######## block 1 ########
### Drive-strength map, block 1

The bar under the picture is 50 µm long.
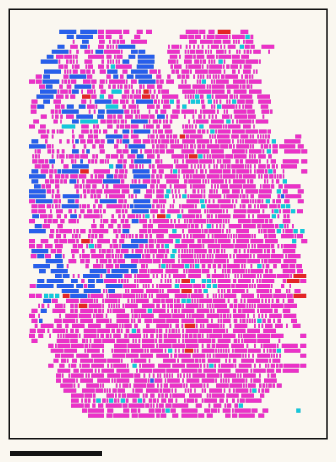

===== src/rtl/flt_env_vca.sv =====
// rtl/flt_env_vca.sv - ADSR envelope generator and VCA stage after the FLT filter.
// Rate/level registers share the FLT parameter bus; output is sample * level >> 16.
module flt_env_vca #(
   parameter int unsigned          ADDR_WIDTH = 5,
   parameter int unsigned          MEM_WIDTH  = 32,
   parameter int unsigned          IN_WIDTH   = 24,
   parameter int unsigned          OUT_WIDTH  = 24,
   parameter int unsigned          LVL_WIDTH  = 16,
   parameter logic [ADDR_WIDTH-1:0] BASE_ADDR = 5'd28
) (
   input  logic                  Clk_CI,
   input  logic                  Rst_RBI,
   input  logic                  WrEn_SI,
   input  logic [ADDR_WIDTH-1:0] Addr_DI,
   input  logic [MEM_WIDTH-1:0]  PAR_In_DI,
   input  logic                  Gate_SI,
   input  logic [IN_WIDTH-1:0]   ENV_In_DI,
   output logic [OUT_WIDTH-1:0]  ENV_Out_DO,
   output logic [LVL_WIDTH-1:0]  Env_Level_DO,
   output logic                  Busy_SO
);

   typedef enum logic [2:0] {IDLE, ATTACK, DECAY, SUSTAIN, RELEASE} state_t;

   localparam logic [LVL_WIDTH-1:0] LVL_MAX = '1;

   state_t                 state_q;
   logic [LVL_WIDTH-1:0]   a_q, d_q, s_q, r_q;
   logic [LVL_WIDTH-1:0]   level_q;
   logic                   gate_q;
   logic                   busy_q;
   logic [OUT_WIDTH-1:0]   out_q;

   logic                   rise;
   logic [ADDR_WIDTH-1:0]  wr_off;
   logic                   wr_hit;
   logic [LVL_WIDTH:0]     atk_sum;
   logic [LVL_WIDTH:0]     dec_thr;
   logic signed [IN_WIDTH+LVL_WIDTH:0] prod;
   logic                   unused_bits;

   assign rise   = Gate_SI & ~gate_q;
   assign wr_off = Addr_DI - BASE_ADDR;
   assign wr_hit = WrEn_SI && (wr_off < ADDR_WIDTH'(4));

   // 17-bit sums so the saturation/threshold tests cannot wrap
   assign atk_sum = {1'b0, level_q} + {1'b0, a_q};
   assign dec_thr = {1'b0, s_q} + {1'b0, d_q};

   // level is zero-extended so it multiplies as a positive gain
   assign prod = $signed(ENV_In_DI) * $signed({1'b0, level_q});

   assign unused_bits = ^{prod[IN_WIDTH+LVL_WIDTH], prod[LVL_WIDTH-1:0],
                          PAR_In_DI[MEM_WIDTH-1:LVL_WIDTH]};

   always_ff @(posedge Clk_CI or negedge Rst_RBI) begin
      if (!Rst_RBI) begin
         state_q <= IDLE;
         a_q     <= LVL_MAX;
         d_q     <= LVL_MAX;
         s_q     <= LVL_MAX;
         r_q     <= LVL_MAX;
         level_q <= '0;
         gate_q  <= 1'b0;
         busy_q  <= 1'b0;
         out_q   <= '0;
      end else begin
         gate_q <= Gate_SI;
         out_q  <= prod[LVL_WIDTH+OUT_WIDTH-1:LVL_WIDTH];

         if (wr_hit) begin
            case (wr_off[1:0])
               2'd0:    a_q <= PAR_In_DI[LVL_WIDTH-1:0];
               2'd1:    d_q <= PAR_In_DI[LVL_WIDTH-1:0];
               2'd2:    s_q <= PAR_In_DI[LVL_WIDTH-1:0];
               default: r_q <= PAR_In_DI[LVL_WIDTH-1:0];
            endcase
         end

         case (state_q)
            IDLE: begin
               level_q <= '0;
               if (rise) begin
                  state_q <= ATTACK;
                  busy_q  <= 1'b1;
               end
            end
            ATTACK: begin
               if (!Gate_SI) begin
                  state_q <= RELEASE;
               end else if (atk_sum >= {1'b0, LVL_MAX}) begin
                  level_q <= LVL_MAX;
                  state_q <= DECAY;
               end else begin
                  level_q <= atk_sum[LVL_WIDTH-1:0];
               end
            end
            DECAY: begin
               if (!Gate_SI) begin
                  state_q <= RELEASE;
               end else if ({1'b0, level_q} <= dec_thr) begin
                  level_q <= s_q;
                  state_q <= SUSTAIN;
               end else begin
                  level_q <= level_q - d_q;
               end
            end
            SUSTAIN: begin
               level_q <= s_q;
               if (!Gate_SI) state_q <= RELEASE;
            end
            RELEASE: begin
               // retrigger restarts the attack from the current level
               if (rise) begin
                  state_q <= ATTACK;
               end else if (level_q <= r_q) begin
                  level_q <= '0;
                  state_q <= IDLE;
                  busy_q  <= 1'b0;
               end else begin
                  level_q <= level_q - r_q;
               end
            end
            default: begin
               state_q <= IDLE;
               level_q <= '0;
               busy_q  <= 1'b0;
            end
         endcase
      end
   end

   assign ENV_Out_DO   = out_q;
   assign Env_Level_DO = level_q;
   assign Busy_SO      = busy_q;

endmodule


===== config.mk =====
export PLATFORM = sky130hd
export DESIGN_NAME = flt_env_vca
export DESIGN_NICKNAME = d
export VERILOG_FILES = /design/src/rtl/flt_env_vca.sv
export SDC_FILE = /design/constraint.sdc
export NUM_CORES = 1
export LEC_CHECK = 0
export CORE_ASPECT_RATIO = 1.4
export CORE_MARGIN = 10
export CORE_UTILIZATION = 64
export CTS_BUF_LIST = sky130_fd_sc_hd__clkbuf_8
export DETAILED_ROUTE_END_ITERATION = 10
export PLACE_DENSITY = 0.84
export SLEW_MARGIN = 20
export SYNTH_ARGS = -nofsm -noshare
export SYNTH_HDL_FRONTEND = slang
export SYNTH_SLANG_ARGS = --single-unit

===== constraint.sdc =====
create_clock -name Clk_CI -period 8 [get_ports Clk_CI]
set_input_delay 1.6 -clock Clk_CI [delete_from_list [all_inputs] [get_ports Clk_CI]]
set_output_delay 1.6 -clock Clk_CI [all_outputs]
set_load 0.03 [all_outputs]

######## block 2 ########
===== src/rtl/router_ingress_ctrl_if.sv =====
// Source/FIFO-side signal bundle of the router ingress controller.
// slave is the controller's view, master is the view of whatever drives it.
interface router_ingress_ctrl_if;
   logic       pkt_valid;
   logic [7:0] data_in;
   logic [2:0] fifo_full;
   logic [7:0] dout;
   logic [2:0] write_enb;
   logic       busy;
   logic       error;
   logic       pkt_done;
   logic       len_err;

   modport slave (
      input  pkt_valid, data_in, fifo_full,
      output dout, write_enb, busy, error, pkt_done, len_err
   );

   modport master (
      output pkt_valid, data_in, fifo_full,
      input  dout, write_enb, busy, error, pkt_done, len_err
   );
endinterface


===== src/rtl/router_ingress_ctrl.sv =====
// Router 1x3 ingress: header decode, FIFO steering, XOR parity check, busy/timeout.
// Optional payload length check is enabled by the macro ROUTER_LEN_CHECK_EN.
module router_ingress_ctrl #(
   parameter int TIMEOUT_CYCLES = 30
) (
   input  logic                  clock,
   input  logic                  resetn,
   router_ingress_ctrl_if.slave  bus
);

   localparam int TW = $clog2(TIMEOUT_CYCLES + 1);
   localparam logic [TW-1:0] TIMER_LAST = TW'(TIMEOUT_CYCLES - 1);

   typedef enum logic [2:0] {
      IDLE  = 3'd0,
      LOAD  = 3'd1,
      HOLD  = 3'd2,
      CHECK = 3'd3,
      DROP  = 3'd4
   } state_t;

   state_t        state_r, state_s;
   logic [1:0]    addr_r, addr_s;
   logic [7:0]    parity_r, parity_s;
   logic [7:0]    rx_parity_r, rx_parity_s;
   logic [7:0]    hold_r, hold_s;
   logic          ret_check_r, ret_check_s;
   logic [TW-1:0] timer_r, timer_s;
   logic [7:0]    dout_r, dout_s;
   logic [2:0]    write_enb_r, write_enb_s;
   logic          busy_r;
   logic          error_r, error_s;
   logic          pkt_done_r, pkt_done_s;
   logic          full_s;
`ifdef ROUTER_LEN_CHECK_EN
   logic [5:0]    count_r, count_s;
   logic [5:0]    len_r, len_s;
   logic          len_err_r, len_err_s;
`endif

   function automatic logic fifo_is_full(input logic [2:0] full, input logic [1:0] a);
      case (a)
         2'd0:    return full[0];
         2'd1:    return full[1];
         2'd2:    return full[2];
         default: return 1'b0;
      endcase
   endfunction

   function automatic logic [2:0] addr_strobe(input logic [1:0] a);
      case (a)
         2'd0:    return 3'b001;
         2'd1:    return 3'b010;
         2'd2:    return 3'b100;
         default: return 3'b000;
      endcase
   endfunction

   function automatic logic [7:0] parity_step(input logic [7:0] acc, input logic [7:0] b);
      return acc ^ b;
   endfunction

   // In IDLE the destination comes straight from the header byte.
   assign full_s = fifo_is_full(bus.fifo_full, (state_r == IDLE) ? bus.data_in[1:0] : addr_r);

   // Next-state, datapath and output decode.
   always_comb begin
      state_s     = state_r;
      addr_s      = addr_r;
      parity_s    = parity_r;
      rx_parity_s = rx_parity_r;
      hold_s      = hold_r;
      ret_check_s = ret_check_r;
      timer_s     = timer_r;
      dout_s      = dout_r;
      write_enb_s = 3'b000;
      error_s     = error_r;
      pkt_done_s  = 1'b0;
`ifdef ROUTER_LEN_CHECK_EN
      count_s     = count_r;
      len_s       = len_r;
      len_err_s   = len_err_r;
`endif
      case (state_r)
         IDLE: begin
            if (bus.pkt_valid && (bus.data_in[1:0] == 2'd3)) begin
               state_s = DROP;
            end else if (bus.pkt_valid) begin
               addr_s      = bus.data_in[1:0];
               error_s     = 1'b0;
               ret_check_s = 1'b0;
               timer_s     = '0;
`ifdef ROUTER_LEN_CHECK_EN
               count_s     = 6'd0;
               len_s       = bus.data_in[7:2];
               len_err_s   = 1'b0;
`endif
               if (!full_s) begin
                  dout_s      = bus.data_in;
                  write_enb_s = addr_strobe(bus.data_in[1:0]);
                  parity_s    = bus.data_in;
                  state_s     = LOAD;
               end else begin
                  // Zero accumulator so releasing the held header seeds it.
                  hold_s   = bus.data_in;
                  parity_s = 8'h00;
                  state_s  = HOLD;
               end
            end else begin
               state_s = IDLE;
            end
         end
         LOAD: begin
`ifdef ROUTER_LEN_CHECK_EN
            if (bus.pkt_valid) begin
               count_s = count_r + 6'd1;
            end else begin
               count_s = count_r;
            end
`endif
            if (!full_s) begin
               dout_s      = bus.data_in;
               write_enb_s = addr_strobe(addr_r);
               if (bus.pkt_valid) begin
                  parity_s = parity_step(parity_r, bus.data_in);
               end else begin
                  rx_parity_s = bus.data_in;
                  state_s     = CHECK;
               end
            end else begin
               hold_s      = bus.data_in;
               ret_check_s = !bus.pkt_valid;
               timer_s     = '0;
               state_s     = HOLD;
            end
         end
         HOLD: begin
            if (!full_s) begin
               dout_s      = hold_r;
               write_enb_s = addr_strobe(addr_r);
               timer_s     = '0;
               if (ret_check_r) begin
                  rx_parity_s = hold_r;
                  state_s     = CHECK;
               end else begin
                  parity_s = parity_step(parity_r, hold_r);
                  state_s  = LOAD;
               end
            end else if (timer_r == TIMER_LAST) begin
               timer_s = '0;
               error_s = 1'b1;
               if (ret_check_r) begin
                  pkt_done_s = 1'b1;
                  state_s    = IDLE;
               end else begin
                  state_s = DROP;
               end
            end else begin
               timer_s = timer_r + {{(TW-1){1'b0}}, 1'b1};
            end
         end
         CHECK: begin
            error_s    = (rx_parity_r != parity_r);
            pkt_done_s = 1'b1;
            state_s    = IDLE;
`ifdef ROUTER_LEN_CHECK_EN
            if (count_r != len_r) begin
               len_err_s = 1'b1;
               error_s   = 1'b1;
            end else begin
               len_err_s = 1'b0;
            end
`endif
         end
         DROP: begin
            if (!bus.pkt_valid) begin
               pkt_done_s = 1'b1;
               state_s    = IDLE;
            end else begin
               state_s = DROP;
            end
         end
         default: begin
            state_s = IDLE;
         end
      endcase
   end

   // State and registered outputs.
   always_ff @(posedge clock or negedge resetn) begin
      if (!resetn) begin
         state_r     <= IDLE;
         addr_r      <= 2'd0;
         parity_r    <= 8'h00;
         rx_parity_r <= 8'h00;
         hold_r      <= 8'h00;
         ret_check_r <= 1'b0;
         timer_r     <= '0;
         dout_r      <= 8'h00;
         write_enb_r <= 3'b000;
         busy_r      <= 1'b0;
         error_r     <= 1'b0;
         pkt_done_r  <= 1'b0;
      end else begin
         state_r     <= state_s;
         addr_r      <= addr_s;
         parity_r    <= parity_s;
         rx_parity_r <= rx_parity_s;
         hold_r      <= hold_s;
         ret_check_r <= ret_check_s;
         timer_r     <= timer_s;
         dout_r      <= dout_s;
         write_enb_r <= write_enb_s;
         busy_r      <= (state_s == HOLD) || (state_s == CHECK);
         error_r     <= error_s;
         pkt_done_r  <= pkt_done_s;
      end
   end

`ifdef ROUTER_LEN_CHECK_EN
   // Payload length counter and its sticky mismatch flag.
   always_ff @(posedge clock or negedge resetn) begin
      if (!resetn) begin
         count_r   <= 6'd0;
         len_r     <= 6'd0;
         len_err_r <= 1'b0;
      end else begin
         count_r   <= count_s;
         len_r     <= len_s;
         len_err_r <= len_err_s;
      end
   end
   assign bus.len_err = len_err_r;
`else
   assign bus.len_err = 1'b0;
`endif

   assign bus.dout      = dout_r;
   assign bus.write_enb = write_enb_r;
   assign bus.busy      = busy_r;
   assign bus.error     = error_r;
   assign bus.pkt_done  = pkt_done_r;

endmodule


===== src/flat_wrapper.sv =====
// flat-port wrapper written by rule: the top's interface ports become plain ports
module router_ingress_ctrl_flat 
#(
   parameter int TIMEOUT_CYCLES = 30
)
  (clock, resetn, bus_pkt_valid, bus_data_in, bus_fifo_full, bus_dout, bus_write_enb, bus_busy, bus_error, bus_pkt_done, bus_len_err);
  router_ingress_ctrl_if bus_i ();
  input  logic clock;
  input  logic resetn;
  input wire logic [$bits(bus_i.pkt_valid)-1:0] bus_pkt_valid;
  input wire logic [$bits(bus_i.data_in)-1:0] bus_data_in;
  input wire logic [$bits(bus_i.fifo_full)-1:0] bus_fifo_full;
  output wire logic [$bits(bus_i.dout)-1:0] bus_dout;
  output wire logic [$bits(bus_i.write_enb)-1:0] bus_write_enb;
  output wire logic [$bits(bus_i.busy)-1:0] bus_busy;
  output wire logic [$bits(bus_i.error)-1:0] bus_error;
  output wire logic [$bits(bus_i.pkt_done)-1:0] bus_pkt_done;
  output wire logic [$bits(bus_i.len_err)-1:0] bus_len_err;
  assign bus_i.pkt_valid = bus_pkt_valid;
  assign bus_i.data_in = bus_data_in;
  assign bus_i.fifo_full = bus_fifo_full;
  assign bus_dout = bus_i.dout;
  assign bus_write_enb = bus_i.write_enb;
  assign bus_busy = bus_i.busy;
  assign bus_error = bus_i.error;
  assign bus_pkt_done = bus_i.pkt_done;
  assign bus_len_err = bus_i.len_err;
  router_ingress_ctrl #(.TIMEOUT_CYCLES(TIMEOUT_CYCLES)) u_core (.clock(clock), .resetn(resetn), .bus(bus_i));
endmodule

===== config.mk =====
export PLATFORM = sky130hd
export DESIGN_NAME = router_ingress_ctrl_flat
export DESIGN_NICKNAME = d
export VERILOG_FILES = /design/src/rtl/router_ingress_ctrl_if.sv /design/src/rtl/router_ingress_ctrl.sv /design/src/flat_wrapper.sv
export SDC_FILE = /design/constraint.sdc
export NUM_CORES = 1
export LEC_CHECK = 0
export ABC_CLOCK_PERIOD_IN_PS = 3700
export CAP_MARGIN = 20
export CORE_ASPECT_RATIO = 0.75
export CORE_MARGIN = 1
export CORE_UTILIZATION = 43
export DETAILED_ROUTE_END_ITERATION = 6
export GPL_TIMING_DRIVEN = 0
export PLACE_DENSITY = 0.65
export SLEW_MARGIN = 10
export SYNTH_ARGS = -nofsm -noshare
export SYNTH_HDL_FRONTEND = slang
export SYNTH_SLANG_ARGS = --single-unit

===== constraint.sdc =====
create_clock -name clock -period 3.7 [get_ports clock]
set_clock_uncertainty 0.15 [all_clocks]
set_input_delay 0.74 -clock clock [delete_from_list [all_inputs] [get_ports clock]]
set_output_delay 0.74 -clock clock [all_outputs]
set_load 0.02 [all_outputs]


==> notes/layouts.md <==
Pictures saved along the way, in no particular order.

Clock routing.
shot_01.png
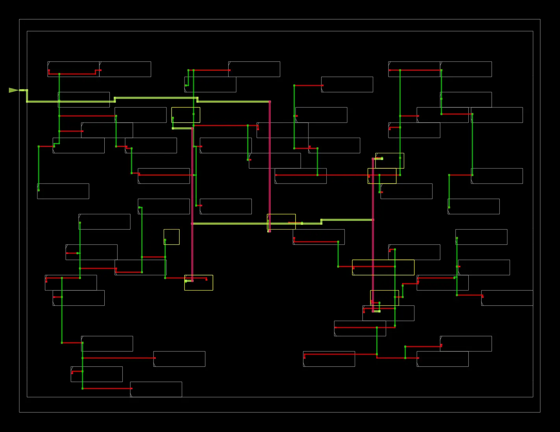
shot_02.png
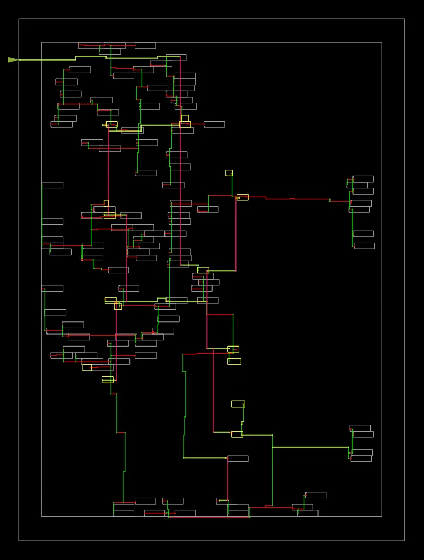
shot_02.png -> block 1
shot_01.png -> block 2
Of these, most clock buffers: shot_02.png
Of these, most sequential cells: shot_02.png

### Clock distribution, block 2

The bar under the picture is 20 µm long.
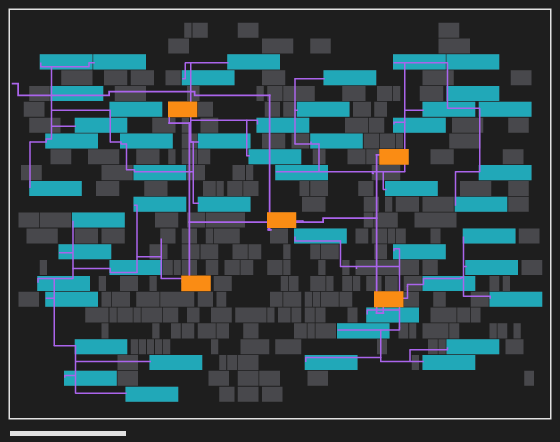
flip-flops -> cyan  # count 49
cells driving clock nets -> orange  # count 5
clock wires -> purple  # length 656 µm
routed clock nets = 6
clock network power consumption: 0.408 mW
clock group share of total power: 14.1%

==> out/summary.log, block 2 <==
[status] run status finished, final reports clean
[synth] ranking of synthesized cells by instance count 49 x dfrtp_1, 19 x nand2_1, 16 x a211oi_1, 16 x mux2_2, 15 x mux2_4
[finish] filler cell count in the final layout 527
[routing] via-per-instance ratio 5.64
[clock_tree] Skew-Pair Late Insertion Delay 310 ps
[sta] Final TNS setup 0 ps
[finish] area share of buffers outside the clock network 11.2%
[critical_path] cells traversed along the worst timing path clkdlybuf4s50_1 > mux2i_1 > o21ai_1 > a211oi_1 > and3_1 > a211oi_1
[critical_path] R2R Setup Slk 1150 ps
[synth] cell area after synthesis 0.00266 mm²
[critical_path] CP max stage delay 930 ps
[floorplan] Taps Inserted 78
[floorplan] Cell Rows 24
[power_and_ir_drop] switching portion of total power 38.6%
[finish] most instantiated logic cell after routing dfrtp_1
[finish] Plain + repair buffers 40
[critical_path] Worst Setup SP bus_data_in[1]
[finish] share of final-layout standard cells stronger than drive strength 1 23.2%
[finish] multi-input gates 169
==> block 2: state kept, by name (all words and copies together), names as in the netlist <==
name and count:
u_core.addr_r 2, u_core.bus.busy 1, u_core.bus.dout 8, u_core.bus.error 1
u_core.bus.pkt_done 1, u_core.bus.write_enb 3, u_core.hold_r 8, u_core.parity_r 8
u_core.ret_check_r 1, u_core.rx_parity_r 8, u_core.state_r 3, u_core.timer_r 5
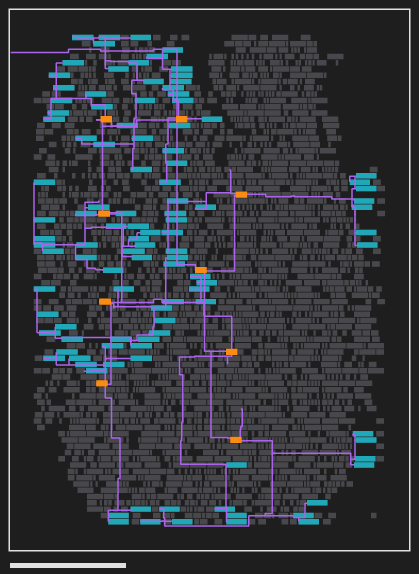
*Clock distribution, block 1*
The bar under the picture is 50 µm long.
clock wires -> purple  # length 1930 µm
cells driving clock nets -> orange  # count 9
flip-flops -> cyan  # count 109
flops lie = widely spread
clock network power consumption: 0.379 mW
clock group share of total power: 5.1%
Skew-Pair Late Insertion Delay: 460 ps

About 'Drive-strength map' of block 1:
drive 6 and up -> red  # cells 18, share 0.76%, most used clkbuf_8
drive 2 -> blue  # cells 134, share 5.6%, most used dfstp_2
drive 1 or less -> magenta  # cells 2135, share 90%, most used inv_1
drive 3 to 4 -> cyan  # cells 87, share 3.7%, most used buf_4
Plain + repair buffers: 174
area added between synthesis and finish: 9.71%
smallest setup slack after layout: 406 ps
post-layout instance area: 0.0229 mm²

==> out/summary.log, block 1 <==
[routing] Post-route DRC 0
[clock_tree] total CTS buffers 9
[critical_path] top cell family by delay on the critical path adder cells
[synth] synthesized area divided by synthesized cell count 9.20 µm²
[routing] DRC violation total after the first TritonRoute iteration 1080
[floorplan] Cell Rows 78
[critical_path] crit start category input port
[synth] share of synthesized cell area in and, or, nand and nor gates 14.5%
[power_and_ir_drop] part of the power in registers 14.1%
[synth] Dominant flop cell dfstp_2
[sta] maximum frequency from static timing analysis 132 MHz
[synth] main logic family after synthesis adder cells
[global_route] via count of the first global-routing pass 18500
[power_and_ir_drop] total power 7.45 mW
[status] run status finished, final reports clean
[floorplan] total I/O pin count 106
[synth] number of cells in the yosys synthesis report 2267
[synth] portion of the post-synthesis area used by sequential elements 13.5%
[critical_path] Max Fanout on Critical Path 9
[job] number of maximum-capacitance constraint violations 0
[clock_tree] number of buffers on the longest clock path 2
[finish] share of final-layout standard cells stronger than drive strength 1 10.1%
[placed_design] DP Wirelength 43700 µm
[clock_tree] cell at the root of the clock tree clkbuf_8
[synth] most frequently used cell type in the post-synthesis netlist inv_1
[synth] count of library flops with an enable pin 0
[power_and_ir_drop] Top power group combinational cells
[routing] via-per-instance ratio 5.84
[sta] Final Max Tran Viols 0
[synth] post-synth top area cell fa_1
[clock_tree] number of buffers inserted by post-CTS setup repair 0
[sta] worst relative slew slack 24.5%
[sta] setup repair after global routing missed its margin no
[critical_path] critical path required time 8370 ps
[floorplan] pre-placement core utilization 64.6%
[synth] number of different library cells in the post-synthesis netlist 74
[power_and_ir_drop] worst IR drop on VDD 0.213 mV
[placed_design] IO buf count 89
[sta] number of failing hold endpoints at the final stage 0
[synth] ranking of synthesized cells by instance count 487 x inv_1, 374 x fa_1, 297 x nand2_1, 176 x ha_1, 156 x and2_1
## block 1: registers in the layout (all words and copies together) (netlist names)
signal / flops
Env_Level_DO: 16
ENV_Out_DO: 24
gate_q: 1
r_q: 16
s_q: 16
Busy_SO: 1
d_q: 16
state_q: 3
a_q: 16
## block 1: routing by layer
layer	routed length, µm	track usage (%)
met1	19500	30.3
met2	27700	49.6
met3	3570	4.15
met4	3110	16.1
met5	0	0
## block 1: cell type report
type	instances	area [µm²]
timing repair buffer	174	1580
clock buffer	9	124
clock inverter	7	75.1
inverter	487	1830
multi-input combinational	1588	15900
fill	2390	9430
tap	440	551
sequential	109	2810

######## block 3 ########
### M4 wires, block 3

Supply wires on this layer in gray.
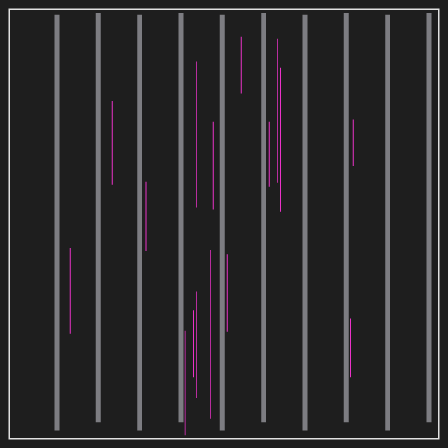

==> src/rtl/mem_io_pkg.sv <==
// Shared constants for the memory / I/O bridge:
// I/O page address map and STATUS register bit positions.
package mem_io_pkg;

    localparam logic [11:0] IO_BASE  = 12'hF00;
    localparam logic [11:0] A_LED    = 12'hF00;
    localparam logic [11:0] A_SW     = 12'hF01;
    localparam logic [11:0] A_TX     = 12'hF02;
    localparam logic [11:0] A_STATUS = 12'hF03;
    localparam logic [11:0] A_CYC_LO = 12'hF04;
    localparam logic [11:0] A_CYC_HI = 12'hF05;

    localparam int ST_FULL  = 0;
    localparam int ST_EMPTY = 1;
    localparam int ST_OVF   = 2;

endpackage

==> src/rtl/mem_io_bridge_tx_fifo.sv <==
// Synchronous show-ahead transmit FIFO.
// A push while full is accepted only if a pop frees a slot that same cycle.
module tx_fifo #(
    parameter int DEPTH = 8,
    parameter int W     = 16
) (
    input  logic                       clk,
    input  logic                       rst_n,
    input  logic                       push,
    input  logic [W-1:0]               wdata,
    input  logic                       pop,
    output logic                       full,
    output logic                       empty,
    output logic [$clog2(DEPTH):0]     count,
    output logic [W-1:0]               head
);

    localparam int AW = $clog2(DEPTH);

    logic [W-1:0]  r_mem [DEPTH];
    logic [AW-1:0] r_wr_ptr;
    logic [AW-1:0] r_rd_ptr;
    logic [AW:0]   r_count;
    logic          w_push_ok;
    logic          w_pop_ok;

    assign full      = (r_count == (AW+1)'(DEPTH));
    assign empty     = (r_count == '0);
    assign count     = r_count;
    assign w_pop_ok  = pop & ~empty;
    assign w_push_ok = push & (~full | w_pop_ok);
    assign head      = empty ? '0 : r_mem[r_rd_ptr];

    // Storage array; contents need no reset since count gates visibility.
    always_ff @(posedge clk) begin
        if (w_push_ok) begin
            r_mem[r_wr_ptr] <= wdata;
        end
    end

    // Pointers and occupancy; pointers wrap naturally (power-of-2 depth).
    always_ff @(posedge clk or negedge rst_n) begin
        if (!rst_n) begin
            r_wr_ptr <= '0;
            r_rd_ptr <= '0;
            r_count  <= '0;
        end else begin
            if (w_push_ok) begin
                r_wr_ptr <= r_wr_ptr + 1'b1;
            end
            if (w_pop_ok) begin
                r_rd_ptr <= r_rd_ptr + 1'b1;
            end
            if (w_push_ok && !w_pop_ok) begin
                r_count <= r_count + 1'b1;
            end else if (!w_push_ok && w_pop_ok) begin
                r_count <= r_count - 1'b1;
            end
        end
    end

endmodule

==> src/rtl/mem_io_bridge.sv <==
// Memory-side stage: RAM / I/O page decode, I/O registers,
// cycle counter and a uniform 1-cycle read path back to the processor.
module mem_io_bridge
    import mem_io_pkg::*;
#(
    parameter int FIFO_DEPTH = 8,
    parameter int CNT_W      = 32
) (
    input  logic        clock,
    input  logic        reset,
    input  logic [11:0] m_addr,
    input  logic        m_rw,
    input  logic [15:0] m_data,
    output logic [15:0] m_q,
    output logic [11:0] ram_addr,
    output logic        ram_we,
    output logic [15:0] ram_wdata,
    input  logic [15:0] ram_rdata,
    output logic [15:0] led_out,
    input  logic [15:0] sw_in,
    output logic        tx_valid,
    input  logic        tx_ready,
    output logic [15:0] tx_data
);

    localparam int CW = $clog2(FIFO_DEPTH) + 1;

    logic             r_ram_sel_q;
    logic [15:0]      r_io_rd;
    logic             r_m_rw_d;
    logic [15:0]      r_led;
    logic [15:0]      r_sw_s1;
    logic [15:0]      r_sw_s2;
    logic [CNT_W-1:0] r_cnt;
    logic [15:0]      r_hi_snap;
    logic             r_ovf;

    logic             w_ram_sel;
    logic             w_wr_edge;
    logic             w_push;
    logic             w_pop;
    logic             w_clr;
    logic             w_full;
    logic             w_empty;
    logic [CW-1:0]    w_count;
    logic [15:0]      w_io_rd;

    assign w_ram_sel = (m_addr < IO_BASE);
    assign ram_addr  = m_addr;
    assign ram_we    = m_rw & w_ram_sel;
    assign ram_wdata = m_data;

    assign w_wr_edge = m_rw & ~r_m_rw_d;
    assign w_push    = w_wr_edge & (m_addr == A_TX);
    assign w_clr     = w_wr_edge & (m_addr == A_STATUS);
    assign w_pop     = tx_valid & tx_ready;

    assign tx_valid  = ~w_empty;
    assign led_out   = r_led;
    assign m_q       = r_ram_sel_q ? ram_rdata : r_io_rd;

    tx_fifo #(
        .DEPTH (FIFO_DEPTH),
        .W     (16)
    ) u_fifo (
        .clk   (clock),
        .rst_n (reset),
        .push  (w_push),
        .wdata (m_data),
        .pop   (w_pop),
        .full  (w_full),
        .empty (w_empty),
        .count (w_count),
        .head  (tx_data)
    );

    // I/O read mux; RAM addresses fall to default and are ignored later.
    always_comb begin
        w_io_rd = '0;
        case (m_addr)
            A_LED:    w_io_rd = r_led;
            A_SW:     w_io_rd = r_sw_s2;
            A_TX:     w_io_rd = 16'(w_count);
            A_STATUS: begin
                w_io_rd[ST_OVF]   = r_ovf;
                w_io_rd[ST_EMPTY] = w_empty;
                w_io_rd[ST_FULL]  = w_full;
            end
            A_CYC_LO: w_io_rd = r_cnt[15:0];
            A_CYC_HI: w_io_rd = r_hi_snap;
            default:  w_io_rd = '0;
        endcase
    end

    // Read path, I/O registers, synchroniser, counter and sticky overflow.
    always_ff @(posedge clock or negedge reset) begin
        if (!reset) begin
            r_ram_sel_q <= 1'b0;
            r_io_rd     <= '0;
            r_m_rw_d    <= 1'b0;
            r_led       <= '0;
            r_sw_s1     <= '0;
            r_sw_s2     <= '0;
            r_cnt       <= '0;
            r_hi_snap   <= '0;
            r_ovf       <= 1'b0;
        end else begin
            r_ram_sel_q <= w_ram_sel;
            r_io_rd     <= w_io_rd;
            r_m_rw_d    <= m_rw;
            r_sw_s1     <= sw_in;
            r_sw_s2     <= r_sw_s1;
            r_cnt       <= r_cnt + 1'b1;
            if (m_rw && (m_addr == A_LED)) begin
                r_led <= m_data;
            end
            if (!m_rw && (m_addr == A_CYC_LO)) begin
                r_hi_snap <= r_cnt[CNT_W-1:16];
            end
            if (w_push && w_full && !w_pop) begin
                r_ovf <= 1'b1;
            end else if (w_clr) begin
                r_ovf <= 1'b0;
            end
        end
    end

endmodule

==> config.mk <==
export PLATFORM = sky130hd
export DESIGN_NAME = mem_io_bridge
export DESIGN_NICKNAME = d
export VERILOG_FILES = /design/src/rtl/mem_io_pkg.sv /design/src/rtl/mem_io_bridge_tx_fifo.sv /design/src/rtl/mem_io_bridge.sv
export SDC_FILE = /design/constraint.sdc
export NUM_CORES = 1
export LEC_CHECK = 0
export ABC_CLOCK_PERIOD_IN_PS = 6950
export CORE_MARGIN = 1.5
export CORE_UTILIZATION = 55
export CTS_CLUSTER_DIAMETER = 80
export DETAILED_ROUTE_END_ITERATION = 12
export HOLD_SLACK_MARGIN = 0.15
export PLACE_DENSITY_LB_ADDON = 0.25
export SETUP_SLACK_MARGIN = 0.4
export SYNTH_ARGS = -nofsm -noshare
export SYNTH_HDL_FRONTEND = slang
export SYNTH_SLANG_ARGS = --single-unit
==> constraint.sdc <==
create_clock -name clock -period 6.95 [get_ports clock]
set_input_delay 0.695 -clock clock [delete_from_list [all_inputs] [get_ports clock]]
set_output_delay 0.695 -clock clock [all_outputs]
set_load 0.02 [all_outputs]
######## block 4 ########
<file path="config.mk">
export PLATFORM = sky130hd
export DESIGN_NAME = stream_grant_ctrl
export DESIGN_NICKNAME = d
export VERILOG_FILES = /design/src/rtl/arb_pkg.sv /design/src/rtl/stream_mux.sv /design/src/rtl/stream_grant_ctrl.sv
export SDC_FILE = /design/constraint.sdc
export NUM_CORES = 1
export LEC_CHECK = 0
export ABC_AREA = 1
export CORE_MARGIN = 2
export CORE_UTILIZATION = 30
export CTS_CLUSTER_DIAMETER = 120
export DETAILED_ROUTE_END_ITERATION = 7
export HOLD_SLACK_MARGIN = 0.05
export PLACE_DENSITY = 0.85
export SYNTH_ARGS = -nofsm -noshare
export SYNTH_HDL_FRONTEND = slang
export SYNTH_SLANG_ARGS = --single-unit
</file>
<file path="constraint.sdc">
create_clock -name clk -period 1.6 [get_ports clk]
set_clock_uncertainty 0.2 [all_clocks]
set_input_delay 0.32 -clock clk [delete_from_list [all_inputs] [get_ports clk]]
set_output_delay 0.32 -clock clk [all_outputs]
set_load 0.02 [all_outputs]
</file>
<file path="src/rtl/arb_pkg.sv">
// Shared definitions for the QoS stream arbiter: default widths, index-width
// helper and the grant controller state type.
package arb_pkg;

  localparam int unsigned DEF_T_DATA_WIDTH = 8;
  localparam int unsigned DEF_T_QOS__WIDTH = 4;
  localparam int unsigned DEF_STREAM_COUNT = 2;

  // Index value meaning "no stream" for the default stream count
  localparam int unsigned NO_STREAM = DEF_STREAM_COUNT;

  // Index width carries one extra bit so STREAM_COUNT itself is representable
  function automatic int unsigned idx_width(input int unsigned n);
    return $clog2(n) + 1;
  endfunction

  typedef enum logic [1:0] {
    CALC,
    SAMPLE,
    XFER
  } grant_state_t;

endpackage

</file>
<file path="src/rtl/stream_mux.sv">
// Combinational selection of the granted stream onto the master port and
// demux of the master ready back to that stream only.
module stream_mux
  import arb_pkg::*;
#(
  parameter int unsigned T_DATA_WIDTH = DEF_T_DATA_WIDTH,
  parameter int unsigned STREAM_COUNT = DEF_STREAM_COUNT,
  parameter int unsigned SW           = $clog2(DEF_STREAM_COUNT)
) (
  input  logic                                      i_en,
  input  logic [SW-1:0]                             i_sel,
  input  logic [STREAM_COUNT-1:0][T_DATA_WIDTH-1:0] i_s_data,
  input  logic [STREAM_COUNT-1:0]                   i_s_last,
  input  logic [STREAM_COUNT-1:0]                   i_s_valid,
  input  logic                                      i_m_ready,
  output logic [T_DATA_WIDTH-1:0]                   o_m_data,
  output logic                                      o_m_last,
  output logic                                      o_m_valid,
  output logic [STREAM_COUNT-1:0]                   o_s_ready
);

  always_comb begin
    o_m_data  = '0;
    o_m_last  = 1'b0;
    o_m_valid = 1'b0;
    o_s_ready = '0;
    if (i_en) begin
      o_m_data         = i_s_data[i_sel];
      o_m_last         = i_s_last[i_sel];
      o_m_valid        = i_s_valid[i_sel];
      o_s_ready[i_sel] = i_m_ready;
    end
  end

endmodule

</file>
<file path="src/rtl/stream_grant_ctrl.sv">
// Grant/forwarding controller: sequences the comparator tree, samples the
// winning stream (zero-QoS first) and forwards its packet until last.
module stream_grant_ctrl
  import arb_pkg::*;
#(
  parameter  int unsigned T_DATA_WIDTH = DEF_T_DATA_WIDTH,
  parameter  int unsigned T_QOS__WIDTH = DEF_T_QOS__WIDTH,
  parameter  int unsigned STREAM_COUNT = DEF_STREAM_COUNT,
  parameter  int unsigned TREE_LAT     = $clog2(STREAM_COUNT),
  localparam int unsigned IW           = idx_width(STREAM_COUNT)
) (
  input  logic                                      clk,
  input  logic                                      rst_n,
  input  logic [STREAM_COUNT-1:0][T_DATA_WIDTH-1:0] s_data_i,
  input  logic [STREAM_COUNT-1:0][T_QOS__WIDTH-1:0] s_qos_i,
  input  logic [STREAM_COUNT-1:0]                   s_last_i,
  input  logic [STREAM_COUNT-1:0]                   s_valid_i,
  output logic [STREAM_COUNT-1:0]                   s_ready_o,
  input  logic [IW-1:0]                             win_index_i,
  input  logic [IW-1:0]                             win_index0_i,
  output logic                                      can_calc_o,
  output logic [STREAM_COUNT-1:0]                   in_serv_o,
  output logic [T_DATA_WIDTH-1:0]                   m_data_o,
  output logic [T_QOS__WIDTH-1:0]                   m_qos_o,
  output logic [IW-2:0]                             m_id_o,
  output logic                                      m_last_o,
  output logic                                      m_valid_o,
  input  logic                                      m_ready_i
);

  localparam int unsigned SW = IW - 1;
  localparam int unsigned CW = (TREE_LAT < 1) ? 1 : $clog2(TREE_LAT + 1);

  grant_state_t            r_state, w_state_nxt;
  logic [CW-1:0]           r_calc_cnt, w_calc_cnt_nxt;
  logic [SW-1:0]           r_sel, w_sel_nxt;
  logic [T_QOS__WIDTH-1:0] r_qos, w_qos_nxt;

  logic          w_cand_ok;
  logic [SW-1:0] w_cand_sel;
  logic          w_xfer;
  logic [T_DATA_WIDTH-1:0] w_m_data;
  logic          w_m_last;
  logic          w_m_valid;

  assign w_xfer = (r_state == XFER);

  // Zero-QoS streams are urgent and take precedence over the max-QoS winner
  always_comb begin
    w_cand_ok  = 1'b0;
    w_cand_sel = '0;
    if (win_index0_i < IW'(STREAM_COUNT)) begin
      w_cand_ok  = 1'b1;
      w_cand_sel = win_index0_i[SW-1:0];
    end else if (win_index_i < IW'(STREAM_COUNT)) begin
      w_cand_ok  = 1'b1;
      w_cand_sel = win_index_i[SW-1:0];
    end
  end

  always_comb begin
    w_state_nxt    = r_state;
    w_calc_cnt_nxt = r_calc_cnt;
    w_sel_nxt      = r_sel;
    w_qos_nxt      = r_qos;
    unique case (r_state)
      CALC: begin
        if (r_calc_cnt == '0) w_state_nxt = SAMPLE;
        else                  w_calc_cnt_nxt = r_calc_cnt - CW'(1);
      end
      SAMPLE: begin
        if (w_cand_ok) begin
          w_sel_nxt   = w_cand_sel;
          w_qos_nxt   = s_qos_i[w_cand_sel];
          w_state_nxt = XFER;
        end else begin
          w_state_nxt    = CALC;
          w_calc_cnt_nxt = CW'(TREE_LAT);
        end
      end
      XFER: begin
        if (w_m_valid && m_ready_i && w_m_last) begin
          w_state_nxt    = CALC;
          w_calc_cnt_nxt = CW'(TREE_LAT);
        end
      end
      default: begin
        w_state_nxt    = CALC;
        w_calc_cnt_nxt = CW'(TREE_LAT);
      end
    endcase
  end

  // rst_n is an active-high asynchronous reset in this codebase
  always_ff @(posedge clk or posedge rst_n) begin
    if (rst_n) begin
      r_state    <= CALC;
      r_calc_cnt <= CW'(TREE_LAT);
      r_sel      <= '0;
      r_qos      <= '0;
    end else begin
      r_state    <= w_state_nxt;
      r_calc_cnt <= w_calc_cnt_nxt;
      r_sel      <= w_sel_nxt;
      r_qos      <= w_qos_nxt;
    end
  end

  stream_mux #(
    .T_DATA_WIDTH (T_DATA_WIDTH),
    .STREAM_COUNT (STREAM_COUNT),
    .SW           (SW)
  ) u_mux (
    .i_en      (w_xfer),
    .i_sel     (r_sel),
    .i_s_data  (s_data_i),
    .i_s_last  (s_last_i),
    .i_s_valid (s_valid_i),
    .i_m_ready (m_ready_i),
    .o_m_data  (w_m_data),
    .o_m_last  (w_m_last),
    .o_m_valid (w_m_valid),
    .o_s_ready (s_ready_o)
  );

  // Grant is derived from the registered state, so it rises on SAMPLE->XFER
  // and falls on XFER->CALC without a separate flag register
  always_comb begin
    in_serv_o = '0;
    if (w_xfer) in_serv_o[r_sel] = 1'b1;
  end

  assign can_calc_o = (r_state == CALC) && !rst_n;
  assign m_data_o   = w_m_data;
  assign m_last_o   = w_m_last;
  assign m_valid_o  = w_m_valid;
  assign m_qos_o    = w_xfer ? r_qos : '0;
  assign m_id_o     = w_xfer ? r_sel : '0;

endmodule

</file>
######## block 5 ########
--- src/rtl/gray_pkg.sv ---
// Shared Gray-code definitions used by the counter and by the Gray-to-binary decoder.
// Pure declarations; no state, no latency.
package gray_pkg;

   localparam int GRAY_W_DEFAULT = 4;
   localparam int GRAY_W_MAX     = 16;

   // Prefix-XOR decode from the MSB down; narrower codes are passed zero-extended.
   function automatic logic [GRAY_W_MAX-1:0] gray2bin(input logic [GRAY_W_MAX-1:0] i_gray);
      logic [GRAY_W_MAX-1:0] w_bin;
      w_bin[GRAY_W_MAX-1] = i_gray[GRAY_W_MAX-1];
      for (int i = GRAY_W_MAX-2; i >= 0; i--) begin
         w_bin[i] = w_bin[i+1] ^ i_gray[i];
      end
      return w_bin;
   endfunction

endpackage

--- src/rtl/bin2gray.sv ---
// Binary to reflected Gray code: combinational, zero latency, no flow control.
module bin2gray #(
   parameter int WIDTH = 4
) (
   input  logic [WIDTH-1:0] i_bin,
   output logic [WIDTH-1:0] o_gray
);

   assign o_gray = i_bin ^ (i_bin >> 1);

endmodule

--- src/rtl/gray_code_counter.sv ---
// Up/down binary counter with registered Gray-code mirror and one-cycle wrap pulse.
// Outputs update one cycle after the controlling inputs; always accepts inputs, no backpressure.
module gray_code_counter
   import gray_pkg::*;
#(
   parameter int WIDTH = GRAY_W_DEFAULT
) (
   input  logic             clk,
   input  logic             rst_n,
   input  logic             clr,
   input  logic             load,
   input  logic [WIDTH-1:0] load_bin,
   input  logic             en,
   input  logic             up_dn,
   output logic [WIDTH-1:0] bin_out,
   output logic [WIDTH-1:0] gray_out,
   output logic             wrap
);

   localparam logic [WIDTH-1:0] ALL_ONES = '1;

   logic [WIDTH-1:0] r_bin;
   logic [WIDTH-1:0] r_gray;
   logic             r_wrap;
   logic [WIDTH-1:0] w_bin_nxt;
   logic [WIDTH-1:0] w_gray_nxt;
   logic             w_wrap_nxt;

   // Wrap only comes from a count step; clr/load jumps never flag it.
   always_comb begin
      w_bin_nxt  = r_bin;
      w_wrap_nxt = 1'b0;
      if (clr) begin
         w_bin_nxt = '0;
      end else if (load) begin
         w_bin_nxt = load_bin;
      end else if (en) begin
         if (up_dn) begin
            w_bin_nxt  = r_bin + 1'b1;
            w_wrap_nxt = (r_bin == ALL_ONES);
         end else begin
            w_bin_nxt  = r_bin - 1'b1;
            w_wrap_nxt = (r_bin == '0);
         end
      end
   end

   // Encoding the next value keeps gray_out aligned with bin_out with no output decode.
   bin2gray #(
      .WIDTH (WIDTH)
   ) u_bin2gray (
      .i_bin  (w_bin_nxt),
      .o_gray (w_gray_nxt)
   );

   always_ff @(posedge clk or negedge rst_n) begin
      if (!rst_n) begin
         r_bin  <= '0;
         r_gray <= '0;
         r_wrap <= 1'b0;
      end else begin
         r_bin  <= w_bin_nxt;
         r_gray <= w_gray_nxt;
         r_wrap <= w_wrap_nxt;
      end
   end

   assign bin_out  = r_bin;
   assign gray_out = r_gray;
   assign wrap     = r_wrap;

endmodule

--- config.mk ---
export PLATFORM = sky130hd
export DESIGN_NAME = gray_code_counter
export DESIGN_NICKNAME = d
export VERILOG_FILES = /design/src/rtl/gray_pkg.sv /design/src/rtl/bin2gray.sv /design/src/rtl/gray_code_counter.sv
export SDC_FILE = /design/constraint.sdc
export NUM_CORES = 1
export LEC_CHECK = 0
export CORE_AREA = 2 2 39 41
export CTS_CLUSTER_DIAMETER = 200
export DETAILED_ROUTE_END_ITERATION = 12
export DIE_AREA = 0 0 41 43
export PLACE_DENSITY = 0.72
export SLEW_MARGIN = 20
export SYNTH_ARGS = -nofsm -noshare
export SYNTH_HDL_FRONTEND = slang
export SYNTH_SLANG_ARGS = --single-unit
export TNS_END_PERCENT = 50
--- constraint.sdc ---
create_clock -name clk -period 3.4 [get_ports clk]
set_input_delay 0.51 -clock clk [delete_from_list [all_inputs] [get_ports clk]]
set_output_delay 0.51 -clock clk [all_outputs]
set_load 0.03 [all_outputs]
### Clock routing, block 3

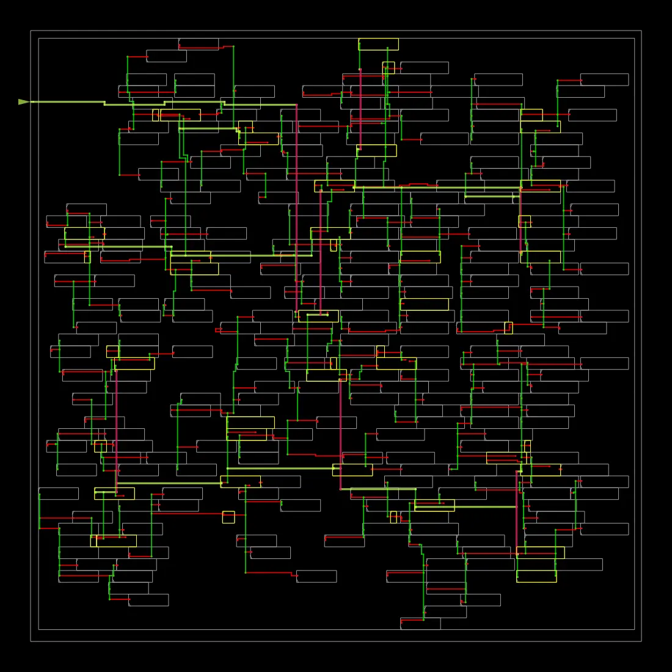
number of clock sinks: 253
clock network power consumption: 1.36 mW
total CTS buffers: 25
clock buffer count in the final layout: 30

Notes on 'M4 wires' of block 3 above:
wire length on this layer = 492 µm
share of all routed wire = 2.3%
total via count in the routed design: 5717
wire length after detailed routing: 21200 µm

==> out/summary.log, block 3 <==
[synth] Async SR Flop Fraction 49.4%
[sta] final-layout worst hold slack 277 ps
[sta] worst-case clock skew 5.88 ps
[critical_path] Setup Crit Path Kind reg -> out
[routing] remaining antenna violation count after routing 0
[finish] core occupancy in the finished layout 67.9%
[floorplan] horizontal die size 141 µm
[sta] clock period minus worst slack 3540 ps
[critical_path] Max Fanout on Critical Path 34
[synth] portion of the post-synthesis area used by sequential elements 67.0%
[clock_tree] number of buffers on the longest clock path 3
[routing] Max Used Layer met4
[power_and_ir_drop] worst IR drop on VDD 0.228 mV
[sta] final clock period utilization by the worst path 51.0%
[placed_design] global placer's final weighted congestion 0.858
[critical_path] cells traversed along the worst timing path buf_4 > mux4_2 > mux2i_1 > nor2_1 > clkdlybuf4s50_1
[critical_path] R2R Setup Slk 4120 ps
[power_and_ir_drop] share of total power in combinational logic 22.8%
[power_and_ir_drop] static leakage 4.94 nW
[synth] cell area after synthesis 0.0104 mm²
[synth] post-synthesis net count 692
[finish] most instantiated logic cell after routing clkdlybuf4s50_1
[power_and_ir_drop] Top power group registers
[power_and_ir_drop] total power 3.93 mW
[min_path] type of the worst min-delay path in -> async
[finish] top logic cells by instance count in the layout 139 x clkdlybuf4s50_1, 128 x edfxtp_1, 124 x dfrtp_1
[clock_tree] number of H-tree branching levels 1
[critical_path] kind of end point of the critical path output pin
[sta] smallest setup slack after layout 3410 ps
[global_route] remaining global-route overflow 0
[global_route] met2 Use GR 37.6%
[power_and_ir_drop] internal power 2.90 mW
[power_and_ir_drop] switching power 1.03 mW
[global_route] layer with the highest usage met2
[clock_tree] cell at the root of the clock tree clkbuf_16
[critical_path] Worst Setup SP u_fifo.r_rd_ptr[0]
[synth] synthesized area divided by synthesized cell count 16.7 µm²
[clock_tree] CTS tree done
[clock_tree] clock-pin slew of the registers on the worst-case setup and hold paths 60 ps
[synth] most frequently used cell type in the post-synthesis netlist edfxtp_1
[global_route] met3 Usage GRT 2.63%
[power_and_ir_drop] clock group share of total power 34.7%
[global_route] maximum number of pins on one net before global-route repair 65
[synth] post-synth top area cell edfxtp_1
[status] run status finished, final reports clean
[synth] number of different library cells in the post-synthesis netlist 43
[synth] fraction of synthesized cell area taken by the top area cell type 37.0%
[global_route] total global routing track utilization 22.3%
[global_route] via count of the first global-routing pass 6145
## block 3: area by class of cell
cell class	instances	area, µm²	share of cell area (%)
clock buffer	30	654	5.17
clock inverter	15	188	1.48
inverter	7	26.3	0.207
multi-input combinational	312	3090	24.4
sequential	253	6970	55.1
tap	234	293	2.31
timing repair buffer	146	1440	11.4
## block 3: critical path, delay by kind of cell (launching register included)
kind                   cells  cell delay (ps)
buffers and inverters      2             1070
multiplexers               2              840
flip-flops                 1              340
AND/OR/NAND/NOR            1               70
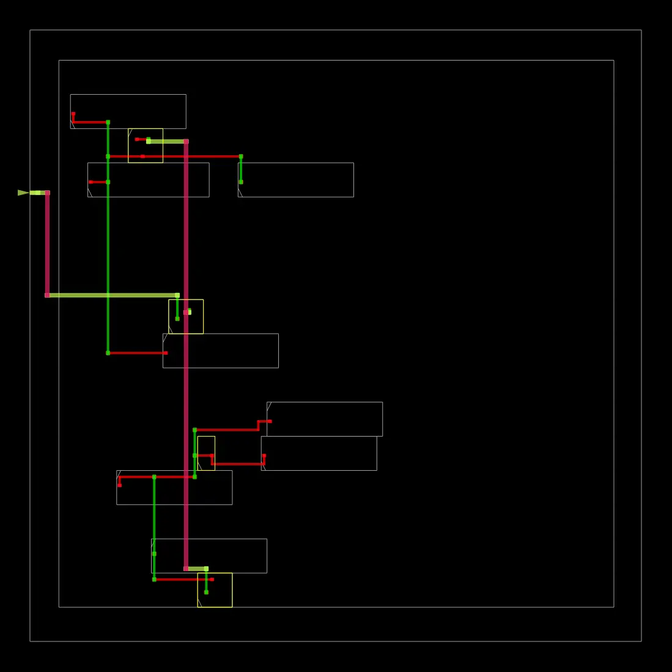
*Clock routing, block 4*
Seq Cell Count: 8
Skew-Pair Late Insertion Delay: 270 ps

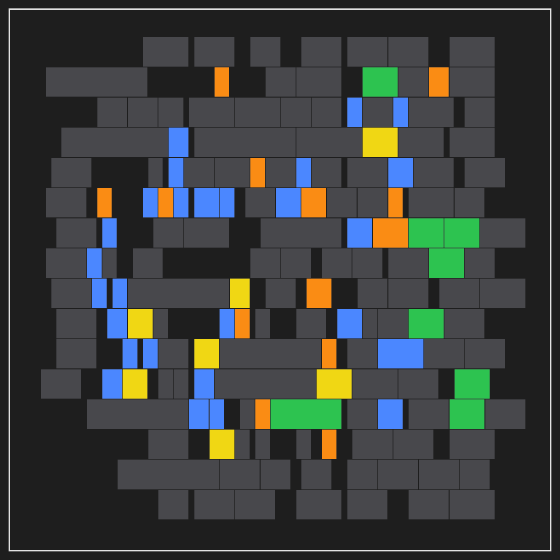
*Logic cells by family, block 4*
inverting AOI/OAI gates -> yellow  # cells 7, most used a31oi_1
AND-OR and OR-AND gates -> green  # cells 8, most used a22o_1, where middle right
NAND gates -> blue  # cells 27, most used nand2_1
inverters -> orange  # cells 13, most used inv_1
logic share of the area: 27.1%
most instantiated logic cell after routing: clkdlybuf4s50_1

==> out/summary.log, block 4 <==
[sta] smallest setup slack after layout -295 ps
[finish] fraction of standard cell area that is sequential 14.0%
[power_and_ir_drop] internal power 1.30 mW
[critical_path] Max Fanout on Critical Path 5
[finish] final net count 200
[finish] clock buffer count in the final layout 4
[sta] final-layout worst hold slack 190 ps
[power_and_ir_drop] switching portion of total power 43.8%
[synth] Yosys warnings 0
[critical_path] slowest library cell on the worst path dfrtp_1
[routing] total via count in the routed design 916
[finish] area share of buffers outside the clock network 50.5%
[sta] Final TNS setup -4910 ps
[finish] footprint of the multi-input gates 390 µm²
[sta] transition at the pin with the smallest max-transition slack 318 ps
[status] run status finished with violations
[finish] clk cell area share 1.83%
[sta] final setup violation count 20
[power_and_ir_drop] static leakage 0.713 nW
[status] failing checks negative setup slack
[routing] routed length on met1 907 µm
[clock_tree] number of buffers inserted by post-CTS setup repair 2
[routing] remaining antenna violation count after routing 0
[job] total tool warning count 28
[synth] Compound-Gate Fraction of Synth Area 18.4%
[critical_path] top cell family by delay on the critical path flip-flops
[placed_design] worst setup timing slack at the placement stage -574 ps
[finish] share of final-layout standard cells stronger than drive strength 1 43.9%
[routing] wire length after detailed routing 2560 µm
[clock_tree] cell at the root of the clock tree clkbuf_4
[block 4: worst paths after layout]
kind | end | slack, ps
hold / removal | r_sel | 190
max in group asynchronous | r_calc_cnt | 720
min in group clk | r_calc_cnt | 280
hold reg to reg | r_calc_cnt | 280
setup reg to reg | r_calc_cnt | 70
setup / recovery | m_data_o[2] | -290
[block 4: flip-flops by register name, indices dropped and copies added, names as in the netlist]
| signal | count |
|---|---|
| r_qos | 4 |
| r_state | 2 |
| r_calc_cnt | 1 |
| r_sel | 1 |
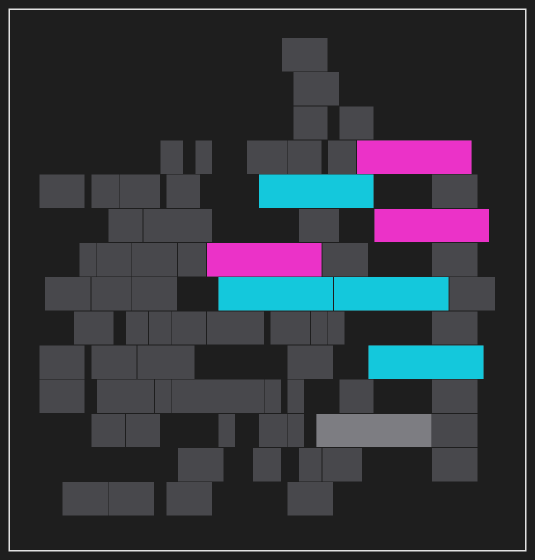
*Register map, names as in the netlist, block 5*
bin_out -> cyan  # flops 4
gray_out -> magenta  # flops 3
fraction of standard cell area that is sequential: 26.9%
sequential power: 0.115 mW
area taken by flip-flops and latches: 200 µm²
core occupancy in the finished layout: 53.8%

==> out/summary.log, block 5 <==
[synth] main logic family after synthesis simple AND/OR/NAND/NOR gates
[finish] Seq Cell Count 8
[critical_path] Max Fanout on Critical Path 8
[synth] share of synthesized cell area in and, or, nand and nor gates 20.1%
[global_route] via count of the first global-routing pass 451
[finish] inverter tally of the final layout excluding the clock network 6
[critical_path] number of cells traversed by the worst register-to-register path 6
[critical_path] CP max stage delay 610 ps
[synth] fraction of synthesized cell area taken by the top area cell type 37.5%
[finish] multi-input gates 36
[floorplan] DIE AREA 0.00176 mm²
[synth] area fraction in mux cells 6.56%
[routing] DRC violation total after the first TritonRoute iteration 5
[power_and_ir_drop] internal power 0.197 mW
[finish] Plain + repair buffers 18
[critical_path] crit path to gray_out[2]
[min_path] type of the worst min-delay path in -> async
[clock_tree] number of buffers inserted by post-CTS setup repair 0
[floorplan] die span in y 43 µm
[synth] ranking of synthesized cells by instance count 8 x dfrtp_1, 6 x inv_1, 3 x xnor2_1
[power_and_ir_drop] worst IR drop on VDD 0.143 mV
[routing] average wire length per cell after detail routing 12.6 µm
[critical_path] Worst Setup SP up_dn
[routing] total via count in the routed design 455
[status] run status finished, final reports clean
[finish] flip-flop count of the largest register after layout 4
[synth] synthesized instance count 52
[finish] share of final-layout standard cells stronger than drive strength 1 9.86%
[global_route] first-pass GRT wire length 1870 µm
[floorplan] Cell Rows 14
## block 5: layer usage
| metal | vias up | wire length [µm] | GRT usage, % |
|---|---|---|---|
| met3 | 2 | 51 | 1.57 |
| met4 | 0 | 21 | 8.00 |
| met1 | 209 | 512 | 21.6 |
| met5 | - | 0 | 0 |
| li1 | 230 | - | - |
| met2 | 14 | 507 | 22.2 |
## block 5: through the flow
step           instance area (µm²)  total power, mW
2_1_floorplan                  534            0.179
3_3_place_gp                   722            0.222
3_5_place_dp                   722            0.223
4_1_cts                        744            0.294
5_1_grt                        744            0.310
6_report                       744            0.293

==> gallery <==
Drive-strength map.
image #1
The bar under the picture is 10 µm long.
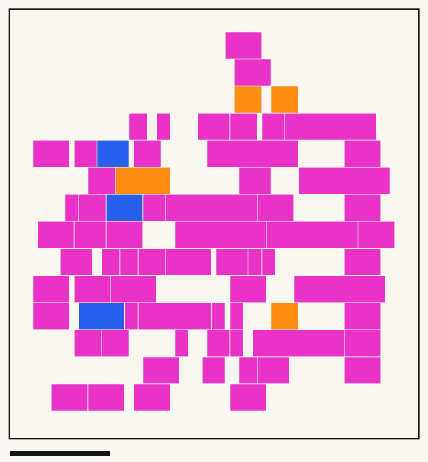
image #2
The bar under the picture is 10 µm long.
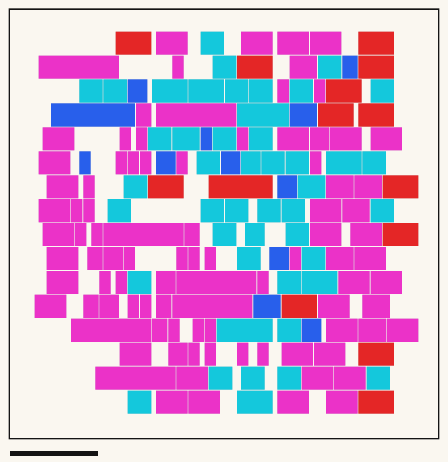
image #3
The bar under the picture is 50 µm long.
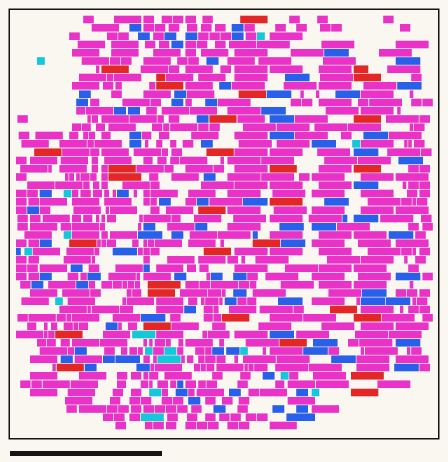
For block 5, see image #1.
For block 4, see image #2.
For block 3, see image #3.

Key to image #2:
drive 3 to 4 -> cyan  # cells 46, share 28%, most used buf_4
drive 1 or less -> magenta  # cells 92, share 56%, most used clkdlybuf4s50_1
drive 6 and up -> red  # cells 14, share 8.5%, most used buf_6
drive 2 -> blue  # cells 12, share 7.3%, most used nand2_2


######## block 6 ########
### Logic cells by family, block 6

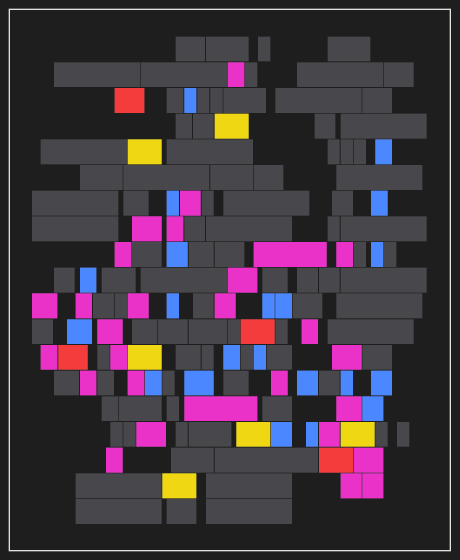

[src/rtl/room_occupancy_controller.sv]
// Automatic room light controller: decodes a two-beam doorway sensor into entry/exit
// events, tracks a saturating occupancy count and holds the light after the room empties.
module room_occupancy_controller #(
    parameter int OCC_W       = 8,
    parameter int MAX_OCC     = 255,
    parameter int HOLD_CYCLES = 4,
    parameter int TIMEOUT     = 16
) (
    input  logic             clk,
    input  logic             rst,
    input  logic             beam_a,
    input  logic             beam_b,
    output logic             light,
    output logic [OCC_W-1:0] occupancy,
    output logic             entry_pulse,
    output logic             exit_pulse,
    output logic             full
);

    localparam int TW = $clog2(TIMEOUT + 1);
    localparam int HW = (HOLD_CYCLES > 0) ? $clog2(HOLD_CYCLES + 1) : 1;
    localparam logic [OCC_W-1:0] MAX_V  = OCC_W'(MAX_OCC);
    localparam logic [TW-1:0]    TMO_V  = TW'(TIMEOUT - 1);
    localparam logic [HW-1:0]    HOLD_V = HW'(HOLD_CYCLES);

    typedef enum logic [2:0] {IDLE, E1, E2, E3, X1, X2, X3} state_t;

    state_t           state_q, state_d;
    logic [TW-1:0]    tmo_q, tmo_d;
    logic [HW-1:0]    hold_q, hold_d;
    logic [OCC_W-1:0] occ_q, occ_d;
    logic             light_q, light_d;
    logic             entry_q, exit_q;
    logic             done_entry, done_exit;
    logic [1:0]       ab;

    assign ab = {beam_a, beam_b};

    always_comb begin
        state_d    = state_q;
        done_entry = 1'b0;
        done_exit  = 1'b0;
        case (state_q)
            IDLE: if (ab == 2'b10) state_d = E1;
                  else if (ab == 2'b01) state_d = X1;
            E1:   if (ab == 2'b11) state_d = E2;
                  else if (ab != 2'b10) state_d = IDLE;
            E2:   if (ab == 2'b01) state_d = E3;
                  else if (ab == 2'b10) state_d = E1;
                  else if (ab == 2'b00) state_d = IDLE;
            E3:   if (ab == 2'b00) begin
                      state_d    = IDLE;
                      done_entry = 1'b1;
                  end else if (ab == 2'b11) state_d = E2;
                  else if (ab == 2'b10) state_d = IDLE;
            X1:   if (ab == 2'b11) state_d = X2;
                  else if (ab != 2'b01) state_d = IDLE;
            X2:   if (ab == 2'b10) state_d = X3;
                  else if (ab == 2'b01) state_d = X1;
                  else if (ab == 2'b00) state_d = IDLE;
            X3:   if (ab == 2'b00) begin
                      state_d   = IDLE;
                      done_exit = 1'b1;
                  end else if (ab == 2'b11) state_d = X2;
                  else if (ab == 2'b01) state_d = IDLE;
            default: state_d = IDLE;
        endcase

        // A stall in any non-IDLE state aborts silently once the count would reach TIMEOUT.
        tmo_d = '0;
        if (state_d == state_q && state_q != IDLE) begin
            if (tmo_q == TMO_V) state_d = IDLE;
            else                tmo_d   = tmo_q + 1'b1;
        end

        occ_d = occ_q;
        if (done_entry && occ_q != MAX_V) occ_d = occ_q + 1'b1;
        if (done_exit && occ_q != '0)     occ_d = occ_q - 1'b1;

        hold_d  = hold_q;
        light_d = light_q;
        if (occ_d != '0) begin
            light_d = 1'b1;
            hold_d  = '0;
        end else if (occ_q != '0) begin
            hold_d  = HOLD_V;
            light_d = (HOLD_CYCLES > 0);
        end else if (hold_q != '0) begin
            hold_d = hold_q - 1'b1;
            if (hold_q == HW'(1)) light_d = 1'b0;
        end
    end

    always_ff @(posedge clk or posedge rst) begin
        if (rst) begin
            state_q <= IDLE;
            tmo_q   <= '0;
            hold_q  <= '0;
            occ_q   <= '0;
            light_q <= 1'b0;
            entry_q <= 1'b0;
            exit_q  <= 1'b0;
        end else begin
            state_q <= state_d;
            tmo_q   <= tmo_d;
            hold_q  <= hold_d;
            occ_q   <= occ_d;
            light_q <= light_d;
            entry_q <= done_entry;
            exit_q  <= done_exit;
        end
    end

    assign light       = light_q;
    assign occupancy   = occ_q;
    assign entry_pulse = entry_q;
    assign exit_pulse  = exit_q;
    assign full        = (occ_q == MAX_V);

endmodule

[config.mk]
export PLATFORM = sky130hd
export DESIGN_NAME = room_occupancy_controller
export DESIGN_NICKNAME = d
export VERILOG_FILES = /design/src/rtl/room_occupancy_controller.sv
export SDC_FILE = /design/constraint.sdc
export NUM_CORES = 1
export LEC_CHECK = 0
export ABC_AREA = 0
export CORE_ASPECT_RATIO = 1.25
export CORE_MARGIN = 2
export CORE_UTILIZATION = 67
export DETAILED_ROUTE_END_ITERATION = 10
export DONT_BUFFER_PORTS = 1
export HOLD_SLACK_MARGIN = 0.12
export PLACE_DENSITY = 0.91
export RECOVER_POWER = 100
export SETUP_SLACK_MARGIN = 0.4
export SLEW_MARGIN = 25
export SYNTH_ARGS = -nofsm -noshare
export SYNTH_HDL_FRONTEND = slang
export SYNTH_SLANG_ARGS = --single-unit
[constraint.sdc]
create_clock -name clk -period 5.5 [get_ports clk]
set_clock_uncertainty 0.15 [all_clocks]
set_input_delay 1.1 -clock clk [delete_from_list [all_inputs] [get_ports clk]]
set_output_delay 1.1 -clock clk [all_outputs]
set_load 0.02 [all_outputs]
######## block 7 ########
==> src/rtl/simon_pkg.sv <==
// Shared Simon128/256 definitions: round count, word width, decrypt FSM states
// and the round-function helpers used by both the encrypt and decrypt cores.
// Purely declarative; no logic of its own.
package simon_pkg;

  localparam int SIMON128_256_ROUNDS = 72;
  localparam int SIMON_WORD          = 64;

  typedef enum logic [1:0] {
    IDLE = 2'd0,
    RUN  = 2'd1,
    DONE = 2'd2
  } simon_dec_state_t;

  function automatic logic [SIMON_WORD-1:0] rol1(input logic [SIMON_WORD-1:0] v);
    return {v[SIMON_WORD-2:0], v[SIMON_WORD-1]};
  endfunction

  function automatic logic [SIMON_WORD-1:0] rol2(input logic [SIMON_WORD-1:0] v);
    return {v[SIMON_WORD-3:0], v[SIMON_WORD-1:SIMON_WORD-2]};
  endfunction

  function automatic logic [SIMON_WORD-1:0] rol8(input logic [SIMON_WORD-1:0] v);
    return {v[SIMON_WORD-9:0], v[SIMON_WORD-1:SIMON_WORD-8]};
  endfunction

  // f(v) = (rol1(v) & rol8(v)) ^ rol2(v)
  function automatic logic [SIMON_WORD-1:0] simon_f(input logic [SIMON_WORD-1:0] v);
    return (rol1(v) & rol8(v)) ^ rol2(v);
  endfunction

endpackage

==> src/rtl/simon128_dec_round.sv <==
// One Simon128 inverse round: (x, y, k) -> (y, x ^ f(y) ^ k).
// Latency: combinational, zero cycles.
// Backpressure: none; the caller decides when the result is registered.
module simon128_dec_round
  import simon_pkg::*;
(
  input  logic [SIMON_WORD-1:0] x,
  input  logic [SIMON_WORD-1:0] y,
  input  logic [SIMON_WORD-1:0] k,
  output logic [SIMON_WORD-1:0] x_next,
  output logic [SIMON_WORD-1:0] y_next
);

  assign x_next = y;
  assign y_next = x ^ simon_f(y) ^ k;

endmodule

==> src/rtl/simon128_256_decrypt.sv <==
// Iterative Simon128/256 decryption: one inverse round per returned round key, keys 71..0.
// Latency: 74 cycles from acceptance to pt_vld with a 1-cycle key memory; slower memory stretches it.
// Backpressure: ct_rdy only in IDLE with key memory loaded; pt_vld/pt_data held until pt_rdy.
module simon128_256_decrypt
  import simon_pkg::*;
#(
  parameter int ROUNDS         = SIMON128_256_ROUNDS,
  parameter int KEY_BASE       = 0,
  parameter int KEY_ADDR_WIDTH = 9
) (
  input  logic                      clk,
  input  logic                      rst,
  input  logic [127:0]              ct_data,
  input  logic                      ct_vld,
  output logic                      ct_rdy,
  output logic [127:0]              pt_data,
  output logic                      pt_vld,
  input  logic                      pt_rdy,
  input  logic                      key_mem_full,
  output logic                      key_rd_en,
  output logic [KEY_ADDR_WIDTH-1:0] key_addr,
  input  logic                      key_data_vld,
  input  logic [SIMON_WORD-1:0]     key_data
);

  localparam logic [6:0] ROUNDS_W = 7'(ROUNDS);
  localparam logic [6:0] LAST_IDX = 7'(ROUNDS - 1);

  simon_dec_state_t      state_q, state_d;
  logic [SIMON_WORD-1:0] x_q, x_d, y_q, y_d;
  logic [6:0]            rd_idx_q, rd_idx_d;   // next key index to fetch
  logic [6:0]            rnd_cnt_q, rnd_cnt_d; // rounds applied so far
  logic [6:0]            rd_cnt_q, rd_cnt_d;   // reads issued so far
  logic                  out_q, out_d;         // a key read is outstanding
  logic                  issue;
  logic [SIMON_WORD-1:0] x_rnd, y_rnd;

  simon128_dec_round u_round (
    .x      (x_q),
    .y      (y_q),
    .k      (key_data),
    .x_next (x_rnd),
    .y_next (y_rnd)
  );

  // Next-state, key-read issue and stream handshakes
  always_comb begin
    state_d   = state_q;
    x_d       = x_q;
    y_d       = y_q;
    rd_idx_d  = rd_idx_q;
    rnd_cnt_d = rnd_cnt_q;
    rd_cnt_d  = rd_cnt_q;
    out_d     = out_q;
    issue     = 1'b0;
    ct_rdy    = 1'b0;
    pt_vld    = 1'b0;
    pt_data   = '0;
    key_rd_en = 1'b0;
    key_addr  = '0;
    case (state_q)
      IDLE: begin
        // Held low while reset is asserted so nothing is offered mid-reset.
        ct_rdy = key_mem_full & ~rst;
        if (ct_vld && ct_rdy) begin
          x_d       = ct_data[127:64];
          y_d       = ct_data[63:0];
          rd_idx_d  = LAST_IDX;
          rnd_cnt_d = '0;
          rd_cnt_d  = '0;
          out_d     = 1'b0;
          state_d   = RUN;
        end
      end
      RUN: begin
        // A return this cycle frees the single read slot, so the next read
        // can go out in the same cycle and a 1-cycle memory streams keys.
        issue = (~out_q | key_data_vld) & (rd_cnt_q < ROUNDS_W);
        if (issue) begin
          key_rd_en = 1'b1;
          key_addr  = KEY_ADDR_WIDTH'(KEY_BASE) + KEY_ADDR_WIDTH'(rd_idx_q);
          rd_cnt_d  = rd_cnt_q + 7'd1;
          if (rd_idx_q != 7'd0) rd_idx_d = rd_idx_q - 7'd1;
        end
        out_d = issue | (out_q & ~key_data_vld);
        if (key_data_vld) begin
          x_d       = x_rnd;
          y_d       = y_rnd;
          rnd_cnt_d = rnd_cnt_q + 7'd1;
          if (rnd_cnt_q == LAST_IDX) state_d = DONE;
        end
      end
      DONE: begin
        pt_vld  = 1'b1;
        pt_data = {x_q, y_q};
        if (pt_rdy) state_d = IDLE;
      end
      default: state_d = IDLE;
    endcase
  end

  // State, block and counter registers with synchronous reset
  always_ff @(posedge clk) begin
    if (rst) begin
      state_q   <= IDLE;
      x_q       <= '0;
      y_q       <= '0;
      rd_idx_q  <= '0;
      rnd_cnt_q <= '0;
      rd_cnt_q  <= '0;
      out_q     <= 1'b0;
    end else begin
      state_q   <= state_d;
      x_q       <= x_d;
      y_q       <= y_d;
      rd_idx_q  <= rd_idx_d;
      rnd_cnt_q <= rnd_cnt_d;
      rd_cnt_q  <= rd_cnt_d;
      out_q     <= out_d;
    end
  end

endmodule
==> config.mk <==
export PLATFORM = sky130hd
export DESIGN_NAME = simon128_256_decrypt
export DESIGN_NICKNAME = d
export VERILOG_FILES = /design/src/rtl/simon_pkg.sv /design/src/rtl/simon128_dec_round.sv /design/src/rtl/simon128_256_decrypt.sv
export SDC_FILE = /design/constraint.sdc
export NUM_CORES = 1
export LEC_CHECK = 0
export CAP_MARGIN = 25
export CORE_MARGIN = 2
export CORE_UTILIZATION = 30
export DETAILED_ROUTE_END_ITERATION = 10
export PLACE_DENSITY_LB_ADDON = 0.1
export SLEW_MARGIN = 20
export SYNTH_ARGS = -nofsm -noshare
export SYNTH_HDL_FRONTEND = slang
export SYNTH_SLANG_ARGS = --single-unit
==> constraint.sdc <==
create_clock -name clk -period 4.25 [get_ports clk]
set_input_delay 0.425 -clock clk [delete_from_list [all_inputs] [get_ports clk]]
set_output_delay 0.425 -clock clk [all_outputs]
set_load 0.01 [all_outputs]
######## block 8 ########
==> src/rtl/button_debouncer.sv <==
// Debouncer for the active-low board push-button: 2-FF synchronizer, debounce FSM,
// registered level plus one-cycle press/release/long-press strobes.
module button_debouncer #(
    parameter int unsigned CNT_MAX  = 269_999,
    parameter int unsigned LONG_MAX = 26_999_999
) (
    input  logic clk,
    input  logic rst,
    input  logic btn_n_in,
    output logic btn_level,
    output logic press_pulse,
    output logic release_pulse,
    output logic long_pulse
);

    localparam int unsigned DCNT_W = (CNT_MAX  > 0) ? $clog2(CNT_MAX + 1)  : 1;
    localparam int unsigned LCNT_W = (LONG_MAX > 0) ? $clog2(LONG_MAX + 1) : 1;

    localparam logic [DCNT_W-1:0] DCNT_LAST = DCNT_W'(CNT_MAX);
    localparam logic [DCNT_W-1:0] DCNT_ONE  = DCNT_W'(1);
    localparam logic [LCNT_W-1:0] LCNT_LAST = LCNT_W'(LONG_MAX);
    localparam logic [LCNT_W-1:0] LCNT_ONE  = LCNT_W'(1);

    typedef enum logic [1:0] {
        IDLE,
        PRESS_WAIT,
        PRESSED,
        RELEASE_WAIT
    } state_t;

    logic              sync1_q, sync1_d;
    logic              sync2_q, sync2_d;
    state_t            state_q, state_d;
    logic [DCNT_W-1:0] dcnt_q, dcnt_d;
    logic [LCNT_W-1:0] lcnt_q, lcnt_d;
    logic              long_done_q, long_done_d;
    logic              level_q, level_d;
    logic              press_q, press_d;
    logic              release_q, release_d;
    logic              long_q, long_d;
    logic              s;

    // Synchronizer idles at 1 (released) so reset never looks like a press.
    always_comb begin
        sync1_d = btn_n_in;
        sync2_d = sync1_q;
        s       = ~sync2_q;
    end

    always_comb begin
        state_d     = state_q;
        dcnt_d      = dcnt_q;
        lcnt_d      = lcnt_q;
        long_done_d = long_done_q;
        press_d     = 1'b0;
        release_d   = 1'b0;
        long_d      = 1'b0;

        case (state_q)
            IDLE: begin
                if (s) begin
                    state_d = PRESS_WAIT;
                    dcnt_d  = '0;
                end
            end

            PRESS_WAIT: begin
                if (!s) begin
                    state_d = IDLE;
                end else if (dcnt_q == DCNT_LAST) begin
                    state_d     = PRESSED;
                    lcnt_d      = '0;
                    long_done_d = 1'b0;
                    press_d     = 1'b1;
                end else begin
                    dcnt_d = dcnt_q + DCNT_ONE;
                end
            end

            // long_done keeps the long strobe to once per debounced press,
            // even across release bounces that return here.
            PRESSED: begin
                if (lcnt_q == LCNT_LAST && !long_done_q) begin
                    long_d      = 1'b1;
                    long_done_d = 1'b1;
                end
                if (!s) begin
                    state_d = RELEASE_WAIT;
                    dcnt_d  = '0;
                end else if (lcnt_q != LCNT_LAST) begin
                    lcnt_d = lcnt_q + LCNT_ONE;
                end
            end

            RELEASE_WAIT: begin
                if (s) begin
                    state_d = PRESSED;
                end else if (dcnt_q == DCNT_LAST) begin
                    state_d   = IDLE;
                    release_d = 1'b1;
                end else begin
                    dcnt_d = dcnt_q + DCNT_ONE;
                end
            end

            default: begin
                state_d = IDLE;
            end
        endcase

        level_d = (state_d == PRESSED) || (state_d == RELEASE_WAIT);
    end

    always_ff @(posedge clk or posedge rst) begin
        if (rst) begin
            sync1_q     <= 1'b1;
            sync2_q     <= 1'b1;
            state_q     <= IDLE;
            dcnt_q      <= '0;
            lcnt_q      <= '0;
            long_done_q <= 1'b0;
            level_q     <= 1'b0;
            press_q     <= 1'b0;
            release_q   <= 1'b0;
            long_q      <= 1'b0;
        end else begin
            sync1_q     <= sync1_d;
            sync2_q     <= sync2_d;
            state_q     <= state_d;
            dcnt_q      <= dcnt_d;
            lcnt_q      <= lcnt_d;
            long_done_q <= long_done_d;
            level_q     <= level_d;
            press_q     <= press_d;
            release_q   <= release_d;
            long_q      <= long_d;
        end
    end

    assign btn_level     = level_q;
    assign press_pulse   = press_q;
    assign release_pulse = release_q;
    assign long_pulse    = long_q;

endmodule
==> config.mk <==
export PLATFORM = sky130hd
export DESIGN_NAME = button_debouncer
export DESIGN_NICKNAME = d
export VERILOG_FILES = /design/src/rtl/button_debouncer.sv
export SDC_FILE = /design/constraint.sdc
export NUM_CORES = 1
export LEC_CHECK = 0
export CAP_MARGIN = 20
export CORE_MARGIN = 3
export CORE_UTILIZATION = 35
export CTS_CLUSTER_DIAMETER = 50
export DETAILED_ROUTE_END_ITERATION = 12
export PLACE_DENSITY = 0.47
export SLEW_MARGIN = 20
export SYNTH_ARGS = -nofsm -noshare
export SYNTH_HDL_FRONTEND = slang
export SYNTH_SLANG_ARGS = --single-unit
==> constraint.sdc <==
create_clock -name clk -period 2.6 [get_ports clk]
set_input_delay 0.52 -clock clk [delete_from_list [all_inputs] [get_ports clk]]
set_output_delay 0.52 -clock clk [all_outputs]
set_load 0.02 [all_outputs]

==> notes/layouts.md <==
Pictures saved along the way, in no particular order.

Drive-strength map.
panel A
The bar under the picture is 50 µm long.
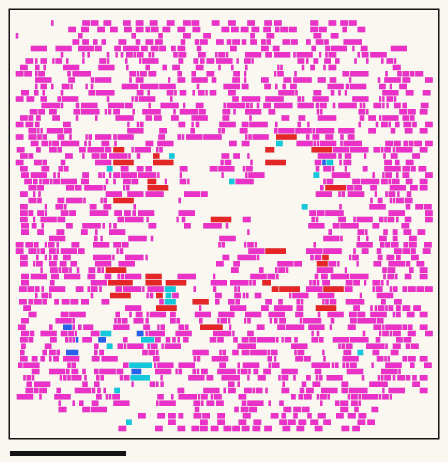
panel B
The bar under the picture is 20 µm long.
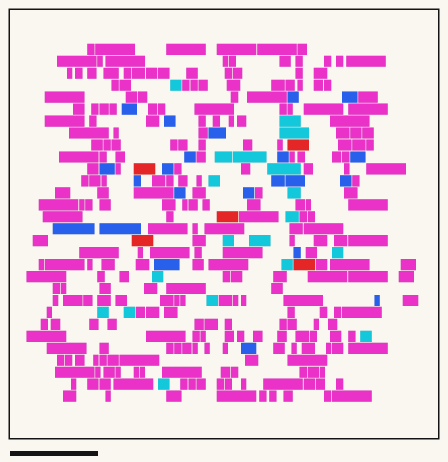
panel C
The bar under the picture is 10 µm long.
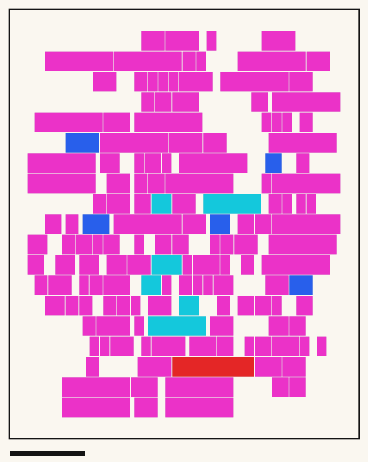
panel A -> block 7
panel C -> block 6
panel B -> block 8
Of these, most cells: panel A
Of these, fewest cells: panel C

### Clock distribution, block 7

The bar under the picture is 50 µm long.
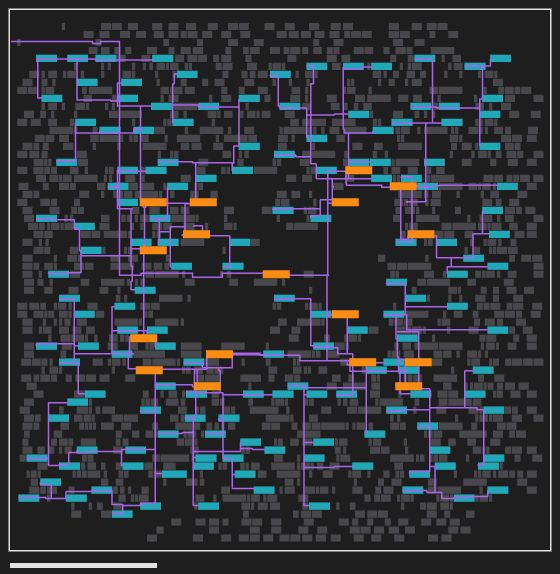
clock wires -> purple  # length 2610 µm
cells driving clock nets -> orange  # count 17
flip-flops -> cyan  # count 152
routed clock nets = 18
clock network power consumption: 1.58 mW
Skew-Pair Late Insertion Delay: 440 ps

==> out/summary.log, block 7 <==
[power_and_ir_drop] clock group share of total power 39.7%
[global_route] total global routing track utilization 21.5%
[critical_path] critical path required time 3830 ps
[floorplan] total I/O pin count 338
[floorplan] DIE AREA 0.0338 mm²
[global_route] via count of the first global-routing pass 9127
[synth] count of library flops with an enable pin 0
[routing] wire length after detailed routing 36900 µm
[critical_path] Crit path buffers/inverters 2
[critical_path] endpoint of the worst-slack reg-to-reg timing path rd_idx_q[6]
[min_path] type of the worst min-delay path in -> reg
[placed_design] DP Wirelength 25200 µm
[clock_tree] total of cells resized after clock tree synthesis 0
[finish] core occupancy in the finished layout 44.0%
[sta] smallest setup slack after layout 916 ps
[sta] Final Max Tran Viols 0
[routing] average wire length per cell after detail routing 20.2 µm
[status] run status finished, final reports clean
[global_route] maximum number of pins on one net before global-route repair 127
[routing] met3 routed wirelength 2210 µm
[critical_path] slowest library cell on the worst path dfxtp_4
[sta] transition at the pin with the smallest max-transition slack 995 ps
[floorplan] pre-placement core utilization 30.6%
[floorplan] die span in y 184 µm
[power_and_ir_drop] Top power group registers
[sta] final clock period utilization by the worst path 78.4%
[global_route] remaining global-route overflow 0
[power_and_ir_drop] share of total power in combinational logic 18.6%
[synth] portion of the post-synthesis area used by sequential elements 31.4%
==> block 7: final cells by class <==
| type | instances | area share [%] |
|---|---|---|
| Sequential cell | 152 | 21.8 |
| Antenna cell | 4 | 0.0718 |
| Inverter | 6 | 0.161 |
| Multi-Input combinational cell | 887 | 45.1 |
| Clock inverter | 13 | 0.978 |
| Timing Repair Buffer | 346 | 25.0 |
| Clock buffer | 19 | 3.25 |
| Tap cell | 402 | 3.61 |
==> block 7: state kept, by name (all words and copies together), names as in the netlist <==
signal and flops:
rd_idx_q 7, state_q 2, y_q 64, x_q 64
rd_cnt_q 7, rnd_cnt_q 7, out_q 1
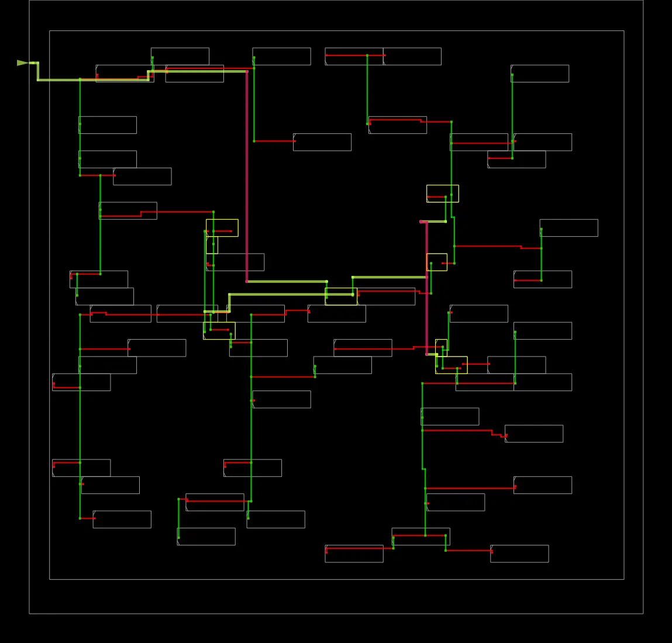
*Clock routing, block 8*
Skew-Pair Late Insertion Delay: 310 ps
clock buffer count in the final layout: 5
worst-case clock skew: 6.97 ps
number of clock sinks: 52
total CTS buffers: 5

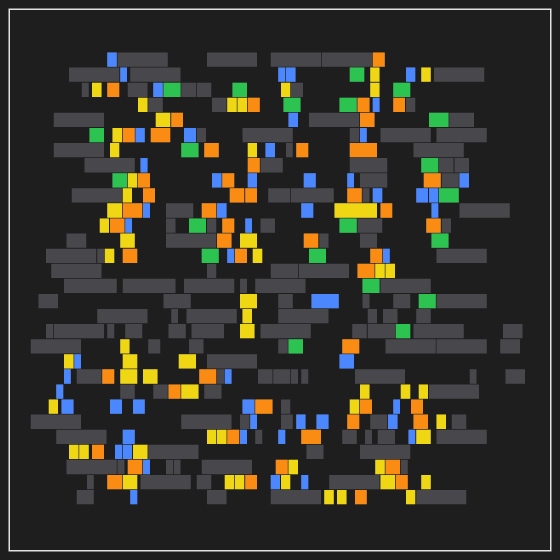
*Logic cells by family, block 8*
AND-OR and OR-AND gates -> green  # cells 21, most used a211o_1
inverting AOI/OAI gates -> yellow  # cells 56, most used o21ai_0
AND and OR gates -> orange  # cells 51, most used or3_1
NAND gates -> blue  # cells 54, most used nand2_1
most instantiated logic cell after routing: dfrtp_1
logic share of the area: 47.3%
number of standard cells in the layout, taps in and fillers out: 420

==> out/summary.log, block 8 <==
[synth] most frequently used cell type in the post-synthesis netlist dfrtp_1
[clock_tree] total of cells resized after clock tree synthesis 0
[critical_path] slowest library cell on the worst path or4b_4
[placed_design] global placer's final weighted congestion 0.743
[power_and_ir_drop] pwr/cell area 420 mW/mm²
[floorplan] Taps Inserted 102
[synth] Dominant flop cell dfrtp_1
[sta] Final TNS setup 0 ps
[finish] filler cell count in the final layout 816
[finish] core occupancy in the finished layout 40.6%
[routing] Post-route DRC 0
[critical_path] crit path to lcnt_q[2]
[finish] Plain + repair buffers 17
[synth] main area contributors after synthesis dfrtp_1 43%, o21ai_0 3.9%, nand2_1 3.2%
[synth] post-synth top area cell dfrtp_1
[synth] post-synthesis share of cell area spent on xor and xnor gates 2.66%
[critical_path] worst flop-to-flop path startpoint lcnt_q[8]
[status] run status finished, final reports clean
[global_route] initial antenna violation count 0
[synth] count of library flops with an enable pin 0
[finish] multi-input gates 231
[synth] Async SR Flop Fraction 100%
[global_route] first-pass GRT wire length 11200 µm
[critical_path] kind of end point of the critical path register
[floorplan] die span in y 97.3 µm
[routing] routed length on met1 3720 µm
[global_route] maximum number of pins on one net before global-route repair 26
[synth] synthesized instance count 301
[critical_path] Crit path buffers/inverters 0
[critical_path] top cell family by delay on the critical path simple AND/OR/NAND/NOR gates
[routing] average wire length per cell after detail routing 15.9 µm
[floorplan] horizontal die size 97.3 µm
[routing] DRC violation total after the first TritonRoute iteration 124
[placed_design] IO buf count 6
[synth] cell area after synthesis 0.00292 mm²
[synth] Compound-Gate Fraction of Synth Area 17.8%
[finish] post-layout instance area 0.00322 mm²
[finish] Seq Cell Count 52
[synth] share of synthesized cell area in and, or, nand and nor gates 30.1%
[synth] portion of the post-synthesis area used by sequential elements 44.6%
[finish] share of final-layout standard cells stronger than drive strength 1 14.5%
[placed_design] DP Wirelength 4670 µm
[min_path] type of the worst min-delay path reg -> reg
[global_route] layer with the highest usage met1
[global_route] met3 Usage GRT 2.44%
[synth] Yosys warnings 0
[critical_path] Setup Crit Path Kind reg -> reg
[finish] Antenna Diode Count 0
[critical_path] critical path required time 2800 ps
[synth] area fraction in mux cells 0.728%
[synth] Synth flops 52
[placed_design] count of placed standard cells including taps 412
[clock_tree] cell at the root of the clock tree clkbuf_8
[critical_path] Worst path depth 5
-- block 8: state kept, by name, indices dropped and copies added, names as in the netlist --
name / flops
release_pulse: 1
long_done_q: 1
dcnt_q: 19
lcnt_q: 25
long_pulse: 1
press_pulse: 1
sync1_q: 1
btn_level: 1
state_q: 1
sync2_q: 1
-- block 8: where the power goes --
group          switching, mW  internal, mW  total, mW
combinational         0.0314        0.0159     0.0473
clock                  0.288         0.189      0.477
sequential            0.0101         0.818      0.828
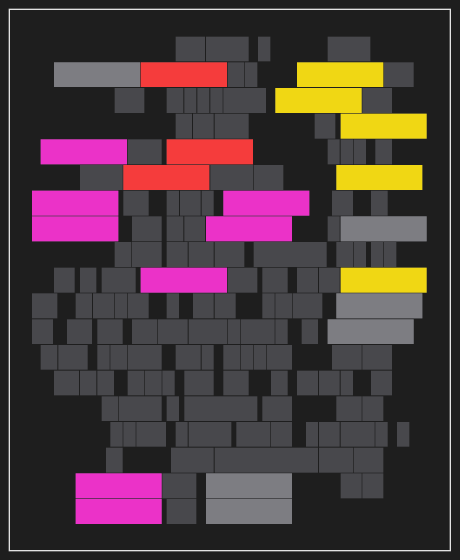
*Register map, names as in the netlist, block 6*
hold_q -> red  # flops 3
occupancy -> magenta  # flops 8
tmo_q -> yellow  # flops 5, where upper right
not colored = 6
fraction of standard cell area that is sequential: 37.0%
core occupancy in the finished layout: 68.8%
area taken by flip-flops and latches: 551 µm²
sequential power: 0.297 mW

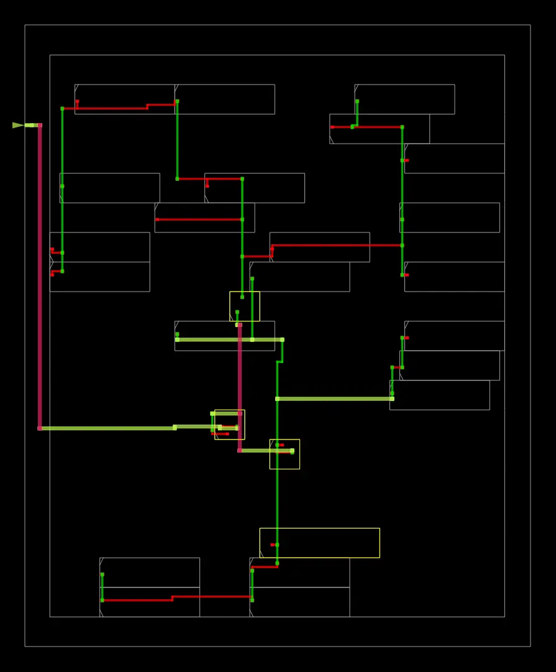
*Clock routing, block 6*
Skew-Pair Late Insertion Delay: 310 ps
Seq Cell Count: 22

About 'Logic cells by family' of block 6:
AND-OR and OR-AND gates -> red  # cells 4, most used a32o_1
inverting AOI/OAI gates -> magenta  # cells 28, most used a21oi_1
multiplexers -> yellow  # cells 6, most used mux2i_1
NAND gates -> blue  # cells 21, most used nand2_1
number of standard cells in the layout, taps in and fillers out: 181
logic share of the area: 54.1%

==> out/summary.log, block 6 <==
[status] run status finished, final reports clean
[power_and_ir_drop] total power 0.636 mW
[finish] post-layout instance area 0.00149 mm²
[routing] remaining antenna violation count after routing 0
[synth] ranking of synthesized cells by instance count 22 x dfrtp_1, 13 x nor2_1, 11 x inv_1, 8 x nand2_1
[sta] final clock period utilization by the worst path 62.9%
[clock_tree] number of H-tree branching levels 1
[job] total tool warning count 30
[synth] area fraction in mux cells 3.96%
[floorplan] DIE AREA 0.00266 mm²
[placed_design] instance area at placement 0.00146 mm²
[finish] flip-flop count of the largest register after layout 8
[routing] Post-route DRC 0
[synth] synthesized instance count 154
[routing] wire length after detailed routing 2920 µm
[finish] Plain + repair buffers 0
[critical_path] Setup Crit Path Kind in -> reg
[global_route] total global routing track utilization 24.5%
[finish] inverter tally of the final layout excluding the clock network 11
[floorplan] horizontal die size 46.5 µm
[min_path] endpoint with the worst hold slack tmo_q[0]
[finish] area added between synthesis and finish -1.82%
[critical_path] crit start category input port
[sta] final-layout worst hold slack 332 ps
[clock_tree] Hold Buf Count CTS 0
[synth] post-synthesis share of cell area spent on xor and xnor gates 4.62%
[routing] average wire length per cell after detail routing 16.1 µm
[critical_path] Worst EP arrival 3520 ps
[finish] final net count 162
[floorplan] Taps Inserted 31
[routing] total via count in the routed design 1169
[finish] area share of buffers outside the clock network 0%
[critical_path] worst flop-to-flop path startpoint occupancy[0]
[global_route] layer with the highest usage met2
[synth] portion of the post-synthesis area used by sequential elements 36.3%
[power_and_ir_drop] pwr/cell area 427 mW/mm²
[placed_design] worst setup timing slack at the placement stage 2120 ps
[floorplan] pre-placement core utilization 70.0%
[clock_tree] number of buffers on the longest clock path 2
[min_path] hold path cells 1
[synth] fraction of synthesized cell area taken by the top area cell type 36.3%
[critical_path] kind of end point of the critical path register
[synth] post-synth top area cell dfrtp_1
[sta] worst relative slew slack 40.4%
[finish] footprint of the multi-input gates 805 µm²
[placed_design] IO buf count 0
[critical_path] endpoint of the worst-slack reg-to-reg timing path light
[min_path] worst hold start tmo_q[0]
[synth] most frequently used cell type in the post-synthesis netlist dfrtp_1
[finish] filler cell count in the final layout 159
[critical_path] crit path to light
[synth] post-synthesis net count 165
[block 6: worst max-delay path, stage by stage]
cell and delay (ps):
nor4b_1 750, nand4b_1 390, o22ai_1 250, xor2_1 120, or4_1 610, a211o_1 300
[block 6: power by group]
group / leakage, nW / internal, mW / switching [mW] / total, mW
combinational: 0.323 / 0.0999 / 0.115 / 0.215
clock: 0.0279 / 0.0737 / 0.0497 / 0.123
sequential: 0.289 / 0.193 / 0.105 / 0.297
total: 0.640 / 0.366 / 0.270 / 0.636

######## block 9 ########
### Logic cells by family, block 9

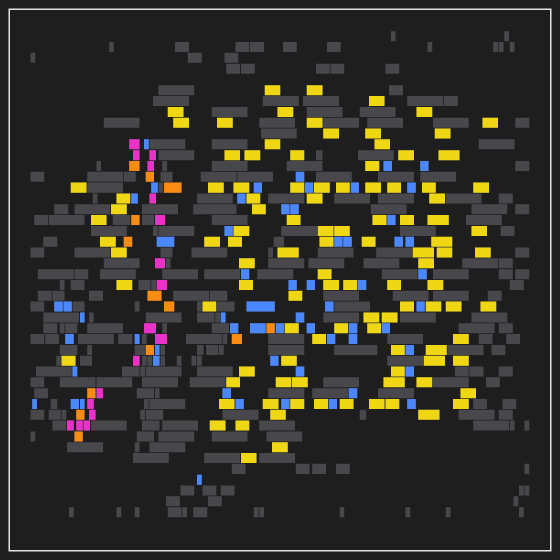

==> src/rtl/dmem_loader_pkg.sv <==
// Shared definitions for the data-memory loader: memory geometry, FSM encoding
// and the word-index to byte-address helper.
package dmem_loader_pkg;

    localparam int DMEM_WORDS      = 256;
    localparam int WORD_BYTES      = 4;
    localparam int WORD_ADDR_SHIFT = 2;

    typedef enum logic [1:0] {
        ST_IDLE    = 2'd0,
        ST_COLLECT = 2'd1,
        ST_WRITE   = 2'd2,
        ST_DONE    = 2'd3
    } load_state_t;

    function automatic logic [31:0] word_to_byte_addr(input logic [31:0] word_idx);
        return word_idx << WORD_ADDR_SHIFT;
    endfunction

endpackage

==> src/rtl/dmem_loader_if.sv <==
// Byte-stream input and data-memory write port of the loader.
// master = loader side, slave = byte source plus memory side.
interface dmem_loader_if #(
    parameter int ADDR_W = 32,
    parameter int DATA_W = 32
);
    logic              in_valid;
    logic [7:0]        in_byte;
    logic              in_ready;
    logic              mem_we;
    logic [ADDR_W-1:0] mem_addr;
    logic [DATA_W-1:0] mem_wdata;

    modport master (
        input  in_valid, in_byte,
        output in_ready, mem_we, mem_addr, mem_wdata
    );

    modport slave (
        output in_valid, in_byte,
        input  in_ready, mem_we, mem_addr, mem_wdata
    );
endinterface

==> src/rtl/dmem_loader_byte_packer.sv <==
// Assembles four bytes little-endian into one 32-bit word; word_next already
// contains the byte being pushed so the caller can capture a full word in one edge.
module byte_packer
    import dmem_loader_pkg::*;
(
    input  logic        clk,
    input  logic        rst,
    input  logic        clear,
    input  logic        push,
    input  logic [7:0]  byte_in,
    output logic [31:0] word_next,
    output logic        word_full
);
    localparam int IDX_W = $clog2(WORD_BYTES);

    logic [IDX_W-1:0] idx_reg;
    logic [31:0]      word_reg;

    generate
        for (genvar gi = 0; gi < WORD_BYTES; gi++) begin : g_lane
            assign word_next[8*gi +: 8] = (push && (idx_reg == IDX_W'(gi))) ? byte_in
                                                                           : word_reg[8*gi +: 8];
        end
    endgenerate

    assign word_full = push && (idx_reg == IDX_W'(WORD_BYTES - 1));

    always_ff @(posedge clk or negedge rst) begin
        if (!rst) begin
            idx_reg  <= '0;
            word_reg <= '0;
        end else if (clear) begin
            idx_reg  <= '0;
            word_reg <= '0;
        end else if (push) begin
            // Index wraps naturally from 3 back to 0 on the fourth byte.
            idx_reg  <= idx_reg + IDX_W'(1);
            word_reg <= word_next;
        end
    end

endmodule

==> src/rtl/dmem_loader.sv <==
// Streams bytes into data memory as consecutive little-endian words from
// address 0, holding the core in reset for the duration of the load.
module dmem_loader
    import dmem_loader_pkg::*;
#(
    parameter int WORDS  = DMEM_WORDS,
    parameter int DATA_W = 32,
    parameter int ADDR_W = 32
) (
    input  logic                clk,
    input  logic                rst,
    input  logic                start,
    input  logic                abort,
    dmem_loader_if.master       bus,
    output logic                cpu_hold,
    output logic                busy,
    output logic                done,
    output logic [8:0]          word_cnt
);
    localparam int IDX_W = $clog2(WORDS);

    load_state_t       state_reg, state_next;
    logic [IDX_W-1:0]  word_idx_reg;
    logic [8:0]        word_cnt_reg;
    logic              in_ready_reg, mem_we_reg, busy_reg, done_reg, cpu_hold_reg;
    logic [ADDR_W-1:0] mem_addr_reg;
    logic [DATA_W-1:0] mem_wdata_reg;

    logic        load_start;
    logic        byte_push;
    logic        word_full;
    logic        last_word;
    logic [31:0] word_next;

    // in_ready_reg is only ever high in COLLECT, so it doubles as the state qualifier.
    assign byte_push = bus.in_valid && in_ready_reg && !abort;
    assign last_word = (word_idx_reg == IDX_W'(WORDS - 1));

    byte_packer u_packer (
        .clk       (clk),
        .rst       (rst),
        .clear     (load_start || abort),
        .push      (byte_push),
        .byte_in   (bus.in_byte),
        .word_next (word_next),
        .word_full (word_full)
    );

    always_ff @(posedge clk or negedge rst) begin
        if (!rst) state_reg <= ST_IDLE;
        else      state_reg <= state_next;
    end

    always_comb begin
        state_next = state_reg;
        load_start = 1'b0;
        case (state_reg)
            ST_IDLE, ST_DONE: begin
                if (start) begin
                    state_next = ST_COLLECT;
                    load_start = 1'b1;
                end
            end
            ST_COLLECT: if (word_full) state_next = ST_WRITE;
            ST_WRITE:   state_next = last_word ? ST_DONE : ST_COLLECT;
            default:    state_next = ST_IDLE;
        endcase
        if (abort) begin
            state_next = ST_IDLE;
            load_start = 1'b0;
        end
    end

    always_ff @(posedge clk or negedge rst) begin
        if (!rst) begin
            in_ready_reg  <= 1'b0;
            mem_we_reg    <= 1'b0;
            busy_reg      <= 1'b0;
            cpu_hold_reg  <= 1'b0;
            done_reg      <= 1'b0;
            word_idx_reg  <= '0;
            word_cnt_reg  <= '0;
            mem_addr_reg  <= '0;
            mem_wdata_reg <= '0;
        end else begin
            in_ready_reg <= (state_next == ST_COLLECT);
            mem_we_reg   <= (state_next == ST_WRITE);
            busy_reg     <= (state_next == ST_COLLECT) || (state_next == ST_WRITE);
            cpu_hold_reg <= (state_next == ST_COLLECT) || (state_next == ST_WRITE);
            done_reg     <= (state_next == ST_DONE);

            if (load_start) begin
                word_idx_reg <= '0;
                word_cnt_reg <= '0;
            end else if (state_reg == ST_WRITE) begin
                // The write strobe was already on the bus this cycle, so it counts even under abort.
                word_cnt_reg <= word_cnt_reg + 9'd1;
                if (!last_word && !abort) word_idx_reg <= word_idx_reg + IDX_W'(1);
            end

            if (word_full) begin
                mem_addr_reg  <= ADDR_W'(word_to_byte_addr(32'(word_idx_reg)));
                mem_wdata_reg <= DATA_W'(word_next);
            end
        end
    end

    assign bus.in_ready  = in_ready_reg;
    assign bus.mem_we    = mem_we_reg;
    assign bus.mem_addr  = mem_addr_reg;
    assign bus.mem_wdata = mem_wdata_reg;
    assign cpu_hold      = cpu_hold_reg;
    assign busy          = busy_reg;
    assign done          = done_reg;
    assign word_cnt      = word_cnt_reg;

endmodule
==> src/flat_wrapper.sv <==
// flat-port wrapper written by rule: the top's interface ports become plain ports
module dmem_loader_flat import dmem_loader_pkg::*;
#(
    parameter int WORDS  = DMEM_WORDS,
    parameter int DATA_W = 32,
    parameter int ADDR_W = 32
)
  (clk, rst, start, abort, cpu_hold, busy, done, word_cnt, bus_in_valid, bus_in_byte, bus_in_ready, bus_mem_we, bus_mem_addr, bus_mem_wdata);
  dmem_loader_if #(.ADDR_W(ADDR_W), .DATA_W(DATA_W)) bus_i ();
  input  logic clk;
  input  logic rst;
  input  logic start;
  input  logic abort;
  output logic cpu_hold;
  output logic busy;
  output logic done;
  output logic [8:0] word_cnt;
  input wire logic [$bits(bus_i.in_valid)-1:0] bus_in_valid;
  input wire logic [$bits(bus_i.in_byte)-1:0] bus_in_byte;
  output wire logic [$bits(bus_i.in_ready)-1:0] bus_in_ready;
  output wire logic [$bits(bus_i.mem_we)-1:0] bus_mem_we;
  output wire logic [$bits(bus_i.mem_addr)-1:0] bus_mem_addr;
  output wire logic [$bits(bus_i.mem_wdata)-1:0] bus_mem_wdata;
  assign bus_i.in_valid = bus_in_valid;
  assign bus_i.in_byte = bus_in_byte;
  assign bus_in_ready = bus_i.in_ready;
  assign bus_mem_we = bus_i.mem_we;
  assign bus_mem_addr = bus_i.mem_addr;
  assign bus_mem_wdata = bus_i.mem_wdata;
  dmem_loader #(.WORDS(WORDS), .DATA_W(DATA_W), .ADDR_W(ADDR_W)) u_core (.clk(clk), .rst(rst), .start(start), .abort(abort), .bus(bus_i), .cpu_hold(cpu_hold), .busy(busy), .done(done), .word_cnt(word_cnt));
endmodule
==> config.mk <==
export PLATFORM = sky130hd
export DESIGN_NAME = dmem_loader_flat
export DESIGN_NICKNAME = d
export VERILOG_FILES = /design/src/rtl/dmem_loader_pkg.sv /design/src/rtl/dmem_loader_if.sv /design/src/rtl/dmem_loader_byte_packer.sv /design/src/rtl/dmem_loader.sv /design/src/flat_wrapper.sv
export SDC_FILE = /design/constraint.sdc
export NUM_CORES = 1
export LEC_CHECK = 0
export ABC_CLOCK_PERIOD_IN_PS = 6200
export CAP_MARGIN = 10
export CORE_MARGIN = 5
export CORE_UTILIZATION = 31
export CTS_BUF_LIST = sky130_fd_sc_hd__clkbuf_8 sky130_fd_sc_hd__clkbuf_16
export CTS_CLUSTER_SIZE = 24
export DETAILED_ROUTE_END_ITERATION = 16
export MAX_ROUTING_LAYER = met4
export PLACE_DENSITY = 0.54
export RECOVER_POWER = 100
export SYNTH_ARGS = -nofsm -noshare
export SYNTH_HDL_FRONTEND = slang
export SYNTH_HIERARCHICAL = 1
export SYNTH_SLANG_ARGS = --single-unit
==> constraint.sdc <==
create_clock -name clk -period 6.2 [get_ports clk]
set_input_delay 1.24 -clock clk [delete_from_list [all_inputs] [get_ports clk]]
set_output_delay 1.24 -clock clk [all_outputs]
set_load 0.02 [all_outputs]
######## block 10 ########
**src/rtl/led_seq_if.sv**
```systemverilog
// Control and display bundle between the switch/button front end and the LED
// sequencer.
interface led_seq_if;
    logic       run;
    logic       step;
    logic       clear;
    logic [1:0] mode;
    logic [1:0] speed;
    logic [7:0] LEDOut;
    logic [1:0] state;
    logic       tick;
    logic       wrap;

    modport master (
        output run, step, clear, mode, speed,
        input  LEDOut, state, tick, wrap
    );

    modport slave (
        input  run, step, clear, mode, speed,
        output LEDOut, state, tick, wrap
    );
endinterface

```
**src/rtl/led_seq_ctrl.sv**
```systemverilog
// Run/pause/step scheduler for the 8-LED bar: a prescaled tick steps one of
// four display patterns (FILL, CHASE, BOUNCE, BLINK).
module led_seq_ctrl #(
    parameter int unsigned TICK_DIV = 32'd50000000
) (
    input  logic      clk,
    input  logic      rst,
    led_seq_if.slave  bus
);

    localparam logic [1:0] ST_IDLE     = 2'b00;
    localparam logic [1:0] ST_RUN      = 2'b01;
    localparam logic [1:0] ST_PAUSE    = 2'b10;

    localparam logic [1:0] MODE_FILL   = 2'b00;
    localparam logic [1:0] MODE_CHASE  = 2'b01;
    localparam logic [1:0] MODE_BOUNCE = 2'b10;
    localparam logic [1:0] MODE_BLINK  = 2'b11;

    logic [7:0]  led_q, led_d;
    logic [1:0]  state_q, state_d;
    logic        tick_q, tick_d;
    logic        wrap_q, wrap_d;
    logic [31:0] q_q, q_d;
    logic [1:0]  act_mode_q, act_mode_d;
    logic        dir_q, dir_d;

    logic [31:0] limit_s;
    logic        due_s;
    logic [9:0]  adv_s;

    function automatic logic [7:0] start_value(input logic [1:0] m);
        logic [7:0] v;
        case (m)
            MODE_CHASE:  v = 8'h01;
            MODE_BOUNCE: v = 8'h01;
            default:     v = 8'h00;
        endcase
        return v;
    endfunction

    // Returns {wrap, next_dir, next_led} for one advance of pattern m.
    function automatic logic [9:0] advance(input logic [1:0] m, input logic [7:0] led,
                                           input logic dir);
        logic [7:0] nxt;
        logic       nd;
        logic       wr;
        nxt = led;
        nd  = dir;
        wr  = 1'b0;
        case (m)
            MODE_FILL: begin
                if (led == 8'hFF) begin
                    nxt = 8'h00;
                    wr  = 1'b1;
                end else begin
                    nxt = {led[6:0], 1'b1};
                end
            end
            MODE_CHASE: begin
                nxt = {led[6:0], led[7]};
                wr  = (led == 8'h80);
            end
            MODE_BOUNCE: begin
                if (!dir) begin
                    nxt = {led[6:0], 1'b0};
                    nd  = (nxt == 8'h80);
                end else begin
                    nxt = {1'b0, led[7:1]};
                    nd  = (nxt != 8'h01);
                    wr  = (nxt == 8'h01);
                end
            end
            MODE_BLINK: begin
                nxt = ~led;
                wr  = (led == 8'hFF);
            end
            default: begin
                nxt = 8'h00;
                nd  = 1'b0;
            end
        endcase
        return {wr, nd, nxt};
    endfunction

    // Next-state logic: clear > mode restart > run transition > advance.
    always_comb begin
        limit_s    = TICK_DIV >> bus.speed;
        due_s      = (q_q >= (limit_s - 32'd1));
        adv_s      = advance(act_mode_q, led_q, dir_q);
        led_d      = led_q;
        state_d    = state_q;
        tick_d     = 1'b0;
        wrap_d     = 1'b0;
        q_d        = q_q;
        act_mode_d = act_mode_q;
        dir_d      = dir_q;
        if (bus.clear) begin
            state_d = ST_IDLE;
            led_d   = 8'h00;
            q_d     = 32'd0;
            dir_d   = 1'b0;
        end else begin
            case (state_q)
                ST_IDLE: begin
                    led_d = 8'h00;
                    q_d   = 32'd0;
                    dir_d = 1'b0;
                    if (bus.run) begin
                        state_d    = ST_RUN;
                        act_mode_d = bus.mode;
                        led_d      = start_value(bus.mode);
                    end else begin
                        state_d = ST_IDLE;
                    end
                end
                ST_RUN, ST_PAUSE: begin
                    if (bus.mode != act_mode_q) begin
                        act_mode_d = bus.mode;
                        led_d      = start_value(bus.mode);
                        q_d        = 32'd0;
                        dir_d      = 1'b0;
                    end else if (state_q == ST_RUN) begin
                        if (!bus.run) begin
                            state_d = ST_PAUSE;
                        end else if (due_s) begin
                            {wrap_d, dir_d, led_d} = adv_s;
                            q_d    = 32'd0;
                            tick_d = 1'b1;
                        end else begin
                            q_d = q_q + 32'd1;
                        end
                    end else begin
                        if (bus.run) begin
                            state_d = ST_RUN;
                        end else if (bus.step) begin
                            {wrap_d, dir_d, led_d} = adv_s;
                            q_d    = 32'd0;
                            tick_d = 1'b1;
                        end else begin
                            state_d = ST_PAUSE;
                        end
                    end
                end
                default: begin
                    state_d = ST_IDLE;
                    led_d   = 8'h00;
                    q_d     = 32'd0;
                    dir_d   = 1'b0;
                end
            endcase
        end
    end

    // State registers with asynchronous reset.
    always_ff @(posedge clk or posedge rst) begin
        if (rst) begin
            led_q      <= 8'h00;
            state_q    <= ST_IDLE;
            tick_q     <= 1'b0;
            wrap_q     <= 1'b0;
            q_q        <= 32'd0;
            act_mode_q <= MODE_FILL;
            dir_q      <= 1'b0;
        end else begin
            led_q      <= led_d;
            state_q    <= state_d;
            tick_q     <= tick_d;
            wrap_q     <= wrap_d;
            q_q        <= q_d;
            act_mode_q <= act_mode_d;
            dir_q      <= dir_d;
        end
    end

    assign bus.LEDOut = led_q;
    assign bus.state  = state_q;
    assign bus.tick   = tick_q;
    assign bus.wrap   = wrap_q;

endmodule
```
**src/flat_wrapper.sv**
```systemverilog
// flat-port wrapper written by rule: the top's interface ports become plain ports
module led_seq_ctrl_flat 
#(
    parameter int unsigned TICK_DIV = 32'd50000000
)
  (clk, rst, bus_run, bus_step, bus_clear, bus_mode, bus_speed, bus_LEDOut, bus_state, bus_tick, bus_wrap);
  led_seq_if bus_i ();
  input  logic clk;
  input  logic rst;
  input wire logic [$bits(bus_i.run)-1:0] bus_run;
  input wire logic [$bits(bus_i.step)-1:0] bus_step;
  input wire logic [$bits(bus_i.clear)-1:0] bus_clear;
  input wire logic [$bits(bus_i.mode)-1:0] bus_mode;
  input wire logic [$bits(bus_i.speed)-1:0] bus_speed;
  output wire logic [$bits(bus_i.LEDOut)-1:0] bus_LEDOut;
  output wire logic [$bits(bus_i.state)-1:0] bus_state;
  output wire logic [$bits(bus_i.tick)-1:0] bus_tick;
  output wire logic [$bits(bus_i.wrap)-1:0] bus_wrap;
  assign bus_i.run = bus_run;
  assign bus_i.step = bus_step;
  assign bus_i.clear = bus_clear;
  assign bus_i.mode = bus_mode;
  assign bus_i.speed = bus_speed;
  assign bus_LEDOut = bus_i.LEDOut;
  assign bus_state = bus_i.state;
  assign bus_tick = bus_i.tick;
  assign bus_wrap = bus_i.wrap;
  led_seq_ctrl #(.TICK_DIV(TICK_DIV)) u_core (.clk(clk), .rst(rst), .bus(bus_i));
endmodule
```
**config.mk**
```make
export PLATFORM = sky130hd
export DESIGN_NAME = led_seq_ctrl_flat
export DESIGN_NICKNAME = d
export VERILOG_FILES = /design/src/rtl/led_seq_if.sv /design/src/rtl/led_seq_ctrl.sv /design/src/flat_wrapper.sv
export SDC_FILE = /design/constraint.sdc
export NUM_CORES = 1
export LEC_CHECK = 0
export CORE_MARGIN = 4
export CORE_UTILIZATION = 45
export CTS_BUF_LIST = sky130_fd_sc_hd__clkbuf_16
export CTS_CLUSTER_DIAMETER = 30
export DETAILED_ROUTE_END_ITERATION = 10
export GPL_TIMING_DRIVEN = 0
export PLACE_DENSITY = 0.66
export SKIP_LAST_GASP = 1
export SYNTH_ARGS = -nofsm -noshare
export SYNTH_HDL_FRONTEND = slang
export SYNTH_SLANG_ARGS = --single-unit
export TNS_END_PERCENT = 5
```
**constraint.sdc**
```tcl
create_clock -name clk -period 2.1 [get_ports clk]
set_input_delay 0.42 -clock clk [delete_from_list [all_inputs] [get_ports clk]]
set_output_delay 0.42 -clock clk [all_outputs]
set_load 0.005 [all_outputs]
```
######## block 11 ########
File: src/rtl/updown_cmd_sched_if.sv
// updown_cmd_sched_if
//   Groups the requester-side command bus and the counter-side control bus of
//   the up/down counter command scheduler.
//   master : requester/environment view (drives req/op/arg, observes the rest)
//   slave  : scheduler view (samples req/op/arg, drives grants, counter
//            controls, status and the tracked shadow value)
//   Handshake: a requester raises req[i] with op/arg stable and holds it until
//   it sees ack[i] (a one-cycle pulse); op/arg are sampled only on the grant
//   edge, and req[i] is ignored during its own ack cycle.
interface updown_cmd_sched_if #(
    parameter int W = 8
);
    logic [1:0]   req;
    logic [1:0]   op0;
    logic [W-1:0] arg0;
    logic [1:0]   op1;
    logic [W-1:0] arg1;
    logic [1:0]   ack;
    logic         ctr_ld;
    logic         ctr_clr;
    logic         ctr_mode;
    logic [W-1:0] ctr_din;
    logic         busy;
    logic         done;
    logic         done_id;
    logic [W-1:0] shadow;
    logic [1:0]   dbg_state;

    modport master (
        output req, op0, arg0, op1, arg1,
        input  ack, ctr_ld, ctr_clr, ctr_mode, ctr_din,
        input  busy, done, done_id, shadow, dbg_state
    );

    modport slave (
        input  req, op0, arg0, op1, arg1,
        output ack, ctr_ld, ctr_clr, ctr_mode, ctr_din,
        output busy, done, done_id, shadow, dbg_state
    );
endinterface

File: src/rtl/updown_cmd_sched.sv
// updown_cmd_sched
//   Arbitrates two requesters issuing LOAD / CLEAR / UP-by-N / DOWN-by-N
//   commands and sequences the control inputs of an enable-less 8-bit up/down
//   counter. Between commands the counter is held by reloading a tracked
//   shadow copy every cycle.
//   Ports:
//     clk  : rising-edge clock
//     rst  : asynchronous active-high reset
//     bus  : updown_cmd_sched_if.slave
//            req/op0/arg0/op1/arg1 in; ack, ctr_ld/ctr_clr/ctr_mode/ctr_din,
//            busy, done, done_id, shadow, dbg_state (FSM state) out
module updown_cmd_sched #(
    parameter int W = 8
) (
    input  logic               clk,
    input  logic               rst,
    updown_cmd_sched_if.slave  bus
);
    localparam logic [1:0] OP_LOAD  = 2'd0;
    localparam logic [1:0] OP_CLEAR = 2'd1;
    localparam logic [1:0] OP_UP    = 2'd2;

    typedef enum logic [1:0] {
        S_IDLE = 2'd0,
        S_LOAD = 2'd1,
        S_CLR  = 2'd2,
        S_STEP = 2'd3
    } state_t;

    state_t       state;
    logic [W-1:0] shadow;
    logic [1:0]   ack;
    logic         done;
    logic         done_id;
    logic         rr;       // last winner of a contested round
    logic [W-1:0] arg_q;
    logic         dir_q;    // 1 = up
    logic         id_q;
    logic [W-1:0] rem;

    logic [1:0]   elig;
    logic         any_elig;
    logic         win;
    logic [1:0]   sel_op;
    logic [W-1:0] sel_arg;

    // A requester in its ack cycle is masked so a still-high req cannot be
    // granted twice for one command.
    always_comb begin
        elig     = bus.req & ~ack;
        any_elig = |elig;
        if (elig == 2'b11)
            win = ~rr;
        else
            win = elig[1];
        sel_op  = win ? bus.op1  : bus.op0;
        sel_arg = win ? bus.arg1 : bus.arg0;
    end

    always_ff @(posedge clk or posedge rst) begin
        if (rst) begin
            state   <= S_IDLE;
            shadow  <= '0;
            ack     <= '0;
            done    <= 1'b0;
            done_id <= 1'b0;
            rr      <= 1'b1;
            arg_q   <= '0;
            dir_q   <= 1'b0;
            id_q    <= 1'b0;
            rem     <= '0;
        end else begin
            ack  <= '0;
            done <= 1'b0;
            case (state)
                S_IDLE: begin
                    if (any_elig) begin
                        ack   <= win ? 2'b10 : 2'b01;
                        id_q  <= win;
                        arg_q <= sel_arg;
                        dir_q <= (sel_op == OP_UP);
                        rem   <= sel_arg;
                        if (elig == 2'b11)
                            rr <= win;
                        case (sel_op)
                            OP_LOAD:  state <= S_LOAD;
                            OP_CLEAR: state <= S_CLR;
                            default: begin
                                // A zero-length step completes on the grant edge.
                                if (sel_arg == '0) begin
                                    done    <= 1'b1;
                                    done_id <= win;
                                end else begin
                                    state <= S_STEP;
                                end
                            end
                        endcase
                    end
                end
                S_LOAD: begin
                    shadow  <= arg_q;
                    state   <= S_IDLE;
                    done    <= 1'b1;
                    done_id <= id_q;
                end
                S_CLR: begin
                    shadow  <= '0;
                    state   <= S_IDLE;
                    done    <= 1'b1;
                    done_id <= id_q;
                end
                S_STEP: begin
                    shadow <= dir_q ? shadow + 1'b1 : shadow - 1'b1;
                    rem    <= rem - 1'b1;
                    if (rem == {{(W-1){1'b0}}, 1'b1}) begin
                        state   <= S_IDLE;
                        done    <= 1'b1;
                        done_id <= id_q;
                    end
                end
                default: state <= S_IDLE;
            endcase
        end
    end

    // Counter controls are a pure decode of registered state.
    always_comb begin
        bus.ctr_ld   = 1'b0;
        bus.ctr_clr  = 1'b0;
        bus.ctr_mode = 1'b0;
        bus.ctr_din  = '0;
        case (state)
            S_IDLE: begin
                bus.ctr_ld  = 1'b1;
                bus.ctr_din = shadow;
            end
            S_LOAD: begin
                bus.ctr_ld  = 1'b1;
                bus.ctr_din = arg_q;
            end
            S_CLR: begin
                bus.ctr_clr = 1'b1;
            end
            S_STEP: begin
                bus.ctr_mode = dir_q;
            end
            default: begin
                bus.ctr_ld = 1'b1;
            end
        endcase
    end

    assign bus.ack       = ack;
    assign bus.busy      = (state != S_IDLE);
    assign bus.done      = done;
    assign bus.done_id   = done_id;
    assign bus.shadow    = shadow;
    assign bus.dbg_state = state;
endmodule

File: src/flat_wrapper.sv
// flat-port wrapper written by rule: the top's interface ports become plain ports
module updown_cmd_sched_flat 
#(
    parameter int W = 8
)
  (clk, rst, bus_req, bus_op0, bus_arg0, bus_op1, bus_arg1, bus_ack, bus_ctr_ld, bus_ctr_clr, bus_ctr_mode, bus_ctr_din, bus_busy, bus_done, bus_done_id, bus_shadow, bus_dbg_state);
  updown_cmd_sched_if #(.W(W)) bus_i ();
  input  logic clk;
  input  logic rst;
  input wire logic [$bits(bus_i.req)-1:0] bus_req;
  input wire logic [$bits(bus_i.op0)-1:0] bus_op0;
  input wire logic [$bits(bus_i.arg0)-1:0] bus_arg0;
  input wire logic [$bits(bus_i.op1)-1:0] bus_op1;
  input wire logic [$bits(bus_i.arg1)-1:0] bus_arg1;
  output wire logic [$bits(bus_i.ack)-1:0] bus_ack;
  output wire logic [$bits(bus_i.ctr_ld)-1:0] bus_ctr_ld;
  output wire logic [$bits(bus_i.ctr_clr)-1:0] bus_ctr_clr;
  output wire logic [$bits(bus_i.ctr_mode)-1:0] bus_ctr_mode;
  output wire logic [$bits(bus_i.ctr_din)-1:0] bus_ctr_din;
  output wire logic [$bits(bus_i.busy)-1:0] bus_busy;
  output wire logic [$bits(bus_i.done)-1:0] bus_done;
  output wire logic [$bits(bus_i.done_id)-1:0] bus_done_id;
  output wire logic [$bits(bus_i.shadow)-1:0] bus_shadow;
  output wire logic [$bits(bus_i.dbg_state)-1:0] bus_dbg_state;
  assign bus_i.req = bus_req;
  assign bus_i.op0 = bus_op0;
  assign bus_i.arg0 = bus_arg0;
  assign bus_i.op1 = bus_op1;
  assign bus_i.arg1 = bus_arg1;
  assign bus_ack = bus_i.ack;
  assign bus_ctr_ld = bus_i.ctr_ld;
  assign bus_ctr_clr = bus_i.ctr_clr;
  assign bus_ctr_mode = bus_i.ctr_mode;
  assign bus_ctr_din = bus_i.ctr_din;
  assign bus_busy = bus_i.busy;
  assign bus_done = bus_i.done;
  assign bus_done_id = bus_i.done_id;
  assign bus_shadow = bus_i.shadow;
  assign bus_dbg_state = bus_i.dbg_state;
  updown_cmd_sched #(.W(W)) u_core (.clk(clk), .rst(rst), .bus(bus_i));
endmodule
File: config.mk
export PLATFORM = sky130hd
export DESIGN_NAME = updown_cmd_sched_flat
export DESIGN_NICKNAME = d
export VERILOG_FILES = /design/src/rtl/updown_cmd_sched_if.sv /design/src/rtl/updown_cmd_sched.sv /design/src/flat_wrapper.sv
export SDC_FILE = /design/constraint.sdc
export NUM_CORES = 1
export LEC_CHECK = 0
export ABC_CLOCK_PERIOD_IN_PS = 3450
export CORE_MARGIN = 8
export CORE_UTILIZATION = 35
export CTS_BUF_LIST = sky130_fd_sc_hd__clkbuf_2 sky130_fd_sc_hd__clkbuf_4 sky130_fd_sc_hd__clkbuf_8
export CTS_CLUSTER_SIZE = 28
export DETAILED_ROUTE_END_ITERATION = 8
export GPL_TIMING_DRIVEN = 0
export SETUP_SLACK_MARGIN = 0.3
export SLEW_MARGIN = 20
export SYNTH_ARGS = -nofsm -noshare
export SYNTH_HDL_FRONTEND = slang
export SYNTH_SLANG_ARGS = --single-unit
File: constraint.sdc
create_clock -name clk -period 3.45 [get_ports clk]
set_input_delay 0.8625 -clock clk [delete_from_list [all_inputs] [get_ports clk]]
set_output_delay 0.8625 -clock clk [all_outputs]
set_load 0.02 [all_outputs]
### Register map, names as in the netlist, block 11

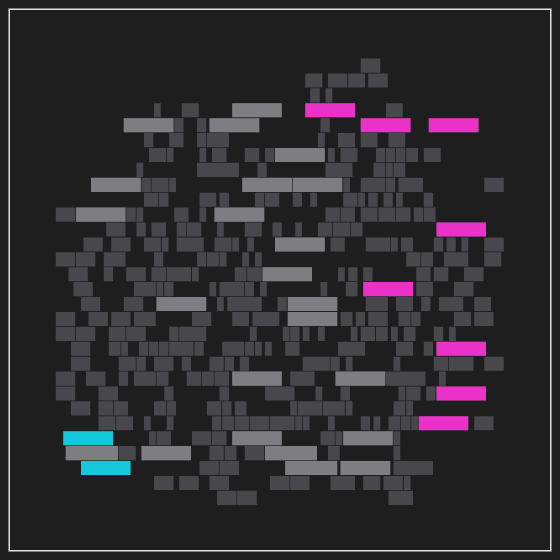
u_core.bus.ack -> cyan  # flops 2
u_core.bus.shadow -> magenta  # flops 8
not colored = 23
area taken by flip-flops and latches: 830 µm²
fraction of standard cell area that is sequential: 26.8%
sequential power: 0.801 mW
core occupancy in the finished layout: 46.3%

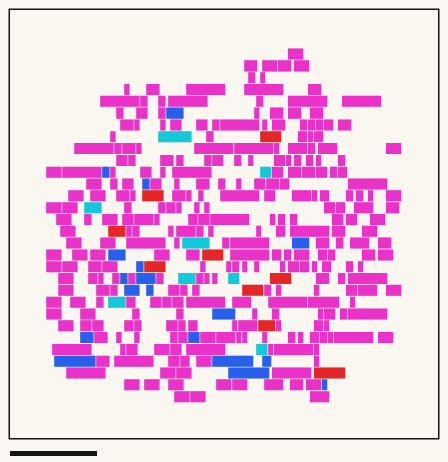
*Drive-strength map, block 11*
The bar under the picture is 20 µm long.
drive 3 to 4 -> cyan  # cells 8, share 2.4%, most used clkbuf_4
drive 6 and up -> red  # cells 9, share 2.7%, most used clkbuf_8
drive 2 -> blue  # cells 18, share 5.5%
drive 1 or less -> magenta  # cells 294, share 89%, most used clkdlybuf4s50_1
Plain + repair buffers: 64
area added between synthesis and finish: 29.6%
post-layout instance area: 0.00309 mm²
smallest setup slack after layout: 457 ps

==> out/summary.log, block 11 <==
[global_route] via count of the first global-routing pass 2395
[routing] DRC violation total after the first TritonRoute iteration 102
[clock_tree] CTS tree done
[placed_design] instance area at placement 0.00300 mm²
[critical_path] crit path to bus_busy
[critical_path] Worst EP arrival 2130 ps
[global_route] met1 Resource Use GR 19.8%
[routing] met3 routed wirelength 349 µm
[sta] clock period minus worst slack 2990 ps
[status] run status finished, final reports clean
[routing] wire length after detailed routing 7200 µm
[job] number of maximum-capacitance constraint violations 0
[finish] multi-input gates 207
[critical_path] slowest library cell on the worst path clkdlybuf4s50_1
[routing] Post-route DRC 0
[placed_design] DP Wirelength 5510 µm
[finish] footprint of the multi-input gates 0.00142 mm²
[floorplan] DIE AREA 0.00971 mm²
[finish] Antenna Diode Count 0
[finish] logic share of the area 45.8%
[placed_design] global placer's final weighted congestion 0.884
[global_route] layer with the highest usage met2
## block 11: where the power goes
group	internal, mW	switching [mW]
registers	0.593	0.208
clock network	0.148	0.162
logic	0.937	1.21
## block 11: cells by family after synthesis
| logic type | after synthesis | synth area share, % |
|---|---|---|
| simple gates | 94 | 22.0 |
| compound gates | 89 | 25.6 |
| flops | 33 | 34.7 |
| buf+inv | 31 | 6.03 |
| fa+ha+maj | 13 | 7.14 |
| mux | 9 | 3.88 |
| xor+xnor | 2 | 0.735 |
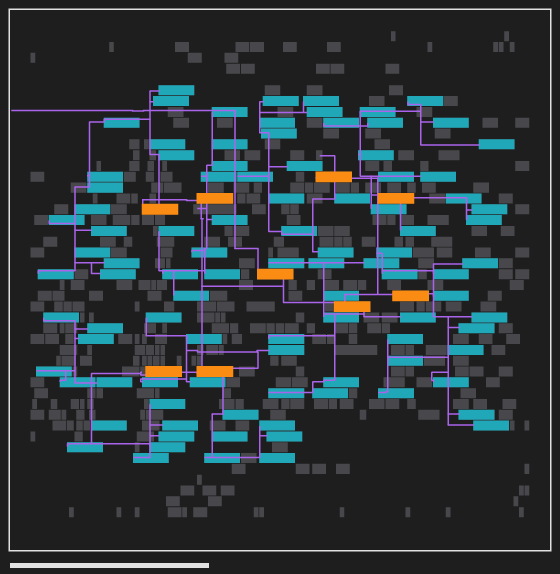
*Clock distribution, block 9*
The bar under the picture is 50 µm long.
clock wires -> purple  # length 1230 µm
flip-flops -> cyan  # count 97
cells driving clock nets -> orange  # count 9
routed clock nets = 10
clock group share of total power: 44.3%
worst-case clock skew: 8.15 ps
clock network power consumption: 0.573 mW
Skew-Pair Late Insertion Delay: 330 ps

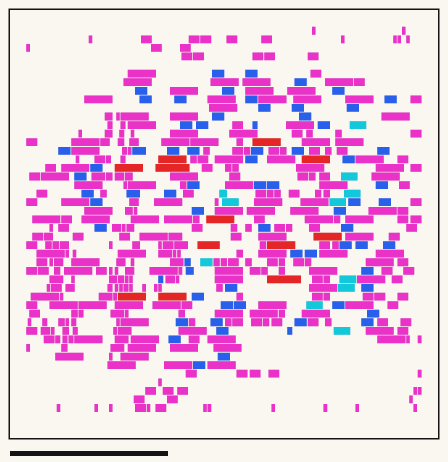
*Drive-strength map, block 9*
The bar under the picture is 50 µm long.
drive 2 -> blue  # cells 70, share 15%, most used mux2_2
drive 6 and up -> red  # cells 12, share 2.6%, most used clkbuf_16
drive 1 or less -> magenta  # cells 363, share 80%, most used dfrtp_1
drive 3 to 4 -> cyan  # cells 11, share 2.4%, most used mux2_4
smallest setup slack after layout: 1700 ps
area added between synthesis and finish: 20.0%
post-layout instance area: 0.00589 mm²
Plain + repair buffers: 70

Notes on 'Logic cells by family' of block 9 above:
AND and OR gates -> orange  # cells 13, most used or3_1
NAND gates -> blue  # cells 60, most used nand2b_1
multiplexers -> yellow  # cells 107, most used mux2_2
inverting AOI/OAI gates -> magenta  # cells 17, most used a21oi_1
number of standard cells in the layout, taps in and fillers out: 672
most instantiated logic cell after routing: dfrtp_1
logic share of the area: 36.9%

==> out/summary.log, block 9 <==
[status] run status finished with violations
[status] failing checks max-capacitance violations, max-slew violations
[clock_tree] number of H-tree branching levels 3
[power_and_ir_drop] share of total power in combinational logic 6.4%
[sta] Final Max Tran Viols 100
[critical_path] R2R Setup Slk 2850 ps
[placed_design] count of placed standard cells including taps 657
[global_route] maximum number of pins on one net before global-route repair 70
[synth] main logic family after synthesis multiplexers
[routing] Max Used Layer met4
[routing] DRC violation total after the first TritonRoute iteration 146
[synth] share of synthesized cell area in and, or, nand and nor gates 11.6%
[global_route] via count of the first global-routing pass 3085
[critical_path] crit path to u_core/bus.mem_wdata[14]
[power_and_ir_drop] switching power 0.287 mW
[power_and_ir_drop] part of the power in registers 49.3%
[critical_path] Worst Setup SP abort
[sta] number of failing hold endpoints at the final stage 0
[finish] fraction of standard cell area that is sequential 41.2%
[critical_path] CP max stage delay 720 ps
[power_and_ir_drop] static leakage 3.07 nW
[global_route] total global routing track utilization 12.3%
[global_route] met2 Use GR 19.7%
[critical_path] Setup Crit Path Kind in -> reg
[job] number of maximum-capacitance constraint violations 2
[min_path] endpoint with the worst hold slack u_core/bus.mem_wdata[18]
[placed_design] instance area at placement 0.00562 mm²
[placed_design] global placer's final weighted congestion 0.747
-- block 9: Yosys cell counts (all sizes together) --
library cell / n
nor3b: 1
o32ai: 1
and3: 2
o21ai: 5
xnor2: 4
o31ai: 1
xor2: 7
dfrtp: 97
buf: 36
nand4: 5
or3: 5
o211ai: 3
clkbuf: 6
mux2: 72
and2b: 1
nand2: 12
a21oi: 6
conb: 1
and2: 2
nand2b: 40
mux2i: 35
or4: 1
inv: 12
nor2: 18
and4b: 1
a311oi: 1
and4bb: 1
nor3: 1
ha: 11
nand3: 3
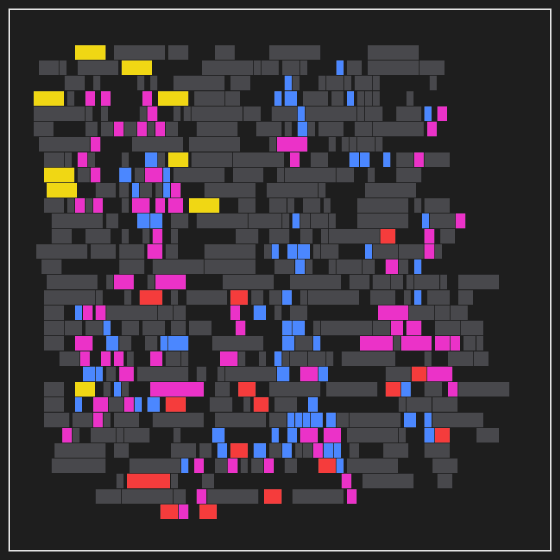
*Logic cells by family, block 10*
NAND gates -> blue  # cells 67, most used nand2_1
multiplexers -> yellow  # cells 9, most used mux2_4
AND-OR and OR-AND gates -> red  # cells 15, most used a22o_1
inverting AOI/OAI gates -> magenta  # cells 66, most used a21oi_1, where widely spread
logic share of the area: 54.4%
number of standard cells in the layout, taps in and fillers out: 547
most instantiated logic cell after routing: nor2_1

==> out/summary.log, block 10 <==
[status] run status finished with violations
[sta] smallest setup slack after layout -501 ps
[floorplan] die span in y 96.0 µm
[routing] DRC violation total after the first TritonRoute iteration 194
[finish] inverter tally of the final layout excluding the clock network 20
[sta] final setup violation count 44
[critical_path] Setup Crit Path Kind reg -> reg
[clock_tree] clock-pin slew of the registers on the worst-case setup and hold paths 60 ps
[clock_tree] total CTS buffers 5
[floorplan] horizontal die size 96.0 µm
[finish] clock buffer count in the final layout 5
[critical_path] R2R Setup Slk -500 ps
[synth] synthesized area divided by synthesized cell count 8.70 µm²
[global_route] maximum number of pins on one net before global-route repair 35
[synth] count of library flops with an enable pin 0
[clock_tree] number of H-tree branching levels 2
[status] failing checks negative setup slack
[power_and_ir_drop] total power 2.69 mW
[block 10: cell families after synthesis]
family                     synth area share, %
AOI/OAI and AO/OA                         15.7
xor gates and xnor gates                  5.79
adders and majority gates                 13.2
buffers and inverters                     4.21
DFF                                       33.8
muxes                                     2.84
other                                    0.216
and+or+nand+nor                           24.3
[block 10: critical path, stage by stage (launching register included)]
cell	delay [ps]
dfrtp_1	420
ha_1	320
and4_1	250
nand2_1	90
nor3_1	260
o2111ai_2	230
and3_1	210
buf_6	130
nor2_8	150
buf_12	130
mux2_4	290

######## block 12 ########
--- src/rtl/tpu_pkg.sv ---
// ---------------------------------------------------------------------------
// tpu_pkg
// Shared definitions for the systolic TPU datapath.
//   outputSize        : width of one PE column result
//   nPEx              : number of PE columns per output vector
//   out_vec_t         : one column-aligned output vector (index x = column x)
//   collector_state_e : state encoding of the ofmap collector FSM
// ---------------------------------------------------------------------------
package tpu_pkg;

  localparam int outputSize = 24;
  localparam int nPEx       = 3;

  typedef logic [nPEx-1:0][outputSize-1:0] out_vec_t;

  typedef enum logic [1:0] {
    ST_IDLE    = 2'd0,
    ST_COLLECT = 2'd1,
    ST_DONE    = 2'd2
  } collector_state_e;

endpackage

--- src/rtl/delay_chain.sv ---
// ---------------------------------------------------------------------------
// delay_chain
// Fixed-length shift register: q is d delayed by nDelay clock cycles.
// All stages clear to zero on asynchronous active-low reset.
//   clk  : clock
//   nrst : asynchronous active-low reset
//   d    : input word   [dataSize-1:0]
//   q    : delayed word [dataSize-1:0]
// nDelay must be at least 1.
// ---------------------------------------------------------------------------
module delay_chain #(
  parameter int dataSize = 8,
  parameter int nDelay   = 1
) (
  input  logic                clk,
  input  logic                nrst,
  input  logic [dataSize-1:0] d,
  output logic [dataSize-1:0] q
);

  logic [dataSize-1:0] r_stage [nDelay];

  always_ff @(posedge clk or negedge nrst) begin
    if (!nrst) begin
      for (int i = 0; i < nDelay; i++) begin
        r_stage[i] <= '0;
      end
    end else begin
      r_stage[0] <= d;
      for (int i = 1; i < nDelay; i++) begin
        r_stage[i] <= r_stage[i-1];
      end
    end
  end

  assign q = r_stage[nDelay-1];

endmodule

--- src/rtl/ofmap_collector.sv ---
// ---------------------------------------------------------------------------
// ofmap_collector
// Output-side drain for the systolic array. De-skews the column-staggered
// PE results into aligned vectors, stores them in a register file and
// offers a registered read port to the host.
//   clk, nrst        : clock, asynchronous active-low reset
//   in_data          : skewed column results (column x lags column 0 by x)
//   in_valid         : column 0 of in_data is valid this cycle
//   cfg_num_vectors  : vectors to collect, sampled on ctrl_start
//   ctrl_start       : one-cycle pulse, starts (or restarts) a collection
//   rd_en, rd_addr   : read request and vector index
//   rd_data          : registered read data (1-cycle latency)
//   wr_count         : vectors counted in the current / last collection
//   flag_done        : one-cycle pulse when the collection completes
//   flag_overflow    : sticky, a vector arrived with the store full
//
// Read port semantics: there is no handshake. A request is accepted in every
// cycle rd_en is high; rd_data carries mem[rd_addr] from the following cycle
// and holds until the next accepted request. A same-cycle write to the same
// address is not forwarded, the old contents are returned.
// ---------------------------------------------------------------------------
module ofmap_collector #(
  parameter  int outputSize = 24,
  parameter  int nPEx       = 3,
  parameter  int numEntries = 64,
  localparam int numAddrOut = $clog2(numEntries)
) (
  input  logic                                clk,
  input  logic                                nrst,
  input  logic [nPEx-1:0][outputSize-1:0]     in_data,
  input  logic                                in_valid,
  input  logic [numAddrOut:0]                 cfg_num_vectors,
  input  logic                                ctrl_start,
  input  logic                                rd_en,
  input  logic [numAddrOut-1:0]               rd_addr,
  output logic [nPEx-1:0][outputSize-1:0]     rd_data,
  output logic [numAddrOut:0]                 wr_count,
  output logic                                flag_done,
  output logic                                flag_overflow
);

  import tpu_pkg::*;

  localparam int DLY     = nPEx - 1;
  localparam int FLUSH_W = $clog2(nPEx) + 1;
  localparam logic [FLUSH_W-1:0]  FLUSH_LOAD = FLUSH_W'(DLY - 1);
  localparam logic [numAddrOut:0] ENTRIES    = (numAddrOut + 1)'(numEntries);

  collector_state_e                  r_state;
  logic [numAddrOut:0]               r_target;
  logic [numAddrOut:0]               r_wr_ptr;
  logic [numAddrOut:0]               r_wr_count;
  logic                              r_overflow;
  logic [FLUSH_W-1:0]                r_flush_cnt;
  logic [nPEx-1:0][outputSize-1:0]   r_rd_data;
  logic [nPEx-1:0][outputSize-1:0]   r_mem [numEntries];

  logic [nPEx-1:0][outputSize-1:0]   w_aligned;
  logic                              w_valid_d;
  logic                              w_valid_q;
  logic                              w_aligned_valid;
  logic                              w_accept;
  logic                              w_write;
  logic                              w_last;
  logic [numAddrOut:0]               w_count_inc;

  // Deskew: column x waits nPEx-1-x cycles so all columns line up with the
  // last one, which is already the latest and passes straight through.
  for (genvar x = 0; x < nPEx - 1; x++) begin : g_deskew
    delay_chain #(
      .dataSize (outputSize),
      .nDelay   (DLY - x)
    ) u_col_dly (
      .clk  (clk),
      .nrst (nrst),
      .d    (in_data[x]),
      .q    (w_aligned[x])
    );
  end
  assign w_aligned[nPEx-1] = in_data[nPEx-1];

  // Flushing the valid pipeline on start: the valid entering this cycle is
  // dropped at the input, and anything already inside the chain emerges
  // within the next nPEx-2 cycles, which the flush counter masks off. The
  // result is the same as clearing every stage of the chain.
  assign w_valid_d = in_valid & ~ctrl_start;

  delay_chain #(
    .dataSize (1),
    .nDelay   (DLY)
  ) u_valid_dly (
    .clk  (clk),
    .nrst (nrst),
    .d    (w_valid_d),
    .q    (w_valid_q)
  );

  assign w_aligned_valid = w_valid_q & (r_flush_cnt == '0);
  assign w_accept        = (r_state == ST_COLLECT) & w_aligned_valid & ~ctrl_start;
  assign w_write         = w_accept & (r_wr_ptr < ENTRIES);
  assign w_count_inc     = r_wr_count + 1'b1;
  assign w_last          = (w_count_inc == r_target);

  always_ff @(posedge clk or negedge nrst) begin
    if (!nrst) begin
      r_state     <= ST_IDLE;
      r_target    <= '0;
      r_wr_ptr    <= '0;
      r_wr_count  <= '0;
      r_overflow  <= 1'b0;
      r_flush_cnt <= '0;
    end else begin
      if (r_flush_cnt != '0) begin
        r_flush_cnt <= r_flush_cnt - 1'b1;
      end
      if (ctrl_start) begin
        // Start from any state: re-latch config and clear all counters.
        r_target    <= cfg_num_vectors;
        r_wr_ptr    <= '0;
        r_wr_count  <= '0;
        r_overflow  <= 1'b0;
        r_flush_cnt <= FLUSH_LOAD;
        r_state     <= (cfg_num_vectors == '0) ? ST_DONE : ST_COLLECT;
      end else begin
        case (r_state)
          ST_IDLE: begin
            r_state <= ST_IDLE;
          end
          ST_COLLECT: begin
            if (w_accept) begin
              // Overflowing vectors are still counted so the collection
              // terminates after the configured number of results.
              r_wr_count <= w_count_inc;
              if (w_write) begin
                r_wr_ptr <= r_wr_ptr + 1'b1;
              end else begin
                r_overflow <= 1'b1;
              end
              if (w_last) begin
                r_state <= ST_DONE;
              end
            end
          end
          ST_DONE: begin
            r_state <= ST_IDLE;
          end
          default: begin
            r_state <= ST_IDLE;
          end
        endcase
      end
    end
  end

  // Vector store: no reset, contents survive reset and restart.
  always_ff @(posedge clk) begin
    if (w_write) begin
      r_mem[r_wr_ptr[numAddrOut-1:0]] <= w_aligned;
    end
  end

  always_ff @(posedge clk or negedge nrst) begin
    if (!nrst) begin
      r_rd_data <= '0;
    end else if (rd_en) begin
      r_rd_data <= r_mem[rd_addr];
    end
  end

  assign rd_data       = r_rd_data;
  assign wr_count      = r_wr_count;
  assign flag_overflow = r_overflow;
  assign flag_done     = (r_state == ST_DONE);

endmodule

--- config.mk ---
export PLATFORM = sky130hd
export DESIGN_NAME = ofmap_collector
export DESIGN_NICKNAME = d
export VERILOG_FILES = /design/src/rtl/tpu_pkg.sv /design/src/rtl/delay_chain.sv /design/src/rtl/ofmap_collector.sv
export SDC_FILE = /design/constraint.sdc
export NUM_CORES = 2
export LEC_CHECK = 0
export CAP_MARGIN = 10
export CORE_MARGIN = 10
export CORE_UTILIZATION = 55
export CTS_BUF_LIST = sky130_fd_sc_hd__clkbuf_16
export DETAILED_ROUTE_END_ITERATION = 8
export PLACE_DENSITY_LB_ADDON = 0.1
export RECOVER_POWER = 100
export SLEW_MARGIN = 40
export SYNTH_ARGS = -nofsm -noshare
export SYNTH_HDL_FRONTEND = slang
export SYNTH_MEMORY_MAX_BITS = 65536
export SYNTH_SLANG_ARGS = --single-unit
--- constraint.sdc ---
create_clock -name clk -period 8.55 [get_ports clk]
set_clock_uncertainty 0.15 [all_clocks]
set_input_delay 1.2825 -clock clk [delete_from_list [all_inputs] [get_ports clk]]
set_output_delay 1.2825 -clock clk [all_outputs]
set_load 0.01 [all_outputs]
######## block 13 ########
==> src/rtl/sdram_port_arbiter.sv <==
// Round-robin arbiter sharing the sdram_controller request bus among NP requesters.
// In-order read tags route responses back. Define SDRAM_ARB_PORT0_PRIO_EN for port-0 priority.
module sdram_port_arbiter #(
   parameter int unsigned NP   = 4,
   parameter int unsigned AW   = 24,
   parameter int unsigned DW   = 16,
   parameter int unsigned TAGD = 4
) (
   input  logic                 clk,
   input  logic                 rst,
   input  logic [NP-1:0]        s_req_valid,
   input  logic [NP-1:0]        s_req_write,
   input  logic [NP*AW-1:0]     s_req_addr,
   input  logic [NP*DW-1:0]     s_req_wdata,
   input  logic [NP*DW/8-1:0]   s_req_byteenable,
   output logic [NP-1:0]        s_req_ready,
   output logic [NP-1:0]        s_rsp_early_valid,
   output logic [NP-1:0]        s_rsp_valid,
   output logic [DW-1:0]        s_rsp_rdata,
   output logic                 m_req_valid,
   output logic                 m_req_write,
   output logic [AW-1:0]        m_req_addr,
   output logic [DW-1:0]        m_req_wdata,
   output logic [DW/8-1:0]      m_req_byteenable,
   input  logic                 m_req_ready,
   input  logic                 m_rsp_early_valid,
   input  logic                 m_rsp_valid,
   input  logic [DW-1:0]        m_rsp_rdata,
   output logic                 err_orphan
);
   localparam int unsigned BW = DW / 8;
   localparam int unsigned TW = (NP > 1) ? $clog2(NP) : 1;
   localparam int unsigned PW = (TAGD > 1) ? $clog2(TAGD) : 1;
   localparam int unsigned CW = PW + 1;

   typedef enum logic {IDLE, ISSUE} state_t;

   state_t        state, state_n;
   logic [TW-1:0] gnt, gnt_n, rr_ptr, rr_ptr_n;
   logic          load;
   logic [NP-1:0] eligible;

   logic [TW-1:0] tag_mem [TAGD];
   logic [PW-1:0] wr_ptr, rd_ptr;
   logic [CW-1:0] count;
   logic          tag_full, tag_empty, push, pop;
   logic [TW-1:0] head;

   assign tag_full    = (count == CW'(TAGD));
   assign tag_empty   = (count == '0);
   assign head        = tag_mem[rd_ptr];
   assign eligible    = s_req_valid & ~(~s_req_write & {NP{tag_full}});
   assign pop         = m_rsp_valid & ~tag_empty;
   assign s_rsp_rdata = m_rsp_rdata;

   // Arbitration and handshake: pick a winner in IDLE, present it in ISSUE until accepted
   always_comb begin
      state_n     = state;
      gnt_n       = gnt;
      rr_ptr_n    = rr_ptr;
      load        = 1'b0;
      push        = 1'b0;
      s_req_ready = '0;
      case (state)
         IDLE: begin
`ifdef SDRAM_ARB_PORT0_PRIO_EN
            if (eligible[0]) begin
               load  = 1'b1;
               gnt_n = '0;
            end
            for (int unsigned k = 0; k < NP; k++) begin
               if (!load && (TW'((32'(rr_ptr) + k) % NP) != '0) &&
                   eligible[TW'((32'(rr_ptr) + k) % NP)]) begin
                  load  = 1'b1;
                  gnt_n = TW'((32'(rr_ptr) + k) % NP);
               end
            end
`else
            for (int unsigned k = 0; k < NP; k++) begin
               if (!load && eligible[TW'((32'(rr_ptr) + k) % NP)]) begin
                  load  = 1'b1;
                  gnt_n = TW'((32'(rr_ptr) + k) % NP);
               end
            end
`endif
            if (load) state_n = ISSUE;
         end
         ISSUE: begin
            if (m_req_ready) begin
               s_req_ready[gnt] = 1'b1;
               push             = ~m_req_write;
               state_n          = IDLE;
`ifdef SDRAM_ARB_PORT0_PRIO_EN
               if (gnt != '0)
                  rr_ptr_n = (gnt == TW'(NP - 1)) ? '0 : gnt + 1'b1;
`else
               rr_ptr_n = (gnt == TW'(NP - 1)) ? '0 : gnt + 1'b1;
`endif
            end
         end
         default: state_n = IDLE;
      endcase
   end

   // State, grant and held request fields
   always_ff @(posedge clk or posedge rst) begin
      if (rst) begin
         state            <= IDLE;
         gnt              <= '0;
         rr_ptr           <= '0;
         m_req_valid      <= 1'b0;
         m_req_write      <= 1'b0;
         m_req_addr       <= '0;
         m_req_wdata      <= '0;
         m_req_byteenable <= '0;
         err_orphan       <= 1'b0;
      end else begin
         state       <= state_n;
         gnt         <= gnt_n;
         rr_ptr      <= rr_ptr_n;
         m_req_valid <= (state_n == ISSUE);
         if (load) begin
            m_req_write      <= s_req_write[gnt_n];
            m_req_addr       <= s_req_addr[32'(gnt_n) * AW +: AW];
            m_req_wdata      <= s_req_wdata[32'(gnt_n) * DW +: DW];
            m_req_byteenable <= s_req_byteenable[32'(gnt_n) * BW +: BW];
         end
         if (m_rsp_valid && tag_empty) err_orphan <= 1'b1;
      end
   end

   // Tag FIFO pointers; TAGD is a power of two so pointers wrap naturally
   always_ff @(posedge clk or posedge rst) begin
      if (rst) begin
         wr_ptr <= '0;
         rd_ptr <= '0;
         count  <= '0;
      end else begin
         if (push) wr_ptr <= wr_ptr + 1'b1;
         if (pop)  rd_ptr <= rd_ptr + 1'b1;
         count <= count + CW'(push) - CW'(pop);
      end
   end

   always_ff @(posedge clk) begin
      if (push) tag_mem[wr_ptr] <= gnt;
   end

   // Response strobes go only to the port at the FIFO head
   always_comb begin
      s_rsp_valid       = '0;
      s_rsp_early_valid = '0;
      for (int unsigned i = 0; i < NP; i++) begin
         s_rsp_valid[i]       = m_rsp_valid & ~tag_empty & (head == TW'(i));
         s_rsp_early_valid[i] = m_rsp_early_valid & ~tag_empty & (head == TW'(i));
      end
   end
endmodule

==> config.mk <==
export PLATFORM = sky130hd
export DESIGN_NAME = sdram_port_arbiter
export DESIGN_NICKNAME = d
export VERILOG_FILES = /design/src/rtl/sdram_port_arbiter.sv
export SDC_FILE = /design/constraint.sdc
export NUM_CORES = 1
export LEC_CHECK = 0
export ABC_AREA = 1
export CORE_AREA = 2 2 106 108
export CTS_CLUSTER_DIAMETER = 60
export CTS_CLUSTER_SIZE = 20
export DETAILED_ROUTE_END_ITERATION = 6
export DIE_AREA = 0 0 108 110
export DONT_BUFFER_PORTS = 1
export SLEW_MARGIN = 20
export SYNTH_ARGS = -nofsm -noshare
export SYNTH_HDL_FRONTEND = slang
export SYNTH_SLANG_ARGS = --single-unit
==> constraint.sdc <==
create_clock -name clk -period 4.55 [get_ports clk]
set_input_delay 0.91 -clock clk [delete_from_list [all_inputs] [get_ports clk]]
set_output_delay 0.91 -clock clk [all_outputs]
set_load 0.05 [all_outputs]

==> gallery <==
M4 wires.
Supply wires on this layer in gray.
Plate I
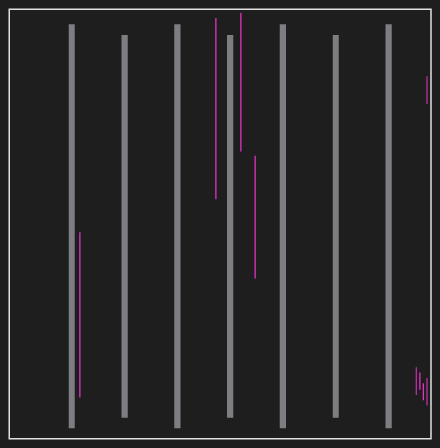
Plate II
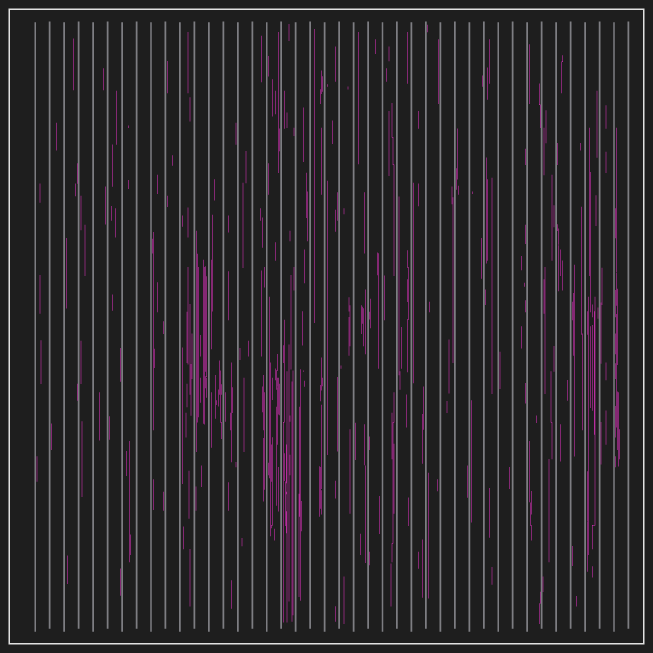
Block 12 is Plate II.
Block 13 is Plate I.

Key to Plate I:
main direction = vertical
longest straight run = 46.2 µm

### Clock routing, block 13

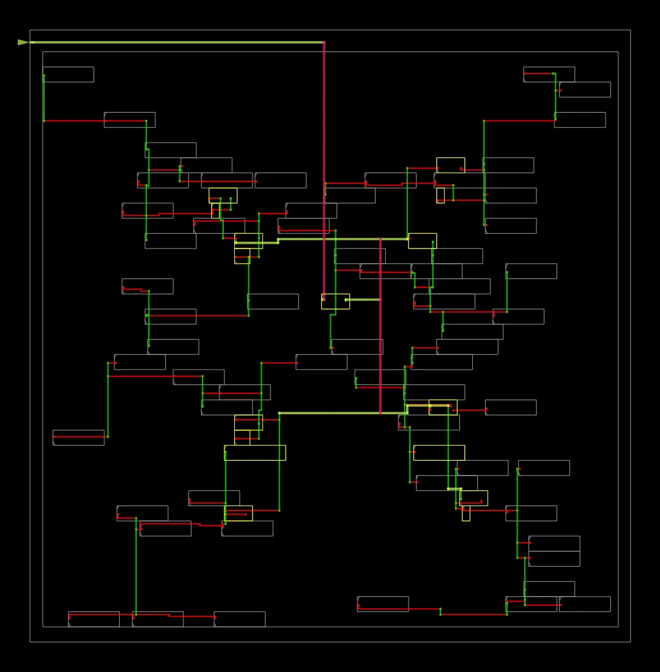
Skew-Pair Late Insertion Delay: 340 ps
clock network power consumption: 0.511 mW
worst-case clock skew: 6.16 ps
Seq Cell Count: 64
clock buffer count in the final layout: 10

==> out/summary.log, block 13 <==
[status] run status finished, final reports clean
[global_route] met1 Resource Use GR 28.5%
[routing] total via count in the routed design 4948
[global_route] maximum number of pins on one net before global-route repair 87
[sta] Final Max Tran Viols 0
[critical_path] Crit path buffers/inverters 0
[critical_path] Max Fanout on Critical Path 9
[finish] flip-flop count of the largest register after layout 24
[min_path] endpoint with the worst hold slack rd_ptr[1]
[finish] Plain + repair buffers 9
[power_and_ir_drop] Top power group combinational cells
[min_path] hold path cells 1
[finish] Biggest register m_req_addr
[power_and_ir_drop] internal power 2.03 mW
[critical_path] critical path required time 3640 ps
[synth] share of synthesized cell area in and, or, nand and nor gates 41.9%
[synth] synthesized area divided by synthesized cell count 6.01 µm²
[finish] inverter tally of the final layout excluding the clock network 201
[finish] core occupancy in the finished layout 50.1%
[critical_path] R2R Setup Slk 1520 ps
[sta] setup repair after global routing missed its margin no
[synth] post-synthesis share of cell area spent on xor and xnor gates 0.976%
[sta] smallest setup slack after layout 1240 ps
[synth] area figure in the yosys stat output 0.00526 mm²
[synth] portion of the post-synthesis area used by sequential elements 31.2%
[placed_design] instance area at placement 0.00516 mm²
[critical_path] Worst EP arrival 2400 ps
[global_route] met2 Use GR 41.7%
[synth] main logic family after synthesis simple AND/OR/NAND/NOR gates
==> block 13: synthesized netlist by cell type (all sizes together) <==
library cell	count	area [µm²]
nand2	298	1120
inv	199	747
nand3	193	971
dfrtp	56	1400
buf	38	274
nor2	24	97.6
clkbuf	23	86.3
ha	10	125
edfxtp	8	240
a21oi	6	30.0
o21ai	4	27.5
xnor2	3	33.8
a32oi	2	17.5
clkinv	2	7.51
xor2	2	17.5
a31o	1	8.76
fa	1	20.0
nand4	1	6.26
o211ai	1	7.51
o31ai	1	7.51
or2	1	6.26
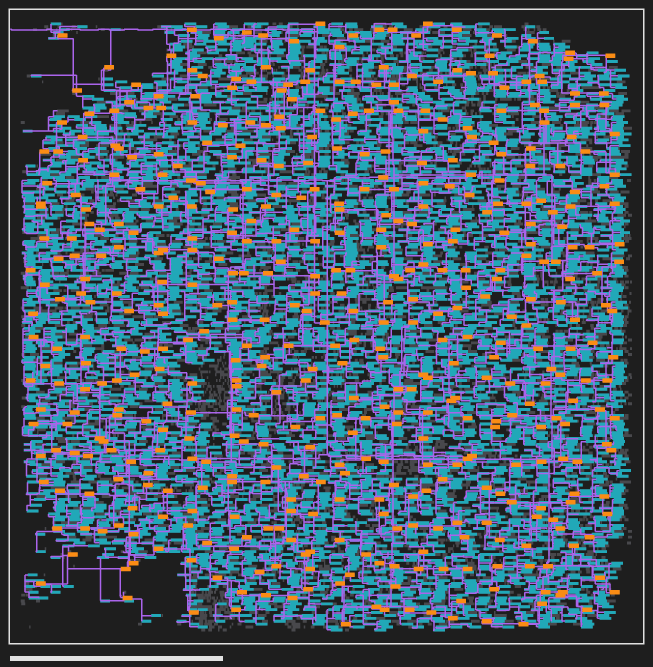
*Clock distribution, block 12*
The bar under the picture is 200 µm long.
flip-flops -> cyan  # count 4781
clock wires -> purple  # length 51.8 mm
cells driving clock nets -> orange  # count 478
routed clock nets = 479
flops lie = widely spread
clock network power consumption: 20.7 mW
Skew-Pair Late Insertion Delay: 1010 ps
clock group share of total power: 42.3%

==> out/summary.log, block 12 <==
[power_and_ir_drop] Comb. pwr 2.25 mW
[job] number of maximum-capacitance constraint violations 165
[status] failing checks max-capacitance violations, max-slew violations
[status] run status finished with violations
[critical_path] Worst Setup SP ctrl_start
[finish] most instantiated logic cell after routing edfxtp_1
[finish] top logic cells by instance count in the layout 4608 x edfxtp_1, 792 x mux4_2, 489 x clkbuf_16
[synth] most frequently used cell type in the post-synthesis netlist edfxtp_1
[global_route] first-pass GRT wire length 702000 µm
[min_path] type of the worst min-delay path reg -> reg
[sta] final-layout worst hold slack 181 ps
[global_route] initial antenna violation count 34
[synth] area figure in the yosys stat output 0.181 mm²
[sta] number of failing hold endpoints at the final stage 0
[finish] number of standard cells in the layout, taps in and fillers out 13900
[critical_path] crit-path most repeated cell clkbuf_1
[sta] Final Max Tran Viols 8049
[sta] final setup violation count 0
[sta] Final TNS setup 0 ps
[power_and_ir_drop] share of total power in combinational logic 4.6%
[synth] Synth flops 4781
[sta] clock period minus worst slack 6870 ps
[power_and_ir_drop] sequential power 26.0 mW
[min_path] endpoint with the worst hold slack g_deskew[0].u_col_dly.q[7]
block 12: sequential cells by signal, indices dropped and copies added, names as in the netlist:
name and cells:
flag_overflow 1, r_mem 4608, wr_count 7, g_deskew.u_col_dly.q 48, r_state 2, r_wr_ptr 7, u_valid_dly.r_stage 1, u_valid_dly.q 1
r_target 7, r_flush_cnt 3, g_deskew.u_col_dly.r_stage 24, rd_data 72
block 12: layer usage:
layer / wire length (µm) / track usage, % / up-vias
met3: 46700 / 5.32 / 788
met1: 200000 / 40.0 / 49300
met5: 46 / 0 / -
met2: 236000 / 43.8 / 4848
li1: - / - / 36900
met4: 16400 / 7.81 / 6

######## block 14 ########
### Clock routing, block 14

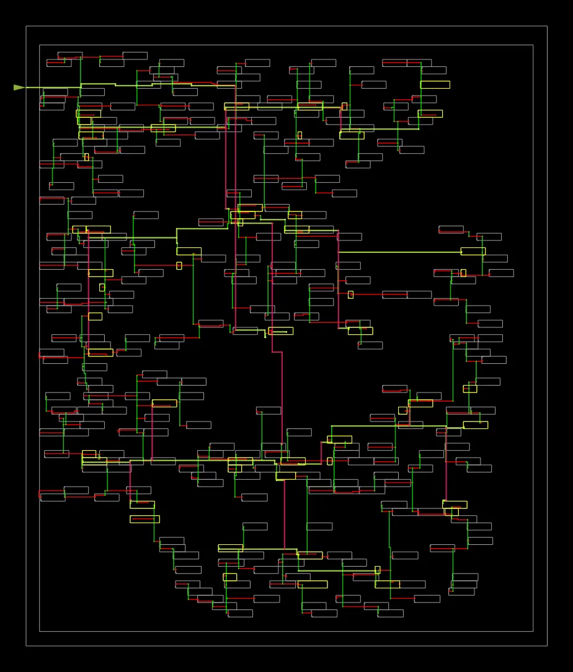

## config.mk

```make
export PLATFORM = sky130hd
export DESIGN_NAME = nodf_module_status
export DESIGN_NICKNAME = d
export VERILOG_FILES = /design/src/rtl/nodf_module_status.sv
export SDC_FILE = /design/constraint.sdc
export NUM_CORES = 1
export LEC_CHECK = 0
export CORE_ASPECT_RATIO = 1.2
export CORE_MARGIN = 5
export CORE_UTILIZATION = 35
export DETAILED_ROUTE_END_ITERATION = 10
export SETUP_SLACK_MARGIN = 0.5
export SLEW_MARGIN = 20
export SYNTH_ARGS = -nofsm -noshare
export SYNTH_HDL_FRONTEND = slang
export SYNTH_SLANG_ARGS = --single-unit
export TNS_END_PERCENT = 10
```

## constraint.sdc

```tcl
create_clock -name clock -period 9 [get_ports clock]
set_input_delay 0.9 -clock clock [delete_from_list [all_inputs] [get_ports clock]]
set_output_delay 0.9 -clock clock [all_outputs]
set_load 0.02 [all_outputs]
```

## src/rtl/nodf_module_status.sv

```systemverilog
// Passive monitor for one ap_ctrl_hs handshake: tracks block state, start/done
// counts, per-transaction latency and start-to-start interval, and emits records.
module nodf_module_status #(
  parameter int CNT_W = 32
) (
  input  logic             clock,
  input  logic             reset,
  input  logic             ap_start,
  input  logic             ap_ready,
  input  logic             ap_done,
  input  logic             ap_continue,
  input  logic             finish,
  output logic [1:0]       state,
  output logic [CNT_W-1:0] start_cnt,
  output logic [CNT_W-1:0] done_cnt,
  output logic [CNT_W-1:0] last_latency,
  output logic [CNT_W-1:0] min_latency,
  output logic [CNT_W-1:0] max_latency,
  output logic [CNT_W-1:0] last_interval,
  output logic             rec_valid,
  output logic             final_valid
);

  typedef enum logic [1:0] {
    S_IDLE = 2'd0,
    S_BUSY = 2'd1,
    S_HOLD = 2'd2,
    S_FIN  = 2'd3
  } state_e;

  localparam logic [CNT_W-1:0] ONE  = CNT_W'(1);
  localparam logic [CNT_W-1:0] ONES = '1;

  function automatic logic [CNT_W-1:0] sat_inc(input logic [CNT_W-1:0] v);
    return (&v) ? v : v + ONE;
  endfunction

  state_e           state_q, state_d;
  logic [CNT_W-1:0] lat_q, lat_d;
  logic [CNT_W-1:0] ivl_q, ivl_d;
  logic             first_q, first_d;
  logic [CNT_W-1:0] start_q, start_d;
  logic [CNT_W-1:0] done_q, done_d;
  logic [CNT_W-1:0] last_lat_q, last_lat_d;
  logic [CNT_W-1:0] min_q, min_d;
  logic [CNT_W-1:0] max_q, max_d;
  logic [CNT_W-1:0] last_ivl_q, last_ivl_d;
  logic             rec_q, rec_d;
  logic             final_q, final_d;

  logic             live;
  logic             acc_start;
  logic             cmpl;
  logic [CNT_W-1:0] lat_smp;

  assign live      = (state_q != S_FIN);
  assign acc_start = live && ap_start && ap_ready;

  // Transaction tracking: lat_smp is the inclusive latency if this cycle completes.
  always_comb begin
    state_d = state_q;
    lat_d   = lat_q;
    lat_smp = lat_q;
    cmpl    = 1'b0;
    case (state_q)
      S_IDLE: begin
        if (ap_start) begin
          lat_d   = ONE;
          lat_smp = ONE;
          if (ap_done && ap_continue) cmpl = 1'b1;
          else if (ap_done)           state_d = S_HOLD;
          else                        state_d = S_BUSY;
        end
      end
      S_BUSY: begin
        lat_d   = sat_inc(lat_q);
        lat_smp = sat_inc(lat_q);
        if (ap_done && ap_continue) begin
          cmpl = 1'b1;
          // A start coinciding with completion opens the next transaction at once.
          if (ap_start) lat_d = ONE;
          else          state_d = S_IDLE;
        end else if (ap_done) begin
          state_d = S_HOLD;
        end
      end
      S_HOLD: begin
        lat_d   = sat_inc(lat_q);
        lat_smp = sat_inc(lat_q);
        if (ap_continue) begin
          cmpl    = 1'b1;
          state_d = S_IDLE;
        end
      end
      default: ;
    endcase
    if (finish) state_d = S_FIN;
  end

  always_comb begin
    start_d    = acc_start ? sat_inc(start_q) : start_q;
    done_d     = done_q;
    last_lat_d = last_lat_q;
    min_d      = min_q;
    max_d      = max_q;
    if (cmpl) begin
      done_d     = sat_inc(done_q);
      last_lat_d = lat_smp;
      min_d      = (lat_smp < min_q) ? lat_smp : min_q;
      max_d      = (lat_smp > max_q) ? lat_smp : max_q;
    end
  end

  // Interval timer only runs once a first accepted start has been seen.
  always_comb begin
    ivl_d      = ivl_q;
    first_d    = first_q;
    last_ivl_d = last_ivl_q;
    if (live) begin
      if (first_q) ivl_d = sat_inc(ivl_q);
      if (acc_start) begin
        if (first_q) last_ivl_d = ivl_q;
        ivl_d   = ONE;
        first_d = 1'b1;
      end
    end
  end

  assign rec_d   = cmpl;
  assign final_d = live && finish;

  always_ff @(posedge clock or negedge reset) begin
    if (!reset) begin
      state_q    <= S_IDLE;
      lat_q      <= '0;
      ivl_q      <= '0;
      first_q    <= 1'b0;
      start_q    <= '0;
      done_q     <= '0;
      last_lat_q <= '0;
      min_q      <= ONES;
      max_q      <= '0;
      last_ivl_q <= '0;
      rec_q      <= 1'b0;
      final_q    <= 1'b0;
    end else begin
      state_q    <= state_d;
      lat_q      <= lat_d;
      ivl_q      <= ivl_d;
      first_q    <= first_d;
      start_q    <= start_d;
      done_q     <= done_d;
      last_lat_q <= last_lat_d;
      min_q      <= min_d;
      max_q      <= max_d;
      last_ivl_q <= last_ivl_d;
      rec_q      <= rec_d;
      final_q    <= final_d;
    end
  end

  assign state         = state_q;
  assign start_cnt     = start_q;
  assign done_cnt      = done_q;
  assign last_latency  = last_lat_q;
  assign min_latency   = min_q;
  assign max_latency   = max_q;
  assign last_interval = last_ivl_q;
  assign rec_valid     = rec_q;
  assign final_valid   = final_q;

endmodule

```

######## block 15 ########
===== src/rtl/seq_chain_ctrl.sv =====
// seq_chain_ctrl: walks a captured launch value down a NUM_STEPS-deep register chain,
// one stage per edge, with start/abort/busy/done control and an optional one-shot auto-launch.
module seq_chain_ctrl #(
    parameter int               WIDTH      = 8,
    parameter int               NUM_STEPS  = 3,
    parameter bit               AUTO_START = 1'b1,
    parameter logic [WIDTH-1:0] LOAD_VALUE = WIDTH'(48)
) (
    input  logic                       clk,
    input  logic                       rst,
    input  logic                       start,
    input  logic                       abort,
    input  logic [WIDTH-1:0]           data_in,
    output logic                       busy,
    output logic                       done,
    output logic [NUM_STEPS-1:0]       step_oh,
    output logic [NUM_STEPS*WIDTH-1:0] chain_out
);
    localparam int KW = $clog2(NUM_STEPS);

    typedef enum logic [1:0] {IDLE, RUN, DONE} state_t;

    state_t                              state_q, state_d;
    logic [KW-1:0]                       k_q, k_d;
    logic [WIDTH-1:0]                    val_q, val_d;
    logic                                auto_q, auto_d;
    logic [NUM_STEPS-1:0][WIDTH-1:0]     chain_q, chain_d, prev;
    logic [NUM_STEPS-1:0]                step;
    logic                                last;

    // Source for each stage: stage 0 takes the captured value, stage k takes stage k-1
    assign prev = {chain_q[NUM_STEPS-2:0], val_q};
    assign last = k_q == KW'(NUM_STEPS - 1);
    assign step = (state_q == RUN) ? (NUM_STEPS'(1) << k_q) : '0;

    always_comb begin
        state_d = state_q;
        k_d     = k_q;
        val_d   = val_q;
        auto_d  = auto_q;
        chain_d = chain_q;
        case (state_q)
            IDLE: begin
                if (auto_q) begin
                    state_d = RUN;
                    val_d   = LOAD_VALUE;
                    auto_d  = 1'b0;
                end else if (start) begin
                    state_d = RUN;
                    val_d   = data_in;
                end
            end
            RUN: begin
                state_d = abort ? IDLE : (last ? DONE : RUN);
                k_d     = (abort || last) ? '0 : k_q + KW'(1);
            end
            DONE:    state_d = IDLE;
            default: state_d = IDLE;
        endcase
        for (int i = 0; i < NUM_STEPS; i++)
            if (step[i] && !abort) chain_d[i] = prev[i];
    end

    always_ff @(posedge clk or negedge rst) begin
        if (!rst) begin
            state_q <= IDLE;
            k_q     <= '0;
            val_q   <= '0;
            auto_q  <= AUTO_START;
            chain_q <= '0;
        end else begin
            state_q <= state_d;
            k_q     <= k_d;
            val_q   <= val_d;
            auto_q  <= auto_d;
            chain_q <= chain_d;
        end
    end

    assign busy      = state_q != IDLE;
    assign done      = state_q == DONE;
    assign step_oh   = step;
    assign chain_out = chain_q;
endmodule


===== config.mk =====
export PLATFORM = sky130hd
export DESIGN_NAME = seq_chain_ctrl
export DESIGN_NICKNAME = d
export VERILOG_FILES = /design/src/rtl/seq_chain_ctrl.sv
export SDC_FILE = /design/constraint.sdc
export NUM_CORES = 1
export LEC_CHECK = 0
export ABC_AREA = 1
export CAP_MARGIN = 20
export CORE_MARGIN = 2
export CORE_UTILIZATION = 43
export CTS_BUF_LIST = sky130_fd_sc_hd__clkbuf_16
export DETAILED_ROUTE_END_ITERATION = 10
export GPL_TIMING_DRIVEN = 0
export PLACE_DENSITY_LB_ADDON = 0.15
export RECOVER_POWER = 50
export REMOVE_ABC_BUFFERS = 1
export SLEW_MARGIN = 20
export SYNTH_ARGS = -nofsm -noshare
export SYNTH_HDL_FRONTEND = slang
export SYNTH_SLANG_ARGS = --single-unit

===== constraint.sdc =====
create_clock -name clk -period 2.73 [get_ports clk]
set_clock_uncertainty 0.2 [all_clocks]
set_input_delay 0.546 -clock clk [delete_from_list [all_inputs] [get_ports clk]]
set_output_delay 0.546 -clock clk [all_outputs]
set_load 0.02 [all_outputs]


==> screenshots <==
Clock distribution.
picture 1
The bar under the picture is 50 µm long.
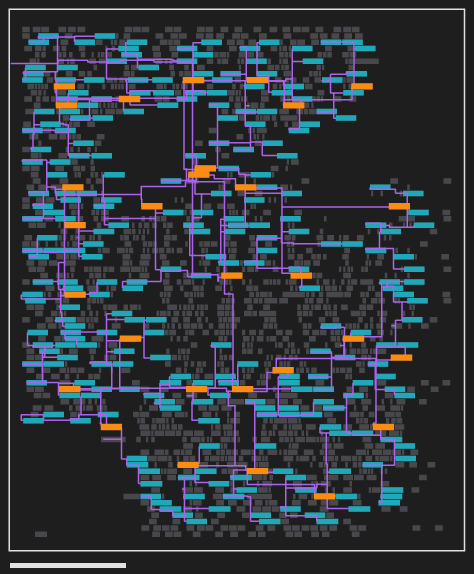
picture 2
The bar under the picture is 20 µm long.
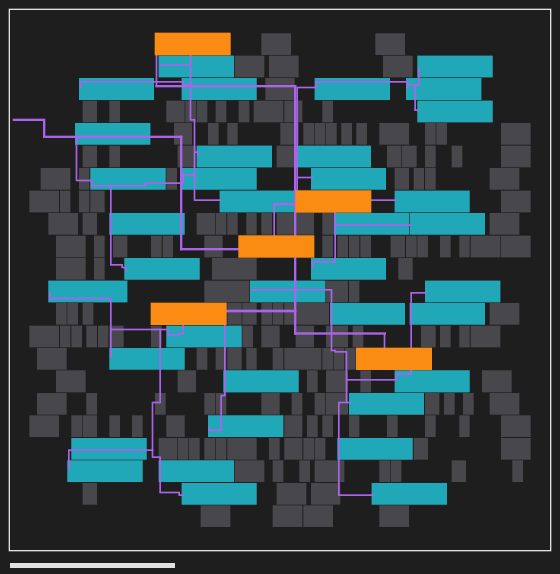
For block 14, see picture 1.
For block 15, see picture 2.

Key to picture 2:
flip-flops -> cyan  # count 37
clock wires -> purple  # length 431 µm
cells driving clock nets -> orange  # count 5
flops lie = widely spread
routed clock nets = 6

### M4 wires, block 14

Supply wires on this layer in gray.
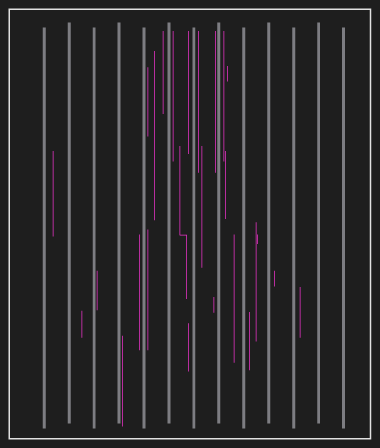
nets with wire on the layer = 18
main direction = vertical
total via count in the routed design: 11600
wire length after detailed routing: 40600 µm

About 'Clock routing' of block 14:
clock buffer count in the final layout: 40
number of clock sinks: 261
worst-case clock skew: 13.0 ps
clock network power consumption: 1.25 mW

==> out/summary.log, block 14 <==
[status] run status finished, final reports clean
[finish] footprint of the multi-input gates 0.00726 mm²
[routing] DRC violation total after the first TritonRoute iteration 929
[power_and_ir_drop] share of total power in combinational logic 25.1%
[synth] portion of the post-synthesis area used by sequential elements 45.4%
[critical_path] R2R Setup Slk 3290 ps
[sta] final clock period utilization by the worst path 63.5%
[synth] post-synthesis share of cell area spent on full adders, half adders and majority gates 6.22%
[routing] via-per-instance ratio 5.29
[sta] maximum frequency from static timing analysis 175 MHz
[routing] router iterations before antenna repair 5
[routing] met2 wire length 20700 µm
[job] total tool warning count 34
[clock_tree] CTS tree done
[finish] multi-input gates 1044
[finish] Antenna Diode Count 0
[routing] routed length on met1 16600 µm
[critical_path] number of cells traversed by the worst register-to-register path 13
[clock_tree] total of cells resized after clock tree synthesis 0
[critical_path] CP max stage delay 960 ps
[clock_tree] Hold Buf Count CTS 0
[sta] transition at the pin with the smallest max-transition slack 1050 ps
[synth] main logic family after synthesis simple AND/OR/NAND/NOR gates
[finish] inverter tally of the final layout excluding the clock network 87
[floorplan] Cell Rows 81
[placed_design] global placer's final weighted congestion 0.884
[clock_tree] total CTS buffers 29
[power_and_ir_drop] sequential power 1.50 mW
[synth] cell area after synthesis 0.0145 mm²
[sta] Final Max Tran Viols 0
[placed_design] DP Wirelength 29100 µm
[finish] core occupancy in the finished layout 44.1%
[floorplan] pre-placement core utilization 35.5%
[power_and_ir_drop] switching portion of total power 31.8%
[critical_path] crit path to min_latency[16]
[power_and_ir_drop] Comb. pwr 0.918 mW
[routing] remaining antenna violation count after routing 0
[finish] clk cell area share 5.64%
[routing] Post-route DRC 0
[global_route] via count of the first global-routing pass 11600
[global_route] remaining global-route overflow 0
[synth] Yosys warnings 0
[synth] Synth flops 261
-- block 14: registers in the layout, summed over array words and instances, names as in the netlist --
| register | flops |
|---|---|
| first_q | 1 |
| start_cnt | 32 |
| ivl_q | 32 |
| lat_q | 32 |
| min_latency | 32 |
| done_cnt | 32 |
| last_interval | 32 |
| rec_valid | 1 |
| final_valid | 1 |
| last_latency | 32 |
| state | 2 |
| max_latency | 32 |
-- block 14: kinds of logic after synthesis --
logic type                 after synthesis
AOI/OAI and AO/OA                      257
xor gates and xnor gates               116
adders and majority gates               72
buffers and inverters                  172
DFF                                    261
muxes                                   99
and+or+nand+nor                        500
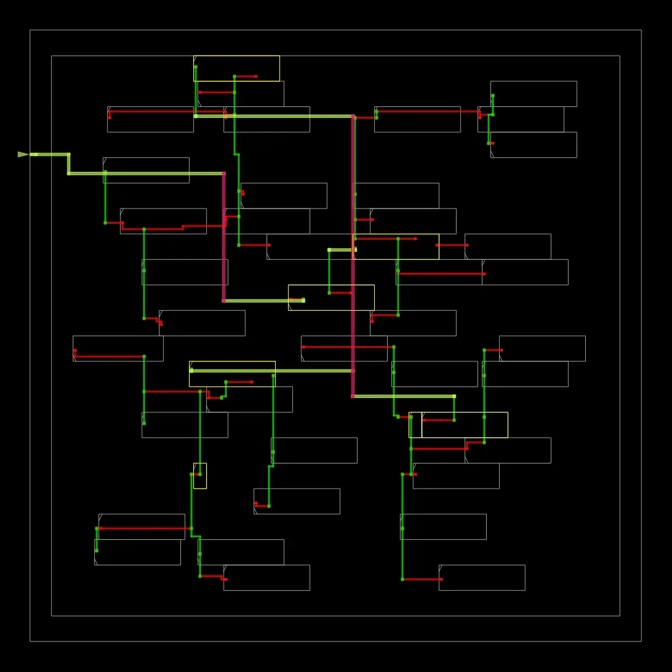
*Clock routing, block 15*
total CTS buffers: 5
clock buffer count in the final layout: 5

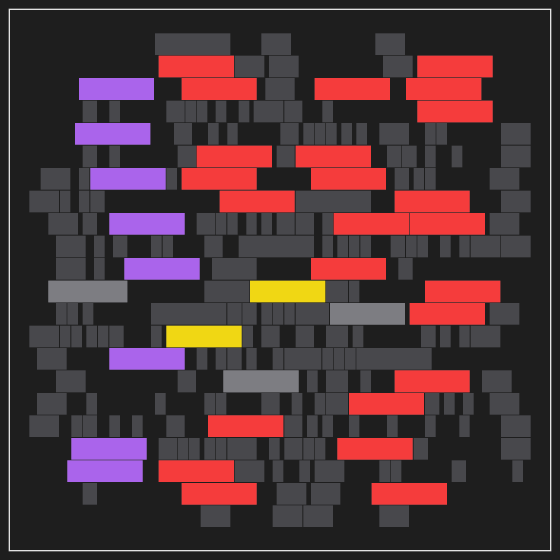
*Register map, names as in the netlist, block 15*
val_q -> purple  # flops 8
chain_out -> red  # flops 24
k_q -> yellow  # flops 2
sequential power: 0.902 mW
core occupancy in the finished layout: 59.6%
fraction of standard cell area that is sequential: 42.8%
area taken by flip-flops and latches: 927 µm²

==> out/summary.log, block 15 <==
[finish] multi-input gates 120
[finish] area added between synthesis and finish 34.0%
[power_and_ir_drop] switching portion of total power 37.2%
[routing] wire length after detailed routing 3120 µm
[placed_design] instance area at placement 0.00204 mm²
[critical_path] Max Fanout on Critical Path 10
[clock_tree] CTS tree done
[synth] most frequently used cell type in the post-synthesis netlist nand2_1
[synth] Compound-Gate Fraction of Synth Area 4.95%
[placed_design] DP Wirelength 2190 µm
[placed_design] global placer's final weighted congestion 0.777
[critical_path] slowest library cell on the worst path clkdlybuf4s50_1
[sta] maximum frequency from static timing analysis 386 MHz
[critical_path] top cell family by delay on the critical path buffers and inverters
[power_and_ir_drop] switching power 0.906 mW
[power_and_ir_drop] static leakage 1.09 nW
[synth] Async SR Flop Fraction 100%
[sta] final-layout worst hold slack 268 ps
[status] run status finished, final reports clean
[sta] final setup violation count 0
[clock_tree] Hold Buf Count CTS 1
[floorplan] DIE AREA 0.00427 mm²
[synth] portion of the post-synthesis area used by sequential elements 57.4%
[synth] area figure in the yosys stat output 0.00162 mm²
[finish] Plain + repair buffers 46
[routing] routed length on met1 1370 µm
[global_route] total global routing track utilization 17.0%
block 15: worst paths after layout:
check	from	end	slack, ps	cells after the start
min	chain_out[23]	chain_out[23]	270	2
max reg2reg	k_q[0]	chain_out[21]	710	7
max in group asynchronous	rst	chain_out[19]	780	3
min in group asynchronous	rst	chain_out[4]	500	2
min reg2reg	chain_out[23]	chain_out[23]	270	2
max	k_q[0]	step_oh[0]	140	5
block 15: registers in the layout, indices dropped and copies added, names as in the netlist:
register / count
state_q: 2
k_q: 2
val_q: 8
auto_q: 1
chain_out: 24

######## block 16 ########
### Clock distribution, block 16

The bar under the picture is 20 µm long.
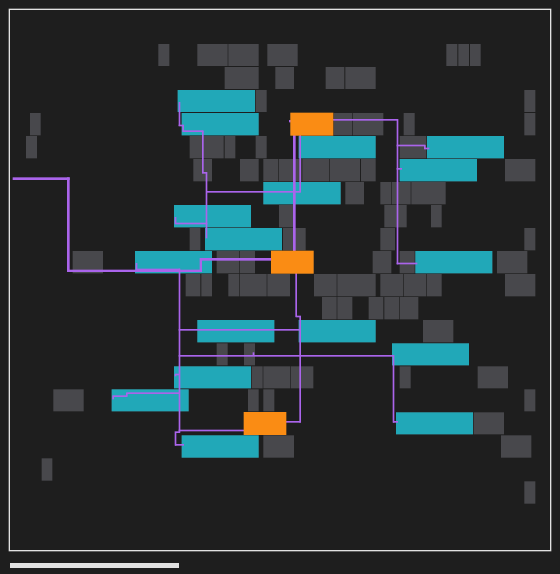

==> src/rtl/tt_um_mascarenhas_toggle_decoder.sv <==
`default_nettype none
// ============================================================================
// Module      : tt_um_mascarenhas_toggle_decoder
// Description : Toggle-encoded event link receiver. It synchronises and
//               filters the line, regenerates one pulse per accepted toggle
//               and counts the accepted events.
// Revision    : 1.0
// ============================================================================
module tt_um_mascarenhas_toggle_decoder #(
    parameter int SYNC_STAGES = 2,
    parameter int FILT_CYCLES = 3,
    parameter int CNT_W       = 8
) (
    input  logic       clk,
    input  logic       rst_n,
    input  logic       ena,
    input  logic [7:0] ui_in,
    output logic [7:0] uo_out,
    input  logic [7:0] uio_in,
    output logic [7:0] uio_out,
    output logic [7:0] uio_oe
);

    localparam int c_filt_w = (FILT_CYCLES > 1) ? $clog2(FILT_CYCLES) : 1;
    localparam logic [c_filt_w-1:0] c_filt_last = c_filt_w'(FILT_CYCLES - 1);

    typedef enum logic [0:0] {
        ST_STABLE  = 1'b0,
        ST_QUALIFY = 1'b1
    } state_t;

    state_t                  state_q, state_d;
    logic [SYNC_STAGES-1:0]  sync_q, sync_d;
    logic [c_filt_w-1:0]     filt_cnt_q, filt_cnt_d;
    logic                    level_q, level_d;
    logic                    pulse_q, pulse_d;
    logic [CNT_W-1:0]        count_q, count_d;
    logic                    ovf_q, ovf_d;
    logic                    glitch_q, glitch_d;

    logic w_s;
    logic w_accept;
    logic w_abort;
    logic w_clear;
    logic w_unused;

    assign w_s      = sync_q[SYNC_STAGES-1];
    assign w_clear  = ui_in[1];
    assign w_unused = &{1'b0, ena, ui_in[7:2], uio_in};

    always_comb begin
        // The raw line lands directly on the first synchroniser flop.
        sync_d     = {sync_q[SYNC_STAGES-2:0], ui_in[0]};
        state_d    = state_q;
        filt_cnt_d = filt_cnt_q;
        level_d    = level_q;
        pulse_d    = 1'b0;
        count_d    = count_q;
        ovf_d      = ovf_q;
        glitch_d   = glitch_q;
        w_accept   = 1'b0;
        w_abort    = 1'b0;

        case (state_q)
            ST_STABLE: begin
                filt_cnt_d = '0;
                if (w_s != level_q) begin
                    if (FILT_CYCLES == 1) begin
                        w_accept = 1'b1;
                    end else begin
                        state_d    = ST_QUALIFY;
                        filt_cnt_d = c_filt_w'(1);
                    end
                end
            end
            ST_QUALIFY: begin
                if (w_s != level_q) begin
                    if (filt_cnt_q == c_filt_last) begin
                        w_accept   = 1'b1;
                        state_d    = ST_STABLE;
                        filt_cnt_d = '0;
                    end else begin
                        filt_cnt_d = filt_cnt_q + 1'b1;
                    end
                end else begin
                    w_abort    = 1'b1;
                    state_d    = ST_STABLE;
                    filt_cnt_d = '0;
                end
            end
        endcase

        if (w_accept) begin
            level_d = ~level_q;
            pulse_d = 1'b1;
            count_d = count_q + 1'b1;
            if (&count_q) begin
                ovf_d = 1'b1;
            end
        end
        if (w_abort) begin
            glitch_d = 1'b1;
        end
        // Clear overrides the counter and stickies but leaves level/FSM/pulse alone.
        if (w_clear) begin
            count_d  = '0;
            ovf_d    = 1'b0;
            glitch_d = 1'b0;
        end
    end

    always_ff @(posedge clk or negedge rst_n) begin
        if (!rst_n) begin
            state_q    <= ST_STABLE;
            sync_q     <= '0;
            filt_cnt_q <= '0;
            level_q    <= 1'b0;
            pulse_q    <= 1'b0;
            count_q    <= '0;
            ovf_q      <= 1'b0;
            glitch_q   <= 1'b0;
        end else begin
            state_q    <= state_d;
            sync_q     <= sync_d;
            filt_cnt_q <= filt_cnt_d;
            level_q    <= level_d;
            pulse_q    <= pulse_d;
            count_q    <= count_d;
            ovf_q      <= ovf_d;
            glitch_q   <= glitch_d;
        end
    end

    assign uo_out  = {4'b0000, glitch_q, ovf_q, level_q, pulse_q};
    assign uio_out = count_q;
    assign uio_oe  = 8'hFF;

endmodule
`default_nettype wire

==> config.mk <==
export PLATFORM = sky130hd
export DESIGN_NAME = tt_um_mascarenhas_toggle_decoder
export DESIGN_NICKNAME = d
export VERILOG_FILES = /design/src/rtl/tt_um_mascarenhas_toggle_decoder.sv
export SDC_FILE = /design/constraint.sdc
export NUM_CORES = 1
export LEC_CHECK = 0
export CAP_MARGIN = 20
export CELL_PAD_IN_SITES_DETAIL_PLACEMENT = 0
export CELL_PAD_IN_SITES_GLOBAL_PLACEMENT = 2
export CORE_MARGIN = 1.5
export CORE_UTILIZATION = 24
export DETAILED_ROUTE_END_ITERATION = 12
export PLACE_DENSITY = 0.93
export SETUP_SLACK_MARGIN = 0.15
export SYNTH_ARGS = -nofsm -noshare
export SYNTH_HDL_FRONTEND = slang
export SYNTH_SLANG_ARGS = --single-unit
==> constraint.sdc <==
create_clock -name clk -period 3.9 [get_ports clk]
set_input_delay 0.585 -clock clk [delete_from_list [all_inputs] [get_ports clk]]
set_output_delay 0.585 -clock clk [all_outputs]
set_load 0.05 [all_outputs]
######## block 17 ########
File: src/rtl/fetch_unit_if.sv
// Instruction-memory bus between the fetch stage and instruction memory.
// The fetch stage is the master: it drives the address and request. Memory is
// the slave: it answers with ready and the instruction word.
interface fetch_unit_if;
    logic [31:0] IAddr;
    logic        IReq;
    logic        IReady;
    logic [31:0] IRData;

    modport master (
        output IAddr,
        output IReq,
        input  IReady,
        input  IRData
    );

    modport slave (
        input  IAddr,
        input  IReq,
        output IReady,
        output IRData
    );
endinterface

File: src/rtl/fetch_unit.sv
// Instruction fetch stage of the ARM core.
// This block holds the PC and fetches one word per instruction over a
// request/ready bus. It keeps the word in Instr and hands its decoded fields to
// the control unit. When the control unit reports the instruction complete, it
// moves the PC to PC+4 or to the branch target.
// Optional feature: define FETCH_TIMEOUT_EN to enable a fetch wait timeout.
// When enabled, a fetch that waits too long leaves a sticky fault in FetchFault
// and parks the unit in FAULT. Only Reset leaves FAULT.
module fetch_unit #(
    parameter logic [31:0] RESET_PC       = 32'h0000_0000,
    parameter int          TIMEOUT_CYCLES = 16
) (
    input  logic                Clk,
    input  logic                Reset,
    fetch_unit_if.master        imem,
    input  logic                ExecDone,
    input  logic                PCSrc,
    input  logic [31:0]         Result,
    output logic [31:0]         Instr,
    output logic [3:0]          Cond,
    output logic [1:0]          Op,
    output logic [5:0]          Funct,
    output logic [3:0]          Rn,
    output logic [3:0]          Rd,
    output logic [3:0]          Rm,
    output logic [23:0]         Imm24,
    output logic                InstrValid,
    output logic [31:0]         PC,
    output logic [31:0]         PCPlus8,
    output logic [31:0]         RetiredCount,
    output logic                FetchFault
);

    // A timeout of zero cycles has no meaning, so reject it at elaboration.
    if (TIMEOUT_CYCLES < 1) begin : g_param_check
        $error("fetch_unit: TIMEOUT_CYCLES must be at least 1");
    end

    // The PC is always word aligned, so drop any stray low bits of the reset vector.
    localparam logic [31:0] RESET_PC_ALIGNED = RESET_PC & 32'hFFFF_FFFC;

`ifdef FETCH_TIMEOUT_EN
    typedef enum logic [1:0] {BOOT = 2'd0, FETCH = 2'd1, HOLD = 2'd2, FAULT = 2'd3} state_t;

    localparam int             WAIT_W    = $clog2(TIMEOUT_CYCLES) + 1;
    localparam logic [WAIT_W-1:0] WAIT_LAST = WAIT_W'(TIMEOUT_CYCLES - 1);

    logic [WAIT_W-1:0] wait_q, wait_d;
    logic              fault_q, fault_d;
`else
    typedef enum logic [1:0] {BOOT = 2'd0, FETCH = 2'd1, HOLD = 2'd2} state_t;
`endif

    state_t      state_q, state_d;
    logic [31:0] pc_q, pc_d;
    logic [31:0] instr_q, instr_d;
    logic [31:0] retired_q, retired_d;

    // State register. Reset aborts any fetch or instruction that is in flight.
    always_ff @(posedge Clk) begin
        if (Reset) begin
            state_q   <= BOOT;
            pc_q      <= RESET_PC_ALIGNED;
            instr_q   <= 32'h0;
            retired_q <= 32'h0;
`ifdef FETCH_TIMEOUT_EN
            wait_q    <= '0;
            fault_q   <= 1'b0;
`endif
        end else begin
            state_q   <= state_d;
            pc_q      <= pc_d;
            instr_q   <= instr_d;
            retired_q <= retired_d;
`ifdef FETCH_TIMEOUT_EN
            wait_q    <= wait_d;
            fault_q   <= fault_d;
`endif
        end
    end

    // Next-state logic. Each state keeps its values unless it has a reason to change them.
    always_comb begin
        state_d   = state_q;
        pc_d      = pc_q;
        instr_d   = instr_q;
        retired_d = retired_q;
`ifdef FETCH_TIMEOUT_EN
        wait_d    = '0;
        fault_d   = fault_q;
`endif
        case (state_q)
            BOOT: begin
                state_d = FETCH;
            end
            FETCH: begin
                if (imem.IReady) begin
                    instr_d = imem.IRData;
                    state_d = HOLD;
                end
`ifdef FETCH_TIMEOUT_EN
                else if (wait_q == WAIT_LAST) begin
                    state_d = FAULT;
                    fault_d = 1'b1;
                end else begin
                    wait_d = wait_q + 1'b1;
                end
`endif
            end
            HOLD: begin
                if (ExecDone) begin
                    // Masking the whole word clears any misaligned target bits.
                    pc_d      = PCSrc ? (Result & 32'hFFFF_FFFC) : (pc_q + 32'd4);
                    retired_d = retired_q + 32'd1;
                    state_d   = FETCH;
                end
            end
            default: begin
`ifdef FETCH_TIMEOUT_EN
                state_d = FAULT;
`else
                state_d = BOOT;
`endif
            end
        endcase
    end

    assign imem.IAddr   = pc_q;
    assign imem.IReq    = (state_q == FETCH);
    assign InstrValid   = (state_q == HOLD);
    assign PC           = pc_q;
    assign PCPlus8      = pc_q + 32'd8;
    assign RetiredCount = retired_q;
    assign Instr        = instr_q;
    assign Cond         = instr_q[31:28];
    assign Op           = instr_q[27:26];
    assign Funct        = instr_q[25:20];
    assign Rn           = instr_q[19:16];
    assign Rd           = instr_q[15:12];
    assign Rm           = instr_q[3:0];
    assign Imm24        = instr_q[23:0];
`ifdef FETCH_TIMEOUT_EN
    assign FetchFault   = fault_q;
`else
    assign FetchFault   = 1'b0;
`endif

endmodule

File: src/flat_wrapper.sv
// flat-port wrapper written by rule: the top's interface ports become plain ports
module fetch_unit_flat 
#(
    parameter logic [31:0] RESET_PC       = 32'h0000_0000,
    parameter int          TIMEOUT_CYCLES = 16
)
  (Clk, Reset, ExecDone, PCSrc, Result, Instr, Cond, Op, Funct, Rn, Rd, Rm, Imm24, InstrValid, PC, PCPlus8, RetiredCount, FetchFault, imem_IAddr, imem_IReq, imem_IReady, imem_IRData);
  fetch_unit_if imem_i ();
  input  logic Clk;
  input  logic Reset;
  input  logic ExecDone;
  input  logic PCSrc;
  input  logic [31:0] Result;
  output logic [31:0] Instr;
  output logic [3:0] Cond;
  output logic [1:0] Op;
  output logic [5:0] Funct;
  output logic [3:0] Rn;
  output logic [3:0] Rd;
  output logic [3:0] Rm;
  output logic [23:0] Imm24;
  output logic InstrValid;
  output logic [31:0] PC;
  output logic [31:0] PCPlus8;
  output logic [31:0] RetiredCount;
  output logic FetchFault;
  output wire logic [$bits(imem_i.IAddr)-1:0] imem_IAddr;
  output wire logic [$bits(imem_i.IReq)-1:0] imem_IReq;
  input wire logic [$bits(imem_i.IReady)-1:0] imem_IReady;
  input wire logic [$bits(imem_i.IRData)-1:0] imem_IRData;
  assign imem_IAddr = imem_i.IAddr;
  assign imem_IReq = imem_i.IReq;
  assign imem_i.IReady = imem_IReady;
  assign imem_i.IRData = imem_IRData;
  fetch_unit #(.RESET_PC(RESET_PC), .TIMEOUT_CYCLES(TIMEOUT_CYCLES)) u_core (.Clk(Clk), .Reset(Reset), .imem(imem_i), .ExecDone(ExecDone), .PCSrc(PCSrc), .Result(Result), .Instr(Instr), .Cond(Cond), .Op(Op), .Funct(Funct), .Rn(Rn), .Rd(Rd), .Rm(Rm), .Imm24(Imm24), .InstrValid(InstrValid), .PC(PC), .PCPlus8(PCPlus8), .RetiredCount(RetiredCount), .FetchFault(FetchFault));
endmodule
File: config.mk
export PLATFORM = sky130hd
export DESIGN_NAME = fetch_unit_flat
export DESIGN_NICKNAME = d
export VERILOG_FILES = /design/src/rtl/fetch_unit_if.sv /design/src/rtl/fetch_unit.sv /design/src/flat_wrapper.sv
export SDC_FILE = /design/constraint.sdc
export NUM_CORES = 1
export LEC_CHECK = 0
export ABC_AREA = 1
export CORE_ASPECT_RATIO = 1.25
export CORE_MARGIN = 4
export CORE_UTILIZATION = 39
export CTS_CLUSTER_DIAMETER = 100
export CTS_CLUSTER_SIZE = 40
export DETAILED_ROUTE_END_ITERATION = 10
export PLACE_DENSITY = 0.9
export SYNTH_ARGS = -nofsm -noshare
export SYNTH_HDL_FRONTEND = slang
export SYNTH_SLANG_ARGS = --single-unit
File: constraint.sdc
create_clock -name Clk -period 1.5 [get_ports Clk]
set_input_delay 0.225 -clock Clk [delete_from_list [all_inputs] [get_ports Clk]]
set_output_delay 0.225 -clock Clk [all_outputs]
set_load 0.02 [all_outputs]
######## block 18 ########
**src/rtl/i281_loader_pkg.sv**
```systemverilog
// Shared definitions for the i281 program loader: command opcodes and the
// loader state encoding.
package i281_loader_pkg;

   localparam logic [1:0] OP_LOAD_CODE = 2'b00;
   localparam logic [1:0] OP_LOAD_DATA = 2'b01;
   localparam logic [1:0] OP_RUN       = 2'b10;
   localparam logic [1:0] OP_HALT      = 2'b11;

   localparam int CNT_W = 9;

   typedef enum logic [2:0] {
      IDLE,
      LEN_C,
      LEN_D,
      CODE_HI,
      CODE_LO,
      WR_C,
      DATA_B,
      WR_D
   } state_e;

endpackage

```
**src/rtl/i281_loader_addr_ctr.sv**
```systemverilog
// Loadable wrap-around write address plus remaining-item counter, shared by the
// code and data load paths.
module i281_loader_addr_ctr
   import i281_loader_pkg::*;
#(
   parameter int AW = 6
) (
   input  logic             clock,
   input  logic             reset,
   input  logic             load_addr_i,
   input  logic [AW-1:0]    addr_i,
   input  logic             load_cnt_i,
   input  logic [CNT_W-1:0] cnt_i,
   input  logic             step_i,
   output logic [AW-1:0]    addr_o,
   output logic             last_o
);

   logic [AW-1:0]    addr_q;
   logic [CNT_W-1:0] cnt_q;

   // Each completed write advances the address (natural wrap) and consumes one item.
   always_ff @(posedge clock or negedge reset) begin
      if (!reset) begin
         addr_q <= '0;
         cnt_q  <= '0;
      end else begin
         if (load_addr_i)
            addr_q <= addr_i;
         else if (step_i)
            addr_q <= addr_q + AW'(1);

         if (load_cnt_i)
            cnt_q <= cnt_i;
         else if (step_i)
            cnt_q <= cnt_q - CNT_W'(1);
      end
   end

   assign addr_o = addr_q;
   assign last_o = (cnt_q == CNT_W'(1));

endmodule

```
**src/rtl/i281_prog_loader.sv**
```systemverilog
// Byte-stream loader for the i281 CPU: decodes host commands, writes code and
// data memories, and owns the CPU run line.
module i281_prog_loader
   import i281_loader_pkg::*;
#(
   parameter int CODE_AW = 6,
   parameter int DATA_AW = 4,
   parameter int IW      = 16,
   parameter int DW      = 8
) (
   input  logic               clock,
   input  logic               reset,
   input  logic               in_valid,
   input  logic [DW-1:0]      in_data,
   output logic               in_ready,
   output logic               code_we,
   output logic [CODE_AW-1:0] code_addr,
   output logic [IW-1:0]      code_wdata,
   output logic               data_we,
   output logic [DATA_AW-1:0] data_addr,
   output logic [DW-1:0]      data_wdata,
   output logic               cpu_run,
   output logic               busy,
   output logic               err
);

   state_e               state_q;
   logic                 cpu_run_q;
   logic                 err_q;
   logic                 code_we_q;
   logic                 data_we_q;
   logic [CODE_AW-1:0]   code_addr_q;
   logic [DATA_AW-1:0]   data_addr_q;
   logic [IW-1:0]        hold_q;

   logic                 accept;
   logic [1:0]           op;
   logic                 ctr_load_addr;
   logic [CODE_AW-1:0]   ctr_start;
   logic                 ctr_load_cnt;
   logic [CNT_W-1:0]     ctr_cnt;
   logic                 ctr_step;
   logic [CODE_AW-1:0]   ctr_addr;
   logic                 ctr_last;

   assign in_ready = (state_q != WR_C) && (state_q != WR_D);
   assign accept   = in_valid && in_ready;
   assign op       = in_data[7:6];
   assign ctr_cnt  = {1'b0, in_data} + CNT_W'(1);

   // Counter control: start address comes with the command byte, item count with the length byte.
   always_comb begin
      ctr_load_addr = 1'b0;
      ctr_start     = '0;
      ctr_load_cnt  = 1'b0;
      ctr_step      = (state_q == WR_C) || (state_q == WR_D);
      if (accept && state_q == IDLE) begin
         if (op == OP_LOAD_CODE) begin
            ctr_load_addr = 1'b1;
            ctr_start     = in_data[CODE_AW-1:0];
         end else if (op == OP_LOAD_DATA && in_data[5:4] == 2'b00) begin
            ctr_load_addr = 1'b1;
            ctr_start     = CODE_AW'(in_data[DATA_AW-1:0]);
         end
      end
      if (accept && (state_q == LEN_C || state_q == LEN_D))
         ctr_load_cnt = 1'b1;
   end

   i281_loader_addr_ctr #(.AW(CODE_AW)) u_addr_ctr (
      .clock       (clock),
      .reset       (reset),
      .load_addr_i (ctr_load_addr),
      .addr_i      (ctr_start),
      .load_cnt_i  (ctr_load_cnt),
      .cnt_i       (ctr_cnt),
      .step_i      (ctr_step),
      .addr_o      (ctr_addr),
      .last_o      (ctr_last)
   );

   always_ff @(posedge clock or negedge reset) begin
      if (!reset) begin
         state_q     <= IDLE;
         cpu_run_q   <= 1'b0;
         err_q       <= 1'b0;
         code_we_q   <= 1'b0;
         data_we_q   <= 1'b0;
         code_addr_q <= '0;
         data_addr_q <= '0;
         hold_q      <= '0;
      end else begin
         code_we_q <= 1'b0;
         data_we_q <= 1'b0;
         case (state_q)
            IDLE: begin
               if (accept) begin
                  case (op)
                     OP_LOAD_CODE: begin
                        cpu_run_q <= 1'b0;
                        state_q   <= LEN_C;
                     end
                     OP_LOAD_DATA: begin
                        if (in_data[5:4] == 2'b00) begin
                           cpu_run_q <= 1'b0;
                           state_q   <= LEN_D;
                        end else begin
                           err_q <= 1'b1;
                        end
                     end
                     OP_RUN: cpu_run_q <= 1'b1;
                     default: begin
                        cpu_run_q <= 1'b0;
                        err_q     <= 1'b0;
                     end
                  endcase
               end
            end
            LEN_C:   if (accept) state_q <= CODE_HI;
            LEN_D:   if (accept) state_q <= DATA_B;
            CODE_HI: begin
               if (accept) begin
                  hold_q[IW-1:DW] <= in_data;
                  state_q         <= CODE_LO;
               end
            end
            CODE_LO: begin
               if (accept) begin
                  hold_q[DW-1:0] <= in_data;
                  code_we_q      <= 1'b1;
                  code_addr_q    <= ctr_addr;
                  state_q        <= WR_C;
               end
            end
            WR_C:    state_q <= ctr_last ? IDLE : CODE_HI;
            DATA_B: begin
               if (accept) begin
                  hold_q[DW-1:0] <= in_data;
                  data_we_q      <= 1'b1;
                  data_addr_q    <= ctr_addr[DATA_AW-1:0];
                  state_q        <= WR_D;
               end
            end
            WR_D:    state_q <= ctr_last ? IDLE : DATA_B;
            default: state_q <= IDLE;
         endcase
      end
   end

   assign code_we    = code_we_q;
   assign code_addr  = code_addr_q;
   assign code_wdata = hold_q;
   assign data_we    = data_we_q;
   assign data_addr  = data_addr_q;
   assign data_wdata = hold_q[DW-1:0];
   assign cpu_run    = cpu_run_q;
   assign busy       = (state_q != IDLE);
   assign err        = err_q;

endmodule

```
**config.mk**
```make
export PLATFORM = sky130hd
export DESIGN_NAME = i281_prog_loader
export DESIGN_NICKNAME = d
export VERILOG_FILES = /design/src/rtl/i281_loader_pkg.sv /design/src/rtl/i281_loader_addr_ctr.sv /design/src/rtl/i281_prog_loader.sv
export SDC_FILE = /design/constraint.sdc
export NUM_CORES = 1
export LEC_CHECK = 0
export CAP_MARGIN = 20
export CORE_MARGIN = 5
export CORE_UTILIZATION = 30
export DETAILED_ROUTE_END_ITERATION = 10
export GPL_TIMING_DRIVEN = 1
export PLACE_DENSITY = 0.49
export RECOVER_POWER = 100
export REMOVE_ABC_BUFFERS = 1
export SYNTH_ARGS = -nofsm -noshare
export SYNTH_HDL_FRONTEND = slang
export SYNTH_SLANG_ARGS = --single-unit
```
**constraint.sdc**
```tcl
create_clock -name clock -period 5.8 [get_ports clock]
set_input_delay 0.87 -clock clock [delete_from_list [all_inputs] [get_ports clock]]
set_output_delay 0.87 -clock clock [all_outputs]
set_load 0.01 [all_outputs]
```
######## block 19 ########
<file path="src/rtl/rf_wr_arbiter.sv">
// ============================================================================
//  Module      : rf_wr_arbiter
//  Description : Round-robin write-port sequencer for the 16-entry register
//                file; latches one requester's address/data, writes, then acks.
//  Revision    : 1.0
// ============================================================================
`default_nettype none

module rf_wr_arbiter #(
    parameter int N          = 3,
    parameter int AW         = 4,
    parameter int DW         = 16,
    parameter int R0_PROTECT = 1
) (
    input  logic            clk_i,
    input  logic            rst_n_i,
    input  logic [N-1:0]    req_i,
    input  logic [N*AW-1:0] addr_i,
    input  logic [N*DW-1:0] data_i,
    output logic [N-1:0]    gnt_o,
    output logic            we_o,
    output logic [AW-1:0]   waddr_o,
    output logic [DW-1:0]   wdata_o,
    output logic            busy_o,
    output logic            dropped_o
);

    localparam int PW = (N > 1) ? $clog2(N) : 1;
    localparam int IW = $clog2(2 * N);

    typedef enum logic [1:0] {
        S_IDLE  = 2'd0,
        S_WRITE = 2'd1,
        S_ACK   = 2'd2
    } state_t;

    state_t          state_q;
    logic [PW-1:0]   ptr_q;
    logic [PW-1:0]   winner_q;
    logic [PW-1:0]   winner_d;
    logic [N-1:0]    gnt_q;
    logic            we_q;
    logic [AW-1:0]   waddr_q;
    logic [DW-1:0]   wdata_q;
    logic            busy_q;
    logic            dropped_q;

    logic [2*N-1:0]  w_req_dbl;
    logic [IW-1:0]   w_sum;
    logic            w_found;
    logic            w_suppress;
    logic [PW-1:0]   w_ptr_next;
    logic [AW-1:0]   w_addr [N];
    logic [DW-1:0]   w_data [N];

    for (genvar g = 0; g < N; g++) begin : g_unpack
        assign w_addr[g] = addr_i[g*AW +: AW];
        assign w_data[g] = data_i[g*DW +: DW];
    end

    // Doubling the request vector turns the circular search from ptr into a linear one.
    assign w_req_dbl = {req_i, req_i};

    always_comb begin
        winner_d = ptr_q;
        w_sum    = '0;
        w_found  = 1'b0;
        for (int i = 0; i < N; i++) begin
            w_sum = IW'(ptr_q) + IW'(i);
            if (!w_found && w_req_dbl[w_sum]) begin
                w_found  = 1'b1;
                winner_d = (w_sum >= IW'(N)) ? PW'(w_sum - IW'(N)) : PW'(w_sum);
            end
        end
    end

    assign w_suppress = (R0_PROTECT != 0) && (w_addr[winner_d] == '0);
    assign w_ptr_next = (winner_q == PW'(N - 1)) ? '0 : winner_q + 1'b1;

    always_ff @(posedge clk_i) begin
        if (!rst_n_i) begin
            state_q   <= S_IDLE;
            ptr_q     <= '0;
            winner_q  <= '0;
            gnt_q     <= '0;
            we_q      <= 1'b0;
            waddr_q   <= '0;
            wdata_q   <= '0;
            busy_q    <= 1'b0;
            dropped_q <= 1'b0;
        end else begin
            case (state_q)
                S_IDLE: begin
                    gnt_q <= '0;
                    if (|req_i) begin
                        winner_q  <= winner_d;
                        waddr_q   <= w_addr[winner_d];
                        wdata_q   <= w_data[winner_d];
                        we_q      <= !w_suppress;
                        dropped_q <= w_suppress;
                        busy_q    <= 1'b1;
                        state_q   <= S_WRITE;
                    end
                end
                S_WRITE: begin
                    we_q      <= 1'b0;
                    dropped_q <= 1'b0;
                    gnt_q     <= N'(1) << winner_q;
                    ptr_q     <= w_ptr_next;
                    state_q   <= S_ACK;
                end
                S_ACK: begin
                    gnt_q   <= '0;
                    busy_q  <= 1'b0;
                    state_q <= S_IDLE;
                end
                default: begin
                    gnt_q     <= '0;
                    we_q      <= 1'b0;
                    dropped_q <= 1'b0;
                    busy_q    <= 1'b0;
                    state_q   <= S_IDLE;
                end
            endcase
        end
    end

    assign gnt_o     = gnt_q;
    assign we_o      = we_q;
    assign waddr_o   = waddr_q;
    assign wdata_o   = wdata_q;
    assign busy_o    = busy_q;
    assign dropped_o = dropped_q;

endmodule

`default_nettype wire
</file>
<file path="config.mk">
export PLATFORM = sky130hd
export DESIGN_NAME = rf_wr_arbiter
export DESIGN_NICKNAME = d
export VERILOG_FILES = /design/src/rtl/rf_wr_arbiter.sv
export SDC_FILE = /design/constraint.sdc
export NUM_CORES = 1
export LEC_CHECK = 0
export ABC_CLOCK_PERIOD_IN_PS = 3000
export CAP_MARGIN = 5
export CELL_PAD_IN_SITES_DETAIL_PLACEMENT = 1
export CELL_PAD_IN_SITES_GLOBAL_PLACEMENT = 1
export CORE_MARGIN = 3
export CORE_UTILIZATION = 29
export CTS_CLUSTER_SIZE = 12
export DETAILED_ROUTE_END_ITERATION = 8
export GPL_TIMING_DRIVEN = 0
export PLACE_DENSITY = 0.77
export SYNTH_ARGS = -nofsm -noshare
export SYNTH_HDL_FRONTEND = slang
export SYNTH_SLANG_ARGS = --single-unit
</file>
<file path="constraint.sdc">
create_clock -name clk_i -period 3 [get_ports clk_i]
set_input_delay 0.45 -clock clk_i [delete_from_list [all_inputs] [get_ports clk_i]]
set_output_delay 0.45 -clock clk_i [all_outputs]
set_load 0.01 [all_outputs]
</file>
### Clock routing, block 19

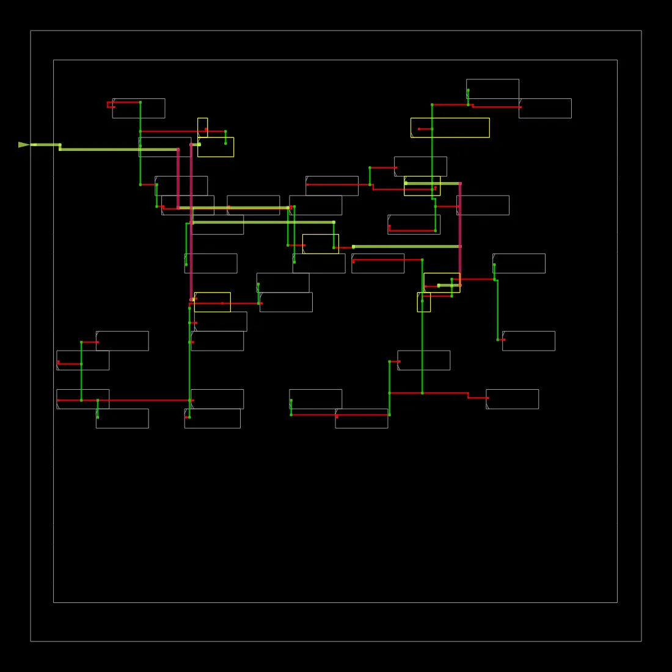
Skew-Pair Late Insertion Delay: 290 ps
clock buffer count in the final layout: 6
worst-case clock skew: 7.77 ps
number of clock sinks: 32
clock network power consumption: 0.409 mW

==> out/summary.log, block 19 <==
[status] run status finished, final reports clean
[global_route] initial antenna violation count 0
[routing] via-per-instance ratio 5.09
[routing] total via count in the routed design 1898
[global_route] met2 Use GR 27.4%
[clock_tree] number of H-tree branching levels 2
[sta] transition at the pin with the smallest max-transition slack 514 ps
[finish] number of standard cells in the layout, taps in and fillers out 373
[finish] footprint of the multi-input gates 0.00107 mm²
[floorplan] DIE AREA 0.00735 mm²
[min_path] worst hold start winner_q[0]
[synth] post-synthesis net count 269
[critical_path] number of cells traversed by the worst register-to-register path 12
[synth] synthesized area divided by synthesized cell count 9.17 µm²
[critical_path] CP max stage delay 370 ps
[min_path] hold path cells 1
[power_and_ir_drop] total power 1.69 mW
[synth] main area contributors after synthesis dfxtp_1 35%, mux2_2 9.8%, a211oi_1 7.7%
[finish] Antenna Diode Count 0
[critical_path] crit start category register
==> block 19: path summary, 6_finish.rpt <==
kind,end,slack (ps)
setup reg to reg,we_o,210
hold reg to reg,gnt_o[2],490
hold / removal,gnt_o[2],490
setup / recovery,we_o,210
==> block 19: power groups by stage <==
| stage | logic, mW | registers [mW] | clock network, mW |
|---|---|---|---|
| floorplan | 0.417 | 0.564 | 0 |
| global placement | 0.740 | 0.539 | 0 |
| detailed placement | 0.751 | 0.542 | 0 |
| CTS | 0.757 | 0.533 | 0.413 |
| global route | 0.814 | 0.543 | 0.435 |
| finish | 0.746 | 0.533 | 0.409 |
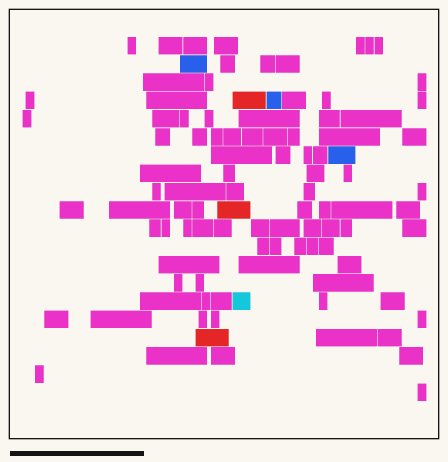
*Drive-strength map, block 16*
The bar under the picture is 20 µm long.
drive 1 or less -> magenta  # cells 94, share 93%, most used dfrtp_1
drive 3 to 4 -> cyan  # cells 1, share 0.99%, most used buf_4
drive 2 -> blue  # cells 3, share 3.0%, most used mux2_2
drive 6 and up -> red  # cells 3, share 3.0%, most used clkbuf_8
smallest setup slack after layout: 1790 ps
post-layout instance area: 0.00105 mm²
area added between synthesis and finish: 18.5%

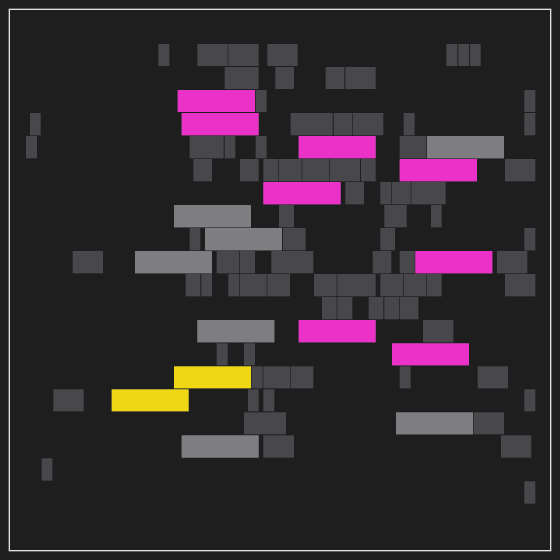
*Register map, names as in the netlist, block 16*
sync_q -> yellow  # flops 2
uio_out -> magenta  # flops 8
area taken by flip-flops and latches: 425 µm²
core occupancy in the finished layout: 30.5%
fraction of standard cell area that is sequential: 40.5%
sequential power: 0.222 mW

Notes on 'Clock distribution' of block 16 above:
flip-flops -> cyan  # count 17
clock wires -> purple  # length 263 µm
cells driving clock nets -> orange  # count 3
routed clock nets = 4
clock network power consumption: 0.132 mW
worst-case clock skew: 2.22 ps
Skew-Pair Late Insertion Delay: 250 ps
clock group share of total power: 25.8%

==> out/summary.log, block 16 <==
[routing] Post-route DRC 0
[sta] transition at the pin with the smallest max-transition slack 740 ps
[synth] area fraction in mux cells 4.94%
[floorplan] DIE AREA 0.00407 mm²
[placed_design] instance area at placement 0.00101 mm²
[placed_design] global placer's final weighted congestion 0.741
[power_and_ir_drop] total power 0.513 mW
[critical_path] R2R Setup Slk 2120 ps
[synth] synthesized area divided by synthesized cell count 9.86 µm²
[synth] number of cells in the yosys synthesis report 90
[status] run status finished, final reports clean
[synth] Dominant flop cell dfrtp_1
[synth] number of different library cells in the post-synthesis netlist 31
[sta] worst relative slew slack 50.5%
[synth] main logic family after synthesis simple AND/OR/NAND/NOR gates
[power_and_ir_drop] switching portion of total power 37.3%
[synth] cell area after synthesis 887 µm²
-- block 16: layer usage --
metal | track usage (%) | up-vias | share of wire (%)
li1 | - | 300 | -
met1 | 9.30 | 291 | 45
met2 | 11.8 | 25 | 46
met3 | 2.82 | 4 | 6.5
met4 | 5.71 | 0 | 1.8
met5 | 0 | - | 0
-- block 16: area by class of cell --
class / count / area, µm²
fill: 364 / 2390
clock buffer: 4 / 45.0
timing repair buffer: 16 / 158
multi-input combinational: 63 / 362
sequential: 17 / 425
tap: 46 / 57.6
inverter: 1 / 3.75
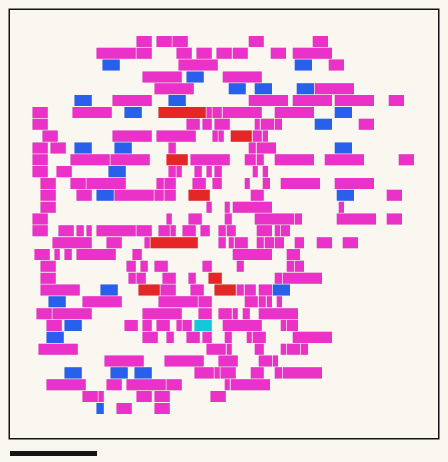
*Drive-strength map, block 18*
The bar under the picture is 20 µm long.
drive 6 and up -> red  # cells 8, share 3.2%, most used clkbuf_8
drive 2 -> blue  # cells 26, share 10%, most used mux2_2
drive 1 or less -> magenta  # cells 217, share 86%, most used dfrtp_1
drive 3 to 4 -> cyan  # cells 1, share 0.40%, most used or4_4
smallest setup slack after layout: 2260 ps
post-layout instance area: 0.00300 mm²
area added between synthesis and finish: 28.2%
Plain + repair buffers: 52

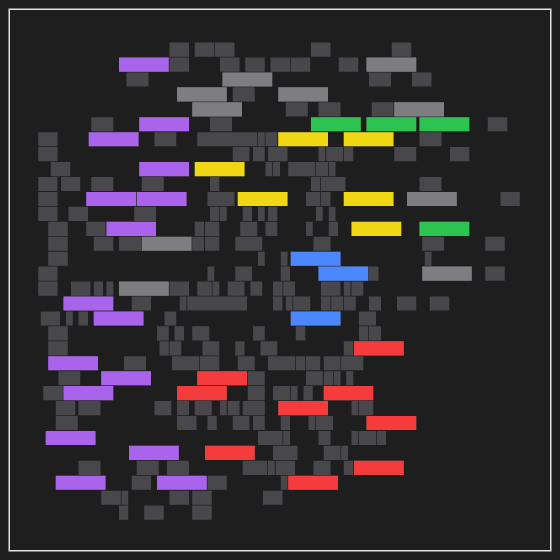
*Register map, names as in the netlist, block 18*
data_addr -> green  # flops 4, where upper right
u_addr_ctr.cnt_q -> red  # flops 9, where bottom center
state_q -> blue  # flops 3
u_addr_ctr.addr_o -> yellow  # flops 6
code_wdata -> purple  # flops 16
not colored = 10
core occupancy in the finished layout: 39.3%
sequential power: 0.590 mW
area taken by flip-flops and latches: 0.00120 mm²

==> out/summary.log, block 18 <==
[routing] remaining antenna violation count after routing 0
[power_and_ir_drop] switching power 0.491 mW
[floorplan] horizontal die size 98.3 µm
[finish] most instantiated logic cell after routing dfrtp_1
[sta] final clock period utilization by the worst path 61.1%
[clock_tree] total CTS buffers 5
[sta] number of failing hold endpoints at the final stage 0
[power_and_ir_drop] Comb. pwr 0.576 mW
[clock_tree] number of buffers on the longest clock path 2
[routing] routed length on met1 2740 µm
[clock_tree] Hold Buf Count CTS 0
[floorplan] total I/O pin count 51
[global_route] total global routing track utilization 11.8%
[critical_path] crit path to in_ready
[clock_tree] total of cells resized after clock tree synthesis 0
[finish] footprint of the multi-input gates 0.00101 mm²
[floorplan] die span in y 98.3 µm
[status] run status finished with violations
[finish] inverter tally of the final layout excluding the clock network 7
[synth] post-synthesis share of cell area spent on full adders, half adders and majority gates 2.14%
[floorplan] Taps Inserted 102
[floorplan] Cell Rows 32
[status] failing checks max-capacitance violations, max-slew violations
[synth] area fraction in mux cells 12.9%
[critical_path] Worst EP arrival 2670 ps
[global_route] remaining global-route overflow 0
[sta] Final Max Tran Viols 49
[routing] Max Used Layer met4
[sta] Final TNS setup 0 ps
[finish] filler cell count in the final layout 741
[critical_path] number of cells traversed by the worst register-to-register path 5
[min_path] type of the worst min-delay path reg -> reg
[routing] met2 wire length 2380 µm
[power_and_ir_drop] Top power group registers
[floorplan] pre-placement core utilization 30.6%
[min_path] hold path cells 2
[job] total tool warning count 26
[job] number of maximum-capacitance constraint violations 1
[min_path] worst hold start code_wdata[14]
[clock_tree] number of buffers inserted by post-CTS setup repair 0
[finish] Seq Cell Count 48
[placed_design] DP Wirelength 3770 µm
[sta] transition at the pin with the smallest max-transition slack 2610 ps
[power_and_ir_drop] clock group share of total power 20.3%
[finish] share of final-layout standard cells stronger than drive strength 1 13.9%
[sta] final setup violation count 0
[power_and_ir_drop] worst IR drop on VDD 0.216 mV
[synth] share of synthesized cell area in and, or, nand and nor gates 13.5%
[routing] via-per-instance ratio 4.79
[synth] portion of the post-synthesis area used by sequential elements 51.3%
block 18: metrics by stage:
stage / hold slack [ps] / std cells / cell area [µm²] / worst slack (ps) / total power [mW]
after global routing: 533 / 354 / 3000 / 2060 / 1.57
after floorplan: 500 / 192 / 2250 / 3420 / 0.900
final: 508 / 354 / 3000 / 2260 / 1.46
after detailed placement: 484 / 345 / 2880 / 2420 / 1.23
after CTS: 512 / 353 / 3010 / 2350 / 1.54
after global placement: 475 / 345 / 2880 / 2460 / 1.23
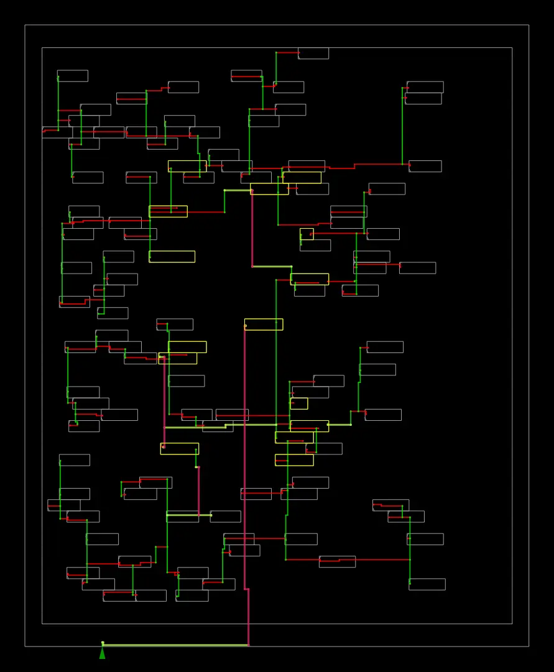
*Clock routing, block 17*
clock network power consumption: 2.64 mW
worst-case clock skew: 12.3 ps
Seq Cell Count: 96
number of clock sinks: 96

==> out/summary.log, block 17 <==
[clock_tree] total CTS buffers 9
[routing] remaining antenna violation count after routing 0
[min_path] endpoint with the worst hold slack u_core.RetiredCount[11]
[critical_path] Crit path buffers/inverters 3
[sta] smallest setup slack after layout -546 ps
[routing] DRC violation total after the first TritonRoute iteration 612
[synth] Compound-Gate Fraction of Synth Area 10.1%
[critical_path] top cell family by delay on the critical path simple AND/OR/NAND/NOR gates
[clock_tree] CTS tree done
[synth] cell area after synthesis 0.00626 mm²
[sta] final setup violation count 50
[sta] setup repair after global routing missed its margin yes
[placed_design] global placer's final weighted congestion 0.963
[status] run status finished with violations
[finish] area taken by flip-flops and latches 0.00204 mm²
[min_path] worst hold start Reset
[global_route] met2 Use GR 48.0%
[critical_path] endpoint of the worst-slack reg-to-reg timing path u_core.PC[15]
[sta] final clock period utilization by the worst path 136%
[global_route] maximum number of pins on one net before global-route repair 40
[synth] Dominant flop cell dfxtp_1
[synth] count of library flops with an enable pin 0
[synth] most frequently used cell type in the post-synthesis netlist nand2_1
[critical_path] crit-path most repeated cell nor2_4
[routing] Max Used Layer met4
[clock_tree] cell at the root of the clock tree clkbuf_16
[status] failing checks negative setup slack
block 17: metrics by stage:
step / util (%) / instance area, µm² / std cells
finish: 70.6 / 11100 / 1522
global route: 70.6 / 11100 / 1521
CTS: 67.6 / 10600 / 1507
detailed placement: 62.7 / 9850 / 1469
global placement: 62.7 / 9850 / 1469
floorplan: - / 6650 / 977
block 17: report_power, final:
group	switching (mW)	internal, mW	total (mW)
Clock	1.04	1.61	2.64
Combinational	0.567	0.455	1.02
Sequential	0.0591	2.57	2.63
Total	1.66	4.63	6.29

######## block 20 ########
### Logic cells by family, block 20

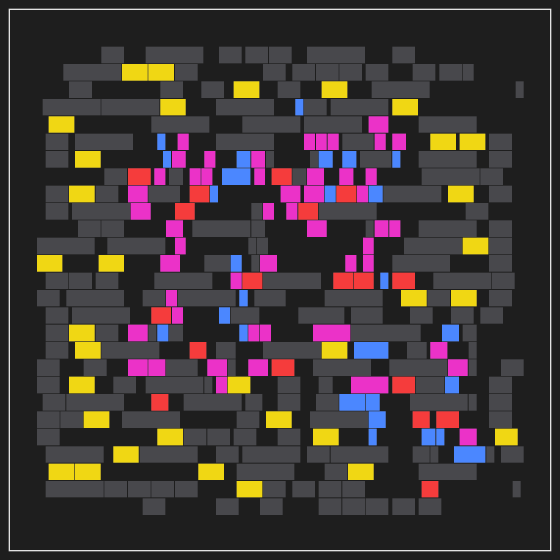

`config.mk`:
```
export PLATFORM = sky130hd
export DESIGN_NAME = instr_fetch
export DESIGN_NICKNAME = d
export VERILOG_FILES = /design/src/rtl/instr_fetch_pkg.sv /design/src/rtl/instr_fetch_next_pc.sv /design/src/rtl/instr_fetch.sv
export SDC_FILE = /design/constraint.sdc
export NUM_CORES = 1
export LEC_CHECK = 0
export CORE_MARGIN = 4
export CORE_UTILIZATION = 44
export DETAILED_ROUTE_END_ITERATION = 8
export PLACE_DENSITY_LB_ADDON = 0.05
export SLEW_MARGIN = 20
export SYNTH_ARGS = -nofsm -noshare
export SYNTH_HDL_FRONTEND = slang
export SYNTH_SLANG_ARGS = --single-unit
```
`constraint.sdc`:
```
create_clock -name clk -period 3.7 [get_ports clk]
set_clock_uncertainty 0.1 [all_clocks]
set_input_delay 0.74 -clock clk [delete_from_list [all_inputs] [get_ports clk]]
set_output_delay 0.74 -clock clk [all_outputs]
set_load 0.05 [all_outputs]
```
`src/rtl/instr_fetch_pkg.sv`:
```
// Shared definitions for the fetch/issue unit and the control decoder:
// opcode constants, fetch FSM state encoding and next-PC select codes.
package instr_fetch_pkg;

    localparam logic [3:0] OP_TYPEA = 4'b0000;
    localparam logic [3:0] OP_LW    = 4'b1000;
    localparam logic [3:0] OP_SW    = 4'b1011;
    localparam logic [3:0] OP_BLT   = 4'b0100;
    localparam logic [3:0] OP_BGT   = 4'b0101;
    localparam logic [3:0] OP_BEQ   = 4'b0110;
    localparam logic [3:0] OP_JMP   = 4'b1100;
    localparam logic [3:0] OP_HALT  = 4'b1111;

    typedef enum logic [2:0] {
        ST_RST_WAIT = 3'd0,
        ST_FETCH    = 3'd1,
        ST_ISSUE    = 3'd2,
        ST_BR_WAIT  = 3'd3,
        ST_HALT     = 3'd4
    } fetch_state_t;

    localparam logic [1:0] NPC_SEQ = 2'd0;
    localparam logic [1:0] NPC_JMP = 2'd1;
    localparam logic [1:0] NPC_BR  = 2'd2;

    function automatic logic is_branch(input logic [3:0] op);
        return (op == OP_BLT) || (op == OP_BGT) || (op == OP_BEQ);
    endfunction

endpackage

```
`src/rtl/instr_fetch_next_pc.sv`:
```
// Combinational next-PC select: sequential (+2), 13-bit jump within the
// current 8 KiB region, or resolved branch (taken target / fall-through).
module instr_fetch_next_pc
    import instr_fetch_pkg::*;
#(
    parameter int ADDR_W = 16
) (
    input  logic [ADDR_W-1:0] pc,
    input  logic [1:0]        sel,
    input  logic [11:0]       jmp_imm,
    input  logic              br_taken,
    input  logic [ADDR_W-1:0] br_target,
    output logic [ADDR_W-1:0] npc
);

    logic [ADDR_W-1:0] pc_plus2;
    logic              br_target_unused;

    assign pc_plus2         = pc + ADDR_W'(2);
    // instructions are halfword aligned, so the target's low bit is dropped
    assign br_target_unused = br_target[0];

    always_comb begin
        npc = pc_plus2;
        case (sel)
            NPC_JMP: npc = {pc_plus2[ADDR_W-1:13], jmp_imm, 1'b0};
            NPC_BR:  npc = br_taken ? {br_target[ADDR_W-1:1], 1'b0} : pc_plus2;
            default: npc = pc_plus2;
        endcase
    end

endmodule

```
`src/rtl/instr_fetch.sv`:
```
// Instruction fetch/issue unit: owns the PC, fetches over req/ack and hands
// each word to the decoder over valid/ready; all outputs come from registers.
module instr_fetch
    import instr_fetch_pkg::*;
#(
    parameter int                ADDR_W   = 16,
    parameter int                INSTR_W  = 16,
    parameter logic [ADDR_W-1:0] RESET_PC = '0
) (
    input  logic               clk,
    input  logic               rst,
    output logic               imem_req,
    output logic [ADDR_W-1:0]  imem_addr,
    input  logic               imem_ack,
    input  logic [INSTR_W-1:0] imem_rdata,
    output logic               instr_valid,
    input  logic               instr_ready,
    output logic [INSTR_W-1:0] instr,
    output logic [3:0]         opcode,
    output logic [ADDR_W-1:0]  instr_pc,
    input  logic               br_resolve,
    input  logic               br_taken,
    input  logic [ADDR_W-1:0]  br_target,
    output logic               halted
);

    fetch_state_t       state, state_nx;
    logic [ADDR_W-1:0]  pc, pc_nx, instr_pc_q;
    logic [INSTR_W-1:0] instr_q;
    logic [3:0]         op;
    logic [1:0]         npc_sel;
    logic               fetch_done, accept, resolve, pc_load;

    assign op         = instr_q[INSTR_W-1 -: 4];
    assign fetch_done = (state == ST_FETCH) && imem_ack;
    assign accept     = (state == ST_ISSUE) && instr_ready;
    assign resolve    = (state == ST_BR_WAIT) && br_resolve;
    // branches and halt park the PC; everything else moves it on acceptance
    assign pc_load    = resolve || (accept && !is_branch(op) && (op != OP_HALT));

    always_ff @(posedge clk or posedge rst) begin
        if (rst) state <= ST_RST_WAIT;
        else     state <= state_nx;
    end

    always_comb begin
        state_nx = state;
        unique case (state)
            ST_RST_WAIT: state_nx = ST_FETCH;
            ST_FETCH:    if (imem_ack) state_nx = ST_ISSUE;
            ST_ISSUE: begin
                if (instr_ready) begin
                    if (is_branch(op))       state_nx = ST_BR_WAIT;
                    else if (op == OP_HALT)  state_nx = ST_HALT;
                    else                     state_nx = ST_FETCH;
                end
            end
            ST_BR_WAIT:  if (br_resolve) state_nx = ST_FETCH;
            ST_HALT:     state_nx = ST_HALT;
            default:     state_nx = ST_RST_WAIT;
        endcase
    end

    always_comb begin
        imem_req    = 1'b0;
        instr_valid = 1'b0;
        halted      = 1'b0;
        unique case (state)
            ST_FETCH: imem_req    = 1'b1;
            ST_ISSUE: instr_valid = 1'b1;
            ST_HALT:  halted      = 1'b1;
            default: ;
        endcase
    end

    always_comb begin
        npc_sel = NPC_SEQ;
        if (state == ST_BR_WAIT) npc_sel = NPC_BR;
        else if (op == OP_JMP)   npc_sel = NPC_JMP;
    end

    instr_fetch_next_pc #(
        .ADDR_W (ADDR_W)
    ) u_next_pc (
        .pc        (pc),
        .sel       (npc_sel),
        .jmp_imm   (instr_q[11:0]),
        .br_taken  (br_taken),
        .br_target (br_target),
        .npc       (pc_nx)
    );

    // PC is untouched between fetch and resolution, so it still names the
    // branch/jump being retired when pc_nx is computed
    always_ff @(posedge clk or posedge rst) begin
        if (rst) begin
            pc         <= RESET_PC;
            instr_q    <= '0;
            instr_pc_q <= '0;
        end else begin
            if (fetch_done) begin
                instr_q    <= imem_rdata;
                instr_pc_q <= pc;
            end
            if (pc_load) pc <= pc_nx;
        end
    end

    assign imem_addr = pc;
    assign instr     = instr_q;
    assign opcode    = op;
    assign instr_pc  = instr_pc_q;

endmodule

```
######## block 21 ########
## config.mk

```make
export PLATFORM = sky130hd
export DESIGN_NAME = if_stage_flat
export DESIGN_NICKNAME = d
export VERILOG_FILES = /design/src/rtl/if_stage_if.sv /design/src/rtl/if_stage.sv /design/src/flat_wrapper.sv
export SDC_FILE = /design/constraint.sdc
export NUM_CORES = 1
export LEC_CHECK = 0
export CAP_MARGIN = 20
export CELL_PAD_IN_SITES_DETAIL_PLACEMENT = 2
export CELL_PAD_IN_SITES_GLOBAL_PLACEMENT = 2
export CORE_AREA = 5 5 147 149
export CTS_BUF_LIST = sky130_fd_sc_hd__clkbuf_8 sky130_fd_sc_hd__clkbuf_16
export CTS_CLUSTER_DIAMETER = 40
export DETAILED_ROUTE_END_ITERATION = 16
export DIE_AREA = 0 0 152 154
export HOLD_SLACK_MARGIN = 0.05
export PLACE_DENSITY_LB_ADDON = 0.1
export SKIP_LAST_GASP = 1
export SYNTH_ARGS = -nofsm -noshare
export SYNTH_HDL_FRONTEND = slang
export SYNTH_SLANG_ARGS = --single-unit
```

## constraint.sdc

```tcl
create_clock -name clk -period 2.95 [get_ports clk]
set_input_delay 0.4425 -clock clk [delete_from_list [all_inputs] [get_ports clk]]
set_output_delay 0.4425 -clock clk [all_outputs]
set_load 0.005 [all_outputs]
```

## src/rtl/if_stage_if.sv

```systemverilog
// if_stage_if: instruction-memory fetch bus (req/addr out, rdata/ready back); master is the fetch stage, slave is the memory
interface if_stage_if;
  logic req;
  logic [31:0] addr;
  logic [31:0] rdata;
  logic ready;
  modport master(output req, addr, input rdata, ready);
  modport slave(input req, addr, output rdata, ready);
endinterface

```

## src/rtl/if_stage.sv

```systemverilog
// if_stage: MIPS fetch stage (clk, rst, freeze, branch_taken/branch_addr in; imem bus; IF/ID pc_out/instruction/valid out) with PC, wait-state fetch, freeze buffer and branch flush
module if_stage #(
  parameter logic [31:0] RESET_PC = 32'h0000_0000
) (
  input  logic        clk,
  input  logic        rst,
  input  logic        freeze,
  input  logic        branch_taken,
  input  logic [31:0] branch_addr,
  if_stage_if.master  imem,
  output logic [31:0] pc_out,
  output logic [31:0] instruction,
  output logic        valid
);
  typedef enum logic {FETCH, HOLD} state_t;
  state_t state;
  logic [31:0] pc, buf_instr;
  assign imem.req = !rst && !branch_taken && state == FETCH;
  assign imem.addr = pc;
  always_ff @(posedge clk) begin
    if (rst) begin
      pc <= RESET_PC;
      buf_instr <= '0;
      state <= FETCH;
      pc_out <= '0;
      instruction <= '0;
      valid <= 1'b0;
    end else if (branch_taken) begin
      pc <= branch_addr;
      buf_instr <= '0;
      state <= FETCH;
      pc_out <= '0;
      instruction <= '0;
      valid <= 1'b0;
    end else if (state == FETCH) begin
      if (imem.ready && !freeze) begin
        pc <= pc + 32'd4;
        pc_out <= pc + 32'd4;
        instruction <= imem.rdata;
        valid <= 1'b1;
      end else if (imem.ready) begin
        buf_instr <= imem.rdata;
        state <= HOLD;
      end else if (!freeze) begin
        valid <= 1'b0;
      end
    end else if (!freeze) begin
      pc <= pc + 32'd4;
      pc_out <= pc + 32'd4;
      instruction <= buf_instr;
      valid <= 1'b1;
      state <= FETCH;
    end
  end
endmodule
```

## src/flat_wrapper.sv

```systemverilog
// flat-port wrapper written by rule: the top's interface ports become plain ports
module if_stage_flat 
#(
  parameter logic [31:0] RESET_PC = 32'h0000_0000
)
  (clk, rst, freeze, branch_taken, branch_addr, pc_out, instruction, valid, imem_req, imem_addr, imem_rdata, imem_ready);
  if_stage_if imem_i ();
  input  logic clk;
  input  logic rst;
  input  logic freeze;
  input  logic branch_taken;
  input  logic [31:0] branch_addr;
  output logic [31:0] pc_out;
  output logic [31:0] instruction;
  output logic valid;
  output wire logic [$bits(imem_i.req)-1:0] imem_req;
  output wire logic [$bits(imem_i.addr)-1:0] imem_addr;
  input wire logic [$bits(imem_i.rdata)-1:0] imem_rdata;
  input wire logic [$bits(imem_i.ready)-1:0] imem_ready;
  assign imem_req = imem_i.req;
  assign imem_addr = imem_i.addr;
  assign imem_i.rdata = imem_rdata;
  assign imem_i.ready = imem_ready;
  if_stage #(.RESET_PC(RESET_PC)) u_core (.clk(clk), .rst(rst), .freeze(freeze), .branch_taken(branch_taken), .branch_addr(branch_addr), .imem(imem_i), .pc_out(pc_out), .instruction(instruction), .valid(valid));
endmodule
```

######## block 22 ########
$ cat src/rtl/gray_to_rgb565_pkg.sv
// Shared constants, frame FSM encoding and RGB565 packing for the gray-to-RGB565 output stage.
package gray_to_rgb565_pkg;

    localparam logic [1:0] MODE_GRAY = 2'd0;
    localparam logic [1:0] MODE_HEAT = 2'd1;
    localparam logic [1:0] MODE_BIN  = 2'd2;
    localparam logic [1:0] MODE_INV  = 2'd3;

    localparam int PIPE_LAT = 3;

    typedef enum logic {
        WAIT_FRM = 1'b0,
        RUN      = 1'b1
    } frm_state_t;

    function automatic logic [15:0] pack565(input logic [7:0] r, input logic [7:0] g,
                                            input logic [7:0] b);
        return {r[7:3], g[7:2], b[7:3]};
    endfunction

endpackage

$ cat src/rtl/gray_to_rgb565_if.sv
// Pixel/sync bus between the gray processing chain, the colour mapper and the VGA driver.
interface gray_to_rgb565_if;

    // No valid/ready: one pixel per vga_clk, never stalled; syncs travel with their pixel.
    logic [7:0]  din;
    logic        hsync;
    logic        vsync;
    logic [1:0]  mode_in;
    logic [7:0]  thresh_in;
    logic [15:0] dout;
    logic        RGB_HSYNC_OUT;
    logic        RGB_VSYNC_OUT;
    logic [1:0]  mode_act;

    modport master (
        output din, hsync, vsync, mode_in, thresh_in,
        input  dout, RGB_HSYNC_OUT, RGB_VSYNC_OUT, mode_act
    );

    modport slave (
        input  din, hsync, vsync, mode_in, thresh_in,
        output dout, RGB_HSYNC_OUT, RGB_VSYNC_OUT, mode_act
    );

endinterface

$ cat src/rtl/gray_to_rgb565_heat_lut_seg.sv
// Heat pseudo-colour map: blue -> cyan -> green -> yellow -> red across the four gray segments.
module heat_lut_seg (
    input  logic [1:0] seg,
    input  logic [5:0] off,
    output logic [7:0] r,
    output logic [7:0] g,
    output logic [7:0] b
);

    logic [7:0] o4;
    assign o4 = {off, 2'b00};

    always_comb begin
        r = 8'h00;
        g = 8'h00;
        b = 8'h00;
        unique case (seg)
            2'd0: begin g = o4;    b = 8'hFF;      end
            2'd1: begin g = 8'hFF; b = 8'hFF - o4; end
            2'd2: begin r = o4;    g = 8'hFF;      end
            2'd3: begin r = 8'hFF; g = 8'hFF - o4; end
            default: ;
        endcase
    end

endmodule

$ cat src/rtl/gray_to_rgb565.sv
// 3-stage gray -> RGB565 colour mapper with frame-synchronous mode/threshold shadows.
module gray_to_rgb565
    import gray_to_rgb565_pkg::*;
#(
    parameter logic [1:0] DEF_MODE   = 2'd0,
    parameter logic [7:0] DEF_THRESH = 8'd128,
    parameter logic       VS_POL     = 1'b1
) (
    input  logic             vga_clk,
    input  logic             sys_rst_n,
    gray_to_rgb565_if.slave  bus,
    output frm_state_t       state_dbg
);

    logic [7:0]  s1_pix;
    logic [2:0]  hs_sr;
    logic [2:0]  vs_sr;
    logic [7:0]  s2_r, s2_g, s2_b;
    logic [7:0]  map_r, map_g, map_b;
    logic [7:0]  heat_r, heat_g, heat_b;
    logic [15:0] dout_q;
    logic [1:0]  mode_act_q;
    logic [7:0]  thresh_act;
    logic        frame_edge;
    logic        out_en;
    frm_state_t  state, state_nxt;

    // vs_sr[0] is the S1-registered vsync; the edge is seen one cycle after the pixel enters S1.
    assign frame_edge = (vs_sr[0] == VS_POL) && (vs_sr[1] != VS_POL);

    always_ff @(posedge vga_clk or negedge sys_rst_n) begin
        if (!sys_rst_n) state <= WAIT_FRM;
        else            state <= state_nxt;
    end

    always_comb begin
        state_nxt = state;
        out_en    = 1'b0;
        unique case (state)
            WAIT_FRM: if (frame_edge) state_nxt = RUN;
            RUN:      out_en = 1'b1;
            default:  state_nxt = WAIT_FRM;
        endcase
    end

    assign state_dbg = state;

    always_ff @(posedge vga_clk or negedge sys_rst_n) begin
        if (!sys_rst_n) begin
            mode_act_q <= DEF_MODE;
            thresh_act <= DEF_THRESH;
        end else if (frame_edge) begin
            mode_act_q <= bus.mode_in;
            thresh_act <= bus.thresh_in;
        end
    end

    heat_lut_seg u_heat (
        .seg (s1_pix[7:6]),
        .off (s1_pix[5:0]),
        .r   (heat_r),
        .g   (heat_g),
        .b   (heat_b)
    );

    always_comb begin
        map_r = s1_pix;
        map_g = s1_pix;
        map_b = s1_pix;
        unique case (mode_act_q)
            MODE_GRAY: ;
            MODE_HEAT: begin map_r = heat_r; map_g = heat_g; map_b = heat_b; end
            MODE_BIN: begin
                map_r = (s1_pix >= thresh_act) ? 8'hFF : 8'h00;
                map_g = map_r;
                map_b = map_r;
            end
            MODE_INV: begin map_r = ~s1_pix; map_g = ~s1_pix; map_b = ~s1_pix; end
            default: ;
        endcase
    end

    always_ff @(posedge vga_clk or negedge sys_rst_n) begin
        if (!sys_rst_n) begin
            s1_pix <= 8'h00;
            hs_sr  <= 3'b000;
            vs_sr  <= 3'b000;
            s2_r   <= 8'h00;
            s2_g   <= 8'h00;
            s2_b   <= 8'h00;
            dout_q <= 16'h0000;
        end else begin
            s1_pix <= bus.din;
            hs_sr  <= {hs_sr[1:0], bus.hsync};
            vs_sr  <= {vs_sr[1:0], bus.vsync};
            s2_r   <= map_r;
            s2_g   <= map_g;
            s2_b   <= map_b;
            dout_q <= out_en ? pack565(s2_r, s2_g, s2_b) : 16'h0000;
        end
    end

    assign bus.dout          = dout_q;
    assign bus.RGB_HSYNC_OUT = hs_sr[2];
    assign bus.RGB_VSYNC_OUT = vs_sr[2];
    assign bus.mode_act      = mode_act_q;

endmodule

$ cat src/flat_wrapper.sv
// flat-port wrapper written by rule: the top's interface ports become plain ports
module gray_to_rgb565_flat import gray_to_rgb565_pkg::*;
#(
    parameter logic [1:0] DEF_MODE   = 2'd0,
    parameter logic [7:0] DEF_THRESH = 8'd128,
    parameter logic       VS_POL     = 1'b1
)
  (vga_clk, sys_rst_n, state_dbg, bus_din, bus_hsync, bus_vsync, bus_mode_in, bus_thresh_in, bus_dout, bus_RGB_HSYNC_OUT, bus_RGB_VSYNC_OUT, bus_mode_act);
  gray_to_rgb565_if bus_i ();
  input  logic vga_clk;
  input  logic sys_rst_n;
  output frm_state_t state_dbg;
  input wire logic [$bits(bus_i.din)-1:0] bus_din;
  input wire logic [$bits(bus_i.hsync)-1:0] bus_hsync;
  input wire logic [$bits(bus_i.vsync)-1:0] bus_vsync;
  input wire logic [$bits(bus_i.mode_in)-1:0] bus_mode_in;
  input wire logic [$bits(bus_i.thresh_in)-1:0] bus_thresh_in;
  output wire logic [$bits(bus_i.dout)-1:0] bus_dout;
  output wire logic [$bits(bus_i.RGB_HSYNC_OUT)-1:0] bus_RGB_HSYNC_OUT;
  output wire logic [$bits(bus_i.RGB_VSYNC_OUT)-1:0] bus_RGB_VSYNC_OUT;
  output wire logic [$bits(bus_i.mode_act)-1:0] bus_mode_act;
  assign bus_i.din = bus_din;
  assign bus_i.hsync = bus_hsync;
  assign bus_i.vsync = bus_vsync;
  assign bus_i.mode_in = bus_mode_in;
  assign bus_i.thresh_in = bus_thresh_in;
  assign bus_dout = bus_i.dout;
  assign bus_RGB_HSYNC_OUT = bus_i.RGB_HSYNC_OUT;
  assign bus_RGB_VSYNC_OUT = bus_i.RGB_VSYNC_OUT;
  assign bus_mode_act = bus_i.mode_act;
  gray_to_rgb565 #(.DEF_MODE(DEF_MODE), .DEF_THRESH(DEF_THRESH), .VS_POL(VS_POL)) u_core (.vga_clk(vga_clk), .sys_rst_n(sys_rst_n), .bus(bus_i), .state_dbg(state_dbg));
endmodule
$ cat config.mk
export PLATFORM = sky130hd
export DESIGN_NAME = gray_to_rgb565_flat
export DESIGN_NICKNAME = d
export VERILOG_FILES = /design/src/rtl/gray_to_rgb565_pkg.sv /design/src/rtl/gray_to_rgb565_if.sv /design/src/rtl/gray_to_rgb565_heat_lut_seg.sv /design/src/rtl/gray_to_rgb565.sv /design/src/flat_wrapper.sv
export SDC_FILE = /design/constraint.sdc
export NUM_CORES = 1
export LEC_CHECK = 0
export CORE_ASPECT_RATIO = 1.4
export CORE_MARGIN = 2
export CORE_UTILIZATION = 30
export DETAILED_ROUTE_END_ITERATION = 12
export DONT_BUFFER_PORTS = 1
export PLACE_DENSITY = 0.49
export SYNTH_ARGS = -nofsm -noshare
export SYNTH_HDL_FRONTEND = slang
export SYNTH_SLANG_ARGS = --single-unit
$ cat constraint.sdc
create_clock -name vga_clk -period 2.3 [get_ports vga_clk]
set_input_delay 0.69 -clock vga_clk [delete_from_list [all_inputs] [get_ports vga_clk]]
set_output_delay 0.69 -clock vga_clk [all_outputs]
set_load 0.02 [all_outputs]
### Clock routing, block 22

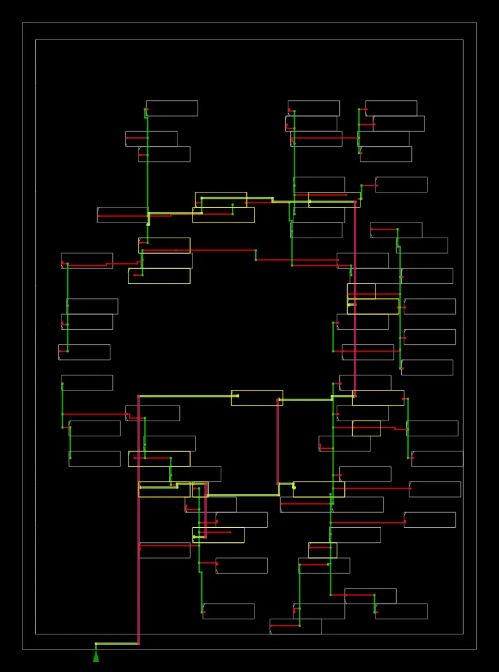
Skew-Pair Late Insertion Delay: 320 ps
clock network power consumption: 1.58 mW
clock buffer count in the final layout: 12
total CTS buffers: 9
Seq Cell Count: 57

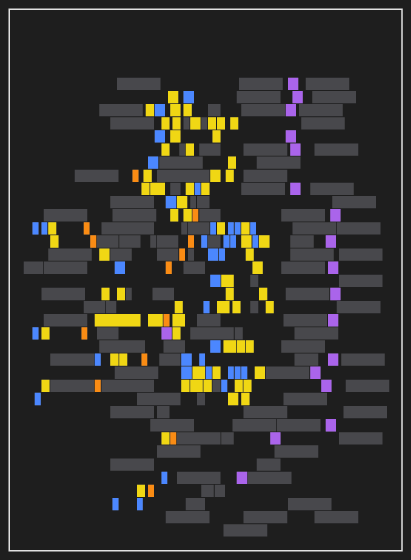
*Logic cells by family, block 22*
inverters -> orange  # cells 13, most used inv_1
AND and OR gates -> purple  # cells 18, most used and2_1
inverting AOI/OAI gates -> yellow  # cells 66, most used o21ai_0
NAND gates -> blue  # cells 36, most used nand2_1, where center
most instantiated logic cell after routing: dfrtp_1
number of standard cells in the layout, taps in and fillers out: 346

==> out/summary.log, block 22 <==
[status] run status finished, final reports clean
[sta] final-layout worst hold slack 65.9 ps
[finish] fraction of standard cell area that is sequential 48.3%
[synth] portion of the post-synthesis area used by sequential elements 57.3%
[sta] number of failing hold endpoints at the final stage 0
[finish] post-layout instance area 0.00296 mm²
[sta] transition at the pin with the smallest max-transition slack 553 ps
[routing] DRC violation total after the first TritonRoute iteration 127
[floorplan] DIE AREA 0.00907 mm²
[job] total tool warning count 29
[synth] area fraction in mux cells 0.903%
[clock_tree] total of cells resized after clock tree synthesis 0
[clock_tree] number of H-tree branching levels 3
[global_route] first-pass GRT wire length 8250 µm
[synth] post-synthesis net count 269
[critical_path] CP max stage delay 510 ps
[clock_tree] cell at the root of the clock tree clkbuf_16
[finish] area added between synthesis and finish 18.5%
[finish] core occupancy in the finished layout 36.5%
[sta] clock period minus worst slack 1920 ps
[job] number of maximum-capacitance constraint violations 0
[routing] router iterations before antenna repair 5
[sta] setup repair after global routing missed its margin no
[synth] Async SR Flop Fraction 100%
[critical_path] critical path required time 2460 ps
[critical_path] top cell family by delay on the critical path AND-OR/OR-AND gates
[critical_path] crit-path most repeated cell o21ai_0
[synth] main logic family after synthesis AND-OR/OR-AND gates
[synth] number of different library cells in the post-synthesis netlist 30
[critical_path] Worst Setup SP u_core.thresh_act[7]
[power_and_ir_drop] total power 3.29 mW
-- block 22: per-layer routing --
metal / global-route usage (%) / routed length (µm) / vias up
met5: 0 / 0 / -
met4: 5.99 / 120 / 0
met3: 3.89 / 258 / 12
met2: 19.9 / 2610 / 47
met1: 13.9 / 2000 / 796
li1: - / - / 810
-- block 22: power by group --
part           internal, mW  switching (mW)  total (mW)
combinational         0.162           0.201       0.363
clock                  1.14           0.435        1.58
sequential             1.18           0.171        1.35
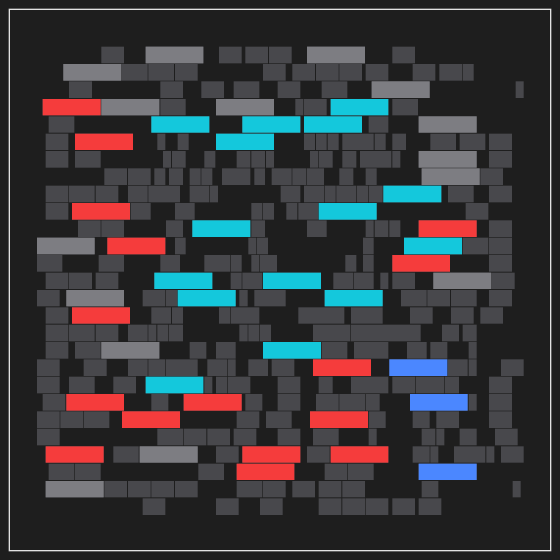
*Register map, names as in the netlist, block 20*
imem_addr -> cyan  # flops 15
instr -> red  # flops 16
state -> blue  # flops 3
not colored = 15
sequential power: 1.10 mW
fraction of standard cell area that is sequential: 34.5%
core occupancy in the finished layout: 63.4%
area taken by flip-flops and latches: 0.00123 mm²

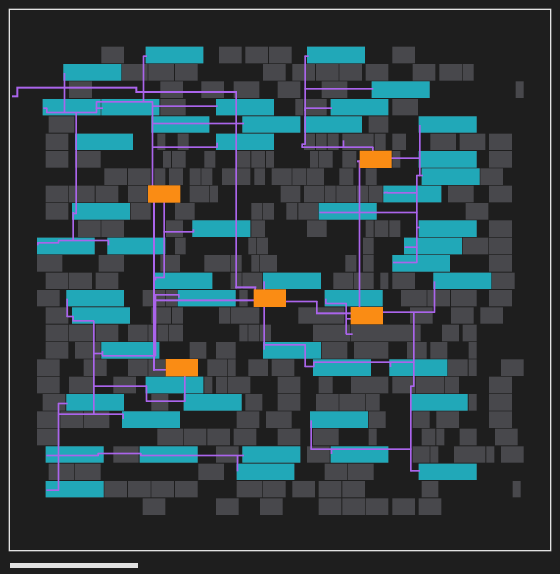
*Clock distribution, block 20*
The bar under the picture is 20 µm long.
flip-flops -> cyan  # count 49
clock wires -> purple  # length 647 µm
cells driving clock nets -> orange  # count 5
flops lie = widely spread
routed clock nets = 6
clock network power consumption: 0.404 mW
clock group share of total power: 10.4%
Skew-Pair Late Insertion Delay: 310 ps

About 'Logic cells by family' of block 20:
AND-OR and OR-AND gates -> red  # cells 18
multiplexers -> yellow  # cells 33, most used mux2_2, where widely spread
NAND gates -> blue  # cells 27, most used nand2_1
inverting AOI/OAI gates -> magenta  # cells 50, most used o21ai_0
most instantiated logic cell after routing: clkdlybuf4s50_1
logic share of the area: 33.3%

==> out/summary.log, block 20 <==
[status] run status finished, final reports clean
[power_and_ir_drop] part of the power in registers 28.4%
[sta] final setup violation count 0
[global_route] initial antenna violation count 0
[power_and_ir_drop] switching portion of total power 51.2%
[power_and_ir_drop] total power 3.87 mW
[critical_path] Max Fanout on Critical Path 7
[global_route] met1 Resource Use GR 23.8%
[synth] main area contributors after synthesis dfrtp_1 48%, mux2_2 14%, a32oi_1 2.7%
[routing] via-per-instance ratio 5.62
[finish] post-layout instance area 0.00355 mm²
[global_route] remaining global-route overflow 0
[clock_tree] clock-pin slew of the registers on the worst-case setup and hold paths 90 ps
[routing] router iterations before antenna repair 4
[routing] met2 wire length 3000 µm
[clock_tree] CTS tree done
[floorplan] DIE AREA 0.00715 mm²
[synth] Dominant flop cell dfrtp_1
[sta] clock period minus worst slack 2880 ps
[finish] number of standard cells in the layout, taps in and fillers out 377
[routing] remaining antenna violation count after routing 0
[power_and_ir_drop] pwr/cell area 1090 mW/mm²
[synth] Synth flops 49
[clock_tree] number of buffers inserted by post-CTS setup repair 0
[synth] area figure in the yosys stat output 0.00258 mm²
[sta] maximum frequency from static timing analysis 347 MHz
[min_path] worst hold start instr_pc[2]
[floorplan] die span in y 84.6 µm
[sta] transition at the pin with the smallest max-transition slack 849 ps
[critical_path] cells traversed along the worst timing path nand2b_1 > nor2_1 > clkdlybuf4s50_1
[sta] setup repair after global routing missed its margin no
[power_and_ir_drop] internal power 1.89 mW
[clock_tree] total of cells resized after clock tree synthesis 0
-- block 20: cells by family (layout without fill, tap and decap cells) --
group / Yosys count / after routing / share of synthesized area (%)
other: 1 / 2 / 0.145
AND-OR/OR-AND: 68 / 68 / 19.3
AND/OR/NAND/NOR: 47 / 47 / 11.1
multiplexers: 33 / 33 / 14.3
XOR/XNOR: 1 / 1 / 0.340
flip-flops: 49 / 49 / 47.5
adder cells (fa/ha/maj): 1 / 1 / 0.485
buffers and inverters: 26 / 104 / 6.79
-- block 20: state kept, by name (all words and copies together) (netlist names) --
name and flops:
state 3, instr 16, instr_pc 15, imem_addr 15
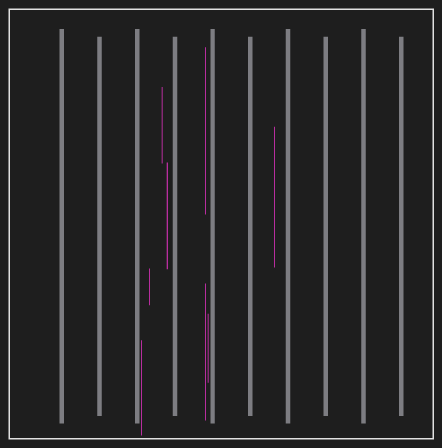
*M4 wires, block 21*
Supply wires on this layer in gray.
main direction = vertical
longest straight run = 59.8 µm
share of all routed wire = 1.4%
wire length on this layer = 296 µm
nets with wire on the layer = 5
total via count in the routed design: 5541
wire length after detailed routing: 21400 µm

==> out/summary.log, block 21 <==
[sta] Final Max Tran Viols 0
[synth] fraction of synthesized cell area taken by the top area cell type 45.2%
[power_and_ir_drop] total power 4.55 mW
[critical_path] R2R Setup Slk 610 ps
[routing] average wire length per cell after detail routing 19.3 µm
[placed_design] DP Wirelength 15300 µm
[critical_path] kind of end point of the critical path register
[routing] DRC violation total after the first TritonRoute iteration 193
[status] run status finished, final reports clean
[synth] Async SR Flop Fraction 0%
[sta] setup repair after global routing missed its margin no
[synth] post-synthesis share of cell area spent on full adders, half adders and majority gates 0.217%
[clock_tree] total CTS buffers 17
[routing] via-per-instance ratio 4.99
[sta] final-layout worst hold slack 454 ps
[synth] number of cells in the yosys synthesis report 682
[synth] post-synth top area cell dfxtp_1
[sta] maximum frequency from static timing analysis 426 MHz
[finish] final net count 898
[global_route] via count of the first global-routing pass 6103
[sta] final setup violation count 0
[synth] synthesized area divided by synthesized cell count 8.44 µm²
[placed_design] instance area at placement 0.00770 mm²
[power_and_ir_drop] internal power 3.37 mW
[critical_path] worst flop-to-flop path startpoint u_core.imem.addr[2]
[placed_design] worst setup timing slack at the placement stage 565 ps
[power_and_ir_drop] part of the power in registers 42.0%
[sta] worst-case clock skew 9.41 ps
[power_and_ir_drop] switching portion of total power 25.8%
[critical_path] crit start category register
[routing] router iterations before antenna repair 4
[synth] area fraction in mux cells 5.91%
block 21: critical path, stage by stage, from the launching register on:
cell and delay [ps]:
dfxtp_1 470, ha_1 320, nand3_4 170, nor4_2 680, nand2_1 220, xor2_1 180
a211oi_1 220
block 21: cell type report:
type | count | area, µm²
Clock inverter | 14 | 140
Sequential cell | 130 | 2600
Tap cell | 270 | 338
Fill cell | 2260 | 11800
Inverter | 4 | 15.0
Timing Repair Buffer | 182 | 1810
Clock buffer | 18 | 439
Multi-Input combinational cell | 493 | 2940

######## block 23 ########
`src/rtl/seq_divider.sv`:
```
// -----------------------------------------------------------------------------
// seq_divider
//   Multi-cycle restoring divider. Each clock in RUN performs one step:
//   shift the partial remainder left, trial-subtract the divisor, and keep
//   the difference only when it does not go negative. One division is in
//   flight at a time, under a start/done handshake.
//
// Handshake: start is sampled only in IDLE. An accepted start captures the
//   operands. busy is high for exactly WIDTH cycles while in RUN. done is a
//   one-cycle pulse; quotient/remainder/div_by_zero are valid from that cycle
//   and hold until the next completion or reset. start is ignored while busy
//   or during the done cycle, and nothing is queued.
//
// Parameters:
//   WIDTH        operand/result width in bits (>= 2)
// Configuration macro:
//   DIV_SIGNED_EN  when defined, operands are two's complement (quotient
//                  truncates toward zero, remainder takes the dividend's sign).
//                  When undefined, the divider is purely unsigned.
// Ports:
//   clk          in   rising-edge clock
//   rst          in   synchronous active-high reset (aborts a running op)
//   start        in   request, sampled only in IDLE
//   dividend     in   WIDTH numerator, captured on accepted start
//   divisor      in   WIDTH denominator, captured on accepted start
//   busy         out  high while in RUN
//   done         out  one-cycle completion pulse
//   quotient     out  WIDTH registered result
//   remainder    out  WIDTH registered result
//   div_by_zero  out  registered flag for the last completed op
//   dbg_state    out  2-bit FSM state (0 IDLE, 1 RUN, 2 DONE) for observation
// -----------------------------------------------------------------------------
module seq_divider #(
  parameter int WIDTH = 4
) (
  input  logic             clk,
  input  logic             rst,
  input  logic             start,
  input  logic [WIDTH-1:0] dividend,
  input  logic [WIDTH-1:0] divisor,
  output logic             busy,
  output logic             done,
  output logic [WIDTH-1:0] quotient,
  output logic [WIDTH-1:0] remainder,
  output logic             div_by_zero,
  output logic [1:0]       dbg_state
);

  localparam int CW = (WIDTH > 2) ? $clog2(WIDTH) : 1;

  typedef enum logic [1:0] {
    S_IDLE = 2'd0,
    S_RUN  = 2'd1,
    S_DONE = 2'd2
  } state_t;

  state_t state, state_next;

  logic [CW-1:0]    cnt;
  // Partial remainder. It is always below the divisor after a step, so its
  // top (WIDTH+1'th) bit is provably zero and only WIDTH bits are stored.
  logic [WIDTH-1:0] p;
  logic [WIDTH-1:0] dq;   // dividend magnitude, shifted out as quotient shifts in
  logic [WIDTH-1:0] dvs;  // captured divisor magnitude

  logic [WIDTH:0]   p_sh;
  logic [WIDTH:0]   trial;
  logic             fits;
  logic [WIDTH-1:0] p_step;
  logic [WIDTH-1:0] dq_step;
  logic             last;

  logic [WIDTH-1:0] dd_mag;
  logic [WIDTH-1:0] dv_mag;
  logic [WIDTH-1:0] q_fix;
  logic [WIDTH-1:0] r_fix;

`ifdef DIV_SIGNED_EN
  logic neg_q;
  logic neg_r;

  // The magnitude of the most-negative value still fits in WIDTH unsigned bits.
  assign dd_mag = dividend[WIDTH-1] ? (~dividend + 1'b1) : dividend;
  assign dv_mag = divisor[WIDTH-1]  ? (~divisor + 1'b1)  : divisor;
  // Most-negative / -1 yields an unsigned quotient of 2^(WIDTH-1) with no
  // negation, which reads back as the most-negative value (wraps).
  assign q_fix  = neg_q ? (~dq_step + 1'b1) : dq_step;
  assign r_fix  = neg_r ? (~p_step + 1'b1)  : p_step;

  always_ff @(posedge clk) begin
    if (rst) begin
      neg_q <= 1'b0;
      neg_r <= 1'b0;
    end else if (state == S_IDLE && start) begin
      neg_q <= dividend[WIDTH-1] ^ divisor[WIDTH-1];
      neg_r <= dividend[WIDTH-1];
    end
  end
`else
  assign dd_mag = dividend;
  assign dv_mag = divisor;
  assign q_fix  = dq_step;
  assign r_fix  = p_step;
`endif

  // One restoring step, evaluated every cycle and used only in RUN.
  always_comb begin
    p_sh    = {p, dq[WIDTH-1]};
    trial   = p_sh - {1'b0, dvs};
    fits    = ~trial[WIDTH];
    p_step  = fits ? trial[WIDTH-1:0] : p_sh[WIDTH-1:0];
    dq_step = {dq[WIDTH-2:0], fits};
    last    = (cnt == CW'(WIDTH - 1));
  end

  always_comb begin
    state_next = state;
    case (state)
      S_IDLE: if (start) state_next = (divisor == '0) ? S_DONE : S_RUN;
      S_RUN:  if (last)  state_next = S_DONE;
      S_DONE: state_next = S_IDLE;
      default: state_next = S_IDLE;
    endcase
  end

  always_ff @(posedge clk) begin
    if (rst) begin
      state       <= S_IDLE;
      cnt         <= '0;
      p           <= '0;
      dq          <= '0;
      dvs         <= '0;
      quotient    <= '0;
      remainder   <= '0;
      div_by_zero <= 1'b0;
    end else begin
      state <= state_next;
      case (state)
        S_IDLE: begin
          if (start) begin
            cnt <= '0;
            p   <= '0;
            dq  <= dd_mag;
            dvs <= dv_mag;
            if (divisor == '0) begin
              // Raw dividend is reported, independent of signed mode.
              quotient    <= '1;
              remainder   <= dividend;
              div_by_zero <= 1'b1;
            end
          end
        end
        S_RUN: begin
          p   <= p_step;
          dq  <= dq_step;
          cnt <= cnt + 1'b1;
          if (last) begin
            quotient    <= q_fix;
            remainder   <= r_fix;
            div_by_zero <= 1'b0;
          end
        end
        default: ;
      endcase
    end
  end

  assign busy      = (state == S_RUN);
  assign done      = (state == S_DONE);
  assign dbg_state = state;

endmodule

```
`config.mk`:
```
export PLATFORM = sky130hd
export DESIGN_NAME = seq_divider
export DESIGN_NICKNAME = d
export VERILOG_FILES = /design/src/rtl/seq_divider.sv
export SDC_FILE = /design/constraint.sdc
export NUM_CORES = 1
export LEC_CHECK = 0
export ABC_AREA = 1
export CORE_MARGIN = 2
export CORE_UTILIZATION = 28
export CTS_BUF_LIST = sky130_fd_sc_hd__clkbuf_8 sky130_fd_sc_hd__clkbuf_16
export CTS_CLUSTER_DIAMETER = 120
export DETAILED_ROUTE_END_ITERATION = 8
export GPL_TIMING_DRIVEN = 1
export PLACE_DENSITY_LB_ADDON = 0.12
export REMOVE_ABC_BUFFERS = 1
export SLEW_MARGIN = 20
export SYNTH_ARGS = -nofsm -noshare
export SYNTH_HDL_FRONTEND = slang
export SYNTH_SLANG_ARGS = --single-unit
```
`constraint.sdc`:
```
create_clock -name clk -period 2.15 [get_ports clk]
set_clock_uncertainty 0.2 [all_clocks]
set_input_delay 0.43 -clock clk [delete_from_list [all_inputs] [get_ports clk]]
set_output_delay 0.43 -clock clk [all_outputs]
set_load 0.05 [all_outputs]
```
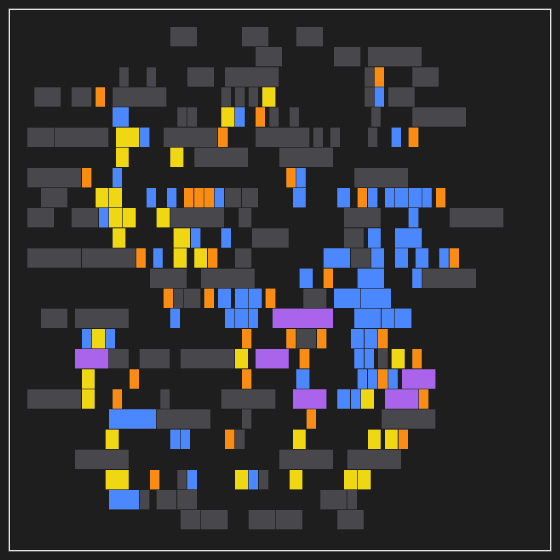
*Logic cells by family, block 23*
adder and majority cells -> purple  # cells 6, most used ha_1
inverting AOI/OAI gates -> yellow  # cells 29, most used o21ai_0
NAND gates -> blue  # cells 62, most used nand2_1
inverters -> orange  # cells 34, most used inv_1
most instantiated logic cell after routing: nand2_1
logic share of the area: 41.0%

==> out/summary.log <==
[sta] transition at the pin with the smallest max-transition slack 495 ps
[min_path] type of the worst min-delay path reg -> reg
[critical_path] endpoint of the worst-slack reg-to-reg timing path remainder[0]
[clock_tree] number of clock sinks 25
[finish] clk cell area share 2.86%
[power_and_ir_drop] Top power group registers
[floorplan] core area 0.00466 mm²
[routing] remaining antenna violation count after routing 0
[global_route] remaining global-route overflow 0
[synth] portion of the post-synthesis area used by sequential elements 37.6%
[global_route] met3 Usage GRT 3.31%
[synth] post-synthesis share of cell area spent on xor and xnor gates 0.658%
[job] number of maximum-capacitance constraint violations 0
[global_route] first-pass GRT wire length 5290 µm
[min_path] endpoint with the worst hold slack cnt[0]
[synth] Async SR Flop Fraction 0%
[power_and_ir_drop] Comb. pwr 0.520 mW
[critical_path] top cell family by delay on the critical path buffers and inverters
[critical_path] kind of end point of the critical path output pin
[synth] ranking of synthesized cells by instance count 36 x nand2_1, 29 x inv_1, 25 x dfxtp_1, 24 x nor2_1, 23 x nand3_1
[power_and_ir_drop] worst IR drop on VDD 0.475 mV
[critical_path] worst flop-to-flop path startpoint dq[3]
[sta] worst relative slew slack 66.9%
[power_and_ir_drop] clock group share of total power 21.7%
[finish] area added between synthesis and finish 28.2%
[finish] area taken by flip-flops and latches 500 µm²
[clock_tree] cell at the root of the clock tree clkbuf_8
[status] run status finished, final reports clean
[floorplan] DIE AREA 0.00532 mm²
[critical_path] Worst path depth 1
[critical_path] CP max stage delay 810 ps
[routing] Post-route DRC 0
[synth] post-synthesis share of cell area spent on full adders, half adders and majority gates 6.20%
[critical_path] R2R Setup Slk 170 ps
[finish] share of final-layout standard cells stronger than drive strength 1 16.1%
[global_route] via count of the first global-routing pass 1133
[clock_tree] clock-pin slew of the registers on the worst-case setup and hold paths 100 ps
[placed_design] DP Wirelength 2310 µm
[synth] area figure in the yosys stat output 0.00133 mm²
[sta] maximum frequency from static timing analysis 480 MHz
[floorplan] total I/O pin count 24
[sta] Final Max Tran Viols 0
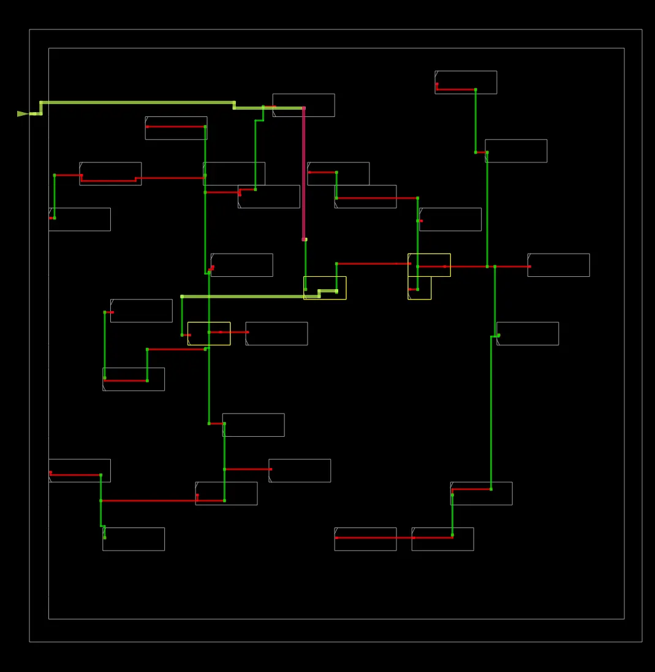
*Clock routing, block 23*
Seq Cell Count: 25
total CTS buffers: 3
clock buffer count in the final layout: 3

==> repair_timing <==
item	4_1_cts	5_1_grt
hold buffers	0	0
setup endpoints to repair	0	9
resized	0	9
setup buffers	0	0
==> metrics by stage <==
stage,cell area (µm²),util (%),setup WS [ps],hold WS [ps],total power [mW]
after floorplan,1290,-,79.2,229,0.894
after global placement,1620,34.8,96.0,255,1.05
after detailed placement,1620,34.8,116,255,1.05
after CTS,1670,35.8,55.7,270,1.35
after global routing,1710,36.6,9.52,301,1.46
final,1710,36.6,67.6,265,1.36


==> layout pictures side by side <==
Clock routing.
(a)
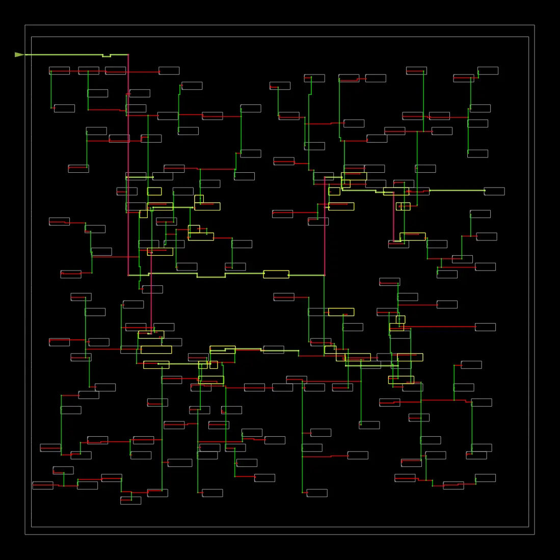
(b)
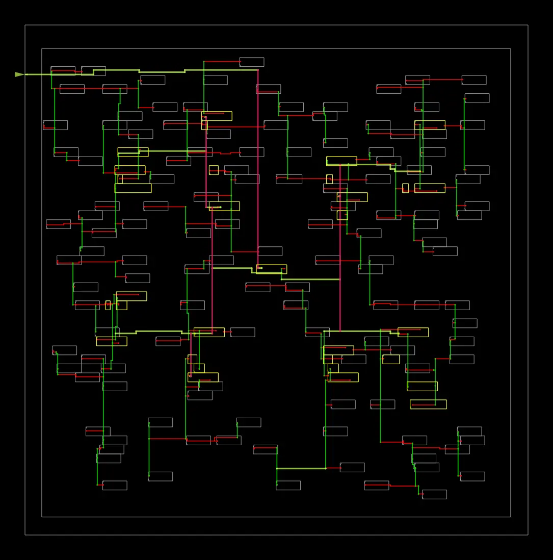
(c)
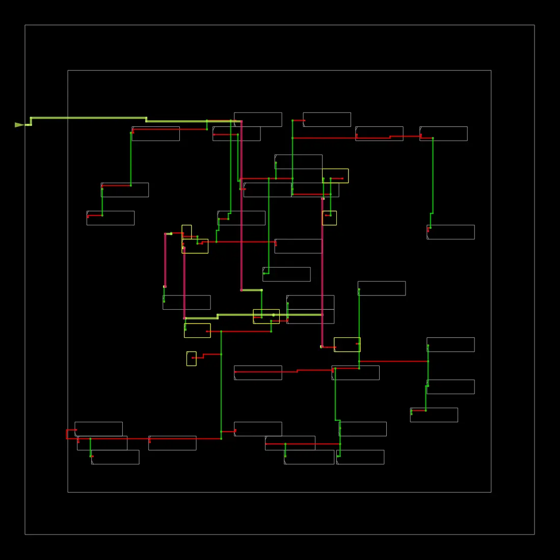
(d)
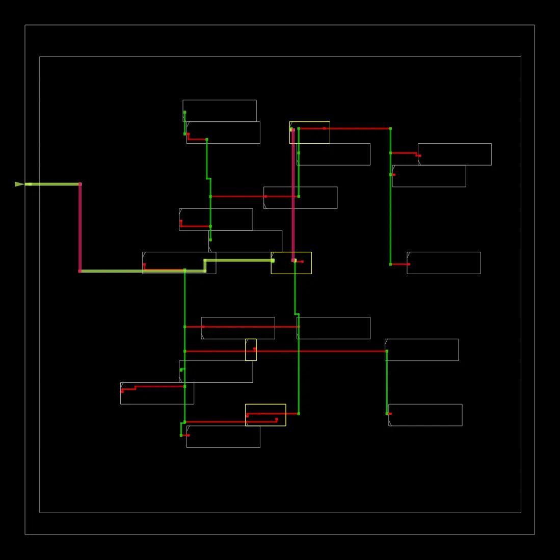
(e)
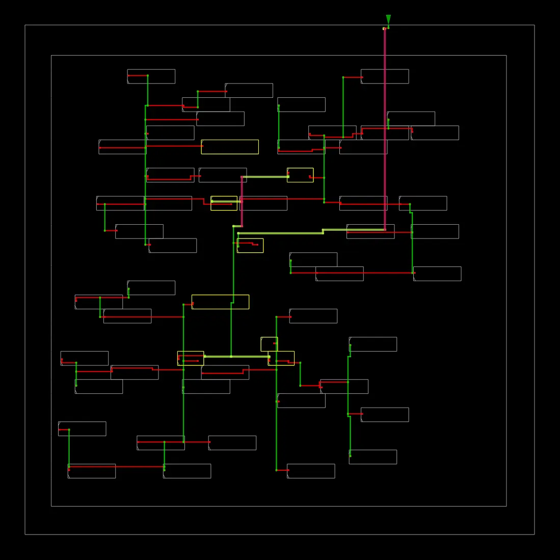
(f)
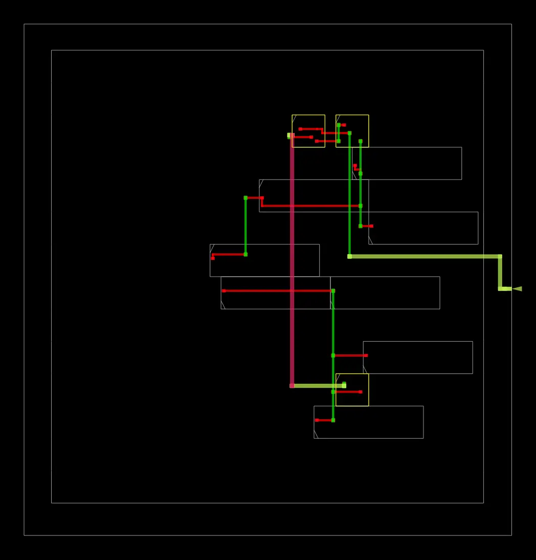
Of these, fewest sequential cells: (f)
Of these, most sequential cells: (a)
block 11: (c)
block 5: (f)
block 21: (b)
block 16: (d)
block 18: (e)
block 7: (a)


==> notes/layouts.md <==
Pictures saved along the way, in no particular order.

M4 wires.
Supply wires on this layer in gray.
picture 1
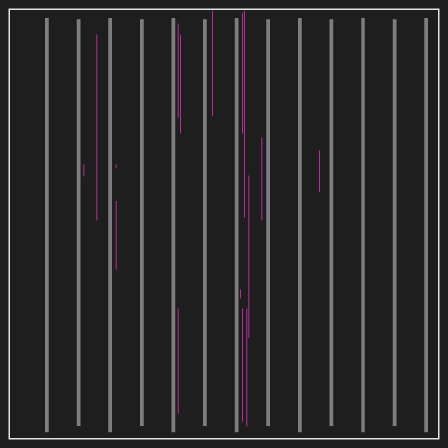
picture 2
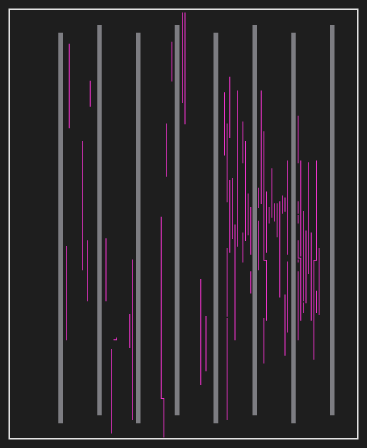
picture 3
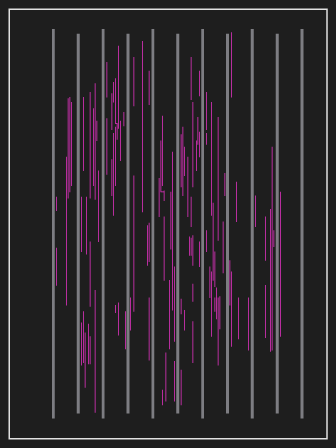
- picture 3 = block 1
- picture 2 = block 17
- picture 1 = block 7

Power figures rest on the tool's default switching activity, not on a simulated workload.
